# seg7_display_ctrl

==> seg7_display_ctrl/port_trees.png <==
(3 px per um)
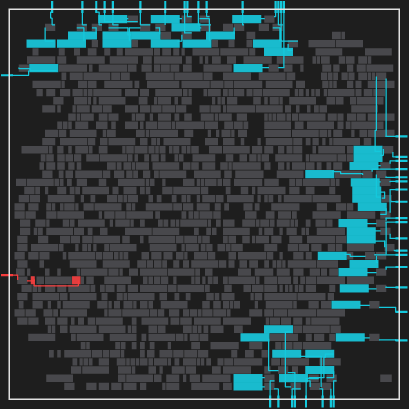

### src/rtl/seg7_pkg.sv
// Shared constants for the 7-segment display controller: active-low glyphs
// (gfedcba ordering) and the request FSM encoding.
package seg7_pkg;

  localparam logic [6:0] GLYPH_0     = 7'h40;
  localparam logic [6:0] GLYPH_1     = 7'h79;
  localparam logic [6:0] GLYPH_2     = 7'h24;
  localparam logic [6:0] GLYPH_3     = 7'h30;
  localparam logic [6:0] GLYPH_4     = 7'h19;
  localparam logic [6:0] GLYPH_5     = 7'h12;
  localparam logic [6:0] GLYPH_6     = 7'h02;
  localparam logic [6:0] GLYPH_7     = 7'h78;
  localparam logic [6:0] GLYPH_8     = 7'h00;
  localparam logic [6:0] GLYPH_9     = 7'h10;
  localparam logic [6:0] GLYPH_A     = 7'h08;
  localparam logic [6:0] GLYPH_B     = 7'h03;
  localparam logic [6:0] GLYPH_C     = 7'h46;
  localparam logic [6:0] GLYPH_D     = 7'h21;
  localparam logic [6:0] GLYPH_E     = 7'h06;
  localparam logic [6:0] GLYPH_F     = 7'h0E;
  localparam logic [6:0] GLYPH_BLANK = 7'h7F;
  localparam logic [6:0] GLYPH_DASH  = 7'h3F;

  typedef enum logic [1:0] {
    IDLE   = 2'd0,
    CONV   = 2'd1,
    COMMIT = 2'd2
  } state_e;

endpackage

### src/rtl/seg7_glyph.sv
// Combinational nibble to active-low 7-segment glyph decoder.
module seg7_glyph
  import seg7_pkg::*;
(
  input  logic [3:0] nibble_i,
  output logic [6:0] seg_o
);

  // Glyph lookup for one digit.
  always_comb begin
    seg_o = GLYPH_BLANK;
    case (nibble_i)
      4'h0:    seg_o = GLYPH_0;
      4'h1:    seg_o = GLYPH_1;
      4'h2:    seg_o = GLYPH_2;
      4'h3:    seg_o = GLYPH_3;
      4'h4:    seg_o = GLYPH_4;
      4'h5:    seg_o = GLYPH_5;
      4'h6:    seg_o = GLYPH_6;
      4'h7:    seg_o = GLYPH_7;
      4'h8:    seg_o = GLYPH_8;
      4'h9:    seg_o = GLYPH_9;
      4'hA:    seg_o = GLYPH_A;
      4'hB:    seg_o = GLYPH_B;
      4'hC:    seg_o = GLYPH_C;
      4'hD:    seg_o = GLYPH_D;
      4'hE:    seg_o = GLYPH_E;
      4'hF:    seg_o = GLYPH_F;
      default: seg_o = GLYPH_BLANK;
    endcase
  end

endmodule

### src/rtl/seg7_display_ctrl.sv
// Multi-digit 7-segment controller: captures a value over valid/ready, renders it as
// hex or decimal (serial double-dabble), with leading-zero blanking, overflow dashes and blink.
module seg7_display_ctrl
  import seg7_pkg::*;
#(
  parameter int NUM_DIGITS = 6,
  parameter int DATA_W     = 24,
  parameter int BLINK_DIV  = 25_000_000
) (
  input  logic                    clk,
  input  logic                    rst_n,
  input  logic                    in_valid,
  output logic                    in_ready,
  input  logic [DATA_W-1:0]       in_data,
  input  logic                    in_dec,
  input  logic                    in_lzb,
  input  logic                    blink_en,
  output logic                    busy,
  output logic                    overflow,
  output logic [7*NUM_DIGITS-1:0] hex_out
);

  localparam int BCD_W = 4 * NUM_DIGITS;
  localparam int HEX_W = 7 * NUM_DIGITS;
  localparam int EXT_W = (DATA_W > BCD_W) ? DATA_W : BCD_W;
  localparam int CNT_W = $clog2(DATA_W + 1);
  localparam int BLK_W = $clog2(BLINK_DIV);

  localparam logic [CNT_W-1:0] LAST_BIT = CNT_W'(DATA_W - 1);
  localparam logic [BLK_W-1:0] BLK_LAST = BLK_W'(BLINK_DIV - 1);
  localparam logic [HEX_W-1:0] ALL_BLANK = {NUM_DIGITS{GLYPH_BLANK}};

  state_e             state_q, state_d;
  logic [DATA_W-1:0]  data_q, data_d;
  logic               dec_q, dec_d;
  logic               lzb_q, lzb_d;
  logic [CNT_W-1:0]   cnt_q, cnt_d;
  logic [BCD_W-1:0]   bcd_q, bcd_d;
  logic               ovf_q, ovf_d;
  logic [HEX_W-1:0]   disp_q, disp_d;
  logic               overflow_q, overflow_d;
  logic [HEX_W-1:0]   hex_q, hex_d;
  logic [BLK_W-1:0]   blink_cnt_q, blink_cnt_d;
  logic               phase_q, phase_d;

  logic [BCD_W-1:0]   adj_s;
  logic [EXT_W-1:0]   hex_ext_s;
  logic [HEX_W-1:0]   glyph_s;
  logic [HEX_W-1:0]   disp_new_s;

  assign hex_ext_s = EXT_W'(data_q);

  for (genvar g = 0; g < NUM_DIGITS; g++) begin : g_glyph
    seg7_glyph u_glyph (
      .nibble_i (bcd_q[4*g +: 4]),
      .seg_o    (glyph_s[7*g +: 7])
    );
  end

  // Double-dabble correction: every BCD nibble >= 5 gets +3 before the shift.
  always_comb begin
    adj_s = bcd_q;
    for (int k = 0; k < NUM_DIGITS; k++) begin
      if (bcd_q[4*k +: 4] >= 4'd5) begin
        adj_s[4*k +: 4] = bcd_q[4*k +: 4] + 4'd3;
      end else begin
        adj_s[4*k +: 4] = bcd_q[4*k +: 4];
      end
    end
  end

  // Digit selection for the commit: dashes on overflow, else blank above the top non-zero digit.
  always_comb begin
    logic seen;
    seen       = 1'b0;
    disp_new_s = ALL_BLANK;
    for (int i = NUM_DIGITS - 1; i >= 0; i--) begin
      if ((bcd_q[4*i +: 4] != 4'd0) || (i == 0)) begin
        seen = 1'b1;
      end else begin
        seen = seen;
      end
      if (ovf_q) begin
        disp_new_s[7*i +: 7] = GLYPH_DASH;
      end else if (lzb_q && !seen) begin
        disp_new_s[7*i +: 7] = GLYPH_BLANK;
      end else begin
        disp_new_s[7*i +: 7] = glyph_s[7*i +: 7];
      end
    end
  end

  // Request FSM, conversion datapath and display-register update.
  always_comb begin
    state_d    = state_q;
    data_d     = data_q;
    dec_d      = dec_q;
    lzb_d      = lzb_q;
    cnt_d      = cnt_q;
    bcd_d      = bcd_q;
    ovf_d      = ovf_q;
    disp_d     = disp_q;
    overflow_d = overflow_q;
    case (state_q)
      IDLE: begin
        if (in_valid) begin
          data_d  = in_data;
          dec_d   = in_dec;
          lzb_d   = in_lzb;
          cnt_d   = '0;
          bcd_d   = '0;
          ovf_d   = 1'b0;
          state_d = CONV;
        end else begin
          state_d = IDLE;
        end
      end
      CONV: begin
        if (dec_q) begin
          bcd_d  = {adj_s[BCD_W-2:0], data_q[DATA_W-1]};
          ovf_d  = ovf_q | adj_s[BCD_W-1];
          data_d = data_q << 1;
          if (cnt_q == LAST_BIT) begin
            state_d = COMMIT;
          end else begin
            cnt_d = cnt_q + CNT_W'(1);
          end
        end else begin
          bcd_d   = hex_ext_s[BCD_W-1:0];
          ovf_d   = |(hex_ext_s >> BCD_W);
          state_d = COMMIT;
        end
      end
      COMMIT: begin
        disp_d     = disp_new_s;
        overflow_d = ovf_q;
        state_d    = IDLE;
      end
      default: begin
        state_d = IDLE;
      end
    endcase
  end

  // Free-running blink divider and the registered output mux.
  always_comb begin
    if (blink_cnt_q == BLK_LAST) begin
      blink_cnt_d = '0;
      phase_d     = ~phase_q;
    end else begin
      blink_cnt_d = blink_cnt_q + BLK_W'(1);
      phase_d     = phase_q;
    end
    if (blink_en && phase_q) begin
      hex_d = ALL_BLANK;
    end else begin
      hex_d = disp_d;
    end
  end

  // State and datapath registers.
  always_ff @(posedge clk or negedge rst_n) begin
    if (!rst_n) begin
      state_q     <= IDLE;
      data_q      <= '0;
      dec_q       <= 1'b0;
      lzb_q       <= 1'b0;
      cnt_q       <= '0;
      bcd_q       <= '0;
      ovf_q       <= 1'b0;
      disp_q      <= ALL_BLANK;
      overflow_q  <= 1'b0;
      hex_q       <= ALL_BLANK;
      blink_cnt_q <= '0;
      phase_q     <= 1'b0;
    end else begin
      state_q     <= state_d;
      data_q      <= data_d;
      dec_q       <= dec_d;
      lzb_q       <= lzb_d;
      cnt_q       <= cnt_d;
      bcd_q       <= bcd_d;
      ovf_q       <= ovf_d;
      disp_q      <= disp_d;
      overflow_q  <= overflow_d;
      hex_q       <= hex_d;
      blink_cnt_q <= blink_cnt_d;
      phase_q     <= phase_d;
    end
  end

  assign in_ready = (state_q == IDLE);
  assign busy     = (state_q != IDLE);
  assign overflow = overflow_q;
  assign hex_out  = hex_q;

endmodule

### config.mk
export PLATFORM = sky130hd
export DESIGN_NAME = seg7_display_ctrl
export DESIGN_NICKNAME = d
export VERILOG_FILES = /design/src/rtl/seg7_pkg.sv /design/src/rtl/seg7_glyph.sv /design/src/rtl/seg7_display_ctrl.sv
export SDC_FILE = /design/constraint.sdc
export NUM_CORES = 1
export LEC_CHECK = 0
export CAP_MARGIN = 10
export CORE_UTILIZATION = 57
export CTS_BUF_LIST = sky130_fd_sc_hd__clkbuf_16
export DETAILED_ROUTE_END_ITERATION = 16
export PLACE_DENSITY = 0.78
export SYNTH_ARGS = -nofsm -noshare
export SYNTH_HDL_FRONTEND = slang
export SYNTH_HIERARCHICAL = 1
export SYNTH_SLANG_ARGS = --single-unit
### constraint.sdc
create_clock -name clk -period 2.24 [get_ports clk]
set_input_delay 0.56 -clock clk [delete_from_list [all_inputs] [get_ports clk]]
set_output_delay 0.56 -clock clk [all_outputs]
set_load 0.02 [all_outputs]
# rr_stream_mux

<file path="src/rtl/rr_stream_mux.sv">
// N-channel to 1 stream multiplexer with round-robin arbitration and a registered output stage.
// Optional packet locking (in_last/out_last) is enabled by defining RRMUX_LAST_EN.
module rr_stream_mux #(
  parameter int unsigned WIDTH = 8,
  parameter int unsigned NCH   = 4,
  parameter int unsigned SELW  = 2
) (
  input  logic                 clk,
  input  logic                 rst_n,
  input  logic [NCH*WIDTH-1:0] in_data,
  input  logic [NCH-1:0]       in_valid,
`ifdef RRMUX_LAST_EN
  input  logic [NCH-1:0]       in_last,
`endif
  output logic [NCH-1:0]       in_ready,
  output logic [WIDTH-1:0]     out_data,
  output logic [SELW-1:0]      out_sel,
  output logic                 out_valid,
`ifdef RRMUX_LAST_EN
  output logic                 out_last,
`endif
  input  logic                 out_ready
);

  logic             load;
  logic             xfer;
  logic             grant_vld;
  logic [SELW-1:0]  grant;
  logic [SELW-1:0]  ptr_q;
  logic [WIDTH-1:0] grant_data;
`ifdef RRMUX_LAST_EN
  logic             lock_q;
`endif

  assign load = !out_valid || out_ready;
  assign xfer = load && grant_vld;

  always_comb begin
    int idx;
    idx       = 0;
    grant     = ptr_q;
    grant_vld = 1'b0;
    // Walk from the farthest candidate back to ptr+1 so the nearest requester wins.
    for (int k = int'(NCH); k >= 1; k--) begin
      idx = int'(ptr_q) + k;
      if (idx >= int'(NCH)) idx = idx - int'(NCH);
      if (in_valid[idx]) begin
        grant     = SELW'(idx);
        grant_vld = 1'b1;
      end
    end
`ifdef RRMUX_LAST_EN
    // A packet in progress owns the output; ptr_q holds its channel.
    if (lock_q) begin
      grant     = ptr_q;
      grant_vld = in_valid[ptr_q];
    end
`endif
  end

  always_comb begin
    grant_data = '0;
    in_ready   = '0;
    for (int i = 0; i < int'(NCH); i++) begin
      if (int'(grant) == i) begin
        grant_data  = in_data[i*WIDTH +: WIDTH];
        in_ready[i] = load && grant_vld;
      end
    end
  end

  always_ff @(posedge clk or negedge rst_n) begin
    if (!rst_n) begin
      out_valid <= 1'b0;
      out_data  <= '0;
      out_sel   <= '0;
      ptr_q     <= SELW'(NCH - 1);
`ifdef RRMUX_LAST_EN
      out_last  <= 1'b0;
      lock_q    <= 1'b0;
`endif
    end else if (load) begin
      if (xfer) begin
        out_valid <= 1'b1;
        out_data  <= grant_data;
        out_sel   <= grant;
        ptr_q     <= grant;
`ifdef RRMUX_LAST_EN
        out_last  <= in_last[grant];
        lock_q    <= !in_last[grant];
`endif
      end else begin
        out_valid <= 1'b0;
      end
    end
  end

endmodule

</file>
<file path="config.mk">
export PLATFORM = sky130hd
export DESIGN_NAME = rr_stream_mux
export DESIGN_NICKNAME = d
export VERILOG_FILES = /design/src/rtl/rr_stream_mux.sv
export SDC_FILE = /design/constraint.sdc
export NUM_CORES = 1
export LEC_CHECK = 0
export ABC_AREA = 1
export CAP_MARGIN = 10
export CORE_ASPECT_RATIO = 1.25
export CORE_MARGIN = 2
export CORE_UTILIZATION = 45
export DETAILED_ROUTE_END_ITERATION = 8
export GPL_ROUTABILITY_DRIVEN = 0
export PLACE_DENSITY = 0.82
export SYNTH_ARGS = -nofsm -noshare
export SYNTH_HDL_FRONTEND = slang
export SYNTH_SLANG_ARGS = --single-unit
</file>
<file path="constraint.sdc">
create_clock -name clk -period 3.3 [get_ports clk]
set_clock_uncertainty 0.05 [all_clocks]
set_input_delay 0.495 -clock clk [delete_from_list [all_inputs] [get_ports clk]]
set_output_delay 0.495 -clock clk [all_outputs]
set_load 0.005 [all_outputs]
</file>
# regfile_chk_input_ctrl_flat

<file path="src/rtl/regfile_chk_pkg.sv">
// Shared types for the register-file checker input stage: display-select codes,
// load-target codes and write FSM states.
package regfile_chk_pkg;

  typedef enum logic [2:0] {
    SEL_RD1 = 3'd0,
    SEL_RD2 = 3'd1,
    SEL_WD3 = 3'd2,
    SEL_A1  = 3'd3,
    SEL_A2  = 3'd4,
    SEL_A3  = 3'd5
  } sel_e;

  localparam sel_e SEL_LAST = SEL_A3;

  typedef enum logic [1:0] {
    TGT_A1  = 2'b00,
    TGT_A2  = 2'b01,
    TGT_A3  = 2'b10,
    TGT_WD3 = 2'b11
  } tgt_e;

  typedef enum logic [1:0] {
    IDLE  = 2'd0,
    WRITE = 2'd1,
    HOLD  = 2'd2
  } wr_state_e;

  function automatic sel_e sel_next(input sel_e s);
    return (s == SEL_LAST) ? SEL_RD1 : sel_e'(s + 3'd1);
  endfunction

endpackage

</file>
<file path="src/rtl/regfile_chk_input_ctrl_if.sv">
// Board-side bundle of the input stage: switches/keys in, regfile and display controls out.
interface regfile_chk_input_ctrl_if;
  logic [17:0] sw;
  logic [2:0]  key;
  logic [4:0]  a1;
  logic [4:0]  a2;
  logic [4:0]  a3;
  logic [31:0] wd3;
  logic        we3;
  logic [2:0]  selm;
  logic [7:0]  wr_cnt;

  modport master (
    input  sw, key,
    output a1, a2, a3, wd3, we3, selm, wr_cnt
  );

  modport slave (
    output sw, key,
    input  a1, a2, a3, wd3, we3, selm, wr_cnt
  );
endinterface

</file>
<file path="src/rtl/key_debounce.sv">
// Active-low pushbutton synchroniser and debouncer with a single-cycle press pulse.
module key_debounce #(
  parameter int unsigned DEBOUNCE_CYCLES = 250000
) (
  input  logic clk,
  input  logic rst_n,
  input  logic key_n,
  output logic pressed,
  output logic press_pulse
);

  localparam int unsigned CntW = (DEBOUNCE_CYCLES > 1) ? $clog2(DEBOUNCE_CYCLES) : 1;
  localparam logic [CntW-1:0] CntMax = CntW'(DEBOUNCE_CYCLES - 1);

  logic [1:0]      sync_q;
  logic            raw_pressed;
  logic            pressed_q, pressed_d;
  logic            pulse_q, pulse_d;
  logic [CntW-1:0] cnt_q, cnt_d;

  assign raw_pressed = ~sync_q[1];

  // Counter runs only while the synchronised input disagrees with the debounced state.
  always_comb begin
    pressed_d = pressed_q;
    pulse_d   = 1'b0;
    cnt_d     = '0;
    if (raw_pressed != pressed_q) begin
      if (cnt_q == CntMax) begin
        pressed_d = raw_pressed;
        pulse_d   = raw_pressed;
      end else begin
        cnt_d = cnt_q + CntW'(1);
      end
    end
  end

  always_ff @(posedge clk or negedge rst_n) begin
    if (!rst_n) begin
      sync_q    <= 2'b11;
      pressed_q <= 1'b0;
      pulse_q   <= 1'b0;
      cnt_q     <= '0;
    end else begin
      sync_q    <= {sync_q[0], key_n};
      pressed_q <= pressed_d;
      pulse_q   <= pulse_d;
      cnt_q     <= cnt_d;
    end
  end

  assign pressed     = pressed_q;
  assign press_pulse = pulse_q;

endmodule

</file>
<file path="src/rtl/regfile_chk_input_ctrl.sv">
// Input stage of the regfile checker: debounced keys load operands, issue writes, step selm.
// Optional macro AUTO_SCROLL_EN: selm auto-advances every SCROLL_CYCLES, KEY2 pauses/resumes.
module regfile_chk_input_ctrl
  import regfile_chk_pkg::*;
#(
  parameter int unsigned DEBOUNCE_CYCLES = 250000,
  parameter int unsigned SCROLL_CYCLES   = 50000000
) (
  input logic                      clk,
  input logic                      rst_n,
  regfile_chk_input_ctrl_if.master bus
);

  logic [2:0]  key_pressed;
  logic [2:0]  key_pulse;

  logic [4:0]  a1_q, a1_d, a2_q, a2_d, a3_q, a3_d;
  logic [31:0] wd3_q, wd3_d;
  logic [7:0]  wr_cnt_q, wr_cnt_d;
  sel_e        selm_q, selm_d;
  wr_state_e   state_q, state_d;
  logic        we3;

  // Index 0 = KEY1 (load), 1 = KEY2 (display), 2 = KEY3 (write).
  for (genvar i = 0; i < 3; i++) begin : g_key
    key_debounce #(
      .DEBOUNCE_CYCLES(DEBOUNCE_CYCLES)
    ) u_key (
      .clk        (clk),
      .rst_n      (rst_n),
      .key_n      (bus.key[i]),
      .pressed    (key_pressed[i]),
      .press_pulse(key_pulse[i])
    );
  end

  always_comb begin
    a1_d  = a1_q;
    a2_d  = a2_q;
    a3_d  = a3_q;
    wd3_d = wd3_q;
    if (key_pulse[0]) begin
      unique case (tgt_e'(bus.sw[17:16]))
        TGT_A1:  a1_d  = bus.sw[4:0];
        TGT_A2:  a2_d  = bus.sw[4:0];
        TGT_A3:  a3_d  = bus.sw[4:0];
        TGT_WD3: wd3_d = {wd3_q[15:0], bus.sw[15:0]};
      endcase
    end
  end

  // HOLD waits for KEY3 release so a held key never produces a second write.
  always_comb begin
    state_d  = state_q;
    wr_cnt_d = wr_cnt_q;
    we3      = 1'b0;
    unique case (state_q)
      IDLE: if (key_pulse[2]) state_d = WRITE;
      WRITE: begin
        we3      = 1'b1;
        wr_cnt_d = wr_cnt_q + 8'd1;
        state_d  = HOLD;
      end
      HOLD: if (!key_pressed[2]) state_d = IDLE;
      default: state_d = IDLE;
    endcase
  end

`ifdef AUTO_SCROLL_EN
  localparam int unsigned ScrollW = (SCROLL_CYCLES > 1) ? $clog2(SCROLL_CYCLES) : 1;
  localparam logic [ScrollW-1:0] ScrollMax = ScrollW'(SCROLL_CYCLES - 1);

  logic [ScrollW-1:0] scroll_q, scroll_d;
  logic               paused_q, paused_d;

  always_comb begin
    paused_d = paused_q ^ key_pulse[1];
    scroll_d = scroll_q;
    selm_d   = selm_q;
    if (!paused_q) begin
      if (scroll_q == ScrollMax) begin
        scroll_d = '0;
        selm_d   = sel_next(selm_q);
      end else begin
        scroll_d = scroll_q + ScrollW'(1);
      end
    end
  end

  always_ff @(posedge clk or negedge rst_n) begin
    if (!rst_n) begin
      scroll_q <= '0;
      paused_q <= 1'b0;
    end else begin
      scroll_q <= scroll_d;
      paused_q <= paused_d;
    end
  end
`else
  always_comb begin
    selm_d = selm_q;
    if (key_pulse[1]) selm_d = sel_next(selm_q);
  end
`endif

  always_ff @(posedge clk or negedge rst_n) begin
    if (!rst_n) begin
      a1_q     <= '0;
      a2_q     <= '0;
      a3_q     <= '0;
      wd3_q    <= '0;
      wr_cnt_q <= '0;
      selm_q   <= SEL_RD1;
      state_q  <= IDLE;
    end else begin
      a1_q     <= a1_d;
      a2_q     <= a2_d;
      a3_q     <= a3_d;
      wd3_q    <= wd3_d;
      wr_cnt_q <= wr_cnt_d;
      selm_q   <= selm_d;
      state_q  <= state_d;
    end
  end

  assign bus.a1     = a1_q;
  assign bus.a2     = a2_q;
  assign bus.a3     = a3_q;
  assign bus.wd3    = wd3_q;
  assign bus.we3    = we3;
  assign bus.selm   = selm_q;
  assign bus.wr_cnt = wr_cnt_q;

endmodule

</file>
<file path="src/flat_wrapper.sv">
// flat-port wrapper written by rule: the top's interface ports become plain ports
module regfile_chk_input_ctrl_flat import regfile_chk_pkg::*;
#(
  parameter int unsigned DEBOUNCE_CYCLES = 250000,
  parameter int unsigned SCROLL_CYCLES   = 50000000
)
  (clk, rst_n, bus_sw, bus_key, bus_a1, bus_a2, bus_a3, bus_wd3, bus_we3, bus_selm, bus_wr_cnt);
  regfile_chk_input_ctrl_if bus_i ();
  input logic clk;
  input logic rst_n;
  input wire logic [$bits(bus_i.sw)-1:0] bus_sw;
  input wire logic [$bits(bus_i.key)-1:0] bus_key;
  output wire logic [$bits(bus_i.a1)-1:0] bus_a1;
  output wire logic [$bits(bus_i.a2)-1:0] bus_a2;
  output wire logic [$bits(bus_i.a3)-1:0] bus_a3;
  output wire logic [$bits(bus_i.wd3)-1:0] bus_wd3;
  output wire logic [$bits(bus_i.we3)-1:0] bus_we3;
  output wire logic [$bits(bus_i.selm)-1:0] bus_selm;
  output wire logic [$bits(bus_i.wr_cnt)-1:0] bus_wr_cnt;
  assign bus_i.sw = bus_sw;
  assign bus_i.key = bus_key;
  assign bus_a1 = bus_i.a1;
  assign bus_a2 = bus_i.a2;
  assign bus_a3 = bus_i.a3;
  assign bus_wd3 = bus_i.wd3;
  assign bus_we3 = bus_i.we3;
  assign bus_selm = bus_i.selm;
  assign bus_wr_cnt = bus_i.wr_cnt;
  regfile_chk_input_ctrl #(.DEBOUNCE_CYCLES(DEBOUNCE_CYCLES), .SCROLL_CYCLES(SCROLL_CYCLES)) u_core (.clk(clk), .rst_n(rst_n), .bus(bus_i));
endmodule
</file>
<file path="config.mk">
export PLATFORM = sky130hd
export DESIGN_NAME = regfile_chk_input_ctrl_flat
export DESIGN_NICKNAME = d
export VERILOG_FILES = /design/src/rtl/regfile_chk_pkg.sv /design/src/rtl/regfile_chk_input_ctrl_if.sv /design/src/rtl/key_debounce.sv /design/src/rtl/regfile_chk_input_ctrl.sv /design/src/flat_wrapper.sv
export SDC_FILE = /design/constraint.sdc
export NUM_CORES = 1
export LEC_CHECK = 0
export CAP_MARGIN = 0
export CORE_MARGIN = 2
export CORE_UTILIZATION = 47
export CTS_BUF_LIST = sky130_fd_sc_hd__clkbuf_4 sky130_fd_sc_hd__clkbuf_8
export DETAILED_ROUTE_END_ITERATION = 16
export GPL_TIMING_DRIVEN = 0
export PLACE_DENSITY = 0.73
export SLEW_MARGIN = 5
export SYNTH_ARGS = -nofsm -noshare
export SYNTH_HDL_FRONTEND = slang
export SYNTH_SLANG_ARGS = --single-unit
export TNS_END_PERCENT = 30
</file>
<file path="constraint.sdc">
create_clock -name clk -period 5.7 [get_ports clk]
set_clock_uncertainty 0.15 [all_clocks]
set_input_delay 0.57 -clock clk [delete_from_list [all_inputs] [get_ports clk]]
set_output_delay 0.57 -clock clk [all_outputs]
set_load 0.03 [all_outputs]
</file>
==> seg7_display_ctrl/m1.png <==
(4 px per um) Supply wires on this layer in grey.
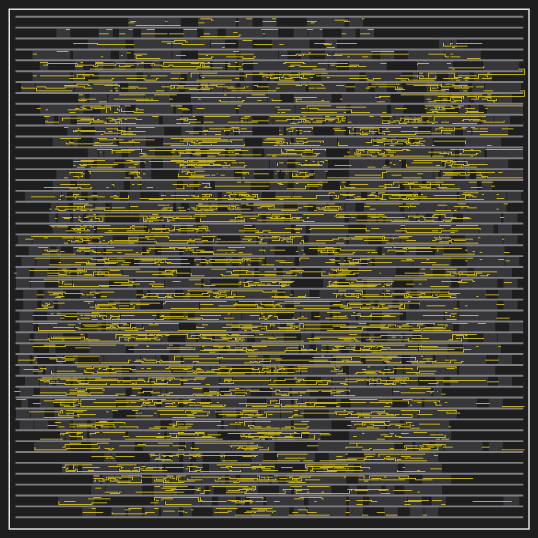
share of all routed wire	48%
wire length on this layer	9000 um
longest straight run	50.6 um
nets with wire on the layer	915
met1 usage: 34.4%
via count: 6608
Total Wirelength: 18700 um

## Picture notes: seg7_display_ctrl/port_trees.png
colour	port	bits	direction	edge	end cells	buffers	wire
red	`in_valid`	1	input	left	2	1	24.7 um
cyan	`hex_out`	42	output	17 right, 16 top, 8 bottom, 1 left	42	42	554 um
port buffer count: 74
io pins: 75

==> out/qor.txt, seg7_display_ctrl <==
# setup viols final: 0
Final hold vios: 0
Clk power: 2.93 mW
Worst Path Arrival: 1.57 ns
Non-CTS buffers: 116
R2r setup slk: 0.18 ns
DP HPWL: 12600 um
DR WL met3: 583 um
Top Metal Used: met4
Sequential area share after synthesis: 46.7%
Core area: 0.0159 sq mm
Inst Count DP: 1160
WP depth: 2
Adder share: 8.23%
CP Capture Type: primary output
Reg area: 0.00433 sq mm
Ys Warns: 6
XOR/XNOR Fraction of Synth Area: 2.93%
Status: complete, no violations
Post-CTS Setup Bufs: 0
Hold WS: 0.0198 ns
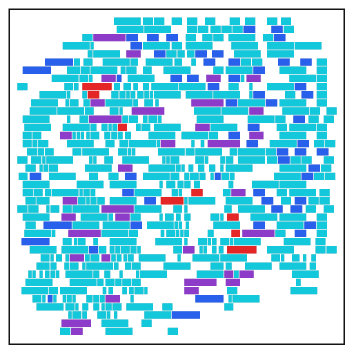
(regfile_chk_input_ctrl_flat/sizing.png)
(3 px per um)
colour	size	cells
blue	x2	58
purple	x6 and larger	34
red	x3 and x4	8
cyan	x1 and smaller	456
Area Overhead vs Synth: 29.5%
worst setup margin: 3.05 ns
Non-CTS buffers: 91

==> out/qor.txt, regfile_chk_input_ctrl_flat <==
Maximum VDD drop: 185 uV
TritonRoute pass-1 iters: 4
DRC: 0
Required time of the critical path: 4.98 ns
Total Wirelength: 10600 um
Worst setup path class: reg2out
Max-Slew Margin vs Limit: 42.0%
Crit path to: bus_we3
# setup viols final: 0
Via count: 3715
DP HPWL: 7420 um
First-pass GRT wire length: 18500 um
Worst skew pair latency: 0.43 ns
Worst Hold Class: reg2reg
Worst Path Arrival: 1.93 ns
Status: complete, no violations
Most frequent cells in the layout: 120 x dfrtp_1, 80 x clkdlybuf4s50_1, 53 x nor2_1
DR iter-0 viols: 185
Non-clock buffer share of cell area: 12.8%
DRT antenna net count: 0
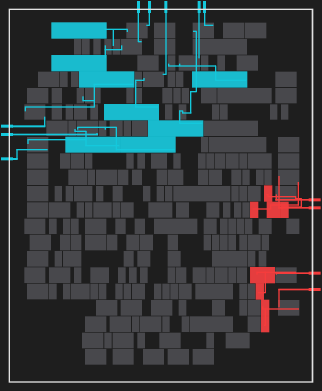
(rr_stream_mux/port_trees.png)
(6 px per um)
colour	port	bits	direction	edge	end cells	buffers	wire
red	`in_valid`	4	input	right	8	4	75.0 um
cyan	`out_data`	8	output	5 top, 3 left	8	8	185 um
port buffer count: 53
io pins: 54

==> out/qor.txt, rr_stream_mux <==
Nets@finish: 273
Grt met2 use: 36.1%
Worst Path Arrival: 2.53 ns
Clock Path Buffers: 2
Max reg flops: 8
Hold WS: 0.423 ns
Tap cells: 34
Status: complete, no violations
Clock tree from TritonCTS: done
Most frequent cells in the layout: 61 x nand2_1, 53 x clkdlybuf4s50_1, 28 x inv_1
Comb power frac: 77.6%
XOR/XNOR Fraction of Synth Area: 0%
Yosys Instances: 180
Worst r2r dst: out_data[3]
Final core utilization: 66.7%
Fillers: 258
Worst-margin pin slew: 0.549 ns
GRT Total Usage: 18.2%
Avg Cell Area, Syn: 6.70 sq um
Floorplan Nets: 219
Hold path startpoint: out_sel[0]
Flip-flops with a built-in enable: 0
Seq area share: 18.7%
Regs by FF count: out_data: 8 flops, out_sel: 2 flops, ptr_q: 2 flops
Worst setup path start: in_valid[1]
Total power: 1.89 mW

==> screenshots <==
Placement density heat map.
panel A
(3 px per um) The die is cut into 13 by 13 equal tiles; dark blue is low, red is high, 0 to 100% covered.
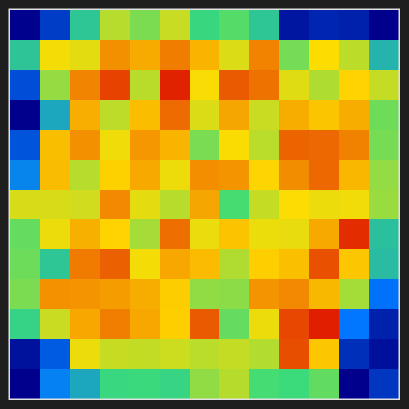
panel B
(3 px per um) The die is cut into 11 by 11 equal tiles; dark blue is low, red is high, 0 to 100% covered.
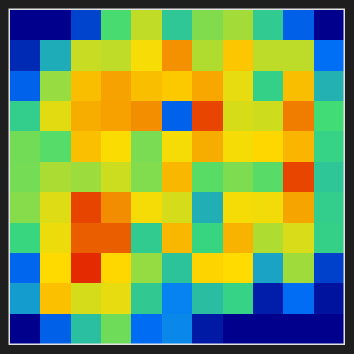
panel C
(6 px per um) The die is cut into 5 by 6 equal tiles; dark blue is low, red is high, 0 to 100% covered.
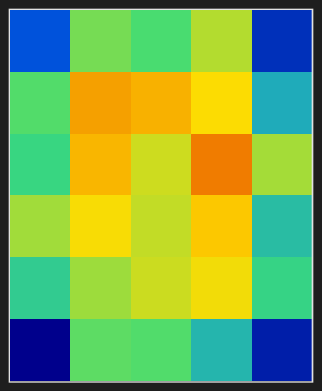
- largest die: panel A
- regfile_chk_input_ctrl_flat = panel B
- seg7_display_ctrl = panel A
- rr_stream_mux = panel C


# jtag_tap

==> jtag_tap/util_map.png <==
(4 px per um) The die is cut into 10 by 9 equal tiles; dark blue is low, red is high, 0 to 100% covered.
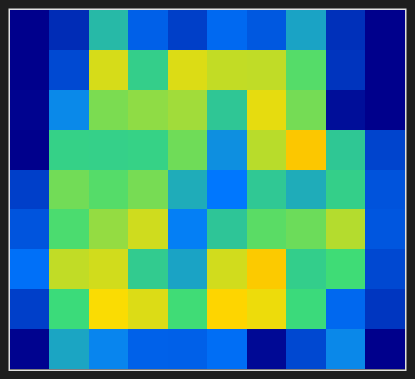

**src/rtl/jtag_tap.sv**
```systemverilog
// JTAG TAP controller: the 16-state TAP FSM, instruction register, BYPASS, IDCODE
// and one user data register with a one-cycle update strobe.
module jtag_tap #(
    parameter int                  IR_WIDTH     = 4,
    parameter logic [31:0]         IDCODE       = 32'h1000_0001,
    parameter logic [IR_WIDTH-1:0] IDCODE_INSTR = IR_WIDTH'(4'b0001),
    parameter logic [IR_WIDTH-1:0] USER_INSTR   = IR_WIDTH'(4'b1000),
    parameter int                  USER_WIDTH   = 8
) (
    input  logic                  CLK,
    input  logic                  RESETN,
    input  logic                  tms,
    input  logic                  tdi,
    output logic                  tdo,
    output logic                  tdo_en,
    output logic [3:0]            state,
    output logic [IR_WIDTH-1:0]   ir,
    input  logic [USER_WIDTH-1:0] user_in,
    output logic [USER_WIDTH-1:0] user_out,
    output logic                  user_update
);

    typedef enum logic [3:0] {
        TLR    = 4'd15,
        RTI    = 4'd12,
        SEL_DR = 4'd7,
        CAP_DR = 4'd6,
        SH_DR  = 4'd2,
        EX1_DR = 4'd1,
        PAU_DR = 4'd3,
        EX2_DR = 4'd0,
        UPD_DR = 4'd5,
        SEL_IR = 4'd4,
        CAP_IR = 4'd14,
        SH_IR  = 4'd10,
        EX1_IR = 4'd9,
        PAU_IR = 4'd11,
        EX2_IR = 4'd8,
        UPD_IR = 4'd13
    } tap_state_t;

    typedef enum logic [1:0] {
        SEL_BYPASS,
        SEL_IDCODE,
        SEL_USER
    } dr_sel_t;

    tap_state_t            state_q;
    tap_state_t            state_d;
    dr_sel_t               dr_sel;
    logic [IR_WIDTH-1:0]   ir_sr;
    logic                  bypass;
    logic [31:0]           idcode_sr;
    logic [USER_WIDTH-1:0] user_sr;

    // NOTE: sequential state uses non-blocking assignments so every register
    // samples the pre-edge values, matching the "state before the edge" rule.
    always_ff @(posedge CLK or negedge RESETN) begin
        if (!RESETN) state_q <= TLR;
        else         state_q <= state_d;
    end

    // NOTE: state_d gets a default before the case so no path leaves it
    // unassigned and no latch is inferred.
    always_comb begin
        state_d = state_q;
        case (state_q)
            TLR:    state_d = tms ? TLR    : RTI;
            RTI:    state_d = tms ? SEL_DR : RTI;
            SEL_DR: state_d = tms ? SEL_IR : CAP_DR;
            CAP_DR: state_d = tms ? EX1_DR : SH_DR;
            SH_DR:  state_d = tms ? EX1_DR : SH_DR;
            EX1_DR: state_d = tms ? UPD_DR : PAU_DR;
            PAU_DR: state_d = tms ? EX2_DR : PAU_DR;
            EX2_DR: state_d = tms ? UPD_DR : SH_DR;
            UPD_DR: state_d = tms ? SEL_DR : RTI;
            SEL_IR: state_d = tms ? TLR    : CAP_IR;
            CAP_IR: state_d = tms ? EX1_IR : SH_IR;
            SH_IR:  state_d = tms ? EX1_IR : SH_IR;
            EX1_IR: state_d = tms ? UPD_IR : PAU_IR;
            PAU_IR: state_d = tms ? EX2_IR : PAU_IR;
            EX2_IR: state_d = tms ? UPD_IR : SH_IR;
            UPD_IR: state_d = tms ? SEL_DR : RTI;
            default: state_d = TLR;
        endcase
    end

    // All-ones is BYPASS by definition; unknown opcodes also fall back to it.
    always_comb begin
        dr_sel = SEL_BYPASS;
        if (ir == '1)                dr_sel = SEL_BYPASS;
        else if (ir == IDCODE_INSTR) dr_sel = SEL_IDCODE;
        else if (ir == USER_INSTR)   dr_sel = SEL_USER;
    end

    // NOTE: every register here, including the shift registers, is reset so a
    // mid-scan reset leaves no partial state behind.
    always_ff @(posedge CLK or negedge RESETN) begin
        if (!RESETN) begin
            ir          <= IDCODE_INSTR;
            ir_sr       <= '0;
            bypass      <= 1'b0;
            idcode_sr   <= IDCODE;
            user_sr     <= '0;
            user_out    <= '0;
            user_update <= 1'b0;
        end else begin
            user_update <= 1'b0;
            case (state_q)
                TLR:    ir    <= IDCODE_INSTR;
                CAP_IR: ir_sr <= IR_WIDTH'(2'b01);
                SH_IR:  ir_sr <= {tdi, ir_sr[IR_WIDTH-1:1]};
                UPD_IR: ir    <= ir_sr;
                CAP_DR: begin
                    case (dr_sel)
                        SEL_IDCODE: idcode_sr <= IDCODE;
                        SEL_USER:   user_sr   <= user_in;
                        default:    bypass    <= 1'b0;
                    endcase
                end
                SH_DR: begin
                    case (dr_sel)
                        SEL_IDCODE: idcode_sr <= {tdi, idcode_sr[31:1]};
                        // Shift form that also holds for a one-bit user DR.
                        SEL_USER:   user_sr   <= (user_sr >> 1) |
                                                 (USER_WIDTH'(tdi) << (USER_WIDTH - 1));
                        default:    bypass    <= tdi;
                    endcase
                end
                UPD_DR: begin
                    if (dr_sel == SEL_USER) begin
                        user_out    <= user_sr;
                        user_update <= 1'b1;
                    end
                end
                default: ;
            endcase
        end
    end

    always_comb begin
        tdo = 1'b0;
        if (state_q == SH_IR) begin
            tdo = ir_sr[0];
        end else if (state_q == SH_DR) begin
            case (dr_sel)
                SEL_IDCODE: tdo = idcode_sr[0];
                SEL_USER:   tdo = user_sr[0];
                default:    tdo = bypass;
            endcase
        end
    end

    assign tdo_en = (state_q == SH_DR) || (state_q == SH_IR);
    assign state  = state_q;

endmodule

```
**config.mk**
```make
export PLATFORM = sky130hd
export DESIGN_NAME = jtag_tap
export DESIGN_NICKNAME = d
export VERILOG_FILES = /design/src/rtl/jtag_tap.sv
export SDC_FILE = /design/constraint.sdc
export NUM_CORES = 1
export LEC_CHECK = 0
export CELL_PAD_IN_SITES_DETAIL_PLACEMENT = 0
export CELL_PAD_IN_SITES_GLOBAL_PLACEMENT = 1
export CORE_ASPECT_RATIO = 0.9
export CORE_MARGIN = 5
export CORE_UTILIZATION = 40
export CTS_BUF_LIST = sky130_fd_sc_hd__clkbuf_8
export DETAILED_ROUTE_END_ITERATION = 7
export GPL_TIMING_DRIVEN = 0
export HOLD_SLACK_MARGIN = 0.02
export PLACE_DENSITY_LB_ADDON = 0.1
export SYNTH_ARGS = -nofsm -noshare
export SYNTH_HDL_FRONTEND = slang
export SYNTH_SLANG_ARGS = --single-unit
```
**constraint.sdc**
```tcl
create_clock -name CLK -period 2.83 [get_ports CLK]
set_input_delay 0.849 -clock CLK [delete_from_list [all_inputs] [get_ports CLK]]
set_output_delay 0.849 -clock CLK [all_outputs]
set_load 0.02 [all_outputs]
```
# pixel_coord_gen

## config.mk

```make
export PLATFORM = sky130hd
export DESIGN_NAME = pixel_coord_gen
export DESIGN_NICKNAME = d
export VERILOG_FILES = /design/src/rtl/pixel_coord_gen_pkg.sv /design/src/rtl/pixel_coord_gen.sv
export SDC_FILE = /design/constraint.sdc
export NUM_CORES = 1
export LEC_CHECK = 0
export CORE_MARGIN = 3
export CORE_UTILIZATION = 40
export DETAILED_ROUTE_END_ITERATION = 8
export PLACE_DENSITY = 0.82
export SYNTH_ARGS = -nofsm -noshare
export SYNTH_HDL_FRONTEND = slang
export SYNTH_SLANG_ARGS = --single-unit
```

## constraint.sdc

```tcl
create_clock -name clk -period 2 [get_ports clk]
set_input_delay 0.5 -clock clk [delete_from_list [all_inputs] [get_ports clk]]
set_output_delay 0.5 -clock clk [all_outputs]
set_load 0.05 [all_outputs]
```

## src/rtl/pixel_coord_gen_pkg.sv

```systemverilog
// Shared raster constants and state encoding for the pixel coordinate generator.
// NUM_PIXELS/COORD_WIDTH defaults are shared with the pixel processor;
// H_VISIBLE/V_VISIBLE defaults are shared with the timing generator.
package pixel_coord_gen_pkg;

    localparam int unsigned DEF_NUM_PIXELS  = 8;
    localparam int unsigned DEF_H_VISIBLE   = 640;
    localparam int unsigned DEF_V_VISIBLE   = 480;
    localparam int unsigned DEF_COORD_WIDTH = 10;
    localparam int unsigned DEF_FRAME_WIDTH = 16;

    typedef enum logic [1:0] {
        StIdle   = 2'd0,
        StActive = 2'd1,
        StDone   = 2'd2
    } coord_state_e;

endpackage

```

## src/rtl/pixel_coord_gen.sv

```systemverilog
// Pixel coordinate generator: issues the raster coordinates of each batch of
// NUM_PIXELS pixels processed in parallel.
// Ports:
//   clk, reset         - clock, synchronous active-high reset
//   new_frame          - one-cycle frame-start strobe (restarts at (0,0))
//   start_next_batch   - consume current batch and advance
//   batch_valid        - current coordinates are valid
//   batch_x, batch_y   - x of lane 0 and line number
//   lane_x             - per-lane x, lane i at [i*COORD_WIDTH +: COORD_WIDTH]
//   last_in_line       - current batch ends the line
//   last_in_frame      - current batch ends the frame
//   frame_count        - frame number (first frame after reset is 0)
module pixel_coord_gen
    import pixel_coord_gen_pkg::*;
#(
    parameter int unsigned NUM_PIXELS  = DEF_NUM_PIXELS,
    parameter int unsigned H_VISIBLE   = DEF_H_VISIBLE,
    parameter int unsigned V_VISIBLE   = DEF_V_VISIBLE,
    parameter int unsigned COORD_WIDTH = DEF_COORD_WIDTH,
    parameter int unsigned FRAME_WIDTH = DEF_FRAME_WIDTH
) (
    input  logic                              clk,
    input  logic                              reset,
    input  logic                              new_frame,
    input  logic                              start_next_batch,
    output logic                              batch_valid,
    output logic [COORD_WIDTH-1:0]            batch_x,
    output logic [COORD_WIDTH-1:0]            batch_y,
    output logic [NUM_PIXELS*COORD_WIDTH-1:0] lane_x,
    output logic                              last_in_line,
    output logic                              last_in_frame,
    output logic [FRAME_WIDTH-1:0]            frame_count
);

    // Parameter sanity: these bounds are what let the x/y adders drop carry-out.
    if (H_VISIBLE % NUM_PIXELS != 0) begin : g_bad_h_visible
        $fatal(1, "pixel_coord_gen: H_VISIBLE must be a multiple of NUM_PIXELS");
    end
    if ((H_VISIBLE - 1) >= (2 ** COORD_WIDTH) || (V_VISIBLE - 1) >= (2 ** COORD_WIDTH))
    begin : g_bad_coord_width
        $fatal(1, "pixel_coord_gen: COORD_WIDTH too narrow for raster size");
    end

    localparam logic [COORD_WIDTH-1:0] LastX = COORD_WIDTH'(H_VISIBLE - NUM_PIXELS);
    localparam logic [COORD_WIDTH-1:0] LastY = COORD_WIDTH'(V_VISIBLE - 1);
    localparam logic [COORD_WIDTH-1:0] StepX = COORD_WIDTH'(NUM_PIXELS);

    coord_state_e            state_q, state_d;
    logic [COORD_WIDTH-1:0]  x_q, x_d;
    logic [COORD_WIDTH-1:0]  y_q, y_d;
    logic [FRAME_WIDTH-1:0]  frame_q, frame_d;
    logic                    at_line_end;
    logic                    at_frame_end;

    // Raw compares on the registered position; outputs gate them with validity.
    assign at_line_end  = (x_q == LastX);
    assign at_frame_end = at_line_end && (y_q == LastY);

    // State register
    always_ff @(posedge clk) begin
        if (reset) begin
            state_q <= StIdle;
            x_q     <= '0;
            y_q     <= '0;
            frame_q <= '0;
        end else begin
            state_q <= state_d;
            x_q     <= x_d;
            y_q     <= y_d;
            frame_q <= frame_d;
        end
    end

    // Next-state logic; new_frame dominates start_next_batch.
    always_comb begin
        state_d = state_q;
        x_d     = x_q;
        y_d     = y_q;
        frame_d = frame_q;
        if (new_frame) begin
            state_d = StActive;
            x_d     = '0;
            y_d     = '0;
            // Leaving IDLE starts frame 0; any later frame start counts up.
            if (state_q != StIdle) begin
                frame_d = frame_q + FRAME_WIDTH'(1);
            end
        end else if (start_next_batch && state_q == StActive) begin
            if (at_frame_end) begin
                state_d = StDone;
            end else if (at_line_end) begin
                x_d = '0;
                y_d = y_q + COORD_WIDTH'(1);
            end else begin
                x_d = x_q + StepX;
            end
        end
    end

    // Outputs, all derived from registered state.
    always_comb begin
        batch_valid   = (state_q == StActive);
        batch_x       = x_q;
        batch_y       = y_q;
        frame_count   = frame_q;
        last_in_line  = batch_valid && at_line_end;
        last_in_frame = batch_valid && at_frame_end;
    end

    for (genvar i = 0; i < NUM_PIXELS; i++) begin : g_lane
        assign lane_x[i*COORD_WIDTH +: COORD_WIDTH] = x_q + COORD_WIDTH'(i);
    end

endmodule

```

# param_seq_adder

`src/rtl/param_seq_adder.sv`:
```
// param_seq_adder: multi-cycle add/subtract that processes SEG bits per clock.
module param_seq_adder #(
    parameter int WIDTH = 8,
    parameter int SEG   = 2
) (
    input  logic             clk,
    input  logic             rst_n,
    input  logic             start,
    input  logic             sub,
    input  logic [WIDTH-1:0] a,
    input  logic [WIDTH-1:0] b,
    input  logic             cin,
    output logic             busy,
    output logic             done,
    output logic [WIDTH-1:0] sum,
    output logic             cout,
    output logic             ovf
);
    localparam int NSEG = (SEG < 1) ? 1 : WIDTH / SEG;
    localparam int IW   = (NSEG > 1) ? $clog2(NSEG) : 1;

    if (SEG < 1 || ((SEG < 1) ? 1 : WIDTH % SEG) != 0) begin : g_bad_params
        $error("param_seq_adder: WIDTH must be a positive multiple of SEG");
    end

    typedef enum logic [1:0] {IDLE, RUN, DONE} state_t;

    state_t           state_q, state_d;
    logic [IW-1:0]    idx_q, idx_d;
    logic [WIDTH-1:0] a_q, a_d, b_q, b_d, r_q, r_d, sum_q, sum_d;
    logic             c_q, c_d, sub_q, sub_d, sa_q, sa_d, sb_q, sb_d;
    logic             cout_q, cout_d, ovf_q, ovf_d;
    logic [SEG:0]     seg_s;
    logic             last, accept;
    logic [WIDTH-1:0] b_eff;

    assign last   = idx_q == IW'(NSEG - 1);
    assign accept = start && state_q != RUN;
    assign b_eff  = sub ? ~b : b;
    assign seg_s  = {1'b0, a_q[SEG-1:0]} + {1'b0, b_q[SEG-1:0]} + {{SEG{1'b0}}, c_q};

    always_ff @(posedge clk or negedge rst_n) begin
        if (!rst_n) begin
            state_q <= IDLE;
            idx_q   <= '0;
            a_q     <= '0;
            b_q     <= '0;
            r_q     <= '0;
            sum_q   <= '0;
            c_q     <= 1'b0;
            sub_q   <= 1'b0;
            sa_q    <= 1'b0;
            sb_q    <= 1'b0;
            cout_q  <= 1'b0;
            ovf_q   <= 1'b0;
        end else begin
            state_q <= state_d;
            idx_q   <= idx_d;
            a_q     <= a_d;
            b_q     <= b_d;
            r_q     <= r_d;
            sum_q   <= sum_d;
            c_q     <= c_d;
            sub_q   <= sub_d;
            sa_q    <= sa_d;
            sb_q    <= sb_d;
            cout_q  <= cout_d;
            ovf_q   <= ovf_d;
        end
    end

    always_comb begin
        state_d = (state_q == RUN) ? (last ? DONE : RUN) : (start ? RUN : IDLE);
    end

    // Operands shift right one segment per cycle; result segments enter from the top.
    always_comb begin
        idx_d  = idx_q;
        a_d    = a_q;
        b_d    = b_q;
        r_d    = r_q;
        c_d    = c_q;
        sub_d  = sub_q;
        sa_d   = sa_q;
        sb_d   = sb_q;
        sum_d  = sum_q;
        cout_d = cout_q;
        ovf_d  = ovf_q;
        if (accept) begin
            idx_d = '0;
            a_d   = a;
            b_d   = b_eff;
            r_d   = '0;
            c_d   = sub ? ~cin : cin;
            sub_d = sub;
            sa_d  = a[WIDTH-1];
            sb_d  = b_eff[WIDTH-1];
        end else if (state_q == RUN) begin
            idx_d = idx_q + IW'(1);
            a_d   = a_q >> SEG;
            b_d   = b_q >> SEG;
            c_d   = seg_s[SEG];
            r_d   = (r_q >> SEG) | (WIDTH'(seg_s[SEG-1:0]) << (WIDTH - SEG));
            if (last) begin
                sum_d  = r_d;
                cout_d = sub_q ^ seg_s[SEG];
                ovf_d  = (sa_q == sb_q) && (r_d[WIDTH-1] != sa_q);
            end
        end
    end

    always_comb begin
        busy = state_q == RUN;
        done = state_q == DONE;
        sum  = sum_q;
        cout = cout_q;
        ovf  = ovf_q;
    end
endmodule

```
`config.mk`:
```
export PLATFORM = sky130hd
export DESIGN_NAME = param_seq_adder
export DESIGN_NICKNAME = d
export VERILOG_FILES = /design/src/rtl/param_seq_adder.sv
export SDC_FILE = /design/constraint.sdc
export NUM_CORES = 1
export LEC_CHECK = 0
export ABC_AREA = 1
export CORE_UTILIZATION = 27
export DETAILED_ROUTE_END_ITERATION = 8
export PLACE_DENSITY = 0.53
export RECOVER_POWER = 50
export SLEW_MARGIN = 5
export SYNTH_ARGS = -nofsm -noshare
export SYNTH_HDL_FRONTEND = slang
export SYNTH_SLANG_ARGS = --single-unit
```
`constraint.sdc`:
```
create_clock -name clk -period 2.3 [get_ports clk]
set_input_delay 0.23 -clock clk [delete_from_list [all_inputs] [get_ports clk]]
set_output_delay 0.23 -clock clk [all_outputs]
set_load 0.005 [all_outputs]
```
==> param_seq_adder/placed.png <==
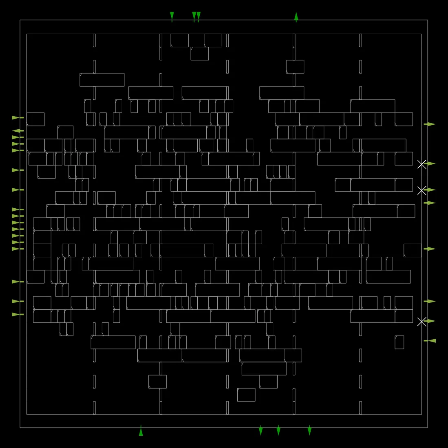
Layout Cells excl Fill: 325
num sequential: 40
core area: 0.00646 sq mm
tap cells: 77

==> out/qor.txt, param_seq_adder <==
Status: complete, but fails checks
Failing checks: DRC
Multi-input gates: 140
Port buffer count: 32
Max_cap viols: 0
Maximum VDD drop: 317 uV
FF+latch count, synth: 40
FP Util: 28.5%
Commonest cells post-synth: 78 x nand2_1, 40 x dfrtp_1, 31 x nand3_1
Total power: 2.77 mW
GRT Total Usage: 12.0%
Fillers: 680
Inst Count DP: 317
Sw Ratio: 37.1%
Worst Path Arrival: 1.68 ns
DRC: 6
GR Util met3: 3.74%
Vias in the first global route: 1380
Yosys Instances: 212
DR iter-0 viols: 48
TritonRoute pass-1 iters: 8
R2r setup slk: 0.44 ns
Cell Type Count: 21
Crit-path max FO: 4
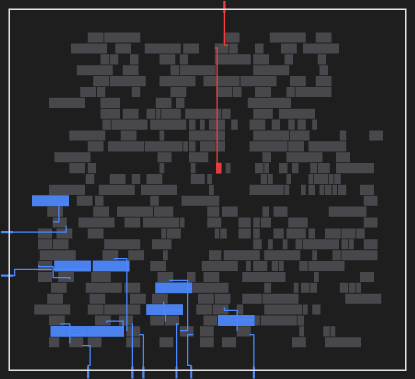
(jtag_tap/port_trees.png)
(4 px per um)
colour	port	bits	direction	edge	end cells	buffers	wire
red	`tdo_en`	1	output	top	1	1	39.3 um
blue	`user_out`	8	output	6 bottom, 2 left	8	8	197 um

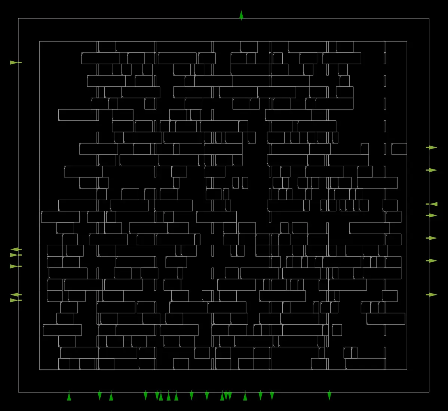
(jtag_tap/placed.png)
core area: 0.00697 sq mm
Layout Cells excl Fill: 369
final core utilization: 49.9%
FP Rows: 29
tap cells: 93

Notes on jtag_tap/util_map.png above:
nearly empty tiles	11%
mean over tiles	38%
tiles over 75% full	3.3%

==> out/qor.txt, jtag_tap <==
Avg Cell Area, Syn: 12.3 sq um
Combinational gate area: 0.00118 sq mm
Compound-Gate Fraction of Synth Area: 4.02%
Pins Over Slew Limit: 0
Area Overhead vs Synth: 22.6%
Clk power: 903 uW
Sequential share of power: 40.3%
FF+latch count, synth: 62
Chip Area, Yosys: 0.00283 sq mm
Design area: 0.00347 sq mm
DP HPWL: 3330 um
Sink Count: 62
Layout clock area frac: 6.74%
XOR/XNOR Fraction of Synth Area: 0.309%
Pint: 2.08 mW
Reg area: 0.00156 sq mm
# setup viols final: 0
Status: complete, no violations
Comb power frac: 30.3%
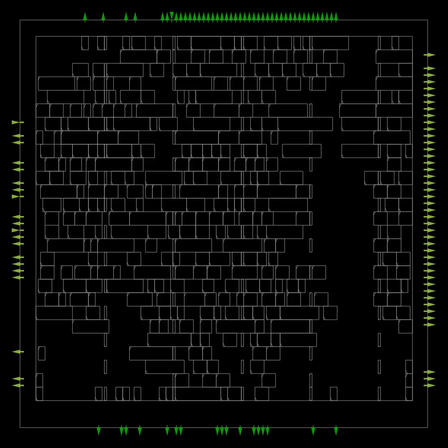
(pixel_coord_gen/placed.png)
Seq area share: 23.0%
FP Rows: 27

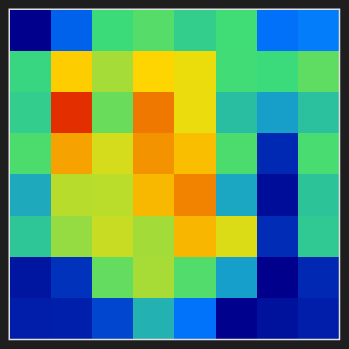
(pixel_coord_gen/util_map.png)
(4 px per um) The die is cut into 8 by 8 equal tiles; dark blue is low, red is high, 0 to 100% covered.
fullest tile	95%
mean over tiles	45%
tiles over 75% full	16%
densest ninth of the die	middle
emptiest ninth of the die	bottom right
nearly empty tiles	4.7%

==> out/qor.txt, pixel_coord_gen <==
Leading cell kind: non-clock buffers
Total power: 1.55 mW
CP Capture Type: primary output
Diode count: 0
Status: complete, but fails checks
Hold WS: 0.490 ns
Comb/total area: 34.9%
Port buffer count: 95
Most numerous cell in the Yosys netlist: buf_4
Core area: 0.00557 sq mm
Clock Path Buffers: 2
Compound-Gate Fraction of Synth Area: 9.49%
Initial antenna violation count: 0
Worst setup margin: -0.273 ns
# setup viols final: 1
TritonRoute pass-1 iters: 5
Most used logic cell in the final layout: buf_4
Failing checks: setup timing
Grt met2 use: 29.3%
Sequential area share after synthesis: 30.2%

# bf_prog_loader

==> bf_prog_loader/util_map.png <==
(3 px per um) The die is cut into 11 by 11 equal tiles; dark blue is low, red is high, 0 to 100% covered.
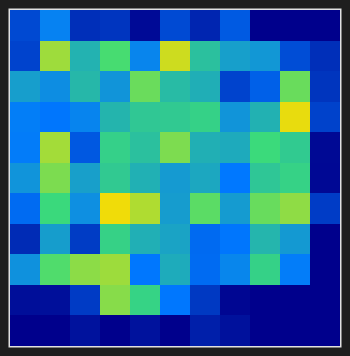

**config.mk**
```make
export PLATFORM = sky130hd
export DESIGN_NAME = bf_prog_loader
export DESIGN_NICKNAME = d
export VERILOG_FILES = /design/src/rtl/bf_prog_loader.sv
export SDC_FILE = /design/constraint.sdc
export NUM_CORES = 1
export LEC_CHECK = 0
export CAP_MARGIN = 10
export CELL_PAD_IN_SITES_DETAIL_PLACEMENT = 0
export CELL_PAD_IN_SITES_GLOBAL_PLACEMENT = 1
export CORE_AREA = 4 4 106 108
export CTS_BUF_LIST = sky130_fd_sc_hd__clkbuf_4
export DETAILED_ROUTE_END_ITERATION = 16
export DIE_AREA = 0 0 110 112
export PLACE_DENSITY_LB_ADDON = 0.1
export SYNTH_ARGS = -nofsm -noshare
export SYNTH_HDL_FRONTEND = slang
export SYNTH_SLANG_ARGS = --single-unit
```
**constraint.sdc**
```tcl
create_clock -name clk_i -period 4.1 [get_ports clk_i]
set_input_delay 0.82 -clock clk_i [delete_from_list [all_inputs] [get_ports clk_i]]
set_output_delay 0.82 -clock clk_i [all_outputs]
set_load 0.005 [all_outputs]
```
**src/rtl/bf_prog_loader.sv**
```systemverilog
// TinyBF serial program loader: parses sync/length/payload/checksum frames from the
// UART byte stream, writes program memory and answers with a one-byte ACK or NAK.
module bf_prog_loader #(
  parameter int          ADDR_W         = 4,
  parameter logic [7:0]  SYNC_BYTE      = 8'hA5,
  parameter int          TIMEOUT_CYCLES = 200000
) (
  input  logic              clk_i,
  input  logic              rst_i,
  input  logic              rx_valid_i,
  input  logic [7:0]        rx_data_i,
  input  logic              cpu_busy_i,
  output logic              prog_we_o,
  output logic [ADDR_W-1:0] prog_waddr_o,
  output logic [7:0]        prog_wdata_o,
  output logic              ack_valid_o,
  output logic [7:0]        ack_data_o,
  input  logic              ack_ready_i,
  output logic              load_busy_o,
  output logic              load_done_o,
  output logic              load_err_o
);

  localparam int         IDX_W     = ADDR_W + 1;
  localparam int         TMO_W     = (TIMEOUT_CYCLES > 2) ? $clog2(TIMEOUT_CYCLES) : 1;
  localparam logic [TMO_W-1:0] TMO_LAST = TMO_W'(TIMEOUT_CYCLES - 1);
  localparam logic [8:0] MAX_LEN   = 9'(1 << ADDR_W);
  localparam logic [7:0] ACK_BYTE  = 8'h06;
  localparam logic [7:0] NAK_BYTE  = 8'h15;

  typedef enum logic [2:0] {
    S_IDLE = 3'd0,
    S_LEN  = 3'd1,
    S_DATA = 3'd2,
    S_CSUM = 3'd3,
    S_RESP = 3'd4
  } state_t;

  function automatic logic [7:0] csum_update(input logic [7:0] csum, input logic [7:0] b);
    return csum ^ b;
  endfunction

  state_t             state_q, state_d;
  logic [IDX_W-1:0]   len_q, len_d;
  logic [IDX_W-1:0]   idx_q, idx_d;
  logic [7:0]         csum_q, csum_d;
  logic [TMO_W-1:0]   tmo_q, tmo_d;
  logic               we_q, we_d;
  logic [ADDR_W-1:0]  waddr_q, waddr_d;
  logic [7:0]         wdata_q, wdata_d;
  logic               ack_valid_q, ack_valid_d;
  logic [7:0]         ack_data_q, ack_data_d;
  logic               busy_q, busy_d;
  logic               done_q, done_d;
  logic               err_q, err_d;

  // Frame parser: next state, datapath updates and next registered outputs.
  always_comb begin
    state_d    = state_q;
    len_d      = len_q;
    idx_d      = idx_q;
    csum_d     = csum_q;
    tmo_d      = tmo_q;
    we_d       = 1'b0;
    waddr_d    = waddr_q;
    wdata_d    = wdata_q;
    ack_data_d = ack_data_q;
    done_d     = 1'b0;
    err_d      = err_q;

    case (state_q)
      S_IDLE: begin
        tmo_d = {TMO_W{1'b0}};
        if (rx_valid_i && (rx_data_i == SYNC_BYTE) && !cpu_busy_i) begin
          state_d = S_LEN;
          err_d   = 1'b0;
          csum_d  = 8'h00;
          idx_d   = {IDX_W{1'b0}};
        end else begin
          state_d = S_IDLE;
        end
      end
      S_LEN, S_DATA, S_CSUM: begin
        if (rx_valid_i) begin
          tmo_d = {TMO_W{1'b0}};
          if (state_q == S_LEN) begin
            if (({1'b0, rx_data_i} >= 9'd1) && ({1'b0, rx_data_i} <= MAX_LEN)) begin
              len_d   = IDX_W'(rx_data_i);
              csum_d  = rx_data_i;
              state_d = S_DATA;
            end else begin
              state_d    = S_RESP;
              ack_data_d = NAK_BYTE;
              err_d      = 1'b1;
            end
          end else if (state_q == S_DATA) begin
            we_d    = 1'b1;
            waddr_d = idx_q[ADDR_W-1:0];
            wdata_d = rx_data_i;
            csum_d  = csum_update(csum_q, rx_data_i);
            idx_d   = idx_q + IDX_W'(1);
            if ((idx_q + IDX_W'(1)) == len_q) begin
              state_d = S_CSUM;
            end else begin
              state_d = S_DATA;
            end
          end else begin
            state_d = S_RESP;
            if (rx_data_i == csum_q) begin
              ack_data_d = ACK_BYTE;
              done_d     = 1'b1;
            end else begin
              ack_data_d = NAK_BYTE;
              err_d      = 1'b1;
            end
          end
        end else if (tmo_q == TMO_LAST) begin
          // A byte in the timeout cycle takes the branch above, so it always wins.
          state_d    = S_RESP;
          ack_data_d = NAK_BYTE;
          err_d      = 1'b1;
        end else begin
          tmo_d = tmo_q + TMO_W'(1);
        end
      end
      S_RESP: begin
        tmo_d = {TMO_W{1'b0}};
        if (ack_ready_i) begin
          state_d = S_IDLE;
        end else begin
          state_d = S_RESP;
        end
      end
      default: begin
        state_d = S_IDLE;
      end
    endcase

    ack_valid_d = (state_d == S_RESP);
    busy_d      = (state_d != S_IDLE);
  end

  // State, datapath and output registers with synchronous reset.
  always_ff @(posedge clk_i) begin
    if (rst_i) begin
      state_q     <= S_IDLE;
      len_q       <= {IDX_W{1'b0}};
      idx_q       <= {IDX_W{1'b0}};
      csum_q      <= 8'h00;
      tmo_q       <= {TMO_W{1'b0}};
      we_q        <= 1'b0;
      waddr_q     <= {ADDR_W{1'b0}};
      wdata_q     <= 8'h00;
      ack_valid_q <= 1'b0;
      ack_data_q  <= 8'h00;
      busy_q      <= 1'b0;
      done_q      <= 1'b0;
      err_q       <= 1'b0;
    end else begin
      state_q     <= state_d;
      len_q       <= len_d;
      idx_q       <= idx_d;
      csum_q      <= csum_d;
      tmo_q       <= tmo_d;
      we_q        <= we_d;
      waddr_q     <= waddr_d;
      wdata_q     <= wdata_d;
      ack_valid_q <= ack_valid_d;
      ack_data_q  <= ack_data_d;
      busy_q      <= busy_d;
      done_q      <= done_d;
      err_q       <= err_d;
    end
  end

  assign prog_we_o    = we_q;
  assign prog_waddr_o = waddr_q;
  assign prog_wdata_o = wdata_q;
  assign ack_valid_o  = ack_valid_q;
  assign ack_data_o   = ack_data_q;
  assign load_busy_o  = busy_q;
  assign load_done_o  = done_q;
  assign load_err_o   = err_q;

endmodule
```
# piso_serializer

### config.mk
export PLATFORM = sky130hd
export DESIGN_NAME = piso_serializer
export DESIGN_NICKNAME = d
export VERILOG_FILES = /design/src/rtl/piso_pkg.sv /design/src/rtl/piso_bit_counter.sv /design/src/rtl/piso_serializer.sv
export SDC_FILE = /design/constraint.sdc
export NUM_CORES = 1
export LEC_CHECK = 0
export CAP_MARGIN = 20
export CORE_MARGIN = 4
export CORE_UTILIZATION = 47
export DETAILED_ROUTE_END_ITERATION = 6
export PLACE_DENSITY = 0.76
export REMOVE_ABC_BUFFERS = 1
export SLEW_MARGIN = 0
export SYNTH_ARGS = -nofsm -noshare
export SYNTH_HDL_FRONTEND = slang
export SYNTH_SLANG_ARGS = --single-unit
### constraint.sdc
create_clock -name clk -period 1.6 [get_ports clk]
set_input_delay 0.24 -clock clk [delete_from_list [all_inputs] [get_ports clk]]
set_output_delay 0.24 -clock clk [all_outputs]
set_load 0.005 [all_outputs]
### src/rtl/piso_pkg.sv
// Shared types and helpers for the parallel-in/serial-out transmitter.
package piso_pkg;

    typedef enum logic {
        IDLE,
        SHIFT
    } state_t;

    function automatic int cnt_width(input int flen);
        return $clog2(flen + 1);
    endfunction

    // Even parity over a word zero-extended to 64 bits; the padding does not change the XOR.
    function automatic logic parity_of(input logic [63:0] data);
        return ^data;
    endfunction

endpackage

### src/rtl/piso_bit_counter.sv
// Frame bit counter: clear on word load, step once per shifted bit, flag the final bit.
module piso_bit_counter
    import piso_pkg::*;
#(
    parameter int FLEN = 8,
    parameter int CW   = cnt_width(FLEN)
) (
    input  logic          clk,
    input  logic          reset,
    input  logic          clear,
    input  logic          inc,
    output logic [CW-1:0] count,
    output logic          last
);

    always_ff @(posedge clk or posedge reset) begin
        if (reset) begin
            count <= '0;
        end else if (clear) begin
            count <= '0;
        end else if (inc) begin
            count <= count + 1'b1;
        end
    end

    assign last = (count == CW'(FLEN - 1));

endmodule

### src/rtl/piso_serializer.sv
// Parallel-in/serial-out transmitter with frame_start marker and gap-free back-to-back frames.
// Define PISO_SERIALIZER_PARITY_EN to append an even-parity bit after the data bits.
module piso_serializer
    import piso_pkg::*;
#(
    parameter int WIDTH     = 8,
    parameter bit MSB_FIRST = 1'b1
) (
    input  logic             clk,
    input  logic             reset,
    input  logic             load_valid,
    input  logic [WIDTH-1:0] load_data,
    output logic             load_ready,
    output logic             ser_out,
    output logic             ser_valid,
    output logic             frame_start,
    output logic             busy
);

`ifdef PISO_SERIALIZER_PARITY_EN
    localparam int FLEN = WIDTH + 1;
`else
    localparam int FLEN = WIDTH;
`endif
    localparam int CW = cnt_width(FLEN);

    state_t           state;
    state_t           state_next;
    logic             accept;
    logic             cnt_clear;
    logic             cnt_inc;
    logic             cnt_last;
    logic [CW-1:0]    cnt;
    logic [WIDTH-1:0] shreg;
`ifdef PISO_SERIALIZER_PARITY_EN
    logic             parity_bit;
    logic [63:0]      data_ext;

    assign data_ext = 64'(load_data);
`endif

    piso_bit_counter #(
        .FLEN (FLEN),
        .CW   (CW)
    ) u_bit_counter (
        .clk   (clk),
        .reset (reset),
        .clear (cnt_clear),
        .inc   (cnt_inc),
        .count (cnt),
        .last  (cnt_last)
    );

    always_ff @(posedge clk or posedge reset) begin
        if (reset) begin
            state <= IDLE;
        end else begin
            state <= state_next;
        end
    end

    // The last-bit cycle doubles as a load slot so a new frame can follow without a gap.
    always_comb begin
        state_next = state;
        load_ready = 1'b0;
        cnt_clear  = 1'b0;
        cnt_inc    = 1'b0;
        case (state)
            IDLE:    load_ready = 1'b1;
            SHIFT:   load_ready = cnt_last;
            default: load_ready = 1'b0;
        endcase
        accept = load_valid && load_ready;
        if (state == SHIFT) begin
            if (cnt_last) begin
                cnt_clear  = 1'b1;
                state_next = IDLE;
            end else begin
                cnt_inc = 1'b1;
            end
        end
        if (accept) begin
            cnt_clear  = 1'b1;
            cnt_inc    = 1'b0;
            state_next = SHIFT;
        end
    end

    // The first bit leaves straight from load_data; shreg holds the remaining bits.
    always_ff @(posedge clk or posedge reset) begin
        if (reset) begin
            shreg       <= '0;
            ser_out     <= 1'b0;
            ser_valid   <= 1'b0;
            frame_start <= 1'b0;
`ifdef PISO_SERIALIZER_PARITY_EN
            parity_bit  <= 1'b0;
`endif
        end else if (accept) begin
            ser_valid   <= 1'b1;
            frame_start <= 1'b1;
            if (MSB_FIRST) begin
                ser_out <= load_data[WIDTH-1];
                shreg   <= load_data << 1;
            end else begin
                ser_out <= load_data[0];
                shreg   <= load_data >> 1;
            end
`ifdef PISO_SERIALIZER_PARITY_EN
            parity_bit  <= parity_of(data_ext);
`endif
        end else if (cnt_inc) begin
            ser_valid   <= 1'b1;
            frame_start <= 1'b0;
`ifdef PISO_SERIALIZER_PARITY_EN
            if (cnt == CW'(WIDTH - 1)) begin
                ser_out <= parity_bit;
            end else
`endif
            if (MSB_FIRST) begin
                ser_out <= shreg[WIDTH-1];
                shreg   <= shreg << 1;
            end else begin
                ser_out <= shreg[0];
                shreg   <= shreg >> 1;
            end
        end else begin
            ser_out     <= 1'b0;
            ser_valid   <= 1'b0;
            frame_start <= 1'b0;
        end
    end

    assign busy = ser_valid;

endmodule

# mem_handle_server

--- src/rtl/mem_pkg.sv ---
// Shared types for the memory-handle server: FSM state encoding, posted-write
// entry layout and default address/data widths.
package mem_pkg;

    localparam int MEM_AW = 32;
    localparam int MEM_DW = 32;

    typedef enum logic [2:0] {
        S_IDLE,
        S_DRAIN,
        S_MEM_RD,
        S_RESP,
        S_ACK
    } mem_state_e;

    // Layout of one posted-write entry at the default widths.
    typedef struct packed {
        logic [MEM_AW-1:0] addr;
        logic [MEM_DW-1:0] data;
        logic              valid;
    } pb_entry_t;

endpackage

--- src/rtl/mem_post_buffer.sv ---
// Single-entry posted-write buffer: holds one {addr, data} pair and reports a
// full-width address hit against the incoming handle pointer.
module mem_post_buffer
    import mem_pkg::*;
#(
    parameter int AW = MEM_AW,
    parameter int DW = MEM_DW
) (
    input  logic          clk,
    input  logic          rst_l,
    input  logic          load_i,
    input  logic          clr_i,
    input  logic [AW-1:0] addr_i,
    input  logic [DW-1:0] data_i,
    input  logic [AW-1:0] cmp_addr_i,
    output logic          valid_o,
    output logic [AW-1:0] addr_o,
    output logic [DW-1:0] data_o,
    output logic          hit_o
);

    logic          valid_q;
    logic [AW-1:0] addr_q;
    logic [DW-1:0] data_q;

    // A load always wins: the FSM never loads and clears in the same cycle.
    always_ff @(posedge clk or negedge rst_l) begin
        if (!rst_l) begin
            valid_q <= 1'b0;
            addr_q  <= '0;
            data_q  <= '0;
        end else if (load_i) begin
            valid_q <= 1'b1;
            addr_q  <= addr_i;
            data_q  <= data_i;
        end else if (clr_i) begin
            valid_q <= 1'b0;
        end
    end

    assign valid_o = valid_q;
    assign addr_o  = addr_q;
    assign data_o  = data_q;
    assign hit_o   = valid_q && (addr_q == cmp_addr_i);

endmodule

--- src/rtl/mem_handle_server.sv ---
// Memory-handle server: one client request at a time, posted-write buffer in
// front of a req/ack backing port. Optional MEM_HANDLE_BOUNDS_CHECK_EN adds a
// region check that fails out-of-range requests with h_err.
module mem_handle_server
    import mem_pkg::*;
#(
    parameter int AW = MEM_AW,
    parameter int DW = MEM_DW
) (
    input  logic          clk,
    input  logic          rst_l,
    input  logic          h_avail,
    input  logic          h_w_en,
    input  logic          h_r_en,
    input  logic [AW-1:0] h_ptr,
    input  logic [DW-1:0] h_data_store,
    input  logic          h_write_through,
    input  logic          h_read_through,
    output logic [DW-1:0] h_data_load,
    output logic          h_done,
    output logic          m_req,
    output logic          m_we,
    output logic [AW-1:0] m_addr,
    output logic [DW-1:0] m_wdata,
    input  logic [DW-1:0] m_rdata,
    input  logic          m_ack
`ifdef MEM_HANDLE_BOUNDS_CHECK_EN
    ,
    input  logic [AW-1:0] h_region_begin,
    input  logic [AW-1:0] h_region_end,
    output logic          h_err
`endif
);

    mem_state_e    state_q;
    logic          req_act_q;   // current DRAIN belongs to the accepted request
    logic          req_wt_q;    // that request is a write-through (else read-through)
    logic [AW-1:0] req_addr_q;
    logic [DW-1:0] load_q;
    logic          done_q;
    logic          m_req_q;
    logic          m_we_q;
    logic [AW-1:0] m_addr_q;
    logic [DW-1:0] m_wdata_q;
`ifdef MEM_HANDLE_BOUNDS_CHECK_EN
    logic          err_pend_q;
    logic          err_q;
`endif

    logic          pb_valid;
    logic [AW-1:0] pb_addr;
    logic [DW-1:0] pb_data;
    logic          pb_hit;
    logic          pb_load;
    logic          pb_clr;
    logic          accept;
    logic          in_range;

`ifdef MEM_HANDLE_BOUNDS_CHECK_EN
    assign in_range = (h_ptr >= h_region_begin) && (h_ptr <= h_region_end);
`else
    assign in_range = 1'b1;
`endif

    assign accept  = (state_q == S_IDLE) && h_avail && (h_w_en || h_r_en);
    // A write may only enter the buffer when it is empty or holds the same word.
    assign pb_load = accept && in_range && h_w_en && !(pb_valid && !pb_hit);
    assign pb_clr  = (state_q == S_DRAIN) && m_req_q && m_ack;

    mem_post_buffer #(.AW(AW), .DW(DW)) u_pb (
        .clk        (clk),
        .rst_l      (rst_l),
        .load_i     (pb_load),
        .clr_i      (pb_clr),
        .addr_i     (h_ptr),
        .data_i     (h_data_store),
        .cmp_addr_i (h_ptr),
        .valid_o    (pb_valid),
        .addr_o     (pb_addr),
        .data_o     (pb_data),
        .hit_o      (pb_hit)
    );

    always_ff @(posedge clk or negedge rst_l) begin
        if (!rst_l) begin
            state_q    <= S_IDLE;
            req_act_q  <= 1'b0;
            req_wt_q   <= 1'b0;
            req_addr_q <= '0;
            load_q     <= '0;
            done_q     <= 1'b0;
            m_req_q    <= 1'b0;
            m_we_q     <= 1'b0;
            m_addr_q   <= '0;
            m_wdata_q  <= '0;
`ifdef MEM_HANDLE_BOUNDS_CHECK_EN
            err_pend_q <= 1'b0;
            err_q      <= 1'b0;
`endif
        end else begin
            done_q <= 1'b0;
`ifdef MEM_HANDLE_BOUNDS_CHECK_EN
            err_q  <= 1'b0;
`endif
            case (state_q)
                S_IDLE: begin
                    if (accept) begin
                        req_addr_q <= h_ptr;
`ifdef MEM_HANDLE_BOUNDS_CHECK_EN
                        err_pend_q <= !in_range;
`endif
                        if (!in_range) begin
                            state_q <= S_RESP;
                        end else if (h_w_en) begin
                            if (pb_valid && !pb_hit) begin
                                // Evict the other word, then retry this write from IDLE.
                                req_act_q <= 1'b0;
                                state_q   <= S_DRAIN;
                            end else if (h_write_through) begin
                                req_act_q <= 1'b1;
                                req_wt_q  <= 1'b1;
                                state_q   <= S_DRAIN;
                            end else begin
                                state_q <= S_RESP;
                            end
                        end else if (pb_hit && !h_read_through) begin
                            load_q  <= pb_data;
                            state_q <= S_RESP;
                        end else if (pb_hit) begin
                            req_act_q <= 1'b1;
                            req_wt_q  <= 1'b0;
                            state_q   <= S_DRAIN;
                        end else begin
                            state_q <= S_MEM_RD;
                        end
                    end else if (pb_valid) begin
                        req_act_q <= 1'b0;
                        state_q   <= S_DRAIN;
                    end
                end
                // Requests are issued one cycle after entry, which also guarantees an
                // idle cycle between a drain and the following read.
                S_DRAIN: begin
                    if (!m_req_q) begin
                        m_req_q   <= 1'b1;
                        m_we_q    <= 1'b1;
                        m_addr_q  <= pb_addr;
                        m_wdata_q <= pb_data;
                    end else if (m_ack) begin
                        m_req_q <= 1'b0;
                        if (!req_act_q) begin
                            state_q <= S_IDLE;
                        end else if (req_wt_q) begin
                            done_q  <= 1'b1;
                            state_q <= S_ACK;
                        end else begin
                            state_q <= S_MEM_RD;
                        end
                    end
                end
                S_MEM_RD: begin
                    if (!m_req_q) begin
                        m_req_q  <= 1'b1;
                        m_we_q   <= 1'b0;
                        m_addr_q <= req_addr_q;
                    end else if (m_ack) begin
                        m_req_q <= 1'b0;
                        load_q  <= m_rdata;
                        done_q  <= 1'b1;
                        state_q <= S_ACK;
                    end
                end
                S_RESP: begin
                    done_q  <= 1'b1;
`ifdef MEM_HANDLE_BOUNDS_CHECK_EN
                    err_q   <= err_pend_q;
`endif
                    state_q <= S_ACK;
                end
                S_ACK: begin
                    if (!h_avail) begin
                        state_q <= S_IDLE;
                    end
                end
                default: state_q <= S_IDLE;
            endcase
        end
    end

    assign h_data_load = load_q;
    assign h_done      = done_q;
    assign m_req       = m_req_q;
    assign m_we        = m_we_q;
    assign m_addr      = m_addr_q;
    assign m_wdata     = m_wdata_q;
`ifdef MEM_HANDLE_BOUNDS_CHECK_EN
    assign h_err       = err_q;
`endif

endmodule

--- config.mk ---
export PLATFORM = sky130hd
export DESIGN_NAME = mem_handle_server
export DESIGN_NICKNAME = d
export VERILOG_FILES = /design/src/rtl/mem_pkg.sv /design/src/rtl/mem_post_buffer.sv /design/src/rtl/mem_handle_server.sv
export SDC_FILE = /design/constraint.sdc
export NUM_CORES = 1
export LEC_CHECK = 0
export CORE_UTILIZATION = 35
export CTS_CLUSTER_SIZE = 12
export DETAILED_ROUTE_END_ITERATION = 16
export GPL_TIMING_DRIVEN = 0
export PLACE_DENSITY_LB_ADDON = 0.1
export SLEW_MARGIN = 20
export SYNTH_ARGS = -nofsm -noshare
export SYNTH_HDL_FRONTEND = slang
export SYNTH_SLANG_ARGS = --single-unit
--- constraint.sdc ---
create_clock -name clk -period 5.7 [get_ports clk]
set_clock_uncertainty 0.2 [all_clocks]
set_input_delay 1.14 -clock clk [delete_from_list [all_inputs] [get_ports clk]]
set_output_delay 1.14 -clock clk [all_outputs]
set_load 0.05 [all_outputs]
# hw_interrupt_request_controller

[config.mk]
export PLATFORM = sky130hd
export DESIGN_NAME = hw_interrupt_request_controller
export DESIGN_NICKNAME = d
export VERILOG_FILES = /design/src/rtl/hw_interrupt_request_controller.sv
export SDC_FILE = /design/constraint.sdc
export NUM_CORES = 1
export LEC_CHECK = 0
export ABC_AREA = 1
export CORE_UTILIZATION = 30
export DETAILED_ROUTE_END_ITERATION = 8
export REMOVE_ABC_BUFFERS = 1
export SLEW_MARGIN = 40
export SYNTH_ARGS = -nofsm -noshare
export SYNTH_HDL_FRONTEND = slang
export SYNTH_SLANG_ARGS = --single-unit
[constraint.sdc]
create_clock -name clk -period 1.3 [get_ports clk]
set_clock_uncertainty 0.1 [all_clocks]
set_input_delay 0.39 -clock clk [delete_from_list [all_inputs] [get_ports clk]]
set_output_delay 0.39 -clock clk [all_outputs]
set_load 0.05 [all_outputs]
[src/rtl/hw_interrupt_request_controller.sv]
// Interrupt request conditioning for the six external MIPS interrupt lines:
// synchronizer, optional rising-edge latch, and a presentation FSM that holds
// hardware_int stable under stall and blanks it after an acknowledge.
module hw_interrupt_request_controller #(
    parameter int unsigned N_INT        = 6,
    parameter int unsigned SYNC_STAGES  = 2,
    parameter int unsigned BLANK_CYCLES = 4
) (
    input  logic             clk,
    input  logic             rst_n,
    input  logic [N_INT-1:0] int_raw,
    input  logic [N_INT-1:0] edge_mode,
    input  logic [N_INT-1:0] clear_pending,
    input  logic             stall,
    input  logic             accept_hardware_interrupt,
    input  logic [N_INT-1:0] taken_int,
    output logic [N_INT-1:0] hardware_int,
    output logic [N_INT-1:0] pending,
    output logic             busy
);

    localparam int unsigned CNT_W = (BLANK_CYCLES > 1) ? $clog2(BLANK_CYCLES) : 1;
    localparam logic [CNT_W-1:0] CNT_LOAD = CNT_W'(BLANK_CYCLES - 1);

    localparam logic [1:0] ST_IDLE    = 2'd0;
    localparam logic [1:0] ST_PRESENT = 2'd1;
    localparam logic [1:0] ST_BLANK   = 2'd2;

    logic [SYNC_STAGES-1:0][N_INT-1:0] sync_q;
    logic [N_INT-1:0]                  sync_c;
    logic [N_INT-1:0]                  sync_prev_q;
    logic [N_INT-1:0]                  edge_q, edge_d;
    logic [N_INT-1:0]                  rise_c, clr_c;

    logic [1:0]       state_q, state_d;
    logic [N_INT-1:0] snap_q, snap_d;
    logic [CNT_W-1:0] cnt_q, cnt_d;
    logic [N_INT-1:0] hw_q, hw_d;
    logic             busy_q, busy_d;
    logic             ack_c;

    assign sync_c  = sync_q[SYNC_STAGES-1];
    assign pending = (edge_mode & edge_q) | (~edge_mode & sync_c);

    // Edge latch: a new rising edge beats any clear; leaving edge mode drops the latch.
    always_comb begin
        rise_c = sync_c & ~sync_prev_q;
        clr_c  = clear_pending | (ack_c ? taken_int : '0);
        edge_d = edge_mode & (rise_c | (edge_q & ~clr_c));
    end

    // Synchronizer chain, previous-sync copy and edge latches.
    always_ff @(posedge clk or negedge rst_n) begin
        if (!rst_n) begin
            sync_q      <= '0;
            sync_prev_q <= '0;
            edge_q      <= '0;
        end else begin
            sync_q      <= {sync_q[SYNC_STAGES-2:0], int_raw};
            sync_prev_q <= sync_c;
            edge_q      <= edge_d;
        end
    end

    // Presentation FSM next-state and registered-output values.
    always_comb begin
        state_d = state_q;
        snap_d  = snap_q;
        cnt_d   = cnt_q;
        ack_c   = 1'b0;
        case (state_q)
            ST_IDLE: begin
                if (|pending) begin
                    snap_d  = pending;
                    state_d = ST_PRESENT;
                end
            end
            ST_PRESENT: begin
                if (accept_hardware_interrupt) begin
                    // A stalled acknowledge cannot commit: hold everything.
                    if (!stall) begin
                        ack_c   = 1'b1;
                        cnt_d   = CNT_LOAD;
                        state_d = ST_BLANK;
                    end
                end else begin
                    snap_d = snap_q & pending;
                    if (snap_d == '0) begin
                        state_d = ST_IDLE;
                    end
                end
            end
            ST_BLANK: begin
                if (cnt_q == '0) begin
                    state_d = ST_IDLE;
                end else begin
                    cnt_d = cnt_q - CNT_W'(1);
                end
            end
            default: state_d = ST_IDLE;
        endcase
        hw_d   = (state_d == ST_PRESENT) ? snap_d : '0;
        busy_d = (state_d != ST_IDLE);
    end

    // FSM state, snapshot, blank counter and output registers.
    always_ff @(posedge clk or negedge rst_n) begin
        if (!rst_n) begin
            state_q <= ST_IDLE;
            snap_q  <= '0;
            cnt_q   <= '0;
            hw_q    <= '0;
            busy_q  <= 1'b0;
        end else begin
            state_q <= state_d;
            snap_q  <= snap_d;
            cnt_q   <= cnt_d;
            hw_q    <= hw_d;
            busy_q  <= busy_d;
        end
    end

    assign hardware_int = hw_q;
    assign busy         = busy_q;

endmodule
# serial_cmp_ctrl

File: src/rtl/serial_cmp_ctrl.sv
// Bit-serial compare controller: walks an operand pair MSB-first through one XOR slice and
// accumulates mismatch flag, first-mismatch index and Hamming distance.
// Optional: define SERIAL_CMP_EARLY_EXIT_EN to stop at the first differing bit.
module serial_cmp_ctrl #(
    parameter int unsigned WIDTH = 8,
    parameter int unsigned IDXW  = $clog2(WIDTH),
    parameter int unsigned CNTW  = $clog2(WIDTH + 1)
) (
    input  logic              clk,
    input  logic              reset,
    input  logic              start_i,
    input  logic [0:WIDTH-1]  a_i,
    input  logic [0:WIDTH-1]  b_i,
    output logic              busy_o,
    output logic              done_o,
    output logic              diff_o,
    output logic [IDXW-1:0]   first_idx_o,
    output logic [CNTW-1:0]   hamming_o
);

    typedef enum logic [1:0] {StIdle, StScan, StDone} state_e;

    localparam logic [IDXW-1:0] LastIdx = IDXW'(WIDTH - 1);

    state_e            state_q, state_d;
    logic [0:WIDTH-1]  a_q, a_d;
    logic [0:WIDTH-1]  b_q, b_d;
    logic [IDXW-1:0]   idx_q, idx_d;
    logic              diff_q, diff_d;
    logic [IDXW-1:0]   first_idx_q, first_idx_d;
    logic [CNTW-1:0]   hamming_q, hamming_d;
    logic              x;

    always_comb begin
        state_d     = state_q;
        a_d         = a_q;
        b_d         = b_q;
        idx_d       = idx_q;
        diff_d      = diff_q;
        first_idx_d = first_idx_q;
        hamming_d   = hamming_q;
        x           = a_q[idx_q] ^ b_q[idx_q];

        unique case (state_q)
            StIdle: begin
                if (start_i) begin
                    a_d         = a_i;
                    b_d         = b_i;
                    idx_d       = '0;
                    diff_d      = 1'b0;
                    first_idx_d = '0;
                    hamming_d   = '0;
                    state_d     = StScan;
                end
            end
            StScan: begin
                if (x) begin
                    hamming_d = hamming_q + CNTW'(1);
                    if (!diff_q) begin
                        first_idx_d = idx_q;
                        diff_d      = 1'b1;
                    end
                end
`ifdef SERIAL_CMP_EARLY_EXIT_EN
                if (x || (idx_q == LastIdx)) begin
                    state_d = StDone;
                end else begin
                    idx_d = idx_q + IDXW'(1);
                end
`else
                if (idx_q == LastIdx) begin
                    state_d = StDone;
                end else begin
                    idx_d = idx_q + IDXW'(1);
                end
`endif
            end
            StDone: begin
                // Start is ignored here; the requester must re-assert it in idle.
                state_d = StIdle;
            end
            default: begin
                state_d = StIdle;
            end
        endcase
    end

    always_ff @(posedge clk) begin
        if (reset) begin
            state_q     <= StIdle;
            a_q         <= '0;
            b_q         <= '0;
            idx_q       <= '0;
            diff_q      <= 1'b0;
            first_idx_q <= '0;
            hamming_q   <= '0;
        end else begin
            state_q     <= state_d;
            a_q         <= a_d;
            b_q         <= b_d;
            idx_q       <= idx_d;
            diff_q      <= diff_d;
            first_idx_q <= first_idx_d;
            hamming_q   <= hamming_d;
        end
    end

    assign busy_o      = (state_q == StScan);
    assign done_o      = (state_q == StDone);
    assign diff_o      = diff_q;
    assign first_idx_o = first_idx_q;
    assign hamming_o   = hamming_q;

endmodule
File: config.mk
export PLATFORM = sky130hd
export DESIGN_NAME = serial_cmp_ctrl
export DESIGN_NICKNAME = d
export VERILOG_FILES = /design/src/rtl/serial_cmp_ctrl.sv
export SDC_FILE = /design/constraint.sdc
export NUM_CORES = 1
export LEC_CHECK = 0
export CORE_MARGIN = 3
export CORE_UTILIZATION = 38
export DETAILED_ROUTE_END_ITERATION = 7
export DONT_BUFFER_PORTS = 1
export PLACE_DENSITY_LB_ADDON = 0.3
export SETUP_SLACK_MARGIN = 0.3
export SLEW_MARGIN = 20
export SYNTH_ARGS = -nofsm -noshare
export SYNTH_HDL_FRONTEND = slang
export SYNTH_SLANG_ARGS = --single-unit
File: constraint.sdc
create_clock -name clk -period 2.1 [get_ports clk]
set_input_delay 0.525 -clock clk [delete_from_list [all_inputs] [get_ports clk]]
set_output_delay 0.525 -clock clk [all_outputs]
set_load 0.01 [all_outputs]

==> gallery <==
Signal wires on met1.
picture 1
(10 px per um) Supply wires on this layer in grey.
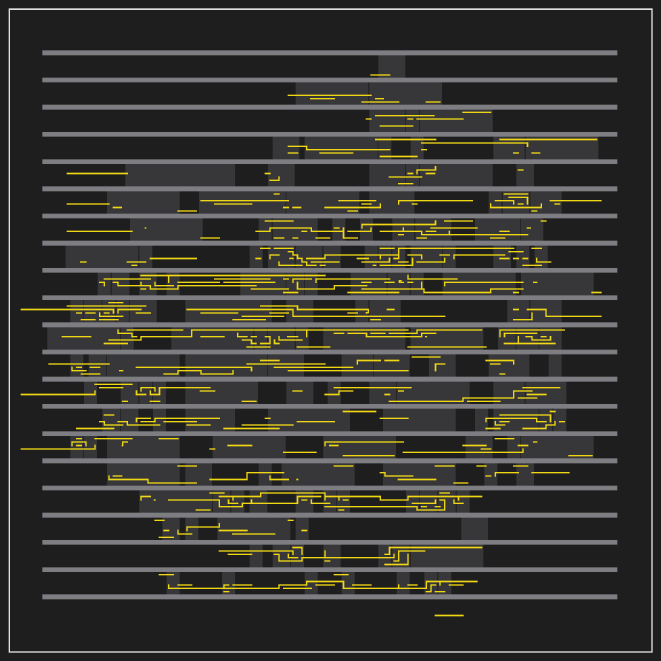
picture 2
(12 px per um) Supply wires on this layer in grey.
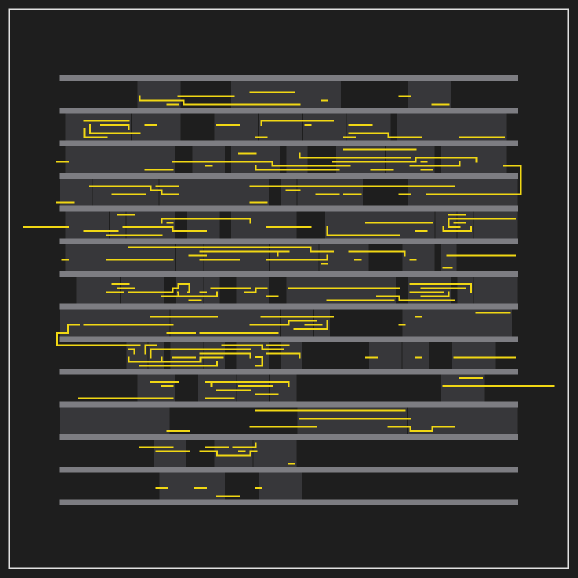
picture 3
(4 px per um) Supply wires on this layer in grey.
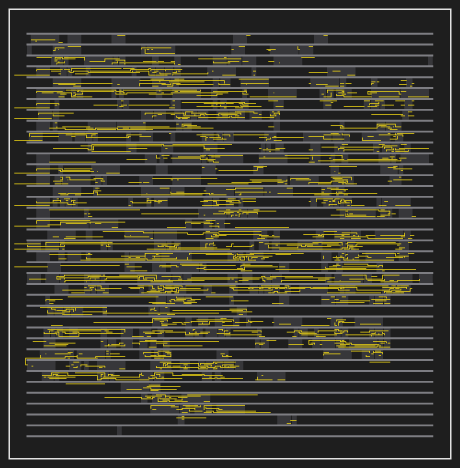
picture 4
(8 px per um) Supply wires on this layer in grey.
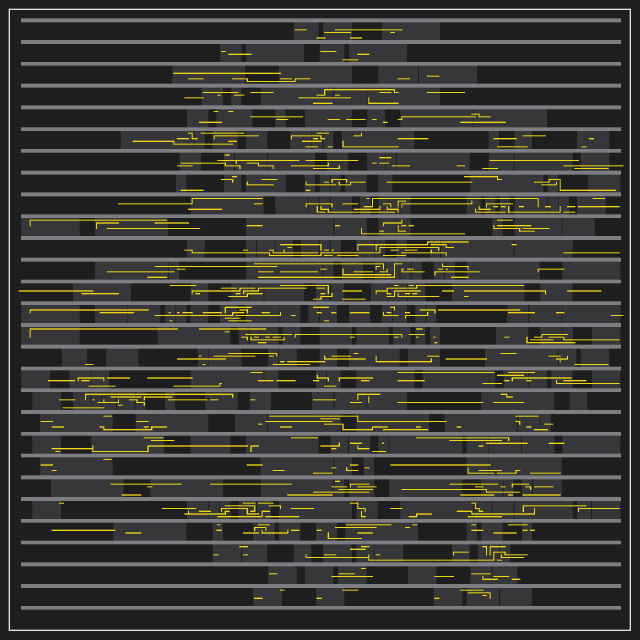
picture 5
(4 px per um) Supply wires on this layer in grey.
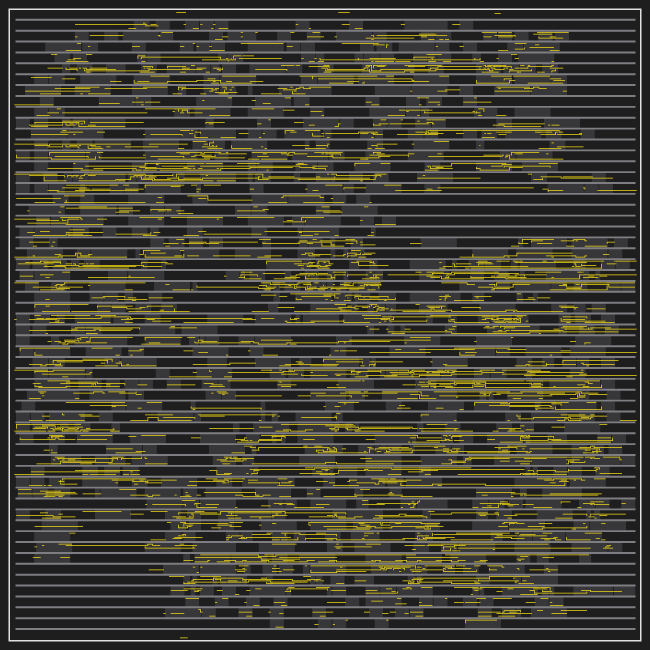
Of these, smallest die: picture 2
serial_cmp_ctrl is picture 1.
hw_interrupt_request_controller is picture 4.
bf_prog_loader is picture 3.
piso_serializer is picture 2.
mem_handle_server is picture 5.

Key to picture 5:
longest straight run	40.0 um
wire length on this layer	9430 um
nets with wire on the layer	825
share of all routed wire	43%
main direction	horizontal

==> bf_prog_loader/port_trees.png <==
(3 px per um)
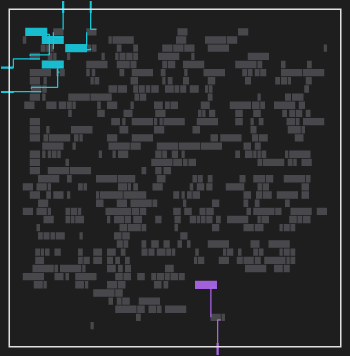
colour	port	bits	direction	edge	end cells	buffers	wire
cyan	`prog_waddr_o`	4	output	2 left, 2 top	4	4	84.4 um
purple	`load_done_o`	1	output	bottom	1	1	20.9 um

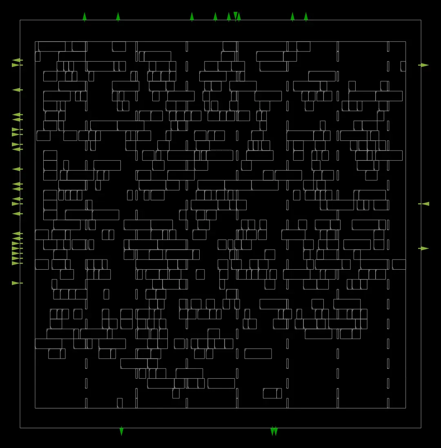
(bf_prog_loader/placed.png)
tap cells: 136
final core utilization: 36.3%
Fillers: 1086
Layout Cells excl Fill: 557

Notes on bf_prog_loader/util_map.png above:
nearly empty tiles	15%
emptiest ninth of the die	bottom right
fullest tile	73%
densest ninth of the die	middle
core area: 0.0102 sq mm
FP Util: 31.5%

==> out/qor.txt, bf_prog_loader <==
DRC: 0
Final min period: 2.77 ns
Chip Area, Yosys: 0.00322 sq mm
Hold endpoint: prog_waddr_o[3]
Inst Count DP: 541
Status: complete, no violations
Final hold vios: 0
Avg Cell Area, Syn: 8.23 sq um
Crit-path max FO: 11
Comb power frac: 5.3%
Seq area share: 31.8%
Met1 usage: 20.5%
Cell Type Count: 62
Crit path to: csum_q[6]
FP Rows: 37
Leading area contributor after synthesis: dfxtp_1
Die area: 0.0123 sq mm
Total power: 985 uW
Total Wirelength: 8960 um
Most numerous cell in the Yosys netlist: dfxtp_1
Yosys Instances: 391
Hold WS: 0.466 ns
Hold buffers post-CTS: 0
Top cells by area: dfxtp_1 37%, a21oi_1 7.3%, nand2_1 5.5%
Non-CTS buffers: 36
Worst setup path class: in2reg
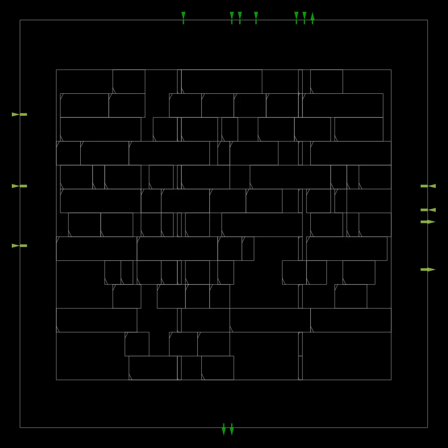
(piso_serializer/placed.png)
num sequential: 14
Layout Cells excl Fill: 90
Seq area share: 38.8%

==> out/qor.txt, piso_serializer <==
Status: complete, no violations
Worst Path Arrival: 1.29 ns
TritonRoute pass-1 iters: 4
Via count: 445
Top FF cell, synth: dfrtp_1
DRT antenna net count: 0
R2r setup slk: 0.10 ns
Design area: 902 sq um
Die area: 0.00216 sq mm
Slowest cell on the critical path: clkdlybuf4s50_1
Root buf cell: clkbuf_4
Post-CTS Resized: 5
Layout cell share with drive strength beyond 1: 34.7%
Worst Hold Class: in2async
Num CTS Buffers: 3
Layout clock area frac: 2.50%
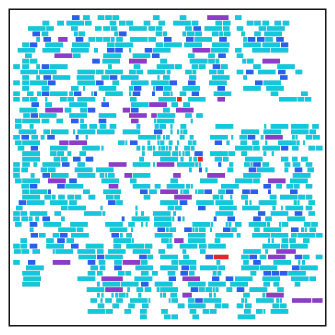
(mem_handle_server/sizing.png)
(2 px per um)
colour	size	cells
purple	x6 and larger	39
red	x3 and x4	3
cyan	x1 and smaller	696
blue	x2	124

==> out/qor.txt, mem_handle_server <==
Crit path largest cell delay: 0.47 ns
Post-CTS Resized: 0
Non-clock buffer share of cell area: 19.3%
Crit path to: u_pb.addr_o[13]
Inst Count DP: 1139
Grt met2 use: 29.8%
Worst setup margin: 2.00 ns
Synth Instances: 616
Status: complete, no violations
Pwr top: combinational logic
Combinational gate area: 0.00324 sq mm
Clk power: 1.47 mW
FF+latch count, synth: 201
Met1 WL: 9430 um
Placed Area: 0.0109 sq mm
Non-CTS buffers: 238
Most frequent cells in the layout: 201 x dfrtp_1, 201 x clkdlybuf4s50_1, 80 x mux2_2
Basic Gates by Area: 6.36%
Comb power frac: 46.9%
Commonest cells post-synth: 201 x dfrtp_1, 80 x mux2_2, 49 x mux2_1
Area fraction in mux cells: 21.0%
Leading area contributor after synthesis: dfrtp_1
GRT Total Usage: 18.3%
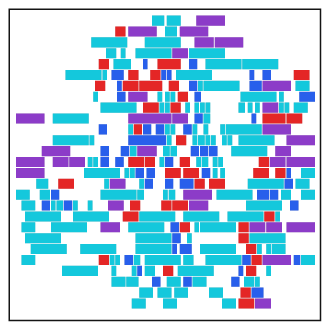
(hw_interrupt_request_controller/sizing.png)
(4 px per um)
colour	size	cells
red	x3 and x4	43
blue	x2	55
purple	x6 and larger	33
cyan	x1 and smaller	142
Non-CTS buffers: 81
Area Overhead vs Synth: 73.6%
worst setup margin: -0.297 ns

==> out/qor.txt, hw_interrupt_request_controller <==
Status: complete, but fails checks
Failing checks: setup timing
Total Wirelength: 3840 um
# setup viols final: 33
Leading area contributor after synthesis: dfrtp_1
Hold endpoint: sync_c[0]
Period utilization: 123%
GRT Total Usage: 13.6%
Bufs and invs on worst path: 2
Leading cell kind: flip-flops and latches
Worst setup margin: -0.297 ns
Worst Path Arrival: 1.11 ns
Sw Ratio: 37.4%
Maximum VDD drop: 960 uV
Clkbuf count: 5
Top non-seq family: simple AND/OR/NAND/NOR gates
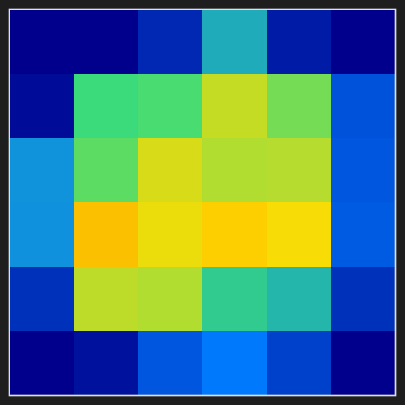
(serial_cmp_ctrl/util_map.png)
(6 px per um) The die is cut into 6 by 6 equal tiles; dark blue is low, red is high, 0 to 100% covered.
densest ninth of the die	middle
tiles over 75% full	5.6%
fullest tile	78%
nearly empty tiles	14%

==> out/qor.txt, serial_cmp_ctrl <==
Status: complete, no violations
Clock share of power: 39.2%
Net Switching: 288 uW
Final hold vios: 0
Fmax: 537 MHz
Clock-pin slew on the worst setup and hold paths: 0.10 ns
Sw Ratio: 23.7%
Design area: 0.00149 sq mm
XOR/XNOR Fraction of Synth Area: 0.682%
Worst skew pair latency: 0.33 ns
Grt total ovfl: 0
Family with the most delay on the worst path: multiplexers
Unrepaired setup endpoints after global routing: true
Clock Skews: 0.0142 ns
Flip-flops with a built-in enable: 0
Tap cells: 44

# intersection_scheduler_flat

==> intersection_scheduler_flat/port_trees.png <==
(6 px per um)
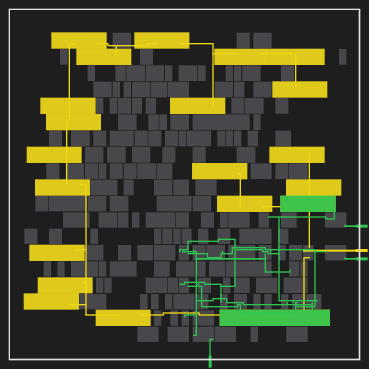

### src/rtl/intersection_scheduler_if.sv
// Lamp and request bundle for the intersection scheduler.
// master drives requests and observes lamps; slave is the scheduler side.
interface intersection_scheduler_if;
  logic       req_ns;
  logic       req_ew;
  logic       ped_req;
  logic       ns_red;
  logic       ns_yellow;
  logic       ns_green;
  logic       ew_red;
  logic       ew_yellow;
  logic       ew_green;
  logic       walk;
  logic [2:0] phase;

  modport master (
    output req_ns, req_ew, ped_req,
    input  ns_red, ns_yellow, ns_green,
    input  ew_red, ew_yellow, ew_green,
    input  walk, phase
  );

  modport slave (
    input  req_ns, req_ew, ped_req,
    output ns_red, ns_yellow, ns_green,
    output ew_red, ew_yellow, ew_green,
    output walk, phase
  );
endinterface

### src/rtl/intersection_scheduler.sv
// Two-road traffic light scheduler with min/max green and clearance.
// Define PED_PHASE_EN to enable the pedestrian walk phase.
module intersection_scheduler #(
  parameter int GREEN_MIN   = 4,
  parameter int GREEN_MAX   = 10,
  parameter int YELLOW_TIME = 2,
  parameter int ALLRED_TIME = 1,
  parameter int WALK_TIME   = 3
) (
  input  logic                      clk,
  input  logic                      reset_n,
  intersection_scheduler_if.slave   bus
);

  localparam logic [2:0] S_ALL_RED   = 3'd0;
  localparam logic [2:0] S_NS_GREEN  = 3'd1;
  localparam logic [2:0] S_NS_YELLOW = 3'd2;
  localparam logic [2:0] S_EW_GREEN  = 3'd3;
  localparam logic [2:0] S_EW_YELLOW = 3'd4;
  localparam logic [2:0] S_PED_WALK  = 3'd5;

  localparam logic [15:0] L_GMIN = 16'(GREEN_MIN);
  localparam logic [15:0] L_GMAX = 16'(GREEN_MAX);
  localparam logic [15:0] L_YEL  = 16'(YELLOW_TIME);
  localparam logic [15:0] L_AR   = 16'(ALLRED_TIME);
  localparam logic [15:0] L_WALK = 16'(WALK_TIME);

  logic [2:0]  r_state;
  logic [2:0]  w_next;
  logic [15:0] r_timer;
  logic [15:0] w_dwell;
  logic        r_pend_ns;
  logic        r_pend_ew;
  logic        r_grant_ew;
  logic        w_ped_pend;
  logic [2:0]  w_grant_green;
  logic        w_change;

  // w_dwell counts cycles spent in the state including this one
  assign w_dwell       = r_timer + 16'd1;
  assign w_change      = (w_next != r_state);
  assign w_grant_green = r_grant_ew ? S_EW_GREEN : S_NS_GREEN;

`ifdef PED_PHASE_EN
  logic r_pend_ped;

  assign w_ped_pend = r_pend_ped;

  always_ff @(posedge clk or negedge reset_n) begin
    if (!reset_n) begin
      r_pend_ped <= 1'b0;
    end else if (w_change && w_next == S_PED_WALK) begin
      r_pend_ped <= 1'b0;
    end else if (bus.ped_req) begin
      r_pend_ped <= 1'b1;
    end
  end
`else
  assign w_ped_pend = 1'b0;
`endif

  always_comb begin
    w_next = r_state;
    case (r_state)
      S_ALL_RED: begin
        if (w_dwell >= L_AR) begin
          w_next = w_ped_pend ? S_PED_WALK : w_grant_green;
        end
      end
      S_NS_GREEN: begin
        if ((r_pend_ew || w_ped_pend) &&
            ((w_dwell >= L_GMIN && !bus.req_ns) ||
             w_dwell >= L_GMAX)) begin
          w_next = S_NS_YELLOW;
        end
      end
      S_NS_YELLOW: begin
        if (w_dwell >= L_YEL) w_next = S_ALL_RED;
      end
      S_EW_GREEN: begin
        if ((r_pend_ns || w_ped_pend) &&
            ((w_dwell >= L_GMIN && !bus.req_ew) ||
             w_dwell >= L_GMAX)) begin
          w_next = S_EW_YELLOW;
        end
      end
      S_EW_YELLOW: begin
        if (w_dwell >= L_YEL) w_next = S_ALL_RED;
      end
      S_PED_WALK: begin
        if (w_dwell >= L_WALK) w_next = w_grant_green;
      end
      default: w_next = S_ALL_RED;
    endcase
  end

  always_ff @(posedge clk or negedge reset_n) begin
    if (!reset_n) begin
      r_state <= S_ALL_RED;
      r_timer <= 16'd0;
    end else begin
      r_state <= w_next;
      r_timer <= w_change ? 16'd0 : w_dwell;
    end
  end

  // Entering its own green clears a road's request, even if set now
  always_ff @(posedge clk or negedge reset_n) begin
    if (!reset_n) begin
      r_pend_ns  <= 1'b0;
      r_pend_ew  <= 1'b0;
      r_grant_ew <= 1'b0;
    end else begin
      if (w_change && w_next == S_NS_GREEN) begin
        r_pend_ns <= 1'b0;
      end else if (bus.req_ns) begin
        r_pend_ns <= 1'b1;
      end
      if (w_change && w_next == S_EW_GREEN) begin
        r_pend_ew <= 1'b0;
      end else if (bus.req_ew) begin
        r_pend_ew <= 1'b1;
      end
      if (r_state == S_NS_YELLOW && w_change) begin
        r_grant_ew <= 1'b1;
      end else if (r_state == S_EW_YELLOW && w_change) begin
        r_grant_ew <= 1'b0;
      end
    end
  end

  logic [6:0] w_lamps;

  always_comb begin
    w_lamps = 7'b100_100_0;
    case (r_state)
      S_NS_GREEN:  w_lamps = 7'b001_100_0;
      S_NS_YELLOW: w_lamps = 7'b010_100_0;
      S_EW_GREEN:  w_lamps = 7'b100_001_0;
      S_EW_YELLOW: w_lamps = 7'b100_010_0;
`ifdef PED_PHASE_EN
      S_PED_WALK:  w_lamps = 7'b100_100_1;
`endif
      default:     w_lamps = 7'b100_100_0;
    endcase
  end

  assign bus.ns_red    = w_lamps[6];
  assign bus.ns_yellow = w_lamps[5];
  assign bus.ns_green  = w_lamps[4];
  assign bus.ew_red    = w_lamps[3];
  assign bus.ew_yellow = w_lamps[2];
  assign bus.ew_green  = w_lamps[1];
  assign bus.walk      = w_lamps[0];
  assign bus.phase     = r_state;

endmodule

### src/flat_wrapper.sv
// flat-port wrapper written by rule: the top's interface ports become plain ports
module intersection_scheduler_flat 
#(
  parameter int GREEN_MIN   = 4,
  parameter int GREEN_MAX   = 10,
  parameter int YELLOW_TIME = 2,
  parameter int ALLRED_TIME = 1,
  parameter int WALK_TIME   = 3
)
  (clk, reset_n, bus_req_ns, bus_req_ew, bus_ped_req, bus_ns_red, bus_ns_yellow, bus_ns_green, bus_ew_red, bus_ew_yellow, bus_ew_green, bus_walk, bus_phase);
  intersection_scheduler_if bus_i ();
  input  logic clk;
  input  logic reset_n;
  input wire logic [$bits(bus_i.req_ns)-1:0] bus_req_ns;
  input wire logic [$bits(bus_i.req_ew)-1:0] bus_req_ew;
  input wire logic [$bits(bus_i.ped_req)-1:0] bus_ped_req;
  output wire logic [$bits(bus_i.ns_red)-1:0] bus_ns_red;
  output wire logic [$bits(bus_i.ns_yellow)-1:0] bus_ns_yellow;
  output wire logic [$bits(bus_i.ns_green)-1:0] bus_ns_green;
  output wire logic [$bits(bus_i.ew_red)-1:0] bus_ew_red;
  output wire logic [$bits(bus_i.ew_yellow)-1:0] bus_ew_yellow;
  output wire logic [$bits(bus_i.ew_green)-1:0] bus_ew_green;
  output wire logic [$bits(bus_i.walk)-1:0] bus_walk;
  output wire logic [$bits(bus_i.phase)-1:0] bus_phase;
  assign bus_i.req_ns = bus_req_ns;
  assign bus_i.req_ew = bus_req_ew;
  assign bus_i.ped_req = bus_ped_req;
  assign bus_ns_red = bus_i.ns_red;
  assign bus_ns_yellow = bus_i.ns_yellow;
  assign bus_ns_green = bus_i.ns_green;
  assign bus_ew_red = bus_i.ew_red;
  assign bus_ew_yellow = bus_i.ew_yellow;
  assign bus_ew_green = bus_i.ew_green;
  assign bus_walk = bus_i.walk;
  assign bus_phase = bus_i.phase;
  intersection_scheduler #(.GREEN_MIN(GREEN_MIN), .GREEN_MAX(GREEN_MAX), .YELLOW_TIME(YELLOW_TIME), .ALLRED_TIME(ALLRED_TIME), .WALK_TIME(WALK_TIME)) u_core (.clk(clk), .reset_n(reset_n), .bus(bus_i));
endmodule
### config.mk
export PLATFORM = sky130hd
export DESIGN_NAME = intersection_scheduler_flat
export DESIGN_NICKNAME = d
export VERILOG_FILES = /design/src/rtl/intersection_scheduler_if.sv /design/src/rtl/intersection_scheduler.sv /design/src/flat_wrapper.sv
export SDC_FILE = /design/constraint.sdc
export NUM_CORES = 1
export LEC_CHECK = 0
export CAP_MARGIN = 5
export CORE_MARGIN = 2
export CORE_UTILIZATION = 55
export DETAILED_ROUTE_END_ITERATION = 10
export GPL_ROUTABILITY_DRIVEN = 0
export PLACE_DENSITY = 0.77
export SETUP_SLACK_MARGIN = 0.3
export SKIP_LAST_GASP = 1
export SLEW_MARGIN = 15
export SYNTH_ARGS = -nofsm -noshare
export SYNTH_HDL_FRONTEND = slang
export SYNTH_SLANG_ARGS = --single-unit
export TNS_END_PERCENT = 20
### constraint.sdc
create_clock -name clk -period 5 [get_ports clk]
set_input_delay 0.5 -clock clk [delete_from_list [all_inputs] [get_ports clk]]
set_output_delay 0.5 -clock clk [all_outputs]
set_load 0.01 [all_outputs]
# sw_mode_timer

### src/rtl/sw_mode_pkg.sv
// -----------------------------------------------------------------------------
// sw_mode_pkg
// Shared definitions for the switch-mode timer:
//   MODE_STOP     - mode code that halts the prescaler
//   apply_e       - what the mode-apply logic does on a given cycle
//   mode_period() - tick period (in clk cycles) for a mode index
//   params_legal()- elaboration-time legality check of the timer parameters
// -----------------------------------------------------------------------------
package sw_mode_pkg;

  localparam int MODE_STOP = 0;

  // Mode-apply decision, evaluated in priority order every cycle.
  typedef enum logic [1:0] {
    APPLY_HOLD  = 2'd0,  // pending equals active: keep counting
    APPLY_STOP  = 2'd1,  // pending is stop: halt on the next edge
    APPLY_START = 2'd2,  // stopped and pending is a run mode: load now
    APPLY_DEFER = 2'd3   // both running, different: switch at terminal count
  } apply_e;

  // period(0) = 0; period(k) = base << (num_modes-1-k), so higher modes tick
  // faster and mode num_modes-1 runs at the base period.
  function automatic longint unsigned mode_period(input int k, input int base,
                                                  input int num_modes);
    longint unsigned p;
    if (k == MODE_STOP) p = 64'd0;
    else                p = longint'(base) << (num_modes - 1 - k);
    return p;
  endfunction

  // The slowest running mode (k = 1) must fit in a cnt_w-bit counter.
  function automatic bit params_legal(input int mode_w, input int cnt_w,
                                      input int base, input int deb);
    longint unsigned p1;
    longint unsigned lim;
    bit              ok;
    ok = 1'b1;
    if (mode_w < 1 || mode_w > 5)  ok = 1'b0;
    if (cnt_w < 1 || cnt_w > 62)   ok = 1'b0;
    if (base < 2 || deb < 1)       ok = 1'b0;
    if (ok) begin
      p1  = mode_period(1, base, 1 << mode_w);
      lim = (64'd1 << cnt_w) - 64'd1;
      if (p1 > lim) ok = 1'b0;
    end
    return ok;
  endfunction

endpackage

### src/rtl/sw_debounce.sv
// -----------------------------------------------------------------------------
// sw_debounce
// Two-flop synchroniser followed by a stable-sample counter. The output only
// takes a new value once the synchronised input has been seen unchanged for
// DEB_CYCLES consecutive samples, so shorter glitches never reach dout.
// Ports:
//   clk  - system clock
//   rst  - asynchronous active-low reset
//   din  - raw W-bit input, asynchronous to clk
//   dout - debounced, clk-synchronous W-bit value (resets to 0)
// -----------------------------------------------------------------------------
module sw_debounce #(
  parameter int W          = 1,
  parameter int DEB_CYCLES = 4
) (
  input  logic         clk,
  input  logic         rst,
  input  logic [W-1:0] din,
  output logic [W-1:0] dout
);

  localparam int SW = $clog2(DEB_CYCLES + 1);

  logic [W-1:0]  s1_q, s2_q, s3_q;   // s3_q is the previous s2 sample
  logic [SW-1:0] stab_q, stab_d;
  logic [W-1:0]  dout_q, dout_d;
  logic          same;
  int            held;

  assign same = (s2_q == s3_q);

  always_comb begin
    stab_d = stab_q;
    dout_d = dout_q;
    // held = number of consecutive equal s2 samples including this one;
    // stab_q counts the repeats after the first, hence the +2.
    held   = same ? int'(stab_q) + 2 : 1;
    if (!same)                        stab_d = '0;
    else if (stab_q != SW'(DEB_CYCLES)) stab_d = stab_q + SW'(1);
    if (held >= DEB_CYCLES) dout_d = s2_q;
  end

  always_ff @(posedge clk or negedge rst) begin
    if (!rst) begin
      s1_q   <= '0;
      s2_q   <= '0;
      s3_q   <= '0;
      stab_q <= '0;
      dout_q <= '0;
    end else begin
      s1_q   <= din;
      s2_q   <= s1_q;
      s3_q   <= s2_q;
      stab_q <= stab_d;
      dout_q <= dout_d;
    end
  end

  assign dout = dout_q;

endmodule

### src/rtl/sw_mode_timer.sv
// -----------------------------------------------------------------------------
// sw_mode_timer
// Debounces a multi-bit mode switch, picks a power-of-two tick period for the
// selected mode and runs a prescaler that emits a one-cycle count_en strobe.
// Mode 0 stops the timer immediately; changes between running modes wait for
// the current period to finish so no short tick is ever produced.
// Ports:
//   clk         - system clock
//   rst         - asynchronous active-low reset
//   sw_state    - raw mode switch (asynchronous)
//   tm_value    - period of the active mode in cycles, 0 when stopped
//   count_en    - registered one-cycle tick strobe
//   active_mode - mode currently driving the prescaler
//   running     - high when active_mode != 0
// -----------------------------------------------------------------------------
module sw_mode_timer
  import sw_mode_pkg::*;
#(
  parameter int MODE_W      = 2,
  parameter int CNT_W       = 27,
  parameter int BASE_PERIOD = 10,
  parameter int DEB_CYCLES  = 4
) (
  input  logic              clk,
  input  logic              rst,
  input  logic [MODE_W-1:0] sw_state,
  output logic [CNT_W-1:0]  tm_value,
  output logic              count_en,
  output logic [MODE_W-1:0] active_mode,
  output logic              running
);

  localparam int                NUM_MODES = 1 << MODE_W;
  localparam logic [MODE_W-1:0] STOP      = MODE_W'(MODE_STOP);

  if (!params_legal(MODE_W, CNT_W, BASE_PERIOD, DEB_CYCLES)) begin : g_bad_params
    $error("sw_mode_timer: illegal parameters (period(1) must fit in CNT_W, BASE_PERIOD >= 2, DEB_CYCLES >= 1)");
  end

  logic [MODE_W-1:0] pend;
  logic [MODE_W-1:0] act_q, act_d;
  logic [CNT_W-1:0]  tm_q, tm_d;
  logic [CNT_W-1:0]  cnt_q, cnt_d;
  logic [CNT_W-1:0]  pend_per;
  logic              cen_q, cen_d;
  logic              run_q, run_d;
  logic              term;
  apply_e            sel;

  sw_debounce #(
    .W          (MODE_W),
    .DEB_CYCLES (DEB_CYCLES)
  ) u_deb (
    .clk  (clk),
    .rst  (rst),
    .din  (sw_state),
    .dout (pend)
  );

  assign pend_per = CNT_W'(mode_period(int'(pend), BASE_PERIOD, NUM_MODES));

  // Terminal count of the running period; never true while stopped.
  assign term = (act_q != STOP) && (cnt_q == tm_q - CNT_W'(1));

  always_comb begin
    if (pend == act_q)      sel = APPLY_HOLD;
    else if (pend == STOP)  sel = APPLY_STOP;
    else if (act_q == STOP) sel = APPLY_START;
    else                    sel = APPLY_DEFER;
  end

  always_comb begin
    act_d = act_q;
    tm_d  = tm_q;
    cnt_d = cnt_q;
    cen_d = 1'b0;
    unique case (sel)
      APPLY_HOLD: begin
        if (act_q != STOP) begin
          if (term) begin
            cen_d = 1'b1;
            cnt_d = '0;
          end else begin
            cnt_d = cnt_q + CNT_W'(1);
          end
        end
      end
      APPLY_STOP: begin
        // Abandon the partial period: no pulse.
        act_d = STOP;
        tm_d  = '0;
        cnt_d = '0;
      end
      APPLY_START: begin
        act_d = pend;
        tm_d  = pend_per;
        cnt_d = '0;
      end
      APPLY_DEFER: begin
        // The finishing period still gets its pulse; the new period starts
        // from the same edge. Whatever pend holds at that moment wins.
        if (term) begin
          cen_d = 1'b1;
          act_d = pend;
          tm_d  = pend_per;
          cnt_d = '0;
        end else begin
          cnt_d = cnt_q + CNT_W'(1);
        end
      end
      default: ;
    endcase
    run_d = (act_d != STOP);
  end

  always_ff @(posedge clk or negedge rst) begin
    if (!rst) begin
      act_q <= STOP;
      tm_q  <= '0;
      cnt_q <= '0;
      cen_q <= 1'b0;
      run_q <= 1'b0;
    end else begin
      act_q <= act_d;
      tm_q  <= tm_d;
      cnt_q <= cnt_d;
      cen_q <= cen_d;
      run_q <= run_d;
    end
  end

  assign tm_value    = tm_q;
  assign count_en    = cen_q;
  assign active_mode = act_q;
  assign running     = run_q;

endmodule

### config.mk
export PLATFORM = sky130hd
export DESIGN_NAME = sw_mode_timer
export DESIGN_NICKNAME = d
export VERILOG_FILES = /design/src/rtl/sw_mode_pkg.sv /design/src/rtl/sw_debounce.sv /design/src/rtl/sw_mode_timer.sv
export SDC_FILE = /design/constraint.sdc
export NUM_CORES = 1
export LEC_CHECK = 0
export CORE_AREA = 4 4 80 111
export CTS_CLUSTER_SIZE = 40
export DETAILED_ROUTE_END_ITERATION = 10
export DIE_AREA = 0 0 84 115
export GPL_ROUTABILITY_DRIVEN = 0
export PLACE_DENSITY = 0.64
export SYNTH_ARGS = -nofsm -noshare
export SYNTH_HDL_FRONTEND = slang
export SYNTH_HIERARCHICAL = 1
export SYNTH_SLANG_ARGS = --single-unit
### constraint.sdc
create_clock -name clk -period 2.9 [get_ports clk]
set_clock_uncertainty 0.2 [all_clocks]
set_input_delay 0.435 -clock clk [delete_from_list [all_inputs] [get_ports clk]]
set_output_delay 0.435 -clock clk [all_outputs]
set_load 0.03 [all_outputs]
==> sw_mode_timer/util_map.png <==
(3 px per um) The die is cut into 8 by 12 equal tiles; dark blue is low, red is high, 0 to 100% covered.
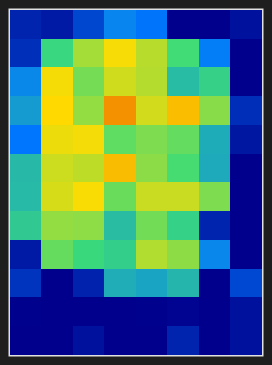
tiles over 75% full	4.2%
mean over tiles	34%
fullest tile	84%
nearly empty tiles	23%

==> out/qor.txt, sw_mode_timer <==
Chip Area, Yosys: 0.00308 sq mm
Max_cap viols: 0
Cell Type Count: 54
Hold path startpoint: u_deb/s1_q[0]
Status: complete, no violations
Num sequential: 46
Initial antenna violation count: 0
Family with the most delay on the worst path: simple AND/OR/NAND/NOR gates
Leading cell kind: logic gates
Startpoint types: flip-flop
Most frequent cells in the layout: 43 x dfrtp_1, 35 x nand2_1, 22 x conb_1
Ys Warns: 6
Ys async rst share: 100%
Clock-pin slew on the worst setup and hold paths: 0.09 ns
Flip-flops with a built-in enable: 0
Total power: 2.89 mW
Max-Slew Margin vs Limit: 60.2%
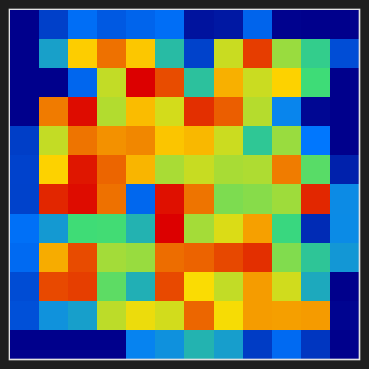
(intersection_scheduler_flat/util_map.png)
(6 px per um) The die is cut into 12 by 12 equal tiles; dark blue is low, red is high, 0 to 100% covered.
fullest tile	100%
nearly empty tiles	13%
tiles over 75% full	31%
mean over tiles	51%

## Picture notes: intersection_scheduler_flat/port_trees.png
colour	port	bits	direction	edge	end cells	buffers	wire
green	`bus_phase`	3	output	2 right, 1 bottom	3	3	210 um
yellow	`reset_n`	1	input	right	22	1	173 um
io pins: 15
port buffer count: 12

==> out/qor.txt, intersection_scheduler_flat <==
Comb/total area: 55.5%
Multi-input gates: 137
Top FF cell, synth: dfrtp_1
Seq area share: 31.5%
Setup tns final: 0 ns
Worst setup margin: 1.50 ns
Die area: 0.00338 sq mm
Max-Slew Margin vs Limit: 36.3%
Layout Cells excl Fill: 216
Cell Type Count: 52
Startpoint types: flip-flop
Clkbuf count: 4
P_seq: 259 uW
Floorplan Nets: 188
Comb power frac: 54.5%
R2r setup slk: 1.50 ns
Crit path largest cell delay: 0.77 ns
Total power: 796 uW
Post-CTS Setup Bufs: 0
Top Metal Used: met4
Die Wd: 58.1 um
Most frequent cells in the layout: 22 x nor2_1, 22 x dfrtp_1, 11 x clkdlybuf4s50_1
Met1 WL: 1560 um
Avg Cell Area, Syn: 9.05 sq um
Clock-pin slew on the worst setup and hold paths: 0.13 ns
Slowest cell on the critical path: o221ai_2
Status: complete, no violations

# pipelined_mux_tree

File: src/rtl/pipelined_mux_tree.sv
// N:1 select built as a binary tree of registered 2:1 nodes, one register level per tree level.
// The select bits and the valid bit ride down the tree beside the data, and an optional round-robin scan counter can drive the select.

module mux_node #(
  parameter int WIDTH = 8
) (
  input  logic             clk,
  input  logic             rst,
  input  logic             en,
  input  logic             sel,
  input  logic [WIDTH-1:0] lo,
  input  logic [WIDTH-1:0] hi,
  output logic [WIDTH-1:0] q
);
  always_ff @(posedge clk or posedge rst) begin
    if (rst)     q <= '0;
    else if (en) q <= sel ? hi : lo;
  end
endmodule

module pipelined_mux_tree #(
  parameter  int WIDTH  = 8,
  parameter  int NCH    = 8,
  localparam int LEVELS = $clog2(NCH)
) (
  input  logic                 clk,
  input  logic                 rst,
  input  logic [NCH*WIDTH-1:0] in_bus,
  input  logic                 in_valid,
  input  logic [LEVELS-1:0]    sel_ext,
  input  logic                 scan_en,
  input  logic                 hold,
  output logic [WIDTH-1:0]     out_data,
  output logic [LEVELS-1:0]    out_sel,
  output logic                 out_valid
);
  // Heap layout: node i reduces nodes 2i/2i+1. The leaves are the input channels and node 1 is the root.
  logic [NCH-1:0][WIDTH-1:0]    leaf;
  logic [NCH-1:1][WIDTH-1:0]    tree;
  logic [LEVELS:1][LEVELS-1:0]  sel_pipe;
  logic [LEVELS:1]              vld_pipe;
  logic [LEVELS-1:0]            scan_cnt;
  logic [LEVELS-1:0]            sel_eff;

  assign leaf    = in_bus;
  assign sel_eff = scan_en ? scan_cnt : sel_ext;

  for (genvar i = 1; i < NCH; i++) begin : g_node
    localparam int K = LEVELS - $clog2(i + 1);
    logic [WIDTH-1:0] lo, hi;
    logic             s;
    if (i >= NCH / 2) begin : g_leaf
      assign lo = leaf[2*i-NCH];
      assign hi = leaf[2*i-NCH+1];
    end else begin : g_inner
      assign lo = tree[2*i];
      assign hi = tree[2*i+1];
    end
    // Level 0 selects in the capture cycle; deeper levels use the select carried with their data.
    if (K == 0) begin : g_s0
      assign s = sel_eff[0];
    end else begin : g_sk
      assign s = sel_pipe[K][K];
    end
    mux_node #(.WIDTH(WIDTH)) u_node (
      .clk (clk),
      .rst (rst),
      .en  (~hold),
      .sel (s),
      .lo  (lo),
      .hi  (hi),
      .q   (tree[i])
    );
  end

  always_ff @(posedge clk or posedge rst) begin
    if (rst) begin
      sel_pipe <= '0;
      vld_pipe <= '0;
    end else if (!hold) begin
      sel_pipe[1] <= sel_eff;
      vld_pipe[1] <= in_valid;
      for (int k = 2; k <= LEVELS; k++) begin
        sel_pipe[k] <= sel_pipe[k-1];
        vld_pipe[k] <= vld_pipe[k-1];
      end
    end
  end

  // The counter wraps naturally because NCH is a power of two.
  always_ff @(posedge clk or posedge rst) begin
    if (rst)                              scan_cnt <= '0;
    else if (!hold && scan_en && in_valid) scan_cnt <= scan_cnt + LEVELS'(1);
  end

  assign out_data  = tree[1];
  assign out_sel   = sel_pipe[LEVELS];
  assign out_valid = vld_pipe[LEVELS];
endmodule

File: config.mk
export PLATFORM = sky130hd
export DESIGN_NAME = pipelined_mux_tree
export DESIGN_NICKNAME = d
export VERILOG_FILES = /design/src/rtl/pipelined_mux_tree.sv
export SDC_FILE = /design/constraint.sdc
export NUM_CORES = 1
export LEC_CHECK = 0
export CORE_UTILIZATION = 49
export DETAILED_ROUTE_END_ITERATION = 8
export PLACE_DENSITY = 0.8
export SLEW_MARGIN = 20
export SYNTH_ARGS = -nofsm -noshare
export SYNTH_HDL_FRONTEND = slang
export SYNTH_SLANG_ARGS = --single-unit
File: constraint.sdc
create_clock -name clk -period 2.48 [get_ports clk]
set_input_delay 0.496 -clock clk [delete_from_list [all_inputs] [get_ports clk]]
set_output_delay 0.496 -clock clk [all_outputs]
set_load 0.02 [all_outputs]
# key_step_pulser

`config.mk`:
```
export PLATFORM = sky130hd
export DESIGN_NAME = key_step_pulser
export DESIGN_NICKNAME = d
export VERILOG_FILES = /design/src/rtl/key_step_pkg.sv /design/src/rtl/sync_2ff.sv /design/src/rtl/key_step_pulser.sv
export SDC_FILE = /design/constraint.sdc
export NUM_CORES = 1
export LEC_CHECK = 0
export CAP_MARGIN = 15
export CORE_UTILIZATION = 45
export DETAILED_ROUTE_END_ITERATION = 12
export SYNTH_ARGS = -nofsm -noshare
export SYNTH_HDL_FRONTEND = slang
export SYNTH_SLANG_ARGS = --single-unit
export TNS_END_PERCENT = 1
```
`constraint.sdc`:
```
create_clock -name CLK50M -period 3.65 [get_ports CLK50M]
set_input_delay 0.5475 -clock CLK50M [delete_from_list [all_inputs] [get_ports CLK50M]]
set_output_delay 0.5475 -clock CLK50M [all_outputs]
set_load 0.1 [all_outputs]
```
`src/rtl/key_step_pkg.sv`:
```
// Shared state encoding and default 50 MHz timing for the key step pulser.
package key_step_pkg;

  typedef enum logic [2:0] {
    IDLE,
    PRESS_WAIT,
    HELD,
    REPEAT,
    RELEASE_WAIT
  } kstate_t;

  localparam int unsigned DEF_DEBOUNCE_CYCLES = 1_000_000;  // 20 ms
  localparam int unsigned DEF_REPEAT_DELAY    = 25_000_000; // 0.5 s
  localparam int unsigned DEF_REPEAT_PERIOD   = 12_500_000; // 0.25 s

  function automatic int unsigned max3(input int unsigned a, input int unsigned b,
                                       input int unsigned c);
    int unsigned m;
    m = (a > b) ? a : b;
    return (m > c) ? m : c;
  endfunction

endpackage

```
`src/rtl/sync_2ff.sv`:
```
// Two-flop synchronizer for asynchronous single-bit inputs; reset value selectable.
module sync_2ff #(
  parameter logic RST_VAL = 1'b0
) (
  input  logic CLK50M,
  input  logic CLRb,
  input  logic d,
  output logic q
);

  logic r_meta;
  logic r_sync;

  always_ff @(posedge CLK50M or negedge CLRb) begin
    if (!CLRb) begin
      r_meta <= RST_VAL;
      r_sync <= RST_VAL;
    end else begin
      r_meta <= d;
      r_sync <= r_meta;
    end
  end

  assign q = r_sync;

endmodule

```
`src/rtl/key_step_pulser.sv`:
```
// Debounces a raw pushbutton into single-cycle STEP pulses on CLK50M,
// with optional hold-to-repeat. One shared counter serves every timed state.
module key_step_pulser
  import key_step_pkg::*;
#(
  parameter int unsigned DEBOUNCE_CYCLES = DEF_DEBOUNCE_CYCLES,
  parameter int unsigned REPEAT_DELAY    = DEF_REPEAT_DELAY,
  parameter int unsigned REPEAT_PERIOD   = DEF_REPEAT_PERIOD,
  parameter bit          REPEAT_EN       = 1'b1,
  parameter bit          KEY_ACTIVE_LOW  = 1'b1
) (
  input  logic CLK50M,
  input  logic CLRb,
  input  logic KEY,
  input  logic EN,
  output logic STEP,
  output logic PRESSED,
  output logic REPEATING
);

  localparam int CW = $clog2(max3(DEBOUNCE_CYCLES, REPEAT_DELAY, REPEAT_PERIOD) + 1);
  localparam logic [CW-1:0] DEB_LAST = CW'(DEBOUNCE_CYCLES - 1);
  localparam logic [CW-1:0] RD_LAST  = CW'(REPEAT_DELAY - 1);
  localparam logic [CW-1:0] RP_LAST  = CW'(REPEAT_PERIOD - 1);

  logic          w_key_s;
  logic          w_p;
  kstate_t       r_state;
  logic [CW-1:0] r_cnt;
  logic          r_step;
  logic          r_pressed;
  logic          r_repeating;

  // Synchronizer resets to the released level so reset never looks like a press.
  sync_2ff #(.RST_VAL(logic'(KEY_ACTIVE_LOW))) u_sync (
    .CLK50M (CLK50M),
    .CLRb   (CLRb),
    .d      (KEY),
    .q      (w_key_s)
  );

  assign w_p = KEY_ACTIVE_LOW ? ~w_key_s : w_key_s;

  always_ff @(posedge CLK50M or negedge CLRb) begin
    if (!CLRb) begin
      r_state     <= IDLE;
      r_cnt       <= '0;
      r_step      <= 1'b0;
      r_pressed   <= 1'b0;
      r_repeating <= 1'b0;
    end else begin
      r_step <= 1'b0;
      case (r_state)
        IDLE: begin
          r_cnt <= '0;
          if (w_p) r_state <= PRESS_WAIT;
        end
        PRESS_WAIT: begin
          if (!w_p) begin
            r_state <= IDLE;
            r_cnt   <= '0;
          end else if (r_cnt == DEB_LAST) begin
            r_state   <= HELD;
            r_cnt     <= '0;
            r_step    <= EN;
            r_pressed <= 1'b1;
          end else begin
            r_cnt <= r_cnt + CW'(1);
          end
        end
        HELD: begin
          if (!w_p) begin
            r_state <= RELEASE_WAIT;
            r_cnt   <= '0;
          end else if (REPEAT_EN && r_cnt == RD_LAST) begin
            r_state     <= REPEAT;
            r_cnt       <= '0;
            r_step      <= EN;
            r_repeating <= 1'b1;
          end else if (r_cnt != RD_LAST) begin
            r_cnt <= r_cnt + CW'(1);
          end
        end
        REPEAT: begin
          // Release beats a coincident period expiry: no pulse on the way out.
          if (!w_p) begin
            r_state     <= RELEASE_WAIT;
            r_cnt       <= '0;
            r_repeating <= 1'b0;
          end else if (r_cnt == RP_LAST) begin
            r_cnt  <= '0;
            r_step <= EN;
          end else begin
            r_cnt <= r_cnt + CW'(1);
          end
        end
        RELEASE_WAIT: begin
          if (w_p) begin
            r_state <= HELD;
            r_cnt   <= '0;
          end else if (r_cnt == DEB_LAST) begin
            r_state   <= IDLE;
            r_cnt     <= '0;
            r_pressed <= 1'b0;
          end else begin
            r_cnt <= r_cnt + CW'(1);
          end
        end
        default: begin
          r_state     <= IDLE;
          r_cnt       <= '0;
          r_pressed   <= 1'b0;
          r_repeating <= 1'b0;
        end
      endcase
    end
  end

  assign STEP      = r_step;
  assign PRESSED   = r_pressed;
  assign REPEATING = r_repeating;

endmodule

```

==> screenshots <==
Cells by drive strength.
Plate I
(6 px per um)
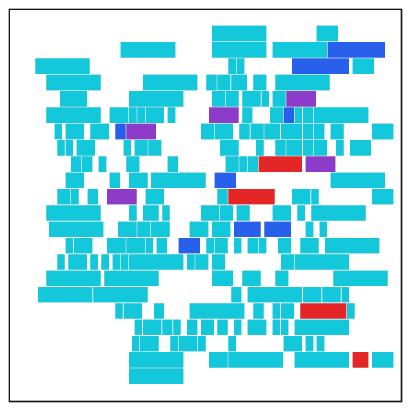
Plate II
(4 px per um)
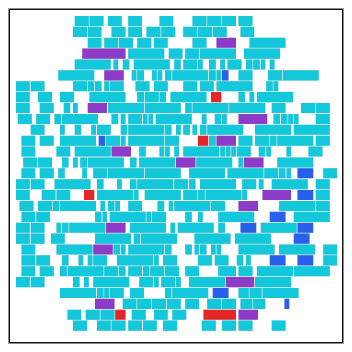
Of these, largest die: Plate II
Of these, most cells: Plate II
For key_step_pulser, see Plate I.
For pipelined_mux_tree, see Plate II.

==> key_step_pulser/placed.png <==
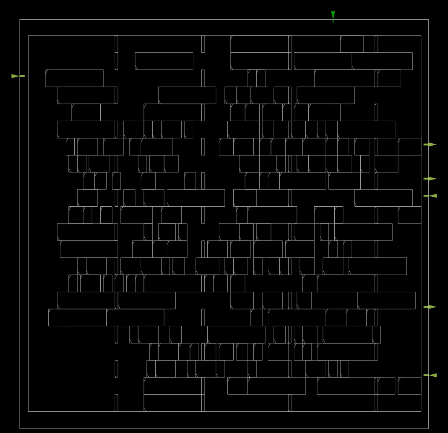
final core utilization: 52.1%
FP Rows: 22
tap cells: 48
Seq area share: 42.4%

==> out/qor.txt, key_step_pulser <==
Status: complete, no violations
Inst Count DP: 231
DRT antenna net count: 0
Max reg flops: 25
Clock Path Buffers: 2
Ys async rst share: 100%
Final min period: 2.47 ns
Pint: 508 uW
CP Capture Type: flip-flop
Post-CTS Resized: 0
FF-to-FF Start: r_cnt[0]
# setup viols final: 0
Cell Type Count: 44
Synth Instances: 184
Design area: 0.00195 sq mm
Worst Path Arrival: 2.59 ns
Diode count: 0
Invs w/o clock: 4
Non-CTS buffers: 7
Top non-seq family: simple AND/OR/NAND/NOR gates
Clkbuf count: 6
Die area: 0.00424 sq mm
FP Util: 47.9%
Combinational gate area: 898 sq um
Nets@finish: 195
Clock share of power: 39.2%
Crit path to: r_cnt[2]
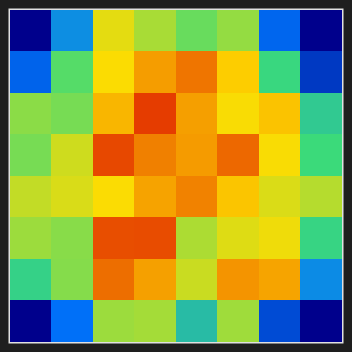
(pipelined_mux_tree/util_map.png)
(4 px per um) The die is cut into 8 by 8 equal tiles; dark blue is low, red is high, 0 to 100% covered.
tiles over 75% full	31%
densest ninth of the die	middle
fullest tile	93%
mean over tiles	61%
final core utilization: 67.4%
core area: 0.00635 sq mm

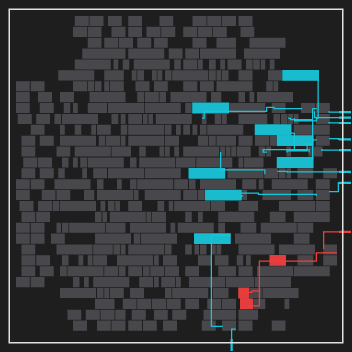
(pipelined_mux_tree/port_trees.png)
(4 px per um)
colour	port	bits	direction	edge	end cells	buffers	wire
red	`in_valid`	1	input	right	3	1	47.5 um
cyan	`out_data`	8	output	7 right, 1 bottom	8	8	205 um

==> out/qor.txt, pipelined_mux_tree <==
WP depth: 5
DRC: 0
Placed Area: 0.00407 sq mm
Top Metal Used: met4
TritonRoute pass-1 iters: 4
R2r setup slk: 1.10 ns
Worst skew pair latency: 0.35 ns
Period utilization: 74.3%
Ys Warns: 0
Top Usage Layer GRT: met2
Max-Slew Margin vs Limit: 63.9%
DR WL met3: 203 um
Unrepaired setup endpoints after global routing: false
Status: complete, no violations
CP Capture Type: flip-flop
Clock Skews: 0.00752 ns
Top FF cell, synth: dfrtp_1
GR Util met3: 3.98%
Design area: 0.00428 sq mm
Worst Path Arrival: 2.08 ns
Routed length per placed instance: 13.6 um
Logic power comb: 1.00 mW
Crit path to: g_node[7].u_node.q[2]
XOR/XNOR Fraction of Synth Area: 0.545%
Area leader share: 55.3%
Max_cap viols: 0
Synth Instances: 289
Worst r2r path cells: 4
Invs w/o clock: 2
Crit path largest cell delay: 0.64 ns

# fetch_pc_unit

==> fetch_pc_unit/sizing.png <==
(3 px per um)
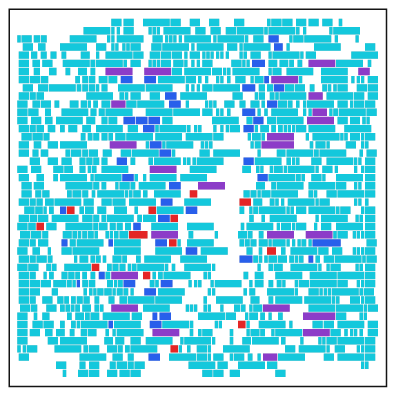

$ cat src/rtl/fetch_pc_unit.sv
// Program counter and single-outstanding instruction fetch stage.
// Presents each fetched word with its PC; jump/branch redirects flush any in-flight fetch.
module fetch_pc_unit #(
  parameter logic [31:0] RESET_PC = 32'h0000_0000
) (
  input  logic        clk,
  input  logic        resetN,
  output logic        imemReq,
  output logic [31:0] imemAddr,
  input  logic        imemGnt,
  input  logic [31:0] imemRdata,
  input  logic        imemRvalid,
  output logic [31:0] instructionOut,
  output logic [31:0] PCOut,
  output logic [31:0] pcPlus4Out,
  output logic        instrValid,
  input  logic        stall,
  input  logic        jumpTaken,
  input  logic [31:0] jumpAddress,
  input  logic        branchTaken,
  input  logic [31:0] branchTarget
);

  typedef enum logic [1:0] {IDLE, FETCH, WAIT, DISCARD} state_t;

  state_t      r_state;
  logic [31:0] r_pc;
  logic [31:0] r_reqPC;
  logic [31:0] r_instr;
  logic [31:0] r_pcOut;
  logic [31:0] r_pcPlus4;
  logic        r_valid;

  logic        w_redirect;
  logic [31:0] w_target;
  logic        w_consume;
  logic        w_req;
  logic        w_accept;

  // Jump wins over branch; targets are forced word-aligned.
  assign w_redirect = jumpTaken | branchTaken;
  assign w_target   = (jumpTaken ? jumpAddress : branchTarget) & ~32'h3;
  assign w_consume  = r_valid & ~stall;

  // Only request when the output slot is empty or being drained this cycle,
  // so a returning word can never land on an unconsumed instruction.
  assign w_req    = (r_state == FETCH) & ~(r_valid & stall);
  assign w_accept = w_req & imemGnt;

  assign imemReq        = w_req;
  assign imemAddr       = r_pc;
  assign instructionOut = r_instr;
  assign PCOut          = r_pcOut;
  assign pcPlus4Out     = r_pcPlus4;
  assign instrValid     = r_valid;

  always_ff @(posedge clk or negedge resetN) begin
    if (!resetN) begin
      r_state   <= IDLE;
      r_pc      <= RESET_PC;
      r_reqPC   <= 32'h0;
      r_instr   <= 32'h0;
      r_pcOut   <= 32'h0;
      r_pcPlus4 <= 32'h4;
      r_valid   <= 1'b0;
    end else begin
      if (w_consume) r_valid <= 1'b0;

      case (r_state)
        IDLE: r_state <= FETCH;
        FETCH: begin
          if (w_accept) begin
            r_reqPC <= r_pc;
            r_pc    <= r_pc + 32'd4;
            // A fetch granted alongside a redirect is already stale.
            r_state <= w_redirect ? DISCARD : WAIT;
          end
        end
        WAIT: begin
          if (imemRvalid) begin
            r_state <= FETCH;
            if (!w_redirect) begin
              r_instr   <= imemRdata;
              r_pcOut   <= r_reqPC;
              r_pcPlus4 <= r_reqPC + 32'd4;
              r_valid   <= 1'b1;
            end
          end else if (w_redirect) begin
            r_state <= DISCARD;
          end
        end
        DISCARD: begin
          if (imemRvalid) r_state <= FETCH;
        end
        default: r_state <= IDLE;
      endcase

      // Redirect overrides both the sequential pc advance and any load.
      if (w_redirect) begin
        r_pc    <= w_target;
        r_valid <= 1'b0;
      end
    end
  end

endmodule
$ cat config.mk
export PLATFORM = sky130hd
export DESIGN_NAME = fetch_pc_unit
export DESIGN_NICKNAME = d
export VERILOG_FILES = /design/src/rtl/fetch_pc_unit.sv
export SDC_FILE = /design/constraint.sdc
export NUM_CORES = 1
export LEC_CHECK = 0
export CORE_MARGIN = 2
export CORE_UTILIZATION = 50
export CTS_CLUSTER_DIAMETER = 200
export DETAILED_ROUTE_END_ITERATION = 12
export HOLD_SLACK_MARGIN = 0.06
export PLACE_DENSITY = 0.82
export SLEW_MARGIN = 15
export SYNTH_ARGS = -nofsm -noshare
export SYNTH_HDL_FRONTEND = slang
export SYNTH_SLANG_ARGS = --single-unit
export TNS_END_PERCENT = 5
$ cat constraint.sdc
create_clock -name clk -period 4.3 [get_ports clk]
set_input_delay 0.86 -clock clk [delete_from_list [all_inputs] [get_ports clk]]
set_output_delay 0.86 -clock clk [all_outputs]
set_load 0.02 [all_outputs]
# ctrl_bubble_stage

[src/rtl/ctrl_bubble_stage.sv]
`default_nettype none
// ============================================================================
// Module   : ctrl_bubble_stage
// Purpose  : ID/EX control pipeline register with self-timed bubble
//            insertion. A hazard request on a valid ID instruction injects
//            1..2^CNT_W-1 all-zero bubbles into EX. PC and IF/ID are stalled
//            while the bubbles go out, and then the held instruction is
//            released once. Flush (taken branch), global hold (downstream
//            stall) and a saturating bubble performance counter are also
//            provided.
// Ports    : clk_i        - clock, rising edge
//            rst_i        - asynchronous, active-low reset
//            ctrl_i       - control bundle from the control unit
//            valid_i      - ID stage holds a real instruction
//            hazard_i     - bubble request for the current ID instruction
//            bubble_len_i - number of bubbles requested (0 behaves as 1)
//            flush_i      - kill ID/EX contents
//            hold_i       - freeze this stage
//            ctrl_o       - registered control bundle to EX
//            valid_o      - registered valid to EX
//            stall_o      - PC / IF/ID write disable (combinational)
//            busy_o       - a bubble sequence is in progress (combinational)
//            bubble_cnt_o - saturating count of inserted bubbles
// Revision : 1.0 - initial release
// ============================================================================
module ctrl_bubble_stage #(
  parameter int CTRL_W = 9,
  parameter int CNT_W  = 2,
  parameter int PERF_W = 16
) (
  input  logic              clk_i,
  input  logic              rst_i,
  input  logic [CTRL_W-1:0] ctrl_i,
  input  logic              valid_i,
  input  logic              hazard_i,
  input  logic [CNT_W-1:0]  bubble_len_i,
  input  logic              flush_i,
  input  logic              hold_i,
  output logic [CTRL_W-1:0] ctrl_o,
  output logic              valid_o,
  output logic              stall_o,
  output logic              busy_o,
  output logic [PERF_W-1:0] bubble_cnt_o
);

  // RUN     : normal pass-through, accepts new bubble requests
  // BUBBLE  : bubbles still being inserted, r_cnt holds how many remain
  // RELEASE : last bubble is out, the held instruction passes on the next edge
  typedef enum logic [1:0] {
    S_RUN     = 2'd0,
    S_BUBBLE  = 2'd1,
    S_RELEASE = 2'd2
  } state_t;

  localparam logic [CNT_W-1:0]  C_CNT_ONE  = CNT_W'(1);
  localparam logic [PERF_W-1:0] C_PERF_ONE = PERF_W'(1);
  localparam logic [PERF_W-1:0] C_PERF_MAX = {PERF_W{1'b1}};

  // --------------------------------------------------------------------------
  // Registered state
  // --------------------------------------------------------------------------
  state_t              r_state;
  logic [CNT_W-1:0]    r_cnt;
  logic [CTRL_W-1:0]   r_ctrl;
  logic                r_valid;
  logic [PERF_W-1:0]   r_bcnt;

  // --------------------------------------------------------------------------
  // Next-state wires
  // --------------------------------------------------------------------------
  state_t              w_state_nxt;
  logic [CNT_W-1:0]    w_cnt_nxt;
  logic [CTRL_W-1:0]   w_ctrl_nxt;
  logic                w_valid_nxt;
  logic [PERF_W-1:0]   w_bcnt_nxt;
  logic                w_insert;     // this edge puts a bubble into EX
  logic                w_req;        // new bubble request accepted in RUN
  logic [CNT_W-1:0]    w_len;        // effective request length, never 0

  assign w_req = (r_state == S_RUN) && valid_i && hazard_i;
  assign w_len = (bubble_len_i == '0) ? C_CNT_ONE : bubble_len_i;

  // --------------------------------------------------------------------------
  // Next-state / datapath selection.
  // Priority at the edge: flush > hold > state action.
  // --------------------------------------------------------------------------
  always_comb begin
    w_state_nxt = r_state;
    w_cnt_nxt   = r_cnt;
    w_ctrl_nxt  = r_ctrl;
    w_valid_nxt = r_valid;
    w_insert    = 1'b0;

    if (flush_i) begin
      // Kill everything, including any pending bubbles; not a bubble itself.
      w_state_nxt = S_RUN;
      w_cnt_nxt   = '0;
      w_ctrl_nxt  = '0;
      w_valid_nxt = 1'b0;
    end else if (hold_i) begin
      // Downstream stall: every register keeps its value.
      w_state_nxt = r_state;
    end else begin
      unique case (r_state)
        S_RUN: begin
          if (w_req) begin
            // First bubble goes out on this edge; r_cnt tracks the rest.
            w_insert    = 1'b1;
            w_ctrl_nxt  = '0;
            w_valid_nxt = 1'b0;
            w_cnt_nxt   = w_len - C_CNT_ONE;
            w_state_nxt = (w_len == C_CNT_ONE) ? S_RELEASE : S_BUBBLE;
          end else begin
            // A hazard without a valid instruction passes straight through.
            w_ctrl_nxt  = ctrl_i;
            w_valid_nxt = valid_i;
          end
        end

        S_BUBBLE: begin
          w_insert    = 1'b1;
          w_ctrl_nxt  = '0;
          w_valid_nxt = 1'b0;
          w_cnt_nxt   = r_cnt - C_CNT_ONE;
          // <= rather than == so a corrupted zero count cannot lock us here.
          if (r_cnt <= C_CNT_ONE) begin
            w_state_nxt = S_RELEASE;
          end
        end

        S_RELEASE: begin
          // The held instruction passes exactly once; a still-asserted
          // hazard_i is ignored here so it cannot re-trigger bubbles.
          w_ctrl_nxt  = ctrl_i;
          w_valid_nxt = valid_i;
          w_state_nxt = S_RUN;
        end

        default: begin
          w_state_nxt = S_RUN;
          w_cnt_nxt   = '0;
          w_ctrl_nxt  = '0;
          w_valid_nxt = 1'b0;
        end
      endcase
    end
  end

  // Saturating bubble counter: counts only edges that actually insert.
  assign w_bcnt_nxt = (w_insert && (r_bcnt != C_PERF_MAX)) ? (r_bcnt + C_PERF_ONE)
                                                           : r_bcnt;

  // --------------------------------------------------------------------------
  // State register
  // --------------------------------------------------------------------------
  always_ff @(posedge clk_i or negedge rst_i) begin
    if (!rst_i) begin
      r_state <= S_RUN;
      r_cnt   <= '0;
      r_ctrl  <= '0;
      r_valid <= 1'b0;
      r_bcnt  <= '0;
    end else begin
      r_state <= w_state_nxt;
      r_cnt   <= w_cnt_nxt;
      r_ctrl  <= w_ctrl_nxt;
      r_valid <= w_valid_nxt;
      r_bcnt  <= w_bcnt_nxt;
    end
  end

  // --------------------------------------------------------------------------
  // Outputs
  // --------------------------------------------------------------------------
  // Flush deliberately does not stall: the front end is redirected instead.
  assign stall_o      = hold_i || (r_state == S_BUBBLE) || w_req;
  assign busy_o       = (r_state != S_RUN);
  assign ctrl_o       = r_ctrl;
  assign valid_o      = r_valid;
  assign bubble_cnt_o = r_bcnt;

endmodule
`default_nettype wire

[config.mk]
export PLATFORM = sky130hd
export DESIGN_NAME = ctrl_bubble_stage
export DESIGN_NICKNAME = d
export VERILOG_FILES = /design/src/rtl/ctrl_bubble_stage.sv
export SDC_FILE = /design/constraint.sdc
export NUM_CORES = 1
export LEC_CHECK = 0
export CELL_PAD_IN_SITES_DETAIL_PLACEMENT = 1
export CELL_PAD_IN_SITES_GLOBAL_PLACEMENT = 1
export CORE_MARGIN = 2
export CORE_UTILIZATION = 30
export DETAILED_ROUTE_END_ITERATION = 6
export GPL_TIMING_DRIVEN = 0
export HOLD_SLACK_MARGIN = 0.1
export PLACE_DENSITY = 0.75
export SETUP_SLACK_MARGIN = 0.5
export SYNTH_ARGS = -nofsm -noshare
export SYNTH_HDL_FRONTEND = slang
export SYNTH_SLANG_ARGS = --single-unit
export TNS_END_PERCENT = 10
[constraint.sdc]
create_clock -name clk_i -period 3.4 [get_ports clk_i]
set_clock_uncertainty 0.15 [all_clocks]
set_input_delay 0.68 -clock clk_i [delete_from_list [all_inputs] [get_ports clk_i]]
set_output_delay 0.68 -clock clk_i [all_outputs]
set_load 0.01 [all_outputs]
==> fetch_pc_unit/util_map.png <==
(3 px per um) The die is cut into 13 by 13 equal tiles; dark blue is low, red is high, 0 to 100% covered.
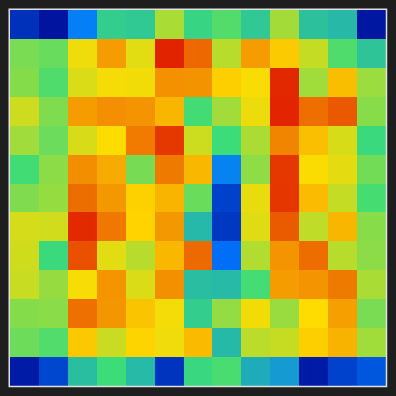
tiles over 75% full	34%
fullest tile	96%
mean over tiles	64%
core area: 0.0144 sq mm
FP Util: 50.9%
final core utilization: 71.3%

About fetch_pc_unit/sizing.png:
colour	size	cells
cyan	x1 and smaller	934
blue	x2	47
red	x3 and x4	13
purple	x6 and larger	24
worst setup margin: 1.16 ns
design area: 0.0103 sq mm
Area Overhead vs Synth: 40.0%

==> out/qor.txt, fetch_pc_unit <==
Basic Gates by Area: 23.5%
Setup tns final: 0 ns
Die area: 0.0157 sq mm
Top cells by area: dfrtp_1 52%, nand2_1 13%, xnor2_1 4.1%
Worst Path Arrival: 2.28 ns
Chip Area, Yosys: 0.00735 sq mm
Combinational gate area: 0.00325 sq mm
Sink Count: 155
Mapped Area: 0.00735 sq mm
Seq area share: 37.7%
Crit-path max FO: 5
FF+latch count, synth: 155
H-tree depth: 4
Clock-pin slew on the worst setup and hold paths: 0.06 ns
Nets@finish: 1116
Comb power frac: 38.6%
Yosys Instances: 798
DRC: 0
CP Capture Type: primary output
Vias in the first global route: 6203
Max-Slew Margin vs Limit: 27.4%
Via count: 6456
Area leader share: 52.5%
Status: complete, no violations
Crit path top cell by count: clkdlybuf4s50_1
Clock share of power: 22.3%
Adder share: 0.851%
Compound-Gate Fraction of Synth Area: 9.81%
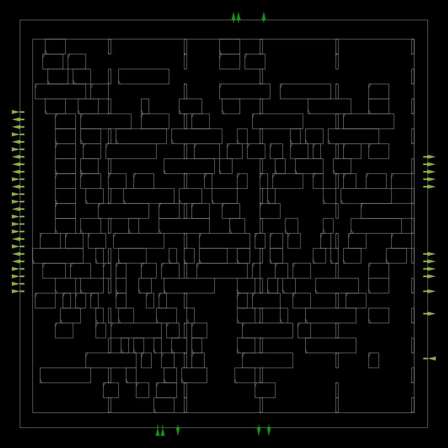
(ctrl_bubble_stage/placed.png)
Layout Cells excl Fill: 249
final core utilization: 43.7%

==> out/qor.txt, ctrl_bubble_stage <==
Sw Ratio: 28.3%
Tool warnings: 26
Avg Cell Area, Syn: 11.2 sq um
Max_cap viols: 0
Non-clock buffer share of cell area: 22.5%
Status: complete, no violations
DR iter-0 viols: 51
Comb power frac: 23.0%
Inst Count DP: 242
Worst setup path start: valid_i
Max reg flops: 16
Layout cell share with drive strength beyond 1: 10.4%
Comb/total area: 32.4%
Num CTS Buffers: 5
Design area: 0.00206 sq mm
Area leader share: 50.8%
Power Dens Cells: 442 mW/mm^2
Diode count: 0
Crit path to: stall_o
Clkbuf count: 7
Invs w/o clock: 5
First-pass GRT wire length: 6470 um
DP HPWL: 2900 um

## Gallery

Port wiring.
(a)
(3 px per um)
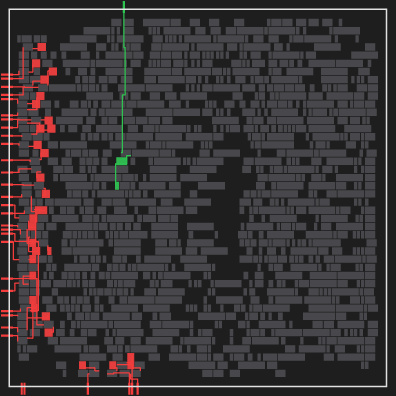
(b)
(4 px per um)
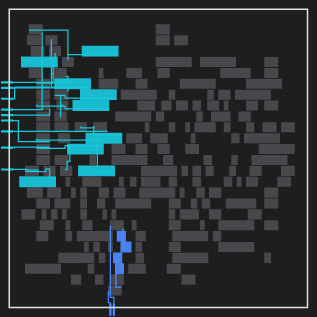
- (a) = fetch_pc_unit
- (b) = ctrl_bubble_stage
Of these, largest die: (a)


# tube_scan_driver

==> tube_scan_driver/util_map.png <==
(4 px per um) The die is cut into 10 by 10 equal tiles; dark blue is low, red is high, 0 to 100% covered.
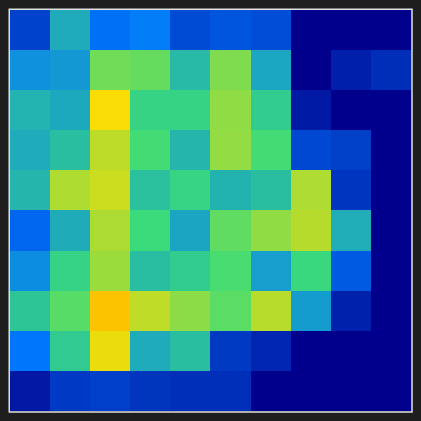

--- src/rtl/tube_pkg.sv ---
// tube_pkg: shared constants for the tube scan driver.
//   Register map addresses for the write port and control-byte bit positions.
package tube_pkg;

    localparam logic [1:0] ADDR_VAL_LO = 2'd0;
    localparam logic [1:0] ADDR_VAL_HI = 2'd1;
    localparam logic [1:0] ADDR_DOTS   = 2'd2;
    localparam logic [1:0] ADDR_CTRL   = 2'd3;

    localparam int CTRL_EN  = 0;
    localparam int CTRL_LZB = 1;

endpackage

--- src/rtl/tube_prescaler.sv ---
// tube_prescaler: per-digit slot timer for the tube scan driver.
//   clk, rst    : clock, asynchronous active-high reset
//   enable      : scanning enable; while low the counter is held at 0
//   slot_end    : high in the last cycle of a slot (cnt = CLK_DIV-1) while enabled
//   in_window   : high during the first BLANK_CYCLES cycles of a slot
module tube_prescaler #(
    parameter int CLK_DIV      = 50000,
    parameter int BLANK_CYCLES = 500
) (
    input  logic clk,
    input  logic rst,
    input  logic enable,
    output logic slot_end,
    output logic in_window
);

    localparam int CW = $clog2(CLK_DIV);
    localparam logic [CW-1:0] CNT_LAST = CW'(CLK_DIV - 1);

    logic [CW-1:0] cnt;

    always_ff @(posedge clk or posedge rst) begin
        if (rst) begin
            cnt <= '0;
        end else if (!enable || cnt == CNT_LAST) begin
            cnt <= '0;
        end else begin
            cnt <= cnt + 1'b1;
        end
    end

    assign slot_end = enable && (cnt == CNT_LAST);

    // A zero-length window would be an always-false unsigned compare.
    generate
        if (BLANK_CYCLES == 0) begin : g_no_window
            assign in_window = 1'b0;
        end else begin : g_window
            assign in_window = (cnt < CW'(BLANK_CYCLES));
        end
    endgenerate

endmodule

--- src/rtl/tube_scan_driver.sv ---
// tube_scan_driver: register file, digit multiplexing and frame commit for
// the 7-segment tube controller.
//   clk, rst          : clock, asynchronous active-high reset
//   we, addr, wdata   : CPU write port (0/1 value bytes, 2 dots, 3 control)
//   dig               : current digit index
//   dig1..dig4        : committed value nibbles, dig1 rightmost
//   dots              : committed decimal points
//   blank             : current digit must be dark
//   frameTick         : one-cycle pulse after each frame commit
module tube_scan_driver
    import tube_pkg::*;
#(
    parameter int CLK_DIV      = 50000,
    parameter int BLANK_CYCLES = 500
) (
    input  logic       clk,
    input  logic       rst,
    input  logic       we,
    input  logic [1:0] addr,
    input  logic [7:0] wdata,
    output logic [1:0] dig,
    output logic [3:0] dig1,
    output logic [3:0] dig2,
    output logic [3:0] dig3,
    output logic [3:0] dig4,
    output logic [3:0] dots,
    output logic       blank,
    output logic       frameTick
);

    logic [15:0] val_sh, val_cm, val_nx;
    logic [3:0]  dots_sh, dots_cm, dots_nx;
    logic        en, lzb;
    logic [1:0]  dig_q;
    logic        tick_q;
    logic        slot_end, in_window, commit;
    logic [3:0]  lead_zero;

    tube_prescaler #(
        .CLK_DIV      (CLK_DIV),
        .BLANK_CYCLES (BLANK_CYCLES)
    ) u_prescaler (
        .clk       (clk),
        .rst       (rst),
        .enable    (en),
        .slot_end  (slot_end),
        .in_window (in_window)
    );

    // Shadow contents including this cycle's write, so a write landing in the
    // commit cycle is carried straight into the committed registers.
    assign val_nx[7:0]  = (we && addr == ADDR_VAL_LO) ? wdata : val_sh[7:0];
    assign val_nx[15:8] = (we && addr == ADDR_VAL_HI) ? wdata : val_sh[15:8];
    assign dots_nx      = (we && addr == ADDR_DOTS) ? wdata[3:0] : dots_sh;

    assign commit = slot_end && (dig_q == 2'd3);

    always_ff @(posedge clk or posedge rst) begin
        if (rst) begin
            val_sh  <= '0;
            val_cm  <= '0;
            dots_sh <= '0;
            dots_cm <= '0;
            en      <= 1'b0;
            lzb     <= 1'b0;
            dig_q   <= '0;
            tick_q  <= 1'b0;
        end else begin
            val_sh  <= val_nx;
            dots_sh <= dots_nx;
            if (we && addr == ADDR_CTRL) begin
                en  <= wdata[CTRL_EN];
                lzb <= wdata[CTRL_LZB];
            end
            // Idle display follows the shadow; a running one only at frame end.
            if (!en || commit) begin
                val_cm  <= val_nx;
                dots_cm <= dots_nx;
            end
            tick_q <= commit;
            if (!en) begin
                dig_q <= '0;
            end else if (slot_end) begin
                dig_q <= dig_q + 2'd1;
            end
        end
    end

    assign lead_zero[3] = (val_cm[15:12] == 4'h0);
    assign lead_zero[2] = lead_zero[3] && (val_cm[11:8] == 4'h0);
    assign lead_zero[1] = lead_zero[2] && (val_cm[7:4] == 4'h0);
    assign lead_zero[0] = 1'b0;

    assign dig       = dig_q;
    assign dig1      = val_cm[3:0];
    assign dig2      = val_cm[7:4];
    assign dig3      = val_cm[11:8];
    assign dig4      = val_cm[15:12];
    assign dots      = dots_cm;
    assign frameTick = tick_q;
    assign blank     = !en || in_window || (lzb && lead_zero[dig_q]);

endmodule
--- config.mk ---
export PLATFORM = sky130hd
export DESIGN_NAME = tube_scan_driver
export DESIGN_NICKNAME = d
export VERILOG_FILES = /design/src/rtl/tube_pkg.sv /design/src/rtl/tube_prescaler.sv /design/src/rtl/tube_scan_driver.sv
export SDC_FILE = /design/constraint.sdc
export NUM_CORES = 1
export LEC_CHECK = 0
export CAP_MARGIN = 20
export CORE_MARGIN = 3
export CORE_UTILIZATION = 30
export DETAILED_ROUTE_END_ITERATION = 16
export GPL_TIMING_DRIVEN = 0
export PLACE_DENSITY = 0.5
export SLEW_MARGIN = 10
export SYNTH_ARGS = -nofsm -noshare
export SYNTH_HDL_FRONTEND = slang
export SYNTH_SLANG_ARGS = --single-unit
--- constraint.sdc ---
create_clock -name clk -period 3.1 [get_ports clk]
set_clock_uncertainty 0.05 [all_clocks]
set_input_delay 0.62 -clock clk [delete_from_list [all_inputs] [get_ports clk]]
set_output_delay 0.62 -clock clk [all_outputs]
set_load 0.005 [all_outputs]
# borsa_coklu_karar

`src/rtl/borsa_coklu_karar.sv`:
```
// Multi-channel stock buy decision: one restoring divide per channel, picks the largest share
// count, and emits an order word. Define BORSA_SIFRELEME_EN to multiply the packet by the key.
module borsa_coklu_karar #(
  parameter int unsigned HISSE_SAYISI = 4,
  parameter int unsigned ESIK         = 1000,
  parameter int unsigned KW           = $clog2(HISSE_SAYISI + 1)
) (
  input  logic                       clk,
  input  logic                       rst_n,
  input  logic                       basla,
  input  logic [36:0]                yatirimci_kimlikno,
  input  logic [10*HISSE_SAYISI-1:0] hisse_numaralari,
  input  logic [32*HISSE_SAYISI-1:0] hisse_degerleri,
  input  logic [63:0]                bakiye,
  output logic                       mesgul,
  output logic                       gecerli,
  output logic [KW-1:0]              karar,
  output logic [63:0]                kagit_sayisi,
  output logic [63:0]                sifre_cikisi,
  output logic [15:0]                sifre_anahtari
);

  localparam int unsigned KI = $clog2(HISSE_SAYISI);

  typedef enum logic [2:0] {StBosta, StBol, StKarsilastir, StSifrele, StBitti} durum_e;

  durum_e        durum_q, durum_d;
  logic [KI-1:0] kanal_q, kanal_d;
  logic [5:0]    sayac_q, sayac_d;
  logic [31:0]   kalan_q, kalan_d;
  logic [63:0]   bolum_q, bolum_d;
  logic [63:0]   best_q, best_d;
  logic [KI-1:0] best_i_q, best_i_d;
  logic [36:0]   kimlik_q, kimlik_d;
  logic [63:0]   bakiye_q, bakiye_d;
  logic [9:0]    numara_q [HISSE_SAYISI];
  logic [9:0]    numara_d [HISSE_SAYISI];
  logic [31:0]   deger_q [HISSE_SAYISI];
  logic [31:0]   deger_d [HISSE_SAYISI];
  logic [63:0]   paket_q, paket_d;
  logic [KW-1:0] karar_q, karar_d;
  logic [63:0]   kagit_q, kagit_d;
  logic [63:0]   sifre_q, sifre_d;
  logic [15:0]   anahtar_q, anahtar_d;

  logic [31:0]   bolen;
  logic [32:0]   kaydir;
  logic          buyuk_esit;
  logic [63:0]   aday;
  logic [KW-1:0] karar_sec;
  logic [9:0]    secilen_no;

  assign bolen      = deger_q[kanal_q];
  assign kaydir     = {kalan_q, bolum_q[63]};
  assign buyuk_esit = kaydir >= {1'b0, bolen};
  // A zero price would yield all-ones; treat it as "cannot buy".
  assign aday       = (bolen == '0) ? '0 : bolum_q;
  assign karar_sec  = (best_q > 64'(ESIK)) ? KW'(best_i_q) + KW'(1) : '0;
  assign secilen_no = (karar_sec != '0) ? numara_q[best_i_q] : '0;

`ifdef BORSA_SIFRELEME_EN
  logic [15:0] anahtar_hesap;
  always_comb begin
    anahtar_hesap = '0;
    for (int i = 0; i < int'(HISSE_SAYISI) - 1; i++) begin
      anahtar_hesap = anahtar_hesap ^ {6'b0, numara_q[i]};
    end
    anahtar_hesap = (anahtar_hesap << 6) + {6'b0, numara_q[HISSE_SAYISI-1]};
  end
`endif

  always_comb begin
    durum_d   = durum_q;
    kanal_d   = kanal_q;
    sayac_d   = sayac_q;
    kalan_d   = kalan_q;
    bolum_d   = bolum_q;
    best_d    = best_q;
    best_i_d  = best_i_q;
    kimlik_d  = kimlik_q;
    bakiye_d  = bakiye_q;
    numara_d  = numara_q;
    deger_d   = deger_q;
    paket_d   = paket_q;
    karar_d   = karar_q;
    kagit_d   = kagit_q;
    sifre_d   = sifre_q;
    anahtar_d = anahtar_q;
    case (durum_q)
      StBosta: begin
        if (basla) begin
          kimlik_d = yatirimci_kimlikno;
          bakiye_d = bakiye;
          for (int i = 0; i < int'(HISSE_SAYISI); i++) begin
            numara_d[i] = hisse_numaralari[10*i +: 10];
            deger_d[i]  = hisse_degerleri[32*i +: 32];
          end
          kanal_d  = '0;
          sayac_d  = '0;
          kalan_d  = '0;
          bolum_d  = bakiye;
          best_d   = '0;
          best_i_d = '0;
          durum_d  = StBol;
        end
      end
      StBol: begin
        kalan_d = buyuk_esit ? 32'(kaydir - {1'b0, bolen}) : kaydir[31:0];
        bolum_d = {bolum_q[62:0], buyuk_esit};
        sayac_d = sayac_q + 6'd1;
        if (sayac_q == 6'd63) durum_d = StKarsilastir;
      end
      StKarsilastir: begin
        if (aday > best_q) begin
          best_d   = aday;
          best_i_d = kanal_q;
        end
        if (kanal_q == KI'(HISSE_SAYISI - 1)) begin
          durum_d = StSifrele;
        end else begin
          kanal_d = kanal_q + KI'(1);
          kalan_d = '0;
          bolum_d = bakiye_q;
          durum_d = StBol;
        end
      end
      StSifrele: begin
        // Two phases: register the packet, then form the product into the outputs.
        if (!sayac_q[0]) begin
          paket_d = {17'b0, kimlik_q, secilen_no};
          sayac_d = 6'd1;
        end else begin
          sayac_d = '0;
          karar_d = karar_sec;
          kagit_d = (karar_sec != '0) ? best_q : '0;
`ifdef BORSA_SIFRELEME_EN
          sifre_d   = paket_q * {48'b0, anahtar_hesap};
          anahtar_d = anahtar_hesap;
`else
          sifre_d   = paket_q;
          anahtar_d = '0;
`endif
          durum_d = StBitti;
        end
      end
      StBitti: durum_d = StBosta;
      default: durum_d = StBosta;
    endcase
  end

  always_ff @(posedge clk or negedge rst_n) begin
    if (!rst_n) begin
      durum_q   <= StBosta;
      kanal_q   <= '0;
      sayac_q   <= '0;
      kalan_q   <= '0;
      bolum_q   <= '0;
      best_q    <= '0;
      best_i_q  <= '0;
      kimlik_q  <= '0;
      bakiye_q  <= '0;
      numara_q  <= '{default: '0};
      deger_q   <= '{default: '0};
      paket_q   <= '0;
      karar_q   <= '0;
      kagit_q   <= '0;
      sifre_q   <= '0;
      anahtar_q <= '0;
    end else begin
      durum_q   <= durum_d;
      kanal_q   <= kanal_d;
      sayac_q   <= sayac_d;
      kalan_q   <= kalan_d;
      bolum_q   <= bolum_d;
      best_q    <= best_d;
      best_i_q  <= best_i_d;
      kimlik_q  <= kimlik_d;
      bakiye_q  <= bakiye_d;
      numara_q  <= numara_d;
      deger_q   <= deger_d;
      paket_q   <= paket_d;
      karar_q   <= karar_d;
      kagit_q   <= kagit_d;
      sifre_q   <= sifre_d;
      anahtar_q <= anahtar_d;
    end
  end

  assign mesgul         = (durum_q != StBosta);
  assign gecerli        = (durum_q == StBitti);
  assign karar          = karar_q;
  assign kagit_sayisi   = kagit_q;
  assign sifre_cikisi   = sifre_q;
  assign sifre_anahtari = anahtar_q;

endmodule

```
`config.mk`:
```
export PLATFORM = sky130hd
export DESIGN_NAME = borsa_coklu_karar
export DESIGN_NICKNAME = d
export VERILOG_FILES = /design/src/rtl/borsa_coklu_karar.sv
export SDC_FILE = /design/constraint.sdc
export NUM_CORES = 1
export LEC_CHECK = 0
export CORE_MARGIN = 2
export CORE_UTILIZATION = 50
export DETAILED_ROUTE_END_ITERATION = 6
export GPL_TIMING_DRIVEN = 0
export PLACE_DENSITY_LB_ADDON = 0.05
export SLEW_MARGIN = 30
export SYNTH_ARGS = -nofsm -noshare
export SYNTH_HDL_FRONTEND = slang
export SYNTH_SLANG_ARGS = --single-unit
```
`constraint.sdc`:
```
create_clock -name clk -period 4.7 [get_ports clk]
set_clock_uncertainty 0.15 [all_clocks]
set_input_delay 0.705 -clock clk [delete_from_list [all_inputs] [get_ports clk]]
set_output_delay 0.705 -clock clk [all_outputs]
set_load 0.02 [all_outputs]
```
==> borsa_coklu_karar/sizing.png <==
(1.5 px per um)
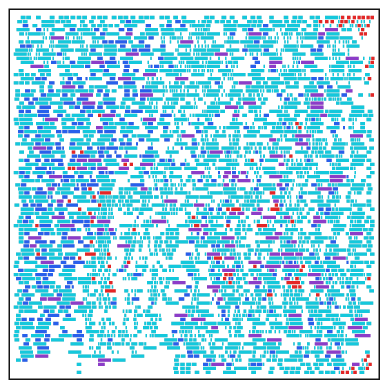
colour	size	cells
blue	x2	421
cyan	x1 and smaller	2658
purple	x6 and larger	140
red	x3 and x4	88
Non-CTS buffers: 638
Area Overhead vs Synth: 29.0%

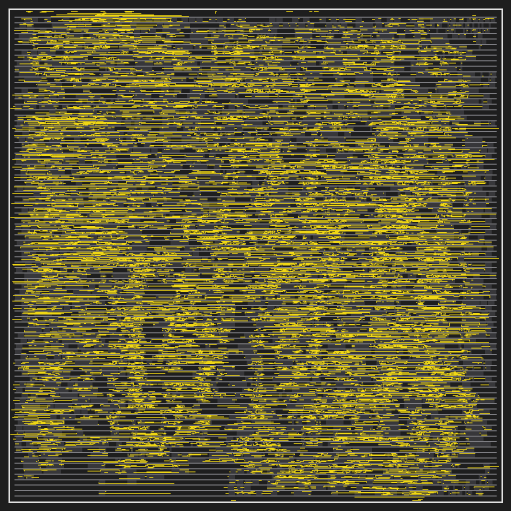
(borsa_coklu_karar/m1.png)
(2 px per um) Supply wires on this layer in grey.
wire length on this layer	36.7 mm
longest straight run	90.6 um
share of all routed wire	40%

==> out/qor.txt, borsa_coklu_karar <==
Status: complete, but fails checks
Failing checks: setup timing
Setup tns final: -10.75 ns
Period utilization: 105%
# setup viols final: 66
Sw Ratio: 28.8%
Nets@finish: 3636
DP HPWL: 68500 um
Top non-seq family: multiplexers
FP Rows: 88
Io pins: 421
Post-CTS Setup Bufs: 18
Chip Area, Yosys: 0.0292 sq mm
Pwr top: sequential cells
Post-CTS Resized: 107
Port buffer count: 387
Hold buffers post-CTS: 1
Worst setup margin: -0.214 ns
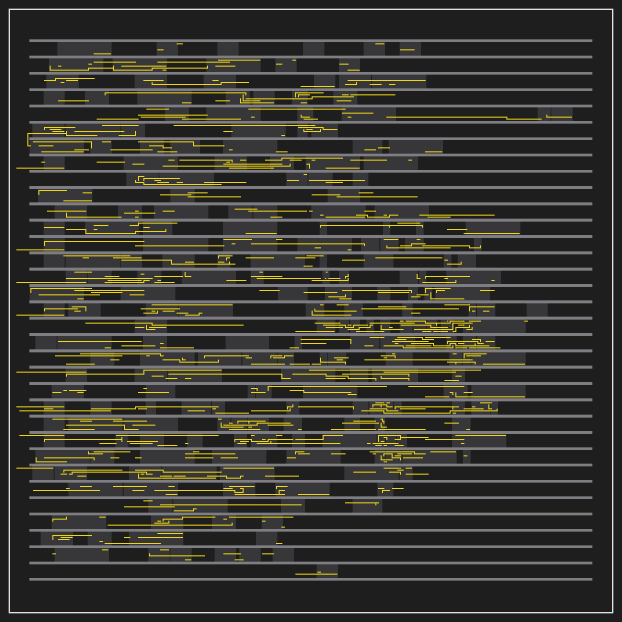
(tube_scan_driver/m1.png)
(6 px per um) Supply wires on this layer in grey.
nets with wire on the layer	227
longest straight run	28.5 um
share of all routed wire	48%

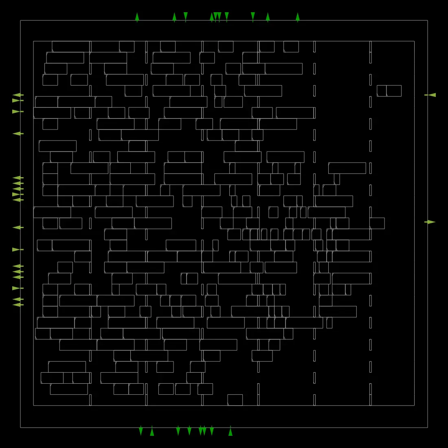
(tube_scan_driver/placed.png)
core area: 0.00842 sq mm
final core utilization: 40.0%
tap cells: 105
FP Rows: 33

About tube_scan_driver/util_map.png:
fullest tile	78%
emptiest ninth of the die	top right
nearly empty tiles	18%
mean over tiles	32%
tiles over 75% full	1.0%
FP Util: 31.7%

==> out/qor.txt, tube_scan_driver <==
Crit-path max FO: 4
Commonest cells post-synth: 61 x dfrtp_1, 22 x mux2_2, 20 x mux2_4
P_seq: 1.05 mW
Post-CTS Setup Bufs: 0
Worst r2r dst: val_cm[15]
Met1 usage: 15.5%
Max_cap viols: 0
DR iter-0 viols: 54
Worst setup path class: reg2out
Status: complete, no violations
Mapped Area: 0.00267 sq mm
Num sequential: 61
Adder share: 0.938%
Setup tns final: 0 ns
FF-to-FF Start: u_prescaler.cnt[11]
Hold path startpoint: u_prescaler.cnt[0]
Worst Path Arrival: 2.28 ns
Clock Path Buffers: 2
Worst skew pair latency: 0.34 ns
Layout clock area frac: 5.91%
DP HPWL: 3610 um
Port buffer count: 36
Total Wirelength: 5330 um

# exec_unit

==> exec_unit/m1.png <==
(4 px per um) Supply wires on this layer in grey.
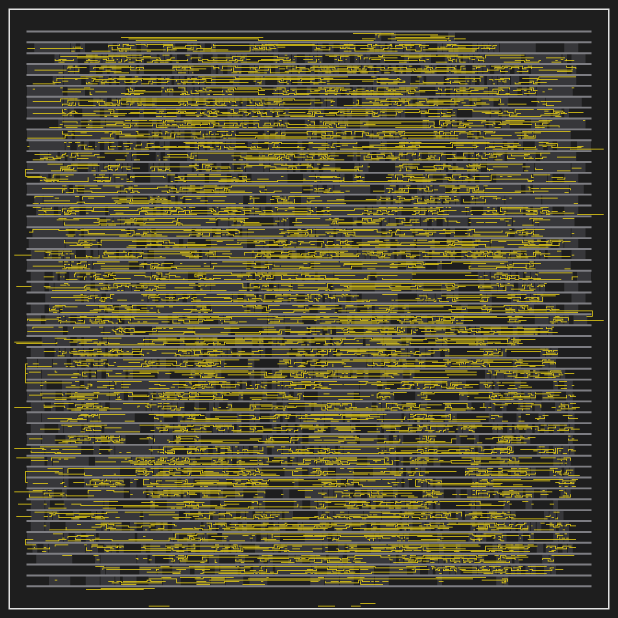

==> src/rtl/exec_unit.sv <==
// Execute stage feeding the register file: ALU ops plus a shift-add multiplier.
// Latency: WB two cycles after start for logic/arith ops, seventeen cycles for MUL.
// Backpressure: none downstream; start is ignored while busy and is not queued.
module exec_unit #(
  parameter int DATA_WIDTH = 16,
  parameter int SEL_WIDTH  = 2
) (
  input  logic                  clk,
  input  logic                  reset,
  input  logic                  start,
  input  logic [2:0]            opcode,
  input  logic [SEL_WIDTH-1:0]  dest_reg,
  input  logic [DATA_WIDTH-1:0] operand_a,
  input  logic [DATA_WIDTH-1:0] operand_b,
  output logic                  busy,
  output logic                  done,
  output logic [DATA_WIDTH-1:0] alu_result,
  output logic                  write_enable,
  output logic [SEL_WIDTH-1:0]  select_reg,
  output logic                  zero_flag,
  output logic                  carry_flag
);

  localparam int CNT_W = $clog2(DATA_WIDTH);
  localparam logic [CNT_W-1:0] CNT_LAST = CNT_W'(DATA_WIDTH - 1);

  localparam logic [2:0] OP_ADD = 3'b000;
  localparam logic [2:0] OP_SUB = 3'b001;
  localparam logic [2:0] OP_AND = 3'b010;
  localparam logic [2:0] OP_OR  = 3'b011;
  localparam logic [2:0] OP_XOR = 3'b100;
  localparam logic [2:0] OP_NOT = 3'b101;
  localparam logic [2:0] OP_MUL = 3'b110;
  localparam logic [2:0] OP_SHL = 3'b111;

  typedef enum logic [1:0] {S_IDLE, S_EXEC, S_MUL, S_WB} state_t;

  state_t                    state;
  logic [2:0]                op_q;
  logic [SEL_WIDTH-1:0]      sel_q;
  logic [DATA_WIDTH-1:0]     a_q;
  logic [DATA_WIDTH-1:0]     b_q;
  logic [2*DATA_WIDTH-1:0]   acc_q;
  logic [2*DATA_WIDTH-1:0]   mcand_q;
  logic [CNT_W-1:0]          cnt_q;

  logic [DATA_WIDTH:0]       sum_w;
  logic [DATA_WIDTH:0]       diff_w;
  logic [2*DATA_WIDTH-1:0]   shl_w;
  logic [DATA_WIDTH-1:0]     exec_res;
  logic                      exec_carry;
  logic [2*DATA_WIDTH-1:0]   mul_sum;

  // Single-cycle ALU result and carry candidate from the latched operands.
  always_comb begin
    sum_w      = {1'b0, a_q} + {1'b0, b_q};
    diff_w     = {1'b0, a_q} - {1'b0, b_q};
    shl_w      = {{DATA_WIDTH{1'b0}}, a_q} << b_q[3:0];
    exec_res   = '0;
    exec_carry = 1'b0;
    case (op_q)
      OP_ADD: begin exec_res = sum_w[DATA_WIDTH-1:0];  exec_carry = sum_w[DATA_WIDTH];  end
      OP_SUB: begin exec_res = diff_w[DATA_WIDTH-1:0]; exec_carry = diff_w[DATA_WIDTH]; end
      OP_AND: exec_res = a_q & b_q;
      OP_OR:  exec_res = a_q | b_q;
      OP_XOR: exec_res = a_q ^ b_q;
      OP_NOT: exec_res = ~a_q;
      OP_SHL: begin
        exec_res   = shl_w[DATA_WIDTH-1:0];
        exec_carry = |shl_w[2*DATA_WIDTH-1:DATA_WIDTH];
      end
      default: begin exec_res = '0; exec_carry = 1'b0; end
    endcase
  end

  // One shift-add step: the multiplier is shifted right so bit 0 is always the current bit.
  always_comb begin
    mul_sum = acc_q + (b_q[0] ? mcand_q : '0);
  end

  // Control FSM with registered outputs; strobes default low and are raised only on entry to WB.
  always_ff @(posedge clk or negedge reset) begin
    if (!reset) begin
      state        <= S_IDLE;
      op_q         <= '0;
      sel_q        <= '0;
      a_q          <= '0;
      b_q          <= '0;
      acc_q        <= '0;
      mcand_q      <= '0;
      cnt_q        <= '0;
      busy         <= 1'b0;
      done         <= 1'b0;
      write_enable <= 1'b0;
      alu_result   <= '0;
      select_reg   <= '0;
      zero_flag    <= 1'b0;
      carry_flag   <= 1'b0;
    end else begin
      done         <= 1'b0;
      write_enable <= 1'b0;
      case (state)
        S_IDLE: begin
          if (start) begin
            op_q    <= opcode;
            sel_q   <= dest_reg;
            a_q     <= operand_a;
            b_q     <= operand_b;
            acc_q   <= '0;
            mcand_q <= {{DATA_WIDTH{1'b0}}, operand_a};
            cnt_q   <= '0;
            busy    <= 1'b1;
            state   <= (opcode == OP_MUL) ? S_MUL : S_EXEC;
          end
        end
        S_EXEC: begin
          alu_result   <= exec_res;
          carry_flag   <= exec_carry;
          zero_flag    <= (exec_res == '0);
          select_reg   <= sel_q;
          done         <= 1'b1;
          write_enable <= 1'b1;
          state        <= S_WB;
        end
        S_MUL: begin
          acc_q   <= mul_sum;
          mcand_q <= mcand_q << 1;
          b_q     <= b_q >> 1;
          cnt_q   <= cnt_q + 1'b1;
          if (cnt_q == CNT_LAST) begin
            alu_result   <= mul_sum[DATA_WIDTH-1:0];
            carry_flag   <= |mul_sum[2*DATA_WIDTH-1:DATA_WIDTH];
            zero_flag    <= (mul_sum[DATA_WIDTH-1:0] == '0);
            select_reg   <= sel_q;
            done         <= 1'b1;
            write_enable <= 1'b1;
            state        <= S_WB;
          end
        end
        S_WB: begin
          busy  <= 1'b0;
          state <= S_IDLE;
        end
        default: begin
          busy  <= 1'b0;
          state <= S_IDLE;
        end
      endcase
    end
  end

endmodule
==> config.mk <==
export PLATFORM = sky130hd
export DESIGN_NAME = exec_unit
export DESIGN_NICKNAME = d
export VERILOG_FILES = /design/src/rtl/exec_unit.sv
export SDC_FILE = /design/constraint.sdc
export NUM_CORES = 1
export LEC_CHECK = 0
export ABC_AREA = 1
export CAP_MARGIN = 20
export CORE_MARGIN = 4
export CORE_UTILIZATION = 59
export CTS_BUF_LIST = sky130_fd_sc_hd__clkbuf_4 sky130_fd_sc_hd__clkbuf_8
export CTS_CLUSTER_SIZE = 30
export DETAILED_ROUTE_END_ITERATION = 6
export GPL_TIMING_DRIVEN = 0
export PLACE_DENSITY = 0.87
export SLEW_MARGIN = 25
export SYNTH_ARGS = -nofsm -noshare
export SYNTH_HDL_FRONTEND = slang
export SYNTH_SLANG_ARGS = --single-unit
==> constraint.sdc <==
create_clock -name clk -period 6.9 [get_ports clk]
set_input_delay 2.07 -clock clk [delete_from_list [all_inputs] [get_ports clk]]
set_output_delay 2.07 -clock clk [all_outputs]
set_load 0.05 [all_outputs]
# param_regfile

## src/rtl/param_regfile.sv

```systemverilog
// Parametrised multi-port register file with a priority write path, optional
// write-to-read bypass, a multi-cycle range-clear engine and status taps.
module param_regfile #(
    parameter int DEPTH     = 64,
    parameter int AW        = 6,
    parameter int DW        = 5,
    parameter int BYPASS    = 1,
    parameter int PACK_BASE = 31,
    parameter int PACK_CNT  = 32,
    parameter int PACK_BITS = 2,
    parameter int CNT_ADDR  = 27,
    parameter int COMP_ADDR = 63
) (
    input  logic                          clk,
    input  logic                          rst_n,
    input  logic                          we0,
    input  logic [AW-1:0]                 waddr0,
    input  logic [DW-1:0]                 wdata0,
    input  logic                          we1,
    input  logic [AW-1:0]                 waddr1,
    input  logic [DW-1:0]                 wdata1,
    input  logic [AW-1:0]                 raddr0,
    input  logic [AW-1:0]                 raddr1,
    input  logic [AW-1:0]                 raddr2,
    output logic [DW-1:0]                 rdata0,
    output logic [DW-1:0]                 rdata1,
    output logic [DW-1:0]                 rdata2,
    input  logic                          clr_req,
    input  logic [AW-1:0]                 clr_base,
    input  logic [AW:0]                   clr_len,
    output logic                          clr_busy,
    output logic                          clr_done,
    output logic [PACK_CNT*PACK_BITS-1:0] packed_out,
    output logic [63:0]                   cnt_out,
    output logic                          comp
);

    typedef enum logic [1:0] {
        IDLE  = 2'd0,
        CLEAR = 2'd1,
        DONE  = 2'd2
    } state_t;

    state_t        state_reg, state_next;
    logic [AW-1:0] ptr_reg, ptr_next;
    logic [AW:0]   rem_reg, rem_next;
    logic [AW:0]   len_sat;
    logic          clr_we;

    logic [DW-1:0] mem_reg [DEPTH];

    // Oversized lengths would otherwise revisit entries after wrapping.
    assign len_sat = (clr_len > (AW+1)'(DEPTH)) ? (AW+1)'(DEPTH) : clr_len;

    always_ff @(posedge clk or negedge rst_n) begin
        if (!rst_n) begin
            state_reg <= IDLE;
            ptr_reg   <= '0;
            rem_reg   <= '0;
        end else begin
            state_reg <= state_next;
            ptr_reg   <= ptr_next;
            rem_reg   <= rem_next;
        end
    end

    always_comb begin
        state_next = state_reg;
        ptr_next   = ptr_reg;
        rem_next   = rem_reg;
        clr_we     = 1'b0;
        clr_busy   = 1'b0;
        clr_done   = 1'b0;
        case (state_reg)
            IDLE: begin
                if (clr_req) begin
                    if (len_sat != '0) begin
                        ptr_next   = clr_base;
                        rem_next   = len_sat;
                        state_next = CLEAR;
                    end else begin
                        state_next = DONE;
                    end
                end
            end
            CLEAR: begin
                clr_we   = 1'b1;
                clr_busy = 1'b1;
                ptr_next = ptr_reg + 1'b1;
                rem_next = rem_reg - 1'b1;
                if (rem_reg == (AW+1)'(1)) begin
                    state_next = DONE;
                end
            end
            DONE: begin
                clr_done   = 1'b1;
                state_next = IDLE;
            end
            default: state_next = IDLE;
        endcase
    end

    // Per-entry write mux: clear engine, then port 0, then port 1.
    genvar gi;
    generate
        for (gi = 0; gi < DEPTH; gi++) begin : g_entry
            localparam logic [AW-1:0] IDX = AW'(gi);
            always_ff @(posedge clk or negedge rst_n) begin
                if (!rst_n) begin
                    mem_reg[gi] <= '0;
                end else if (clr_we && (ptr_reg == IDX)) begin
                    mem_reg[gi] <= '0;
                end else if (we0 && (waddr0 == IDX)) begin
                    mem_reg[gi] <= wdata0;
                end else if (we1 && (waddr1 == IDX)) begin
                    mem_reg[gi] <= wdata1;
                end
            end
        end
    endgenerate

    logic [AW-1:0] raddr_arr [3];
    logic [DW-1:0] rdata_arr [3];

    assign raddr_arr[0] = raddr0;
    assign raddr_arr[1] = raddr1;
    assign raddr_arr[2] = raddr2;
    assign rdata0       = rdata_arr[0];
    assign rdata1       = rdata_arr[1];
    assign rdata2       = rdata_arr[2];

    generate
        for (gi = 0; gi < 3; gi++) begin : g_rport
            always_comb begin
                rdata_arr[gi] = mem_reg[raddr_arr[gi]];
                if (BYPASS != 0) begin
                    if (clr_we && (ptr_reg == raddr_arr[gi])) begin
                        rdata_arr[gi] = '0;
                    end else if (we0 && (waddr0 == raddr_arr[gi])) begin
                        rdata_arr[gi] = wdata0;
                    end else if (we1 && (waddr1 == raddr_arr[gi])) begin
                        rdata_arr[gi] = wdata1;
                    end
                end
            end
        end
    endgenerate

    // Taps always show stored state, never the bypassed value.
    generate
        for (gi = 0; gi < PACK_CNT; gi++) begin : g_pack
            assign packed_out[gi*PACK_BITS +: PACK_BITS] =
                mem_reg[(PACK_BASE + gi) % DEPTH][PACK_BITS-1:0];
        end
    endgenerate

    assign cnt_out = 64'(mem_reg[CNT_ADDR]);
    assign comp    = mem_reg[COMP_ADDR][0];

endmodule

```

## config.mk

```make
export PLATFORM = sky130hd
export DESIGN_NAME = param_regfile
export DESIGN_NICKNAME = d
export VERILOG_FILES = /design/src/rtl/param_regfile.sv
export SDC_FILE = /design/constraint.sdc
export NUM_CORES = 1
export LEC_CHECK = 0
export CORE_MARGIN = 2
export CORE_UTILIZATION = 50
export DETAILED_ROUTE_END_ITERATION = 10
export PLACE_DENSITY = 0.72
export SKIP_LAST_GASP = 1
export SYNTH_ARGS = -nofsm -noshare
export SYNTH_HDL_FRONTEND = slang
export SYNTH_SLANG_ARGS = --single-unit
```

## constraint.sdc

```tcl
create_clock -name clk -period 3.39 [get_ports clk]
set_input_delay 0.339 -clock clk [delete_from_list [all_inputs] [get_ports clk]]
set_output_delay 0.339 -clock clk [all_outputs]
set_load 0.01 [all_outputs]
```

# pc_seq_ctrl

<file path="config.mk">
export PLATFORM = sky130hd
export DESIGN_NAME = pc_seq_ctrl
export DESIGN_NICKNAME = d
export VERILOG_FILES = /design/src/rtl/pc_seq_ctrl.sv
export SDC_FILE = /design/constraint.sdc
export NUM_CORES = 1
export LEC_CHECK = 0
export CAP_MARGIN = 20
export CORE_MARGIN = 5
export CORE_UTILIZATION = 45
export DETAILED_ROUTE_END_ITERATION = 16
export DONT_BUFFER_PORTS = 1
export HOLD_SLACK_MARGIN = 0.08
export PLACE_DENSITY = 0.6
export REMOVE_ABC_BUFFERS = 1
export SLEW_MARGIN = 5
export SYNTH_ARGS = -nofsm -noshare
export SYNTH_HDL_FRONTEND = slang
export SYNTH_SLANG_ARGS = --single-unit
</file>
<file path="constraint.sdc">
create_clock -name clk -period 3.4 [get_ports clk]
set_input_delay 0.34 -clock clk [delete_from_list [all_inputs] [get_ports clk]]
set_output_delay 0.34 -clock clk [all_outputs]
set_load 0.05 [all_outputs]
</file>
<file path="src/rtl/pc_seq_ctrl.sv">
// pc_seq_ctrl: next-PC sequencer for the fetch stage.
// Picks the PC register input (sequential, branch target, exception vector or EPC)
// and its write enable, holds the PC through stalls and keeps a branch resolved
// during a stall as a pending redirect until the stall releases.
// Optional feature macro: PC_ALIGN_CHECK_EN
//   defined   : misaligned targets raise an address-error redirect to EXC_VEC (adel pulse)
//   undefined : target bits [1:0] are forced to 2'b00, adel stays 0
module pc_seq_ctrl #(
   parameter logic [31:0] RESET_VEC = 32'h0000_3000,
   parameter logic [31:0] EXC_VEC   = 32'h0000_4180
) (
   input  logic        clk,
   input  logic        reset,
   input  logic [31:0] pc_cur,
   input  logic        stall,
   input  logic        br_take,
   input  logic [31:0] br_target,
   input  logic        exc_req,
   input  logic        eret_req,
   input  logic [31:0] epc,
   output logic [31:0] pc_next,
   output logic        pc_en,
   output logic        flush,
   output logic        redir_pend,
   output logic        adel
);

`ifdef PC_ALIGN_CHECK_EN
   localparam logic ALIGN_CHK = 1'b1;
`else
   localparam logic ALIGN_CHK = 1'b0;
`endif

   typedef enum logic [1:0] {ST_BOOT, ST_RUN, ST_HOLD, ST_FLUSH} state_t;

   state_t      r_state;
   state_t      w_state_nx;
   logic        r_pend;
   logic [31:0] r_pend_tgt;
   logic        r_flush;
   logic        r_adel;

   logic        w_pend_nx;
   logic [31:0] w_pend_tgt_nx;
   logic        w_adel_nx;
   logic        w_stall_eff;
   logic        w_redirect;
   logic [31:0] w_tgt;
   logic [31:0] w_pc_inc;

   assign w_pc_inc   = pc_cur + 32'd4;
   assign flush      = r_flush;
   assign redir_pend = r_pend;
   assign adel       = r_adel;

   // Next-PC selection and next-state decode; all target loads share one alignment stage
   always_comb begin
      pc_next       = RESET_VEC;
      pc_en         = 1'b0;
      w_state_nx    = r_state;
      w_pend_nx     = r_pend;
      w_pend_tgt_nx = r_pend_tgt;
      w_adel_nx     = 1'b0;
      w_stall_eff   = 1'b0;
      w_redirect    = 1'b0;
      w_tgt         = '0;
      case (r_state)
         ST_BOOT: begin
            w_state_nx = ST_RUN;
         end
         ST_RUN, ST_FLUSH: begin
            // the flush cycle never freezes: it must load the redirect it follows
            w_stall_eff = stall && (r_state == ST_RUN);
            if (exc_req) begin
               pc_next    = EXC_VEC;
               pc_en      = 1'b1;
               w_state_nx = ST_FLUSH;
            end else if (eret_req) begin
               w_tgt      = epc;
               w_redirect = 1'b1;
               w_state_nx = ST_FLUSH;
            end else if (br_take && !w_stall_eff) begin
               w_tgt      = br_target;
               w_redirect = 1'b1;
               w_state_nx = ST_RUN;
            end else if (br_take) begin
               w_pend_nx     = 1'b1;
               w_pend_tgt_nx = br_target;
               w_state_nx    = ST_HOLD;
            end else if (w_stall_eff) begin
               w_state_nx = ST_HOLD;
            end else begin
               pc_next    = w_pc_inc;
               pc_en      = 1'b1;
               w_state_nx = ST_RUN;
            end
         end
         ST_HOLD: begin
            if (exc_req) begin
               w_pend_nx  = 1'b0;
               pc_next    = EXC_VEC;
               pc_en      = 1'b1;
               w_state_nx = ST_FLUSH;
            end else if (eret_req) begin
               w_pend_nx  = 1'b0;
               w_tgt      = epc;
               w_redirect = 1'b1;
               w_state_nx = ST_FLUSH;
            end else if (stall) begin
               // a branch resolving with nothing held yet is captured; a second one is dropped
               if (br_take && !r_pend) begin
                  w_pend_nx     = 1'b1;
                  w_pend_tgt_nx = br_target;
               end
            end else begin
               w_pend_nx  = 1'b0;
               w_state_nx = ST_RUN;
               if (r_pend) begin
                  w_tgt      = r_pend_tgt;
                  w_redirect = 1'b1;
               end else begin
                  pc_next = w_pc_inc;
                  pc_en   = 1'b1;
               end
            end
         end
         default: begin
            w_state_nx = ST_BOOT;
         end
      endcase

      if (w_redirect) begin
         pc_en = 1'b1;
         if (ALIGN_CHK && (w_tgt[1:0] != 2'b00)) begin
            pc_next    = EXC_VEC;
            w_adel_nx  = 1'b1;
            w_state_nx = ST_FLUSH;
         end else begin
            pc_next = {w_tgt[31:2], 2'b00};
         end
      end
   end

   // State, pending redirect and registered status pulses
   always_ff @(posedge clk or negedge reset) begin
      if (!reset) begin
         r_state    <= ST_BOOT;
         r_pend     <= 1'b0;
         r_pend_tgt <= '0;
         r_flush    <= 1'b0;
         r_adel     <= 1'b0;
      end else begin
         r_state    <= w_state_nx;
         r_pend     <= w_pend_nx;
         r_pend_tgt <= w_pend_tgt_nx;
         r_flush    <= (w_state_nx == ST_FLUSH);
         r_adel     <= w_adel_nx;
      end
   end

   // A second taken branch must not arrive while a redirect is already held
   a_no_br_while_pend : assert property (@(posedge clk) disable iff (!reset) !(r_pend && br_take))
      else $error("pc_seq_ctrl: br_take while a redirect is pending");

endmodule
</file>

==> notes/layouts.md <==
Pictures saved along the way, in no particular order.

Port wiring.
image #1
(2 px per um)
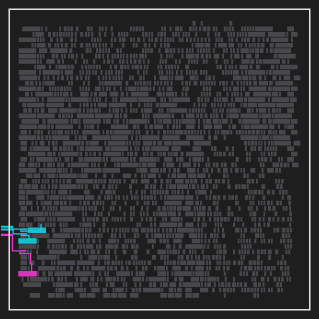
image #2
(1.5 px per um)
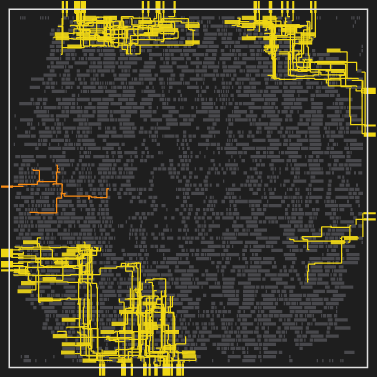
image #3
(4 px per um)
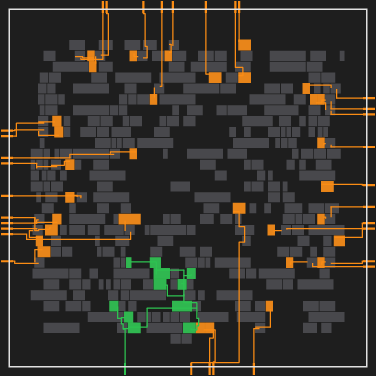
- image #3 = pc_seq_ctrl
- image #2 = param_regfile
- image #1 = exec_unit
Of these, fewest cells: image #3

Key to image #1:
colour	port	bits	direction	edge	end cells	buffers	wire
magenta	`busy`	1	output	left	1	1	33.9 um
cyan	`select_reg`	2	output	left	2	2	46.2 um

==> exec_unit/sizing.png <==
(2 px per um)
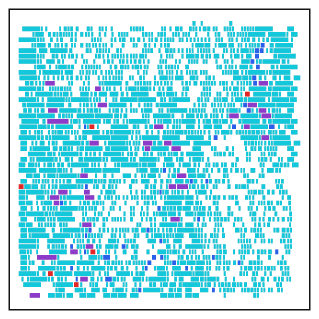
colour	size	cells
blue	x2	44
cyan	x1 and smaller	1951
red	x3 and x4	6
purple	x6 and larger	34
worst setup margin: 2.96 ns
design area: 0.0132 sq mm
Non-CTS buffers: 130
Area Overhead vs Synth: 11.7%

## Picture notes: exec_unit/m1.png
longest straight run	62.6 um
share of all routed wire	43%

==> out/qor.txt, exec_unit <==
Failing checks: DRC
Multi-input gates: 1425
GPL Wtd Cong: 1.02
Area leader share: 27.3%
Status: complete, but fails checks
Cell Type Count: 38
Initial antenna violation count: 1
R2r setup slk: 2.99 ns
Leading area contributor after synthesis: dfrtp_1
Hold path startpoint: sel_q[1]
Worst setup path start: start
DRC: 3
Via count: 13021
Sequential area share after synthesis: 27.3%
Most frequent cells in the layout: 671 x nand2_1, 314 x inv_1, 179 x nand3_1
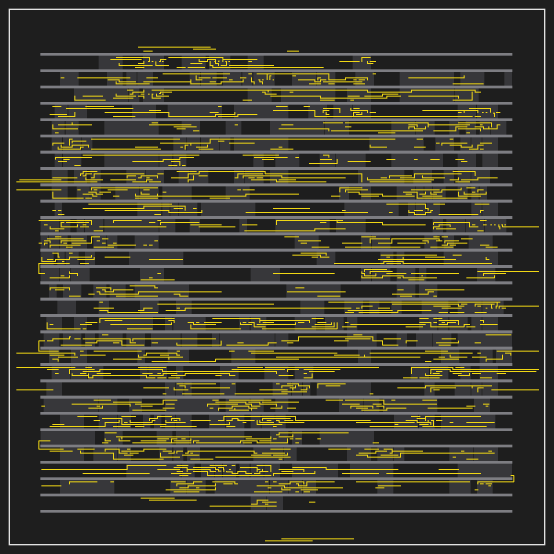
(pc_seq_ctrl/m1.png)
(6 px per um) Supply wires on this layer in grey.
main direction	horizontal
longest straight run	35.9 um
share of all routed wire	41%
wire length on this layer	3520 um

==> out/qor.txt, pc_seq_ctrl <==
Via count: 2536
Startpoint types: flip-flop
Design area: 0.00314 sq mm
Worst-margin pin slew: 0.948 ns
Nets@finish: 422
Fillers: 571
Worst Hold Class: in2reg
Ys async rst share: 100%
GPL Wtd Cong: 0.817
Clock Path Buffers: 2
Inst Count DP: 385
Top Usage Layer GRT: met2
Status: complete, no violations
Clk power: 317 uW
Fmax: 334 MHz
DR WL met3: 1010 um
FF+latch count, synth: 34
Power Dens Cells: 389 mW/mm^2
Combinational gate area: 0.00184 sq mm
Placed Area: 0.00302 sq mm
H-tree depth: 2
P_seq: 525 uW
Top non-seq family: AND-OR/OR-AND gates
Leading cell kind: logic gates
Post-CTS Setup Bufs: 0
Hold path startpoint: stall
Pre-CTS setup slack: 0.700 ns
Basic Gates by Area: 17.5%
Leading area contributor after synthesis: dfrtp_1
Regs by FF count: r_pend_tgt: 30 flops, r_state: 2 flops
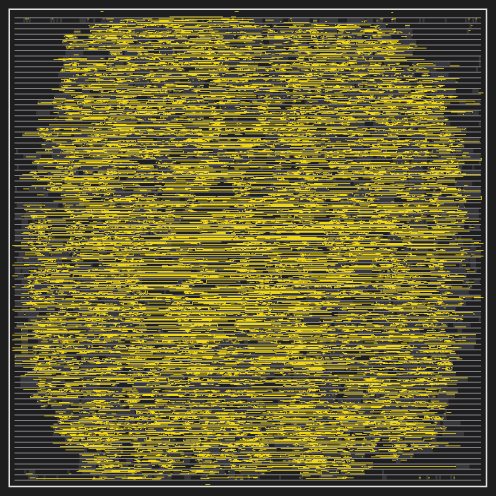
(param_regfile/m1.png)
(2 px per um) Supply wires on this layer in grey.
share of all routed wire	37%
longest straight run	79.1 um

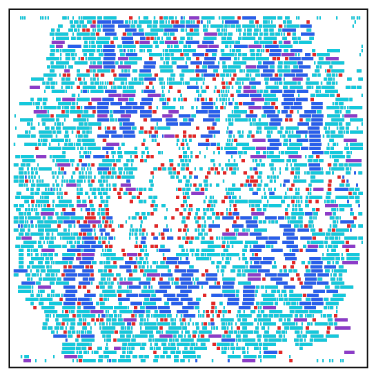
(param_regfile/sizing.png)
(1.5 px per um)
colour	size	cells
blue	x2	364
cyan	x1 and smaller	2100
red	x3 and x4	354
purple	x6 and larger	85
design area: 0.0325 sq mm
Area Overhead vs Synth: 18.8%
worst setup margin: -0.0252 ns

==> out/qor.txt, param_regfile <==
Status: complete, but fails checks
Failing checks: capacitance limit, setup timing
Routed length per placed instance: 34.3 um
Worst setup margin: -0.0252 ns
Pre-CTS setup slack: -0.164 ns
Worst r2r dst: mem_reg[314]
Max_cap viols: 1
GR Util met3: 16.7%
Adder share: 0.275%
Most numerous cell in the Yosys netlist: nor2_1
Diode count: 5
# setup viols final: 2
Tool warnings: 35
Clock tree from TritonCTS: done
Chip Area, Yosys: 0.0273 sq mm

# time_merger

==> time_merger/util_map.png <==
(6 px per um) The die is cut into 7 by 5 equal tiles; dark blue is low, red is high, 0 to 100% covered.
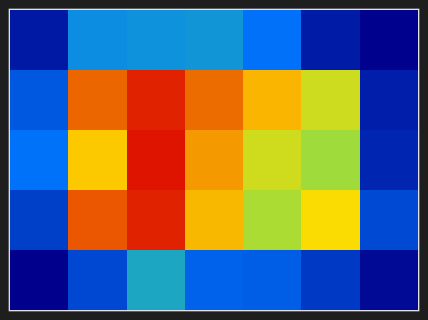

==> src/rtl/time_merger.sv <==
// BCD-to-binary time merger: rebuilds a binary count from ones/tens digits
// by adding 10 once per cycle, with start/busy/done/error handshake.
module time_merger #(
    parameter int BIT_WIDTH = 7,
    parameter int MAX_VALUE = 99
) (
    input  logic                 clk,
    input  logic                 reset,
    input  logic                 i_start,
    input  logic [3:0]           i_time_1,
    input  logic [3:0]           i_time_10,
    output logic [BIT_WIDTH-1:0] o_time,
    output logic                 o_busy,
    output logic                 o_done,
    output logic                 o_error
);

    typedef enum logic [1:0] {
        IDLE   = 2'd0,
        ACCUM  = 2'd1,
        FINISH = 2'd2
    } state_t;

    localparam logic [6:0] MAX_ACC = 7'(MAX_VALUE);

    state_t               state_q, state_d;
    logic [6:0]           acc_q, acc_d;
    logic [3:0]           cnt_q, cnt_d;
    logic                 err_q, err_d;
    logic [BIT_WIDTH-1:0] time_q, time_d;
    logic                 done_q, done_d;
    logic                 error_q, error_d;
    logic                 bad_digit;

    assign bad_digit = (i_time_1 > 4'd9) || (i_time_10 > 4'd9);

    always_ff @(posedge clk) begin
        if (reset) begin
            state_q <= IDLE;
            acc_q   <= '0;
            cnt_q   <= '0;
            err_q   <= 1'b0;
            time_q  <= '0;
            done_q  <= 1'b0;
            error_q <= 1'b0;
        end else begin
            state_q <= state_d;
            acc_q   <= acc_d;
            cnt_q   <= cnt_d;
            err_q   <= err_d;
            time_q  <= time_d;
            done_q  <= done_d;
            error_q <= error_d;
        end
    end

    always_comb begin
        state_d = state_q;
        acc_d   = acc_q;
        cnt_d   = cnt_q;
        err_d   = err_q;
        time_d  = time_q;
        done_d  = 1'b0;
        error_d = 1'b0;
        unique case (state_q)
            IDLE: begin
                if (i_start) begin
                    acc_d   = {3'b000, i_time_1};
                    cnt_d   = i_time_10;
                    err_d   = bad_digit;
                    // Invalid digits and a zero tens digit skip accumulation.
                    state_d = (bad_digit || (i_time_10 == 4'd0)) ? FINISH : ACCUM;
                end
            end
            ACCUM: begin
                acc_d = acc_q + 7'd10;
                cnt_d = cnt_q - 4'd1;
                if (cnt_q == 4'd1) begin
                    state_d = FINISH;
                end
            end
            FINISH: begin
                state_d = IDLE;
                if (err_q || (acc_q > MAX_ACC)) begin
                    error_d = 1'b1;
                end else begin
                    done_d = 1'b1;
                    time_d = BIT_WIDTH'(acc_q);
                end
            end
            default: begin
                state_d = IDLE;
            end
        endcase
    end

    assign o_time  = time_q;
    assign o_busy  = (state_q != IDLE);
    assign o_done  = done_q;
    assign o_error = error_q;

endmodule

==> config.mk <==
export PLATFORM = sky130hd
export DESIGN_NAME = time_merger
export DESIGN_NICKNAME = d
export VERILOG_FILES = /design/src/rtl/time_merger.sv
export SDC_FILE = /design/constraint.sdc
export NUM_CORES = 1
export LEC_CHECK = 0
export ABC_CLOCK_PERIOD_IN_PS = 1400
export CAP_MARGIN = 0
export CORE_ASPECT_RATIO = 0.7
export CORE_MARGIN = 4
export CORE_UTILIZATION = 45
export DETAILED_ROUTE_END_ITERATION = 12
export GPL_TIMING_DRIVEN = 0
export HOLD_SLACK_MARGIN = 0.03
export PLACE_DENSITY = 0.83
export SYNTH_ARGS = -nofsm -noshare
export SYNTH_HDL_FRONTEND = slang
export SYNTH_SLANG_ARGS = --single-unit
==> constraint.sdc <==
create_clock -name clk -period 1.4 [get_ports clk]
set_input_delay 0.42 -clock clk [delete_from_list [all_inputs] [get_ports clk]]
set_output_delay 0.42 -clock clk [all_outputs]
set_load 0.02 [all_outputs]
# boa_extmem_spirom

--- src/rtl/boa_spirom_pkg.sv ---
// Shared types and constants for the read-only SPI NOR flash controller.
package boa_spirom_pkg;

  typedef enum logic [2:0] {
    INIT_CMD  = 3'd0,
    INIT_WAIT = 3'd1,
    IDLE      = 3'd2,
    CMD       = 3'd3,
    ADDR      = 3'd4,
    DATA      = 3'd5,
    DONE      = 3'd6
  } spirom_state_t;

  localparam logic [7:0] OP_READ   = 8'h03;
  localparam logic [7:0] OP_WAKE   = 8'hAB;
  localparam int         BITS_CMD  = 8;
  localparam int         BITS_ADDR = 24;
  localparam int         BITS_DATA = 32;

  // Flash bytes arrive in address order with byte 0 first; the bus wants byte 0 in the low lane.
  function automatic logic [31:0] byte_swap32(input logic [31:0] w);
    return {w[7:0], w[15:8], w[23:16], w[31:24]};
  endfunction

endpackage

--- src/rtl/boa_spi_shift.sv ---
// Mode-0 SPI bit engine: SCLK divider plus 32-bit transmit/receive shift registers.
// Transmit data is left-justified (bit 31 goes out first). A new start may be
// issued in the cycle last_o is high so that consecutive segments run seamlessly.
module boa_spi_shift #(
  parameter int div = 2
) (
  input  logic        clk,
  input  logic        rst,
  input  logic        start_i,
  input  logic [5:0]  nbits_i,
  input  logic [31:0] tx_i,
  input  logic        miso_i,
  output logic        busy_o,
  output logic        last_o,
  output logic [31:0] rx_o,
  output logic        sclk_o,
  output logic        mosi_o
);

  localparam int             CW      = (div > 1) ? $clog2(div) : 1;
  localparam logic [CW-1:0]  CNT_MAX = CW'(div - 1);

  logic          busy_q, busy_d;
  logic          sclk_q, sclk_d;
  logic          mosi_q, mosi_d;
  logic [CW-1:0] cnt_q,  cnt_d;
  logic [5:0]    bits_q, bits_d;
  logic [31:0]   sh_q,   sh_d;
  logic [31:0]   rx_q,   rx_d;

  // Final clk cycle of the high phase of the final bit of the segment.
  assign last_o = busy_q && sclk_q && (cnt_q == CNT_MAX) && (bits_q == 6'd0);
  assign busy_o = busy_q;
  assign rx_o   = rx_q;
  assign sclk_o = sclk_q;
  assign mosi_o = mosi_q;

  // Next-state logic: low phase then high phase per bit, MOSI updated entering low, MISO sampled on the rise.
  always_comb begin
    busy_d = busy_q;
    sclk_d = sclk_q;
    mosi_d = mosi_q;
    cnt_d  = cnt_q;
    bits_d = bits_q;
    sh_d   = sh_q;
    rx_d   = rx_q;
    if (start_i) begin
      busy_d = 1'b1;
      sclk_d = 1'b0;
      cnt_d  = {CW{1'b0}};
      bits_d = nbits_i - 6'd1;
      mosi_d = tx_i[31];
      sh_d   = {tx_i[30:0], 1'b0};
    end else if (busy_q) begin
      if (cnt_q != CNT_MAX) begin
        cnt_d = cnt_q + CW'(1);
      end else begin
        cnt_d = {CW{1'b0}};
        if (!sclk_q) begin
          sclk_d = 1'b1;
          rx_d   = {rx_q[30:0], miso_i};
        end else if (bits_q == 6'd0) begin
          busy_d = 1'b0;
          sclk_d = 1'b0;
          mosi_d = 1'b0;
        end else begin
          sclk_d = 1'b0;
          bits_d = bits_q - 6'd1;
          mosi_d = sh_q[31];
          sh_d   = {sh_q[30:0], 1'b0};
        end
      end
    end else begin
      busy_d = 1'b0;
    end
  end

  // Shifter registers with synchronous reset to an idle, SCLK-low bus.
  always_ff @(posedge clk) begin
    if (rst) begin
      busy_q <= 1'b0;
      sclk_q <= 1'b0;
      mosi_q <= 1'b0;
      cnt_q  <= {CW{1'b0}};
      bits_q <= 6'd0;
      sh_q   <= 32'd0;
      rx_q   <= 32'd0;
    end else begin
      busy_q <= busy_d;
      sclk_q <= sclk_d;
      mosi_q <= mosi_d;
      cnt_q  <= cnt_d;
      bits_q <= bits_d;
      sh_q   <= sh_d;
      rx_q   <= rx_d;
    end
  end

endmodule

--- src/rtl/boa_extmem_spirom.sv ---
// Read-only SPI NOR flash controller for the external-ROM memory bus.
// Wakes the flash with 0xAB, then serves one-word READ (0x03) transactions,
// with a one-entry last-word buffer that answers repeat fetches without SPI traffic.
module boa_extmem_spirom
  import boa_spirom_pkg::*;
#(
  parameter int alen      = 19,
  parameter int div       = 2,
  parameter int init_wait = 64
) (
  input  logic            clk,
  input  logic            rst,
  input  logic            bus_re,
  input  logic [3:0]      bus_we,
  input  logic [alen-1:0] bus_addr,
  input  logic [31:0]     bus_wdata,
  output logic [31:0]     bus_rdata,
  output logic            bus_ready,
  output logic            spi_sclk,
  output logic            spi_cs_n,
  output logic            spi_mosi,
  input  logic            spi_miso
);

  localparam int             TW       = alen - 2;
  localparam int             WW       = $clog2(init_wait + 1);
  localparam logic [WW-1:0]  WAIT_MAX = WW'(init_wait - 1);
  localparam int             GW       = $clog2(2 * div) + 1;
  localparam logic [GW-1:0]  GAP_MAX  = GW'(2 * div - 1);

  spirom_state_t state_q, state_d;
  logic          cs_n_q,  cs_n_d;
  logic [TW-1:0] addr_q,  addr_d;
  logic [TW-1:0] tag_q,   tag_d;
  logic          valid_q, valid_d;
  logic [31:0]   rdata_q, rdata_d;
  logic [WW-1:0] wait_q,  wait_d;
  logic [GW-1:0] gap_q,   gap_d;

  logic          start_s;
  logic [5:0]    nbits_s;
  logic [31:0]   tx_s;
  logic          shift_busy_s;
  logic          shift_last_s;
  logic [31:0]   shift_rx_s;
  logic [23:0]   flash_addr_s;
  logic          hit_s;
  logic          ready_s;
  logic          unused_s;

  // Write data and byte offset have no meaning for a ROM.
  assign unused_s     = ^{bus_wdata, bus_addr[1:0]};
  assign flash_addr_s = {22'(addr_q), 2'b00};
  assign hit_s        = valid_q && (tag_q == bus_addr[alen-1:2]);

  boa_spi_shift #(.div(div)) u_shift (
    .clk     (clk),
    .rst     (rst),
    .start_i (start_s),
    .nbits_i (nbits_s),
    .tx_i    (tx_s),
    .miso_i  (spi_miso),
    .busy_o  (shift_busy_s),
    .last_o  (shift_last_s),
    .rx_o    (shift_rx_s),
    .sclk_o  (spi_sclk),
    .mosi_o  (spi_mosi)
  );

  // Bus handshake: idle and writes complete at once; reads complete on a buffer hit or in DONE.
  always_comb begin
    ready_s = 1'b0;
    if (bus_we != 4'h0) begin
      ready_s = 1'b1;
    end else if (!bus_re) begin
      ready_s = 1'b1;
    end else if (state_q == DONE) begin
      ready_s = 1'b1;
    end else if (hit_s) begin
      ready_s = 1'b1;
    end else begin
      ready_s = 1'b0;
    end
  end

  assign bus_ready = ready_s;
  assign bus_rdata = rdata_q;
  assign spi_cs_n  = cs_n_q;

  // Counts clk cycles with CS high so back-to-back reads keep the minimum deselect time.
  always_comb begin
    gap_d = gap_q;
    if (!cs_n_q) begin
      gap_d = {GW{1'b0}};
    end else if (gap_q != GAP_MAX) begin
      gap_d = gap_q + GW'(1);
    end else begin
      gap_d = gap_q;
    end
  end

  // Transaction sequencer: drives CS and hands command/address/data segments to the shifter.
  always_comb begin
    state_d = state_q;
    cs_n_d  = cs_n_q;
    addr_d  = addr_q;
    tag_d   = tag_q;
    valid_d = valid_q;
    rdata_d = rdata_q;
    wait_d  = wait_q;
    start_s = 1'b0;
    nbits_s = 6'd0;
    tx_s    = 32'd0;
    case (state_q)
      INIT_CMD: begin
        if (cs_n_q) begin
          cs_n_d = 1'b0;
        end else if (!shift_busy_s) begin
          start_s = 1'b1;
          nbits_s = 6'(BITS_CMD);
          tx_s    = {OP_WAKE, 24'h000000};
        end else if (shift_last_s) begin
          cs_n_d  = 1'b1;
          wait_d  = {WW{1'b0}};
          state_d = INIT_WAIT;
        end else begin
          state_d = INIT_CMD;
        end
      end
      INIT_WAIT: begin
        if (wait_q == WAIT_MAX) begin
          state_d = IDLE;
        end else begin
          wait_d = wait_q + WW'(1);
        end
      end
      IDLE: begin
        if (bus_re && (bus_we == 4'h0) && !hit_s && (gap_q == GAP_MAX)) begin
          addr_d  = bus_addr[alen-1:2];
          cs_n_d  = 1'b0;
          state_d = CMD;
        end else begin
          state_d = IDLE;
        end
      end
      CMD: begin
        if (!shift_busy_s) begin
          start_s = 1'b1;
          nbits_s = 6'(BITS_CMD);
          tx_s    = {OP_READ, 24'h000000};
        end else if (shift_last_s) begin
          start_s = 1'b1;
          nbits_s = 6'(BITS_ADDR);
          tx_s    = {flash_addr_s, 8'h00};
          state_d = ADDR;
        end else begin
          state_d = CMD;
        end
      end
      ADDR: begin
        if (shift_last_s) begin
          start_s = 1'b1;
          nbits_s = 6'(BITS_DATA);
          tx_s    = 32'd0;
          state_d = DATA;
        end else begin
          state_d = ADDR;
        end
      end
      DATA: begin
        if (shift_last_s) begin
          rdata_d = byte_swap32(shift_rx_s);
          cs_n_d  = 1'b1;
          state_d = DONE;
        end else begin
          state_d = DATA;
        end
      end
      DONE: begin
        tag_d   = addr_q;
        valid_d = 1'b1;
        state_d = IDLE;
      end
      default: begin
        cs_n_d  = 1'b1;
        state_d = INIT_CMD;
      end
    endcase
  end

  // Controller registers; reset deselects the flash, drops the buffer and restarts the wake sequence.
  always_ff @(posedge clk) begin
    if (rst) begin
      state_q <= INIT_CMD;
      cs_n_q  <= 1'b1;
      addr_q  <= {TW{1'b0}};
      tag_q   <= {TW{1'b0}};
      valid_q <= 1'b0;
      rdata_q <= 32'd0;
      wait_q  <= {WW{1'b0}};
      gap_q   <= {GW{1'b0}};
    end else begin
      state_q <= state_d;
      cs_n_q  <= cs_n_d;
      addr_q  <= addr_d;
      tag_q   <= tag_d;
      valid_q <= valid_d;
      rdata_q <= rdata_d;
      wait_q  <= wait_d;
      gap_q   <= gap_d;
    end
  end

endmodule

--- config.mk ---
export PLATFORM = sky130hd
export DESIGN_NAME = boa_extmem_spirom
export DESIGN_NICKNAME = d
export VERILOG_FILES = /design/src/rtl/boa_spirom_pkg.sv /design/src/rtl/boa_spi_shift.sv /design/src/rtl/boa_extmem_spirom.sv
export SDC_FILE = /design/constraint.sdc
export NUM_CORES = 1
export LEC_CHECK = 0
export CORE_ASPECT_RATIO = 0.9
export CORE_MARGIN = 1.5
export CORE_UTILIZATION = 55
export CTS_BUF_LIST = sky130_fd_sc_hd__clkbuf_2
export DETAILED_ROUTE_END_ITERATION = 7
export PLACE_DENSITY = 0.9
export REMOVE_ABC_BUFFERS = 1
export SKIP_LAST_GASP = 1
export SLEW_MARGIN = 30
export SYNTH_ARGS = -nofsm -noshare
export SYNTH_HDL_FRONTEND = slang
export SYNTH_SLANG_ARGS = --single-unit
--- constraint.sdc ---
create_clock -name clk -period 3.35 [get_ports clk]
set_input_delay 0.8375 -clock clk [delete_from_list [all_inputs] [get_ports clk]]
set_output_delay 0.8375 -clock clk [all_outputs]
set_load 0.02 [all_outputs]
# conv_tile_sequencer_flat

**config.mk**
```make
export PLATFORM = sky130hd
export DESIGN_NAME = conv_tile_sequencer_flat
export DESIGN_NICKNAME = d
export VERILOG_FILES = /design/src/rtl/conv_seq_pkg.sv /design/src/rtl/conv_tile_sequencer_if.sv /design/src/rtl/conv_result_serializer.sv /design/src/rtl/conv_tile_sequencer.sv /design/src/flat_wrapper.sv
export SDC_FILE = /design/constraint.sdc
export NUM_CORES = 1
export LEC_CHECK = 0
export CORE_UTILIZATION = 53
export DETAILED_ROUTE_END_ITERATION = 6
export GPL_ROUTABILITY_DRIVEN = 0
export HOLD_SLACK_MARGIN = 0.06
export PLACE_DENSITY_LB_ADDON = 0.12
export SYNTH_ARGS = -nofsm -noshare
export SYNTH_HDL_FRONTEND = slang
export SYNTH_SLANG_ARGS = --single-unit
```
**constraint.sdc**
```tcl
create_clock -name clk -period 5.8 [get_ports clk]
set_clock_uncertainty 0.2 [all_clocks]
set_input_delay 1.16 -clock clk [delete_from_list [all_inputs] [get_ports clk]]
set_output_delay 1.16 -clock clk [all_outputs]
set_load 0.01 [all_outputs]
```
**src/rtl/conv_seq_pkg.sv**
```systemverilog
// conv_seq_pkg: shared state encoding, job sizes and bus-slice offsets for the conv tile sequencer
package conv_seq_pkg;
    typedef enum logic [1:0] {LOAD, RUN, DRAIN} state_t;
    localparam int FILTER_N = 9;
    localparam int TILE_N = 16;
    localparam int RESULT_N = 4;
    localparam int LOAD_LAST = 24;
    function automatic int filter_off(input int idx, input int w);
        return idx * w;
    endfunction
    function automatic int input_off(input int idx, input int w);
        return idx * w;
    endfunction
    function automatic int result_off(input int idx, input int w);
        return idx * w;
    endfunction
endpackage

```
**src/rtl/conv_tile_sequencer_if.sv**
```systemverilog
// conv_tile_sequencer_if: byte streams in/out plus the parallel array buses
interface conv_tile_sequencer_if #(parameter int DATA_W = 8);
    import conv_seq_pkg::*;
    logic                         in_valid;
    logic                         in_ready;
    logic [DATA_W-1:0]            in_data;
    logic                         arr_rst;
    logic [TILE_N*DATA_W-1:0]     arr_input;
    logic [FILTER_N*DATA_W-1:0]   arr_filter;
    logic [RESULT_N*DATA_W-1:0]   arr_result;
    logic                         out_valid;
    logic                         out_ready;
    logic [DATA_W-1:0]            out_data;
    logic                         out_last;
    logic                         busy;
    modport master (
        input  in_valid, in_data, arr_result, out_ready,
        output in_ready, arr_rst, arr_input, arr_filter, out_valid, out_data, out_last, busy
    );
    modport slave (
        output in_valid, in_data, arr_result, out_ready,
        input  in_ready, arr_rst, arr_input, arr_filter, out_valid, out_data, out_last, busy
    );
endinterface

```
**src/rtl/conv_result_serializer.sv**
```systemverilog
// conv_result_serializer: captures the four array results and drains them as a valid/ready byte stream
module conv_result_serializer
    import conv_seq_pkg::*;
#(
    parameter int DATA_W = 8
) (
    input  logic                       clk,
    input  logic                       rst,
    input  logic                       i_cap,
    input  logic [RESULT_N*DATA_W-1:0] i_result,
    input  logic                       i_ready,
    output logic                       o_valid,
    output logic [DATA_W-1:0]          o_data,
    output logic                       o_last,
    output logic                       o_done
);
    logic [DATA_W-1:0] r_res [RESULT_N];
    logic [DATA_W-1:0] w_cap [RESULT_N];
    logic [1:0]        r_idx;
    logic [1:0]        w_nxt;
    logic              r_valid;
    logic [DATA_W-1:0] r_data;
    logic              r_last;
    logic              w_fire;

    for (genvar k = 0; k < RESULT_N; k++) begin : g_cap
        assign w_cap[k] = i_result[result_off(k, DATA_W) +: DATA_W];
    end

    assign w_fire = r_valid && i_ready;
    assign w_nxt = r_idx + 2'd1;

    always_ff @(posedge clk) begin
        if (rst) begin
            r_res   <= '{default: '0};
            r_idx   <= '0;
            r_valid <= 1'b0;
            r_data  <= '0;
            r_last  <= 1'b0;
        end else if (i_cap) begin
            r_res   <= w_cap;
            r_idx   <= '0;
            r_valid <= 1'b1;
            r_data  <= w_cap[0];
            r_last  <= 1'b0;
        end else if (w_fire) begin
            r_idx   <= w_nxt;
            r_valid <= !r_last;
            r_data  <= r_last ? '0 : r_res[w_nxt];
            r_last  <= w_nxt == 2'(RESULT_N - 1);
        end
    end

    assign o_valid = r_valid;
    assign o_data  = r_data;
    assign o_last  = r_last;
    assign o_done  = w_fire && r_last;
endmodule

```
**src/rtl/conv_tile_sequencer.sv**
```systemverilog
// conv_tile_sequencer: loads filter+tile bytes, runs the 2x2 systolic array for a fixed window,
// then streams the four results back out
module conv_tile_sequencer
    import conv_seq_pkg::*;
#(
    parameter int DATA_W = 8,
    parameter int COMPUTE_CYCLES = 24
) (
    input logic clk,
    input logic rst,
    conv_tile_sequencer_if.master bus
);
    localparam int CW = COMPUTE_CYCLES > 1 ? $clog2(COMPUTE_CYCLES) : 1;

    state_t            r_state;
    state_t            w_next;
    logic [4:0]        r_idx;
    logic [3:0]        w_tidx;
    logic [CW-1:0]     r_cnt;
    logic [DATA_W-1:0] r_f [FILTER_N];
    logic [DATA_W-1:0] r_t [TILE_N];
    logic              r_in_ready;
    logic              r_arr_rst;
    logic              r_busy;
    logic              w_in_ready;
    logic              w_arr_rst;
    logic              w_busy;
    logic              w_take;
    logic              w_run_end;
    logic              w_done;

    assign w_take    = r_in_ready && bus.in_valid;
    assign w_run_end = r_state == RUN && r_cnt == CW'(COMPUTE_CYCLES - 1);
    assign w_tidx    = 4'(r_idx - 5'(FILTER_N));

    always_comb begin
        w_next = (w_take && r_idx == 5'(LOAD_LAST)) ? RUN :
                 w_run_end ? DRAIN :
                 (r_state == DRAIN && w_done) ? LOAD : r_state;
    end

    // outputs are registered, so they are derived from the state being entered
    always_comb begin
        w_in_ready = w_next == LOAD;
        w_arr_rst  = w_next != RUN;
        w_busy     = w_next != LOAD;
    end

    always_ff @(posedge clk) begin
        if (rst) begin
            r_state    <= LOAD;
            r_idx      <= '0;
            r_cnt      <= '0;
            r_in_ready <= 1'b0;
            r_arr_rst  <= 1'b1;
            r_busy     <= 1'b0;
        end else begin
            r_state    <= w_next;
            r_idx      <= w_take ? (r_idx == 5'(LOAD_LAST) ? '0 : r_idx + 5'd1) : r_idx;
            r_cnt      <= (r_state == RUN && !w_run_end) ? r_cnt + 1'b1 : '0;
            r_in_ready <= w_in_ready;
            r_arr_rst  <= w_arr_rst;
            r_busy     <= w_busy;
        end
    end

    always_ff @(posedge clk) begin
        if (rst) begin
            r_f <= '{default: '0};
            r_t <= '{default: '0};
        end else if (w_take) begin
            if (r_idx < 5'(FILTER_N))
                r_f[r_idx[3:0]] <= bus.in_data;
            else
                r_t[w_tidx] <= bus.in_data;
        end
    end

    for (genvar k = 0; k < FILTER_N; k++) begin : g_flt
        assign bus.arr_filter[filter_off(k, DATA_W) +: DATA_W] = r_f[k];
    end
    for (genvar k = 0; k < TILE_N; k++) begin : g_inp
        assign bus.arr_input[input_off(k, DATA_W) +: DATA_W] = r_t[k];
    end

    assign bus.in_ready = r_in_ready;
    assign bus.arr_rst  = r_arr_rst;
    assign bus.busy     = r_busy;

    conv_result_serializer #(.DATA_W(DATA_W)) u_ser (
        .clk      (clk),
        .rst      (rst),
        .i_cap    (w_run_end),
        .i_result (bus.arr_result),
        .i_ready  (bus.out_ready),
        .o_valid  (bus.out_valid),
        .o_data   (bus.out_data),
        .o_last   (bus.out_last),
        .o_done   (w_done)
    );
endmodule

```
**src/flat_wrapper.sv**
```systemverilog
// flat-port wrapper written by rule: the top's interface ports become plain ports
module conv_tile_sequencer_flat import conv_seq_pkg::*;
#(
    parameter int DATA_W = 8,
    parameter int COMPUTE_CYCLES = 24
)
  (clk, rst, bus_in_valid, bus_in_data, bus_arr_result, bus_out_ready, bus_in_ready, bus_arr_rst, bus_arr_input, bus_arr_filter, bus_out_valid, bus_out_data, bus_out_last, bus_busy);
  conv_tile_sequencer_if #(.DATA_W(DATA_W)) bus_i ();
  input logic clk;
  input logic rst;
  input wire logic [$bits(bus_i.in_valid)-1:0] bus_in_valid;
  input wire logic [$bits(bus_i.in_data)-1:0] bus_in_data;
  input wire logic [$bits(bus_i.arr_result)-1:0] bus_arr_result;
  input wire logic [$bits(bus_i.out_ready)-1:0] bus_out_ready;
  output wire logic [$bits(bus_i.in_ready)-1:0] bus_in_ready;
  output wire logic [$bits(bus_i.arr_rst)-1:0] bus_arr_rst;
  output wire logic [$bits(bus_i.arr_input)-1:0] bus_arr_input;
  output wire logic [$bits(bus_i.arr_filter)-1:0] bus_arr_filter;
  output wire logic [$bits(bus_i.out_valid)-1:0] bus_out_valid;
  output wire logic [$bits(bus_i.out_data)-1:0] bus_out_data;
  output wire logic [$bits(bus_i.out_last)-1:0] bus_out_last;
  output wire logic [$bits(bus_i.busy)-1:0] bus_busy;
  assign bus_i.in_valid = bus_in_valid;
  assign bus_i.in_data = bus_in_data;
  assign bus_i.arr_result = bus_arr_result;
  assign bus_i.out_ready = bus_out_ready;
  assign bus_in_ready = bus_i.in_ready;
  assign bus_arr_rst = bus_i.arr_rst;
  assign bus_arr_input = bus_i.arr_input;
  assign bus_arr_filter = bus_i.arr_filter;
  assign bus_out_valid = bus_i.out_valid;
  assign bus_out_data = bus_i.out_data;
  assign bus_out_last = bus_i.out_last;
  assign bus_busy = bus_i.busy;
  conv_tile_sequencer #(.DATA_W(DATA_W), .COMPUTE_CYCLES(COMPUTE_CYCLES)) u_core (.clk(clk), .rst(rst), .bus(bus_i));
endmodule
```
# div32x32

--- src/rtl/div32x32.sv ---
// Sequential 32-bit unsigned restoring divider, one quotient bit per clock.
// Shares the start/busy/done handshake of the 32x32 multiplier.
module div32x32 (
    input  logic        clk,
    input  logic        reset,
    input  logic        start,
    input  logic [31:0] a,
    input  logic [31:0] b,
    output logic        busy,
    output logic        done,
    output logic [31:0] quotient,
    output logic [31:0] remainder,
    output logic        div_by_zero
);

    typedef enum logic {IDLE, CALC} state_t;

    state_t      state;
    state_t      state_next;
    logic [31:0] q_w;
    logic [31:0] r_w;
    logic [31:0] d;
    logic [4:0]  cnt;
    logic [32:0] trial;
    logic [32:0] diff;
    logic [31:0] q_next;
    logic [31:0] r_next;

    always_ff @(posedge clk or posedge reset) begin
        if (reset) begin
            state <= IDLE;
        end else begin
            state <= state_next;
        end
    end

    always_comb begin
        state_next = state;
        case (state)
            IDLE: if (start && (b != 32'd0)) state_next = CALC;
            CALC: if (cnt == 5'd31) state_next = IDLE;
        endcase
    end

    always_comb begin
        busy = (state == CALC);
    end

    // The trial is 33 bits wide because a remainder >= 2^31 overflows 32 bits
    // once shifted; bit 32 of the difference is the borrow.
    always_comb begin
        trial = {r_w, q_w[31]};
        diff  = trial - {1'b0, d};
        if (!diff[32]) begin
            r_next = diff[31:0];
            q_next = {q_w[30:0], 1'b1};
        end else begin
            r_next = trial[31:0];
            q_next = {q_w[30:0], 1'b0};
        end
    end

    always_ff @(posedge clk or posedge reset) begin
        if (reset) begin
            q_w         <= 32'd0;
            r_w         <= 32'd0;
            d           <= 32'd0;
            cnt         <= 5'd0;
            done        <= 1'b0;
            quotient    <= 32'd0;
            remainder   <= 32'd0;
            div_by_zero <= 1'b0;
        end else begin
            done <= 1'b0;
            case (state)
                IDLE: begin
                    if (start) begin
                        if (b != 32'd0) begin
                            q_w         <= a;
                            d           <= b;
                            r_w         <= 32'd0;
                            cnt         <= 5'd0;
                            div_by_zero <= 1'b0;
                        end else begin
                            // Divide by zero resolves in a single edge without iterating.
                            quotient    <= 32'hFFFF_FFFF;
                            remainder   <= a;
                            div_by_zero <= 1'b1;
                            done        <= 1'b1;
                        end
                    end
                end
                CALC: begin
                    q_w <= q_next;
                    r_w <= r_next;
                    cnt <= cnt + 5'd1;
                    if (cnt == 5'd31) begin
                        quotient  <= q_next;
                        remainder <= r_next;
                        done      <= 1'b1;
                    end
                end
            endcase
        end
    end

endmodule

--- config.mk ---
export PLATFORM = sky130hd
export DESIGN_NAME = div32x32
export DESIGN_NICKNAME = d
export VERILOG_FILES = /design/src/rtl/div32x32.sv
export SDC_FILE = /design/constraint.sdc
export NUM_CORES = 1
export LEC_CHECK = 0
export ABC_AREA = 1
export CORE_ASPECT_RATIO = 0.8
export CORE_UTILIZATION = 35
export CTS_BUF_LIST = sky130_fd_sc_hd__clkbuf_16
export DETAILED_ROUTE_END_ITERATION = 7
export PLACE_DENSITY = 0.6
export REMOVE_ABC_BUFFERS = 1
export SYNTH_ARGS = -nofsm -noshare
export SYNTH_HDL_FRONTEND = slang
export SYNTH_SLANG_ARGS = --single-unit
--- constraint.sdc ---
create_clock -name clk -period 6.4 [get_ports clk]
set_input_delay 0.64 -clock clk [delete_from_list [all_inputs] [get_ports clk]]
set_output_delay 0.64 -clock clk [all_outputs]
set_load 0.01 [all_outputs]

## Gallery

Signal wires on met1.
shot_01.png
(4 px per um) Supply wires on this layer in grey.
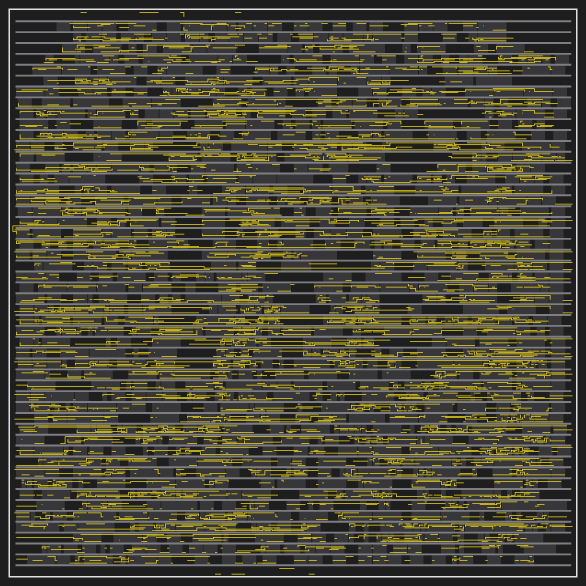
shot_02.png
(8 px per um) Supply wires on this layer in grey.
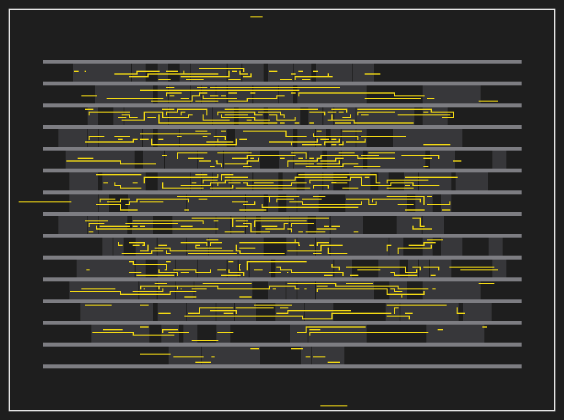
shot_03.png
(3 px per um) Supply wires on this layer in grey.
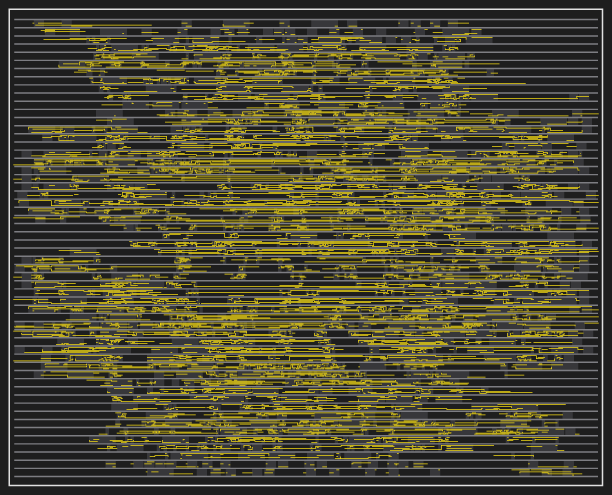
shot_04.png
(4 px per um) Supply wires on this layer in grey.
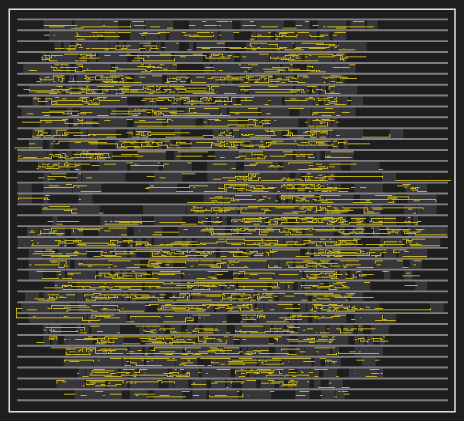
shot_04.png comes from boa_extmem_spirom.
shot_02.png comes from time_merger.
shot_03.png comes from div32x32.
shot_01.png comes from conv_tile_sequencer_flat.
- largest die: shot_03.png
- smallest die: shot_02.png

Key to shot_03.png:
wire length on this layer	17200 um
share of all routed wire	54%
main direction	horizontal

==> time_merger/sizing.png <==
(6 px per um)
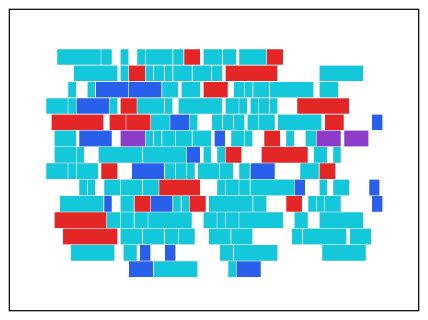
colour	size	cells
red	x3 and x4	22
purple	x6 and larger	3
cyan	x1 and smaller	120
blue	x2	19

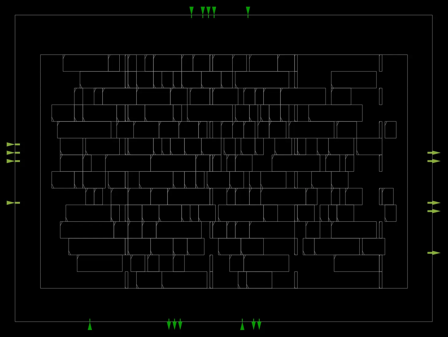
(time_merger/placed.png)
Fillers: 171
tap cells: 32
core area: 0.00228 sq mm

About time_merger/util_map.png:
emptiest ninth of the die	top right
densest ninth of the die	middle
mean over tiles	44%

==> out/qor.txt, time_merger <==
Status: complete, but fails checks
Failing checks: setup timing
Pint: 1.02 mW
Bufs and invs on worst path: 1
Non-CTS buffers: 34
Design area: 0.00153 sq mm
Io pins: 21
Worst setup path class: reg2out
Die area: 0.00340 sq mm
Avg Cell Area, Syn: 8.46 sq um
Final core utilization: 67.1%
# setup viols final: 3
Hold path startpoint: state_q[0]
Mapped Area: 0.00113 sq mm
Worst Path Arrival: 1.05 ns
GRT Total Usage: 17.7%
Area leader share: 40.6%
Fmax: 680 MHz
Crit path largest cell delay: 0.37 ns
Via count: 1064
FP Util: 49.8%
Adder share: 4.42%
Final hold vios: 0
CP Capture Type: primary output
Worst setup margin: -0.0710 ns
Comb/total area: 45.5%
FP Rows: 14
Max_cap viols: 0
Worst setup path start: state_q[1]
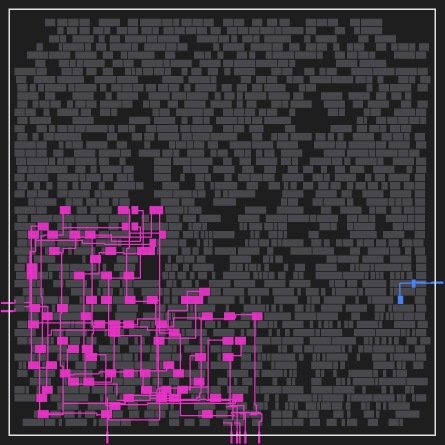
(conv_tile_sequencer_flat/port_trees.png)
(3 px per um)
colour	port	bits	direction	edge	end cells	buffers	wire
blue	`bus_out_ready`	1	input	right	2	1	20.9 um
magenta	`bus_in_data`	8	input	6 bottom, 2 left	80	9	1560 um
io pins: 257
port buffer count: 256

==> out/qor.txt, conv_tile_sequencer_flat <==
Seq area share: 37.7%
Logic power comb: 165 uW
Synth Instances: 993
Status: complete, no violations
Pins Over Slew Limit: 0
Basic Gates by Area: 18.8%
Sink Count: 259
Combinational gate area: 0.00481 sq mm
Pint: 2.79 mW
Clk power: 1.62 mW
Comb power frac: 4.6%
Hold path startpoint: u_core.u_ser.r_res[9]
Adder share: 0.970%
Root buf cell: clkbuf_16
Flip-flops with a built-in enable: 0
XOR/XNOR Fraction of Synth Area: 0.509%
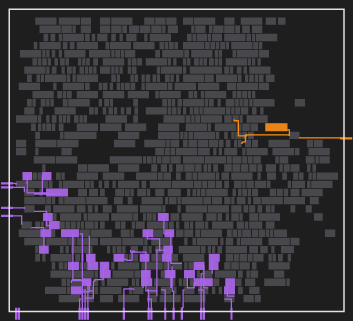
(boa_extmem_spirom/port_trees.png)
(3 px per um)
colour	port	bits	direction	edge	end cells	buffers	wire
orange	`spi_sclk`	1	output	right	1	1	46.7 um
purple	`bus_addr`	19	input	15 bottom, 4 left	34	19	399 um

==> out/qor.txt, boa_extmem_spirom <==
Met1 WL: 5200 um
Leading cell kind: flip-flops and latches
Die Y: 100 um
Clock share of power: 34.7%
Logic power comb: 211 uW
Status: complete, no violations
Root buf cell: clkbuf_2
Invs w/o clock: 5
Sink Count: 144
Clock Path Buffers: 2
Tool warnings: 59
# setup viols final: 0
FF+latch count, synth: 144
Crit path largest cell delay: 0.53 ns
DP HPWL: 8620 um
Startpoint types: input port
Family with the most delay on the worst path: simple AND/OR/NAND/NOR gates
Final min period: 3.27 ns
Top non-seq family: simple AND/OR/NAND/NOR gates
TritonRoute pass-1 iters: 5
Die area: 0.0111 sq mm
FP Util: 56.4%
Post-CTS Resized: 4
FP Rows: 35
Total Wirelength: 12800 um
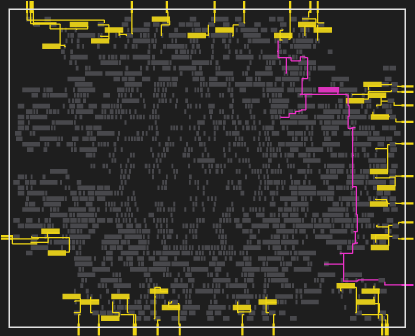
(div32x32/port_trees.png)
(2 px per um)
colour	port	bits	direction	edge	end cells	buffers	wire
yellow	`quotient`	32	output	11 bottom, 10 top, 9 right, 2 left	32	32	787 um
magenta	`busy`	1	output	right	1	1	260 um
port buffer count: 133
io pins: 134

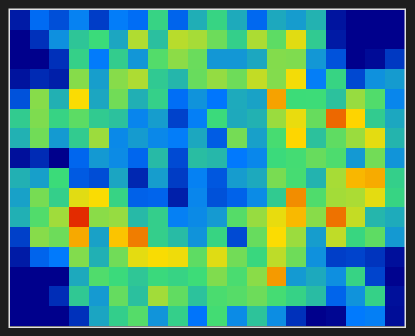
(div32x32/util_map.png)
(2 px per um) The die is cut into 20 by 16 equal tiles; dark blue is low, red is high, 0 to 100% covered.
fullest tile	95%
tiles over 75% full	4.4%
densest ninth of the die	right middle
core area: 0.0296 sq mm
final core utilization: 43.6%
FP Util: 36.0%

==> out/qor.txt, div32x32 <==
Post-CTS Setup Bufs: 0
Flip-flops with a built-in enable: 0
XOR/XNOR Fraction of Synth Area: 1.23%
H-tree depth: 4
DR WL met3: 1250 um
Seq area share: 32.6%
Crit path to: r_w[28]
Inst Count DP: 1976
Sink Count: 168
Hold Path Stages: 2
Status: complete, no violations
Worst r2r dst: remainder[24]
Layout cell share with drive strength beyond 1: 11.5%
Die Y: 158 um
Most used logic cell in the final layout: nand2_1
Final min period: 3.98 ns
Root buf cell: clkbuf_16
Adder share: 4.17%
Tool warnings: 25
Num CTS Buffers: 17
Combinational gate area: 0.00522 sq mm
Die area: 0.0312 sq mm
Slowest cell on the critical path: nor4_1
# setup viols final: 0
DRT antenna net count: 0
Synth Instances: 1479


==> layout pictures side by side <==
Port wiring.
panel A
(8 px per um)
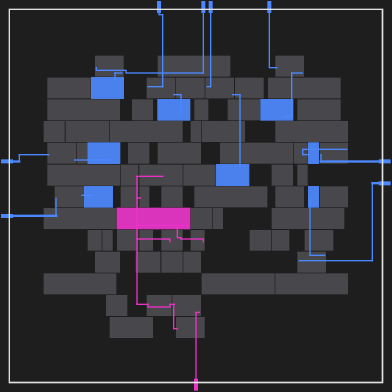
panel B
(3 px per um)
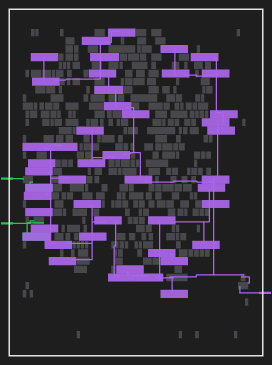
panel C
(4 px per um)
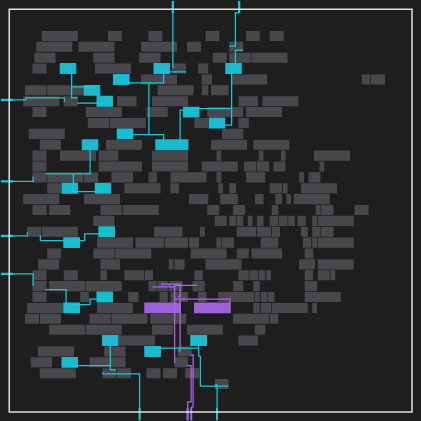
panel D
(6 px per um)
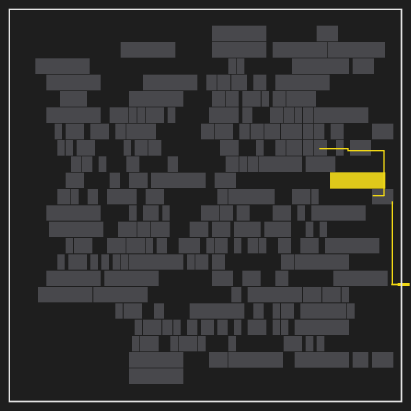
panel E
(4 px per um)
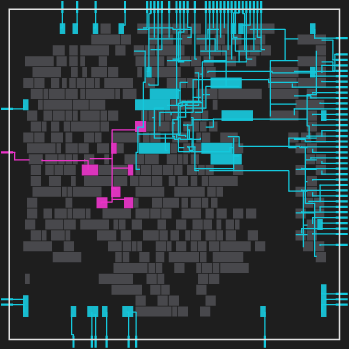
panel F
(4 px per um)
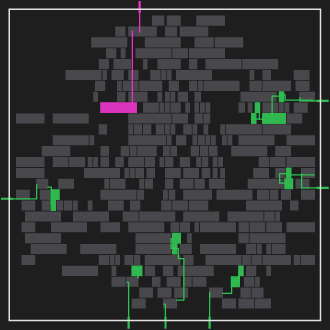
sw_mode_timer: panel B
tube_scan_driver: panel C
hw_interrupt_request_controller: panel F
key_step_pulser: panel D
piso_serializer: panel A
pixel_coord_gen: panel E
- smallest die: panel A

Key to panel B:
colour	port	bits	direction	edge	end cells	buffers	wire
green	`sw_state`	2	input	left	2	2	25.8 um
purple	`rst`	1	input	right	46	3	449 um


## Gallery

Port wiring.
image #1
(3 px per um)
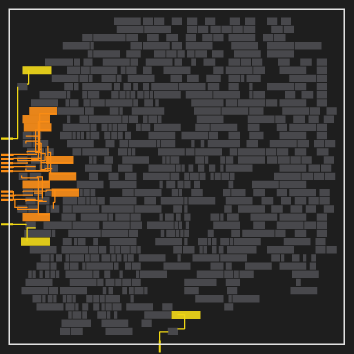
image #2
(1.5 px per um)
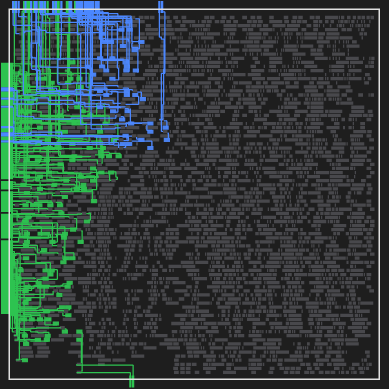
image #3
(6 px per um)
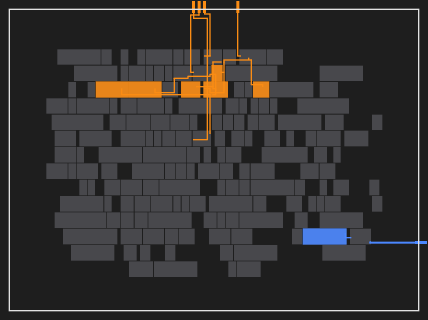
image #4
(4 px per um)
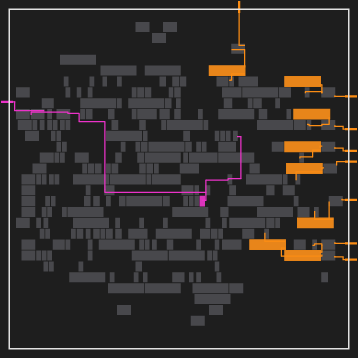
image #5
(6 px per um)
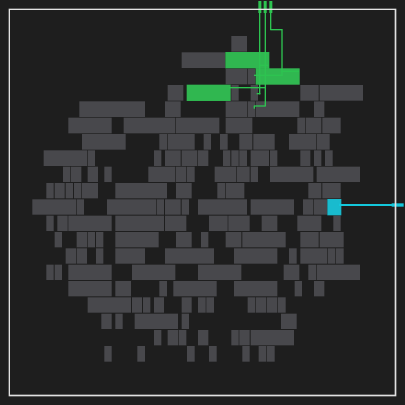
image #6
(2 px per um)
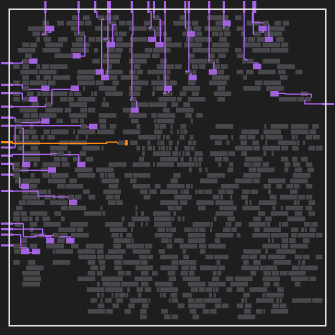
serial_cmp_ctrl -> image #5
regfile_chk_input_ctrl_flat -> image #1
mem_handle_server -> image #6
time_merger -> image #3
borsa_coklu_karar -> image #2
param_seq_adder -> image #4

Key to image #6:
colour	port	bits	direction	edge	end cells	buffers	wire
purple	`h_data_store`	32	input	16 top, 15 left, 1 right	32	32	797 um
orange	`m_ack`	1	input	left	1	1	56.4 um

Power figures rest on the tool's default switching activity, not on a simulated workload.
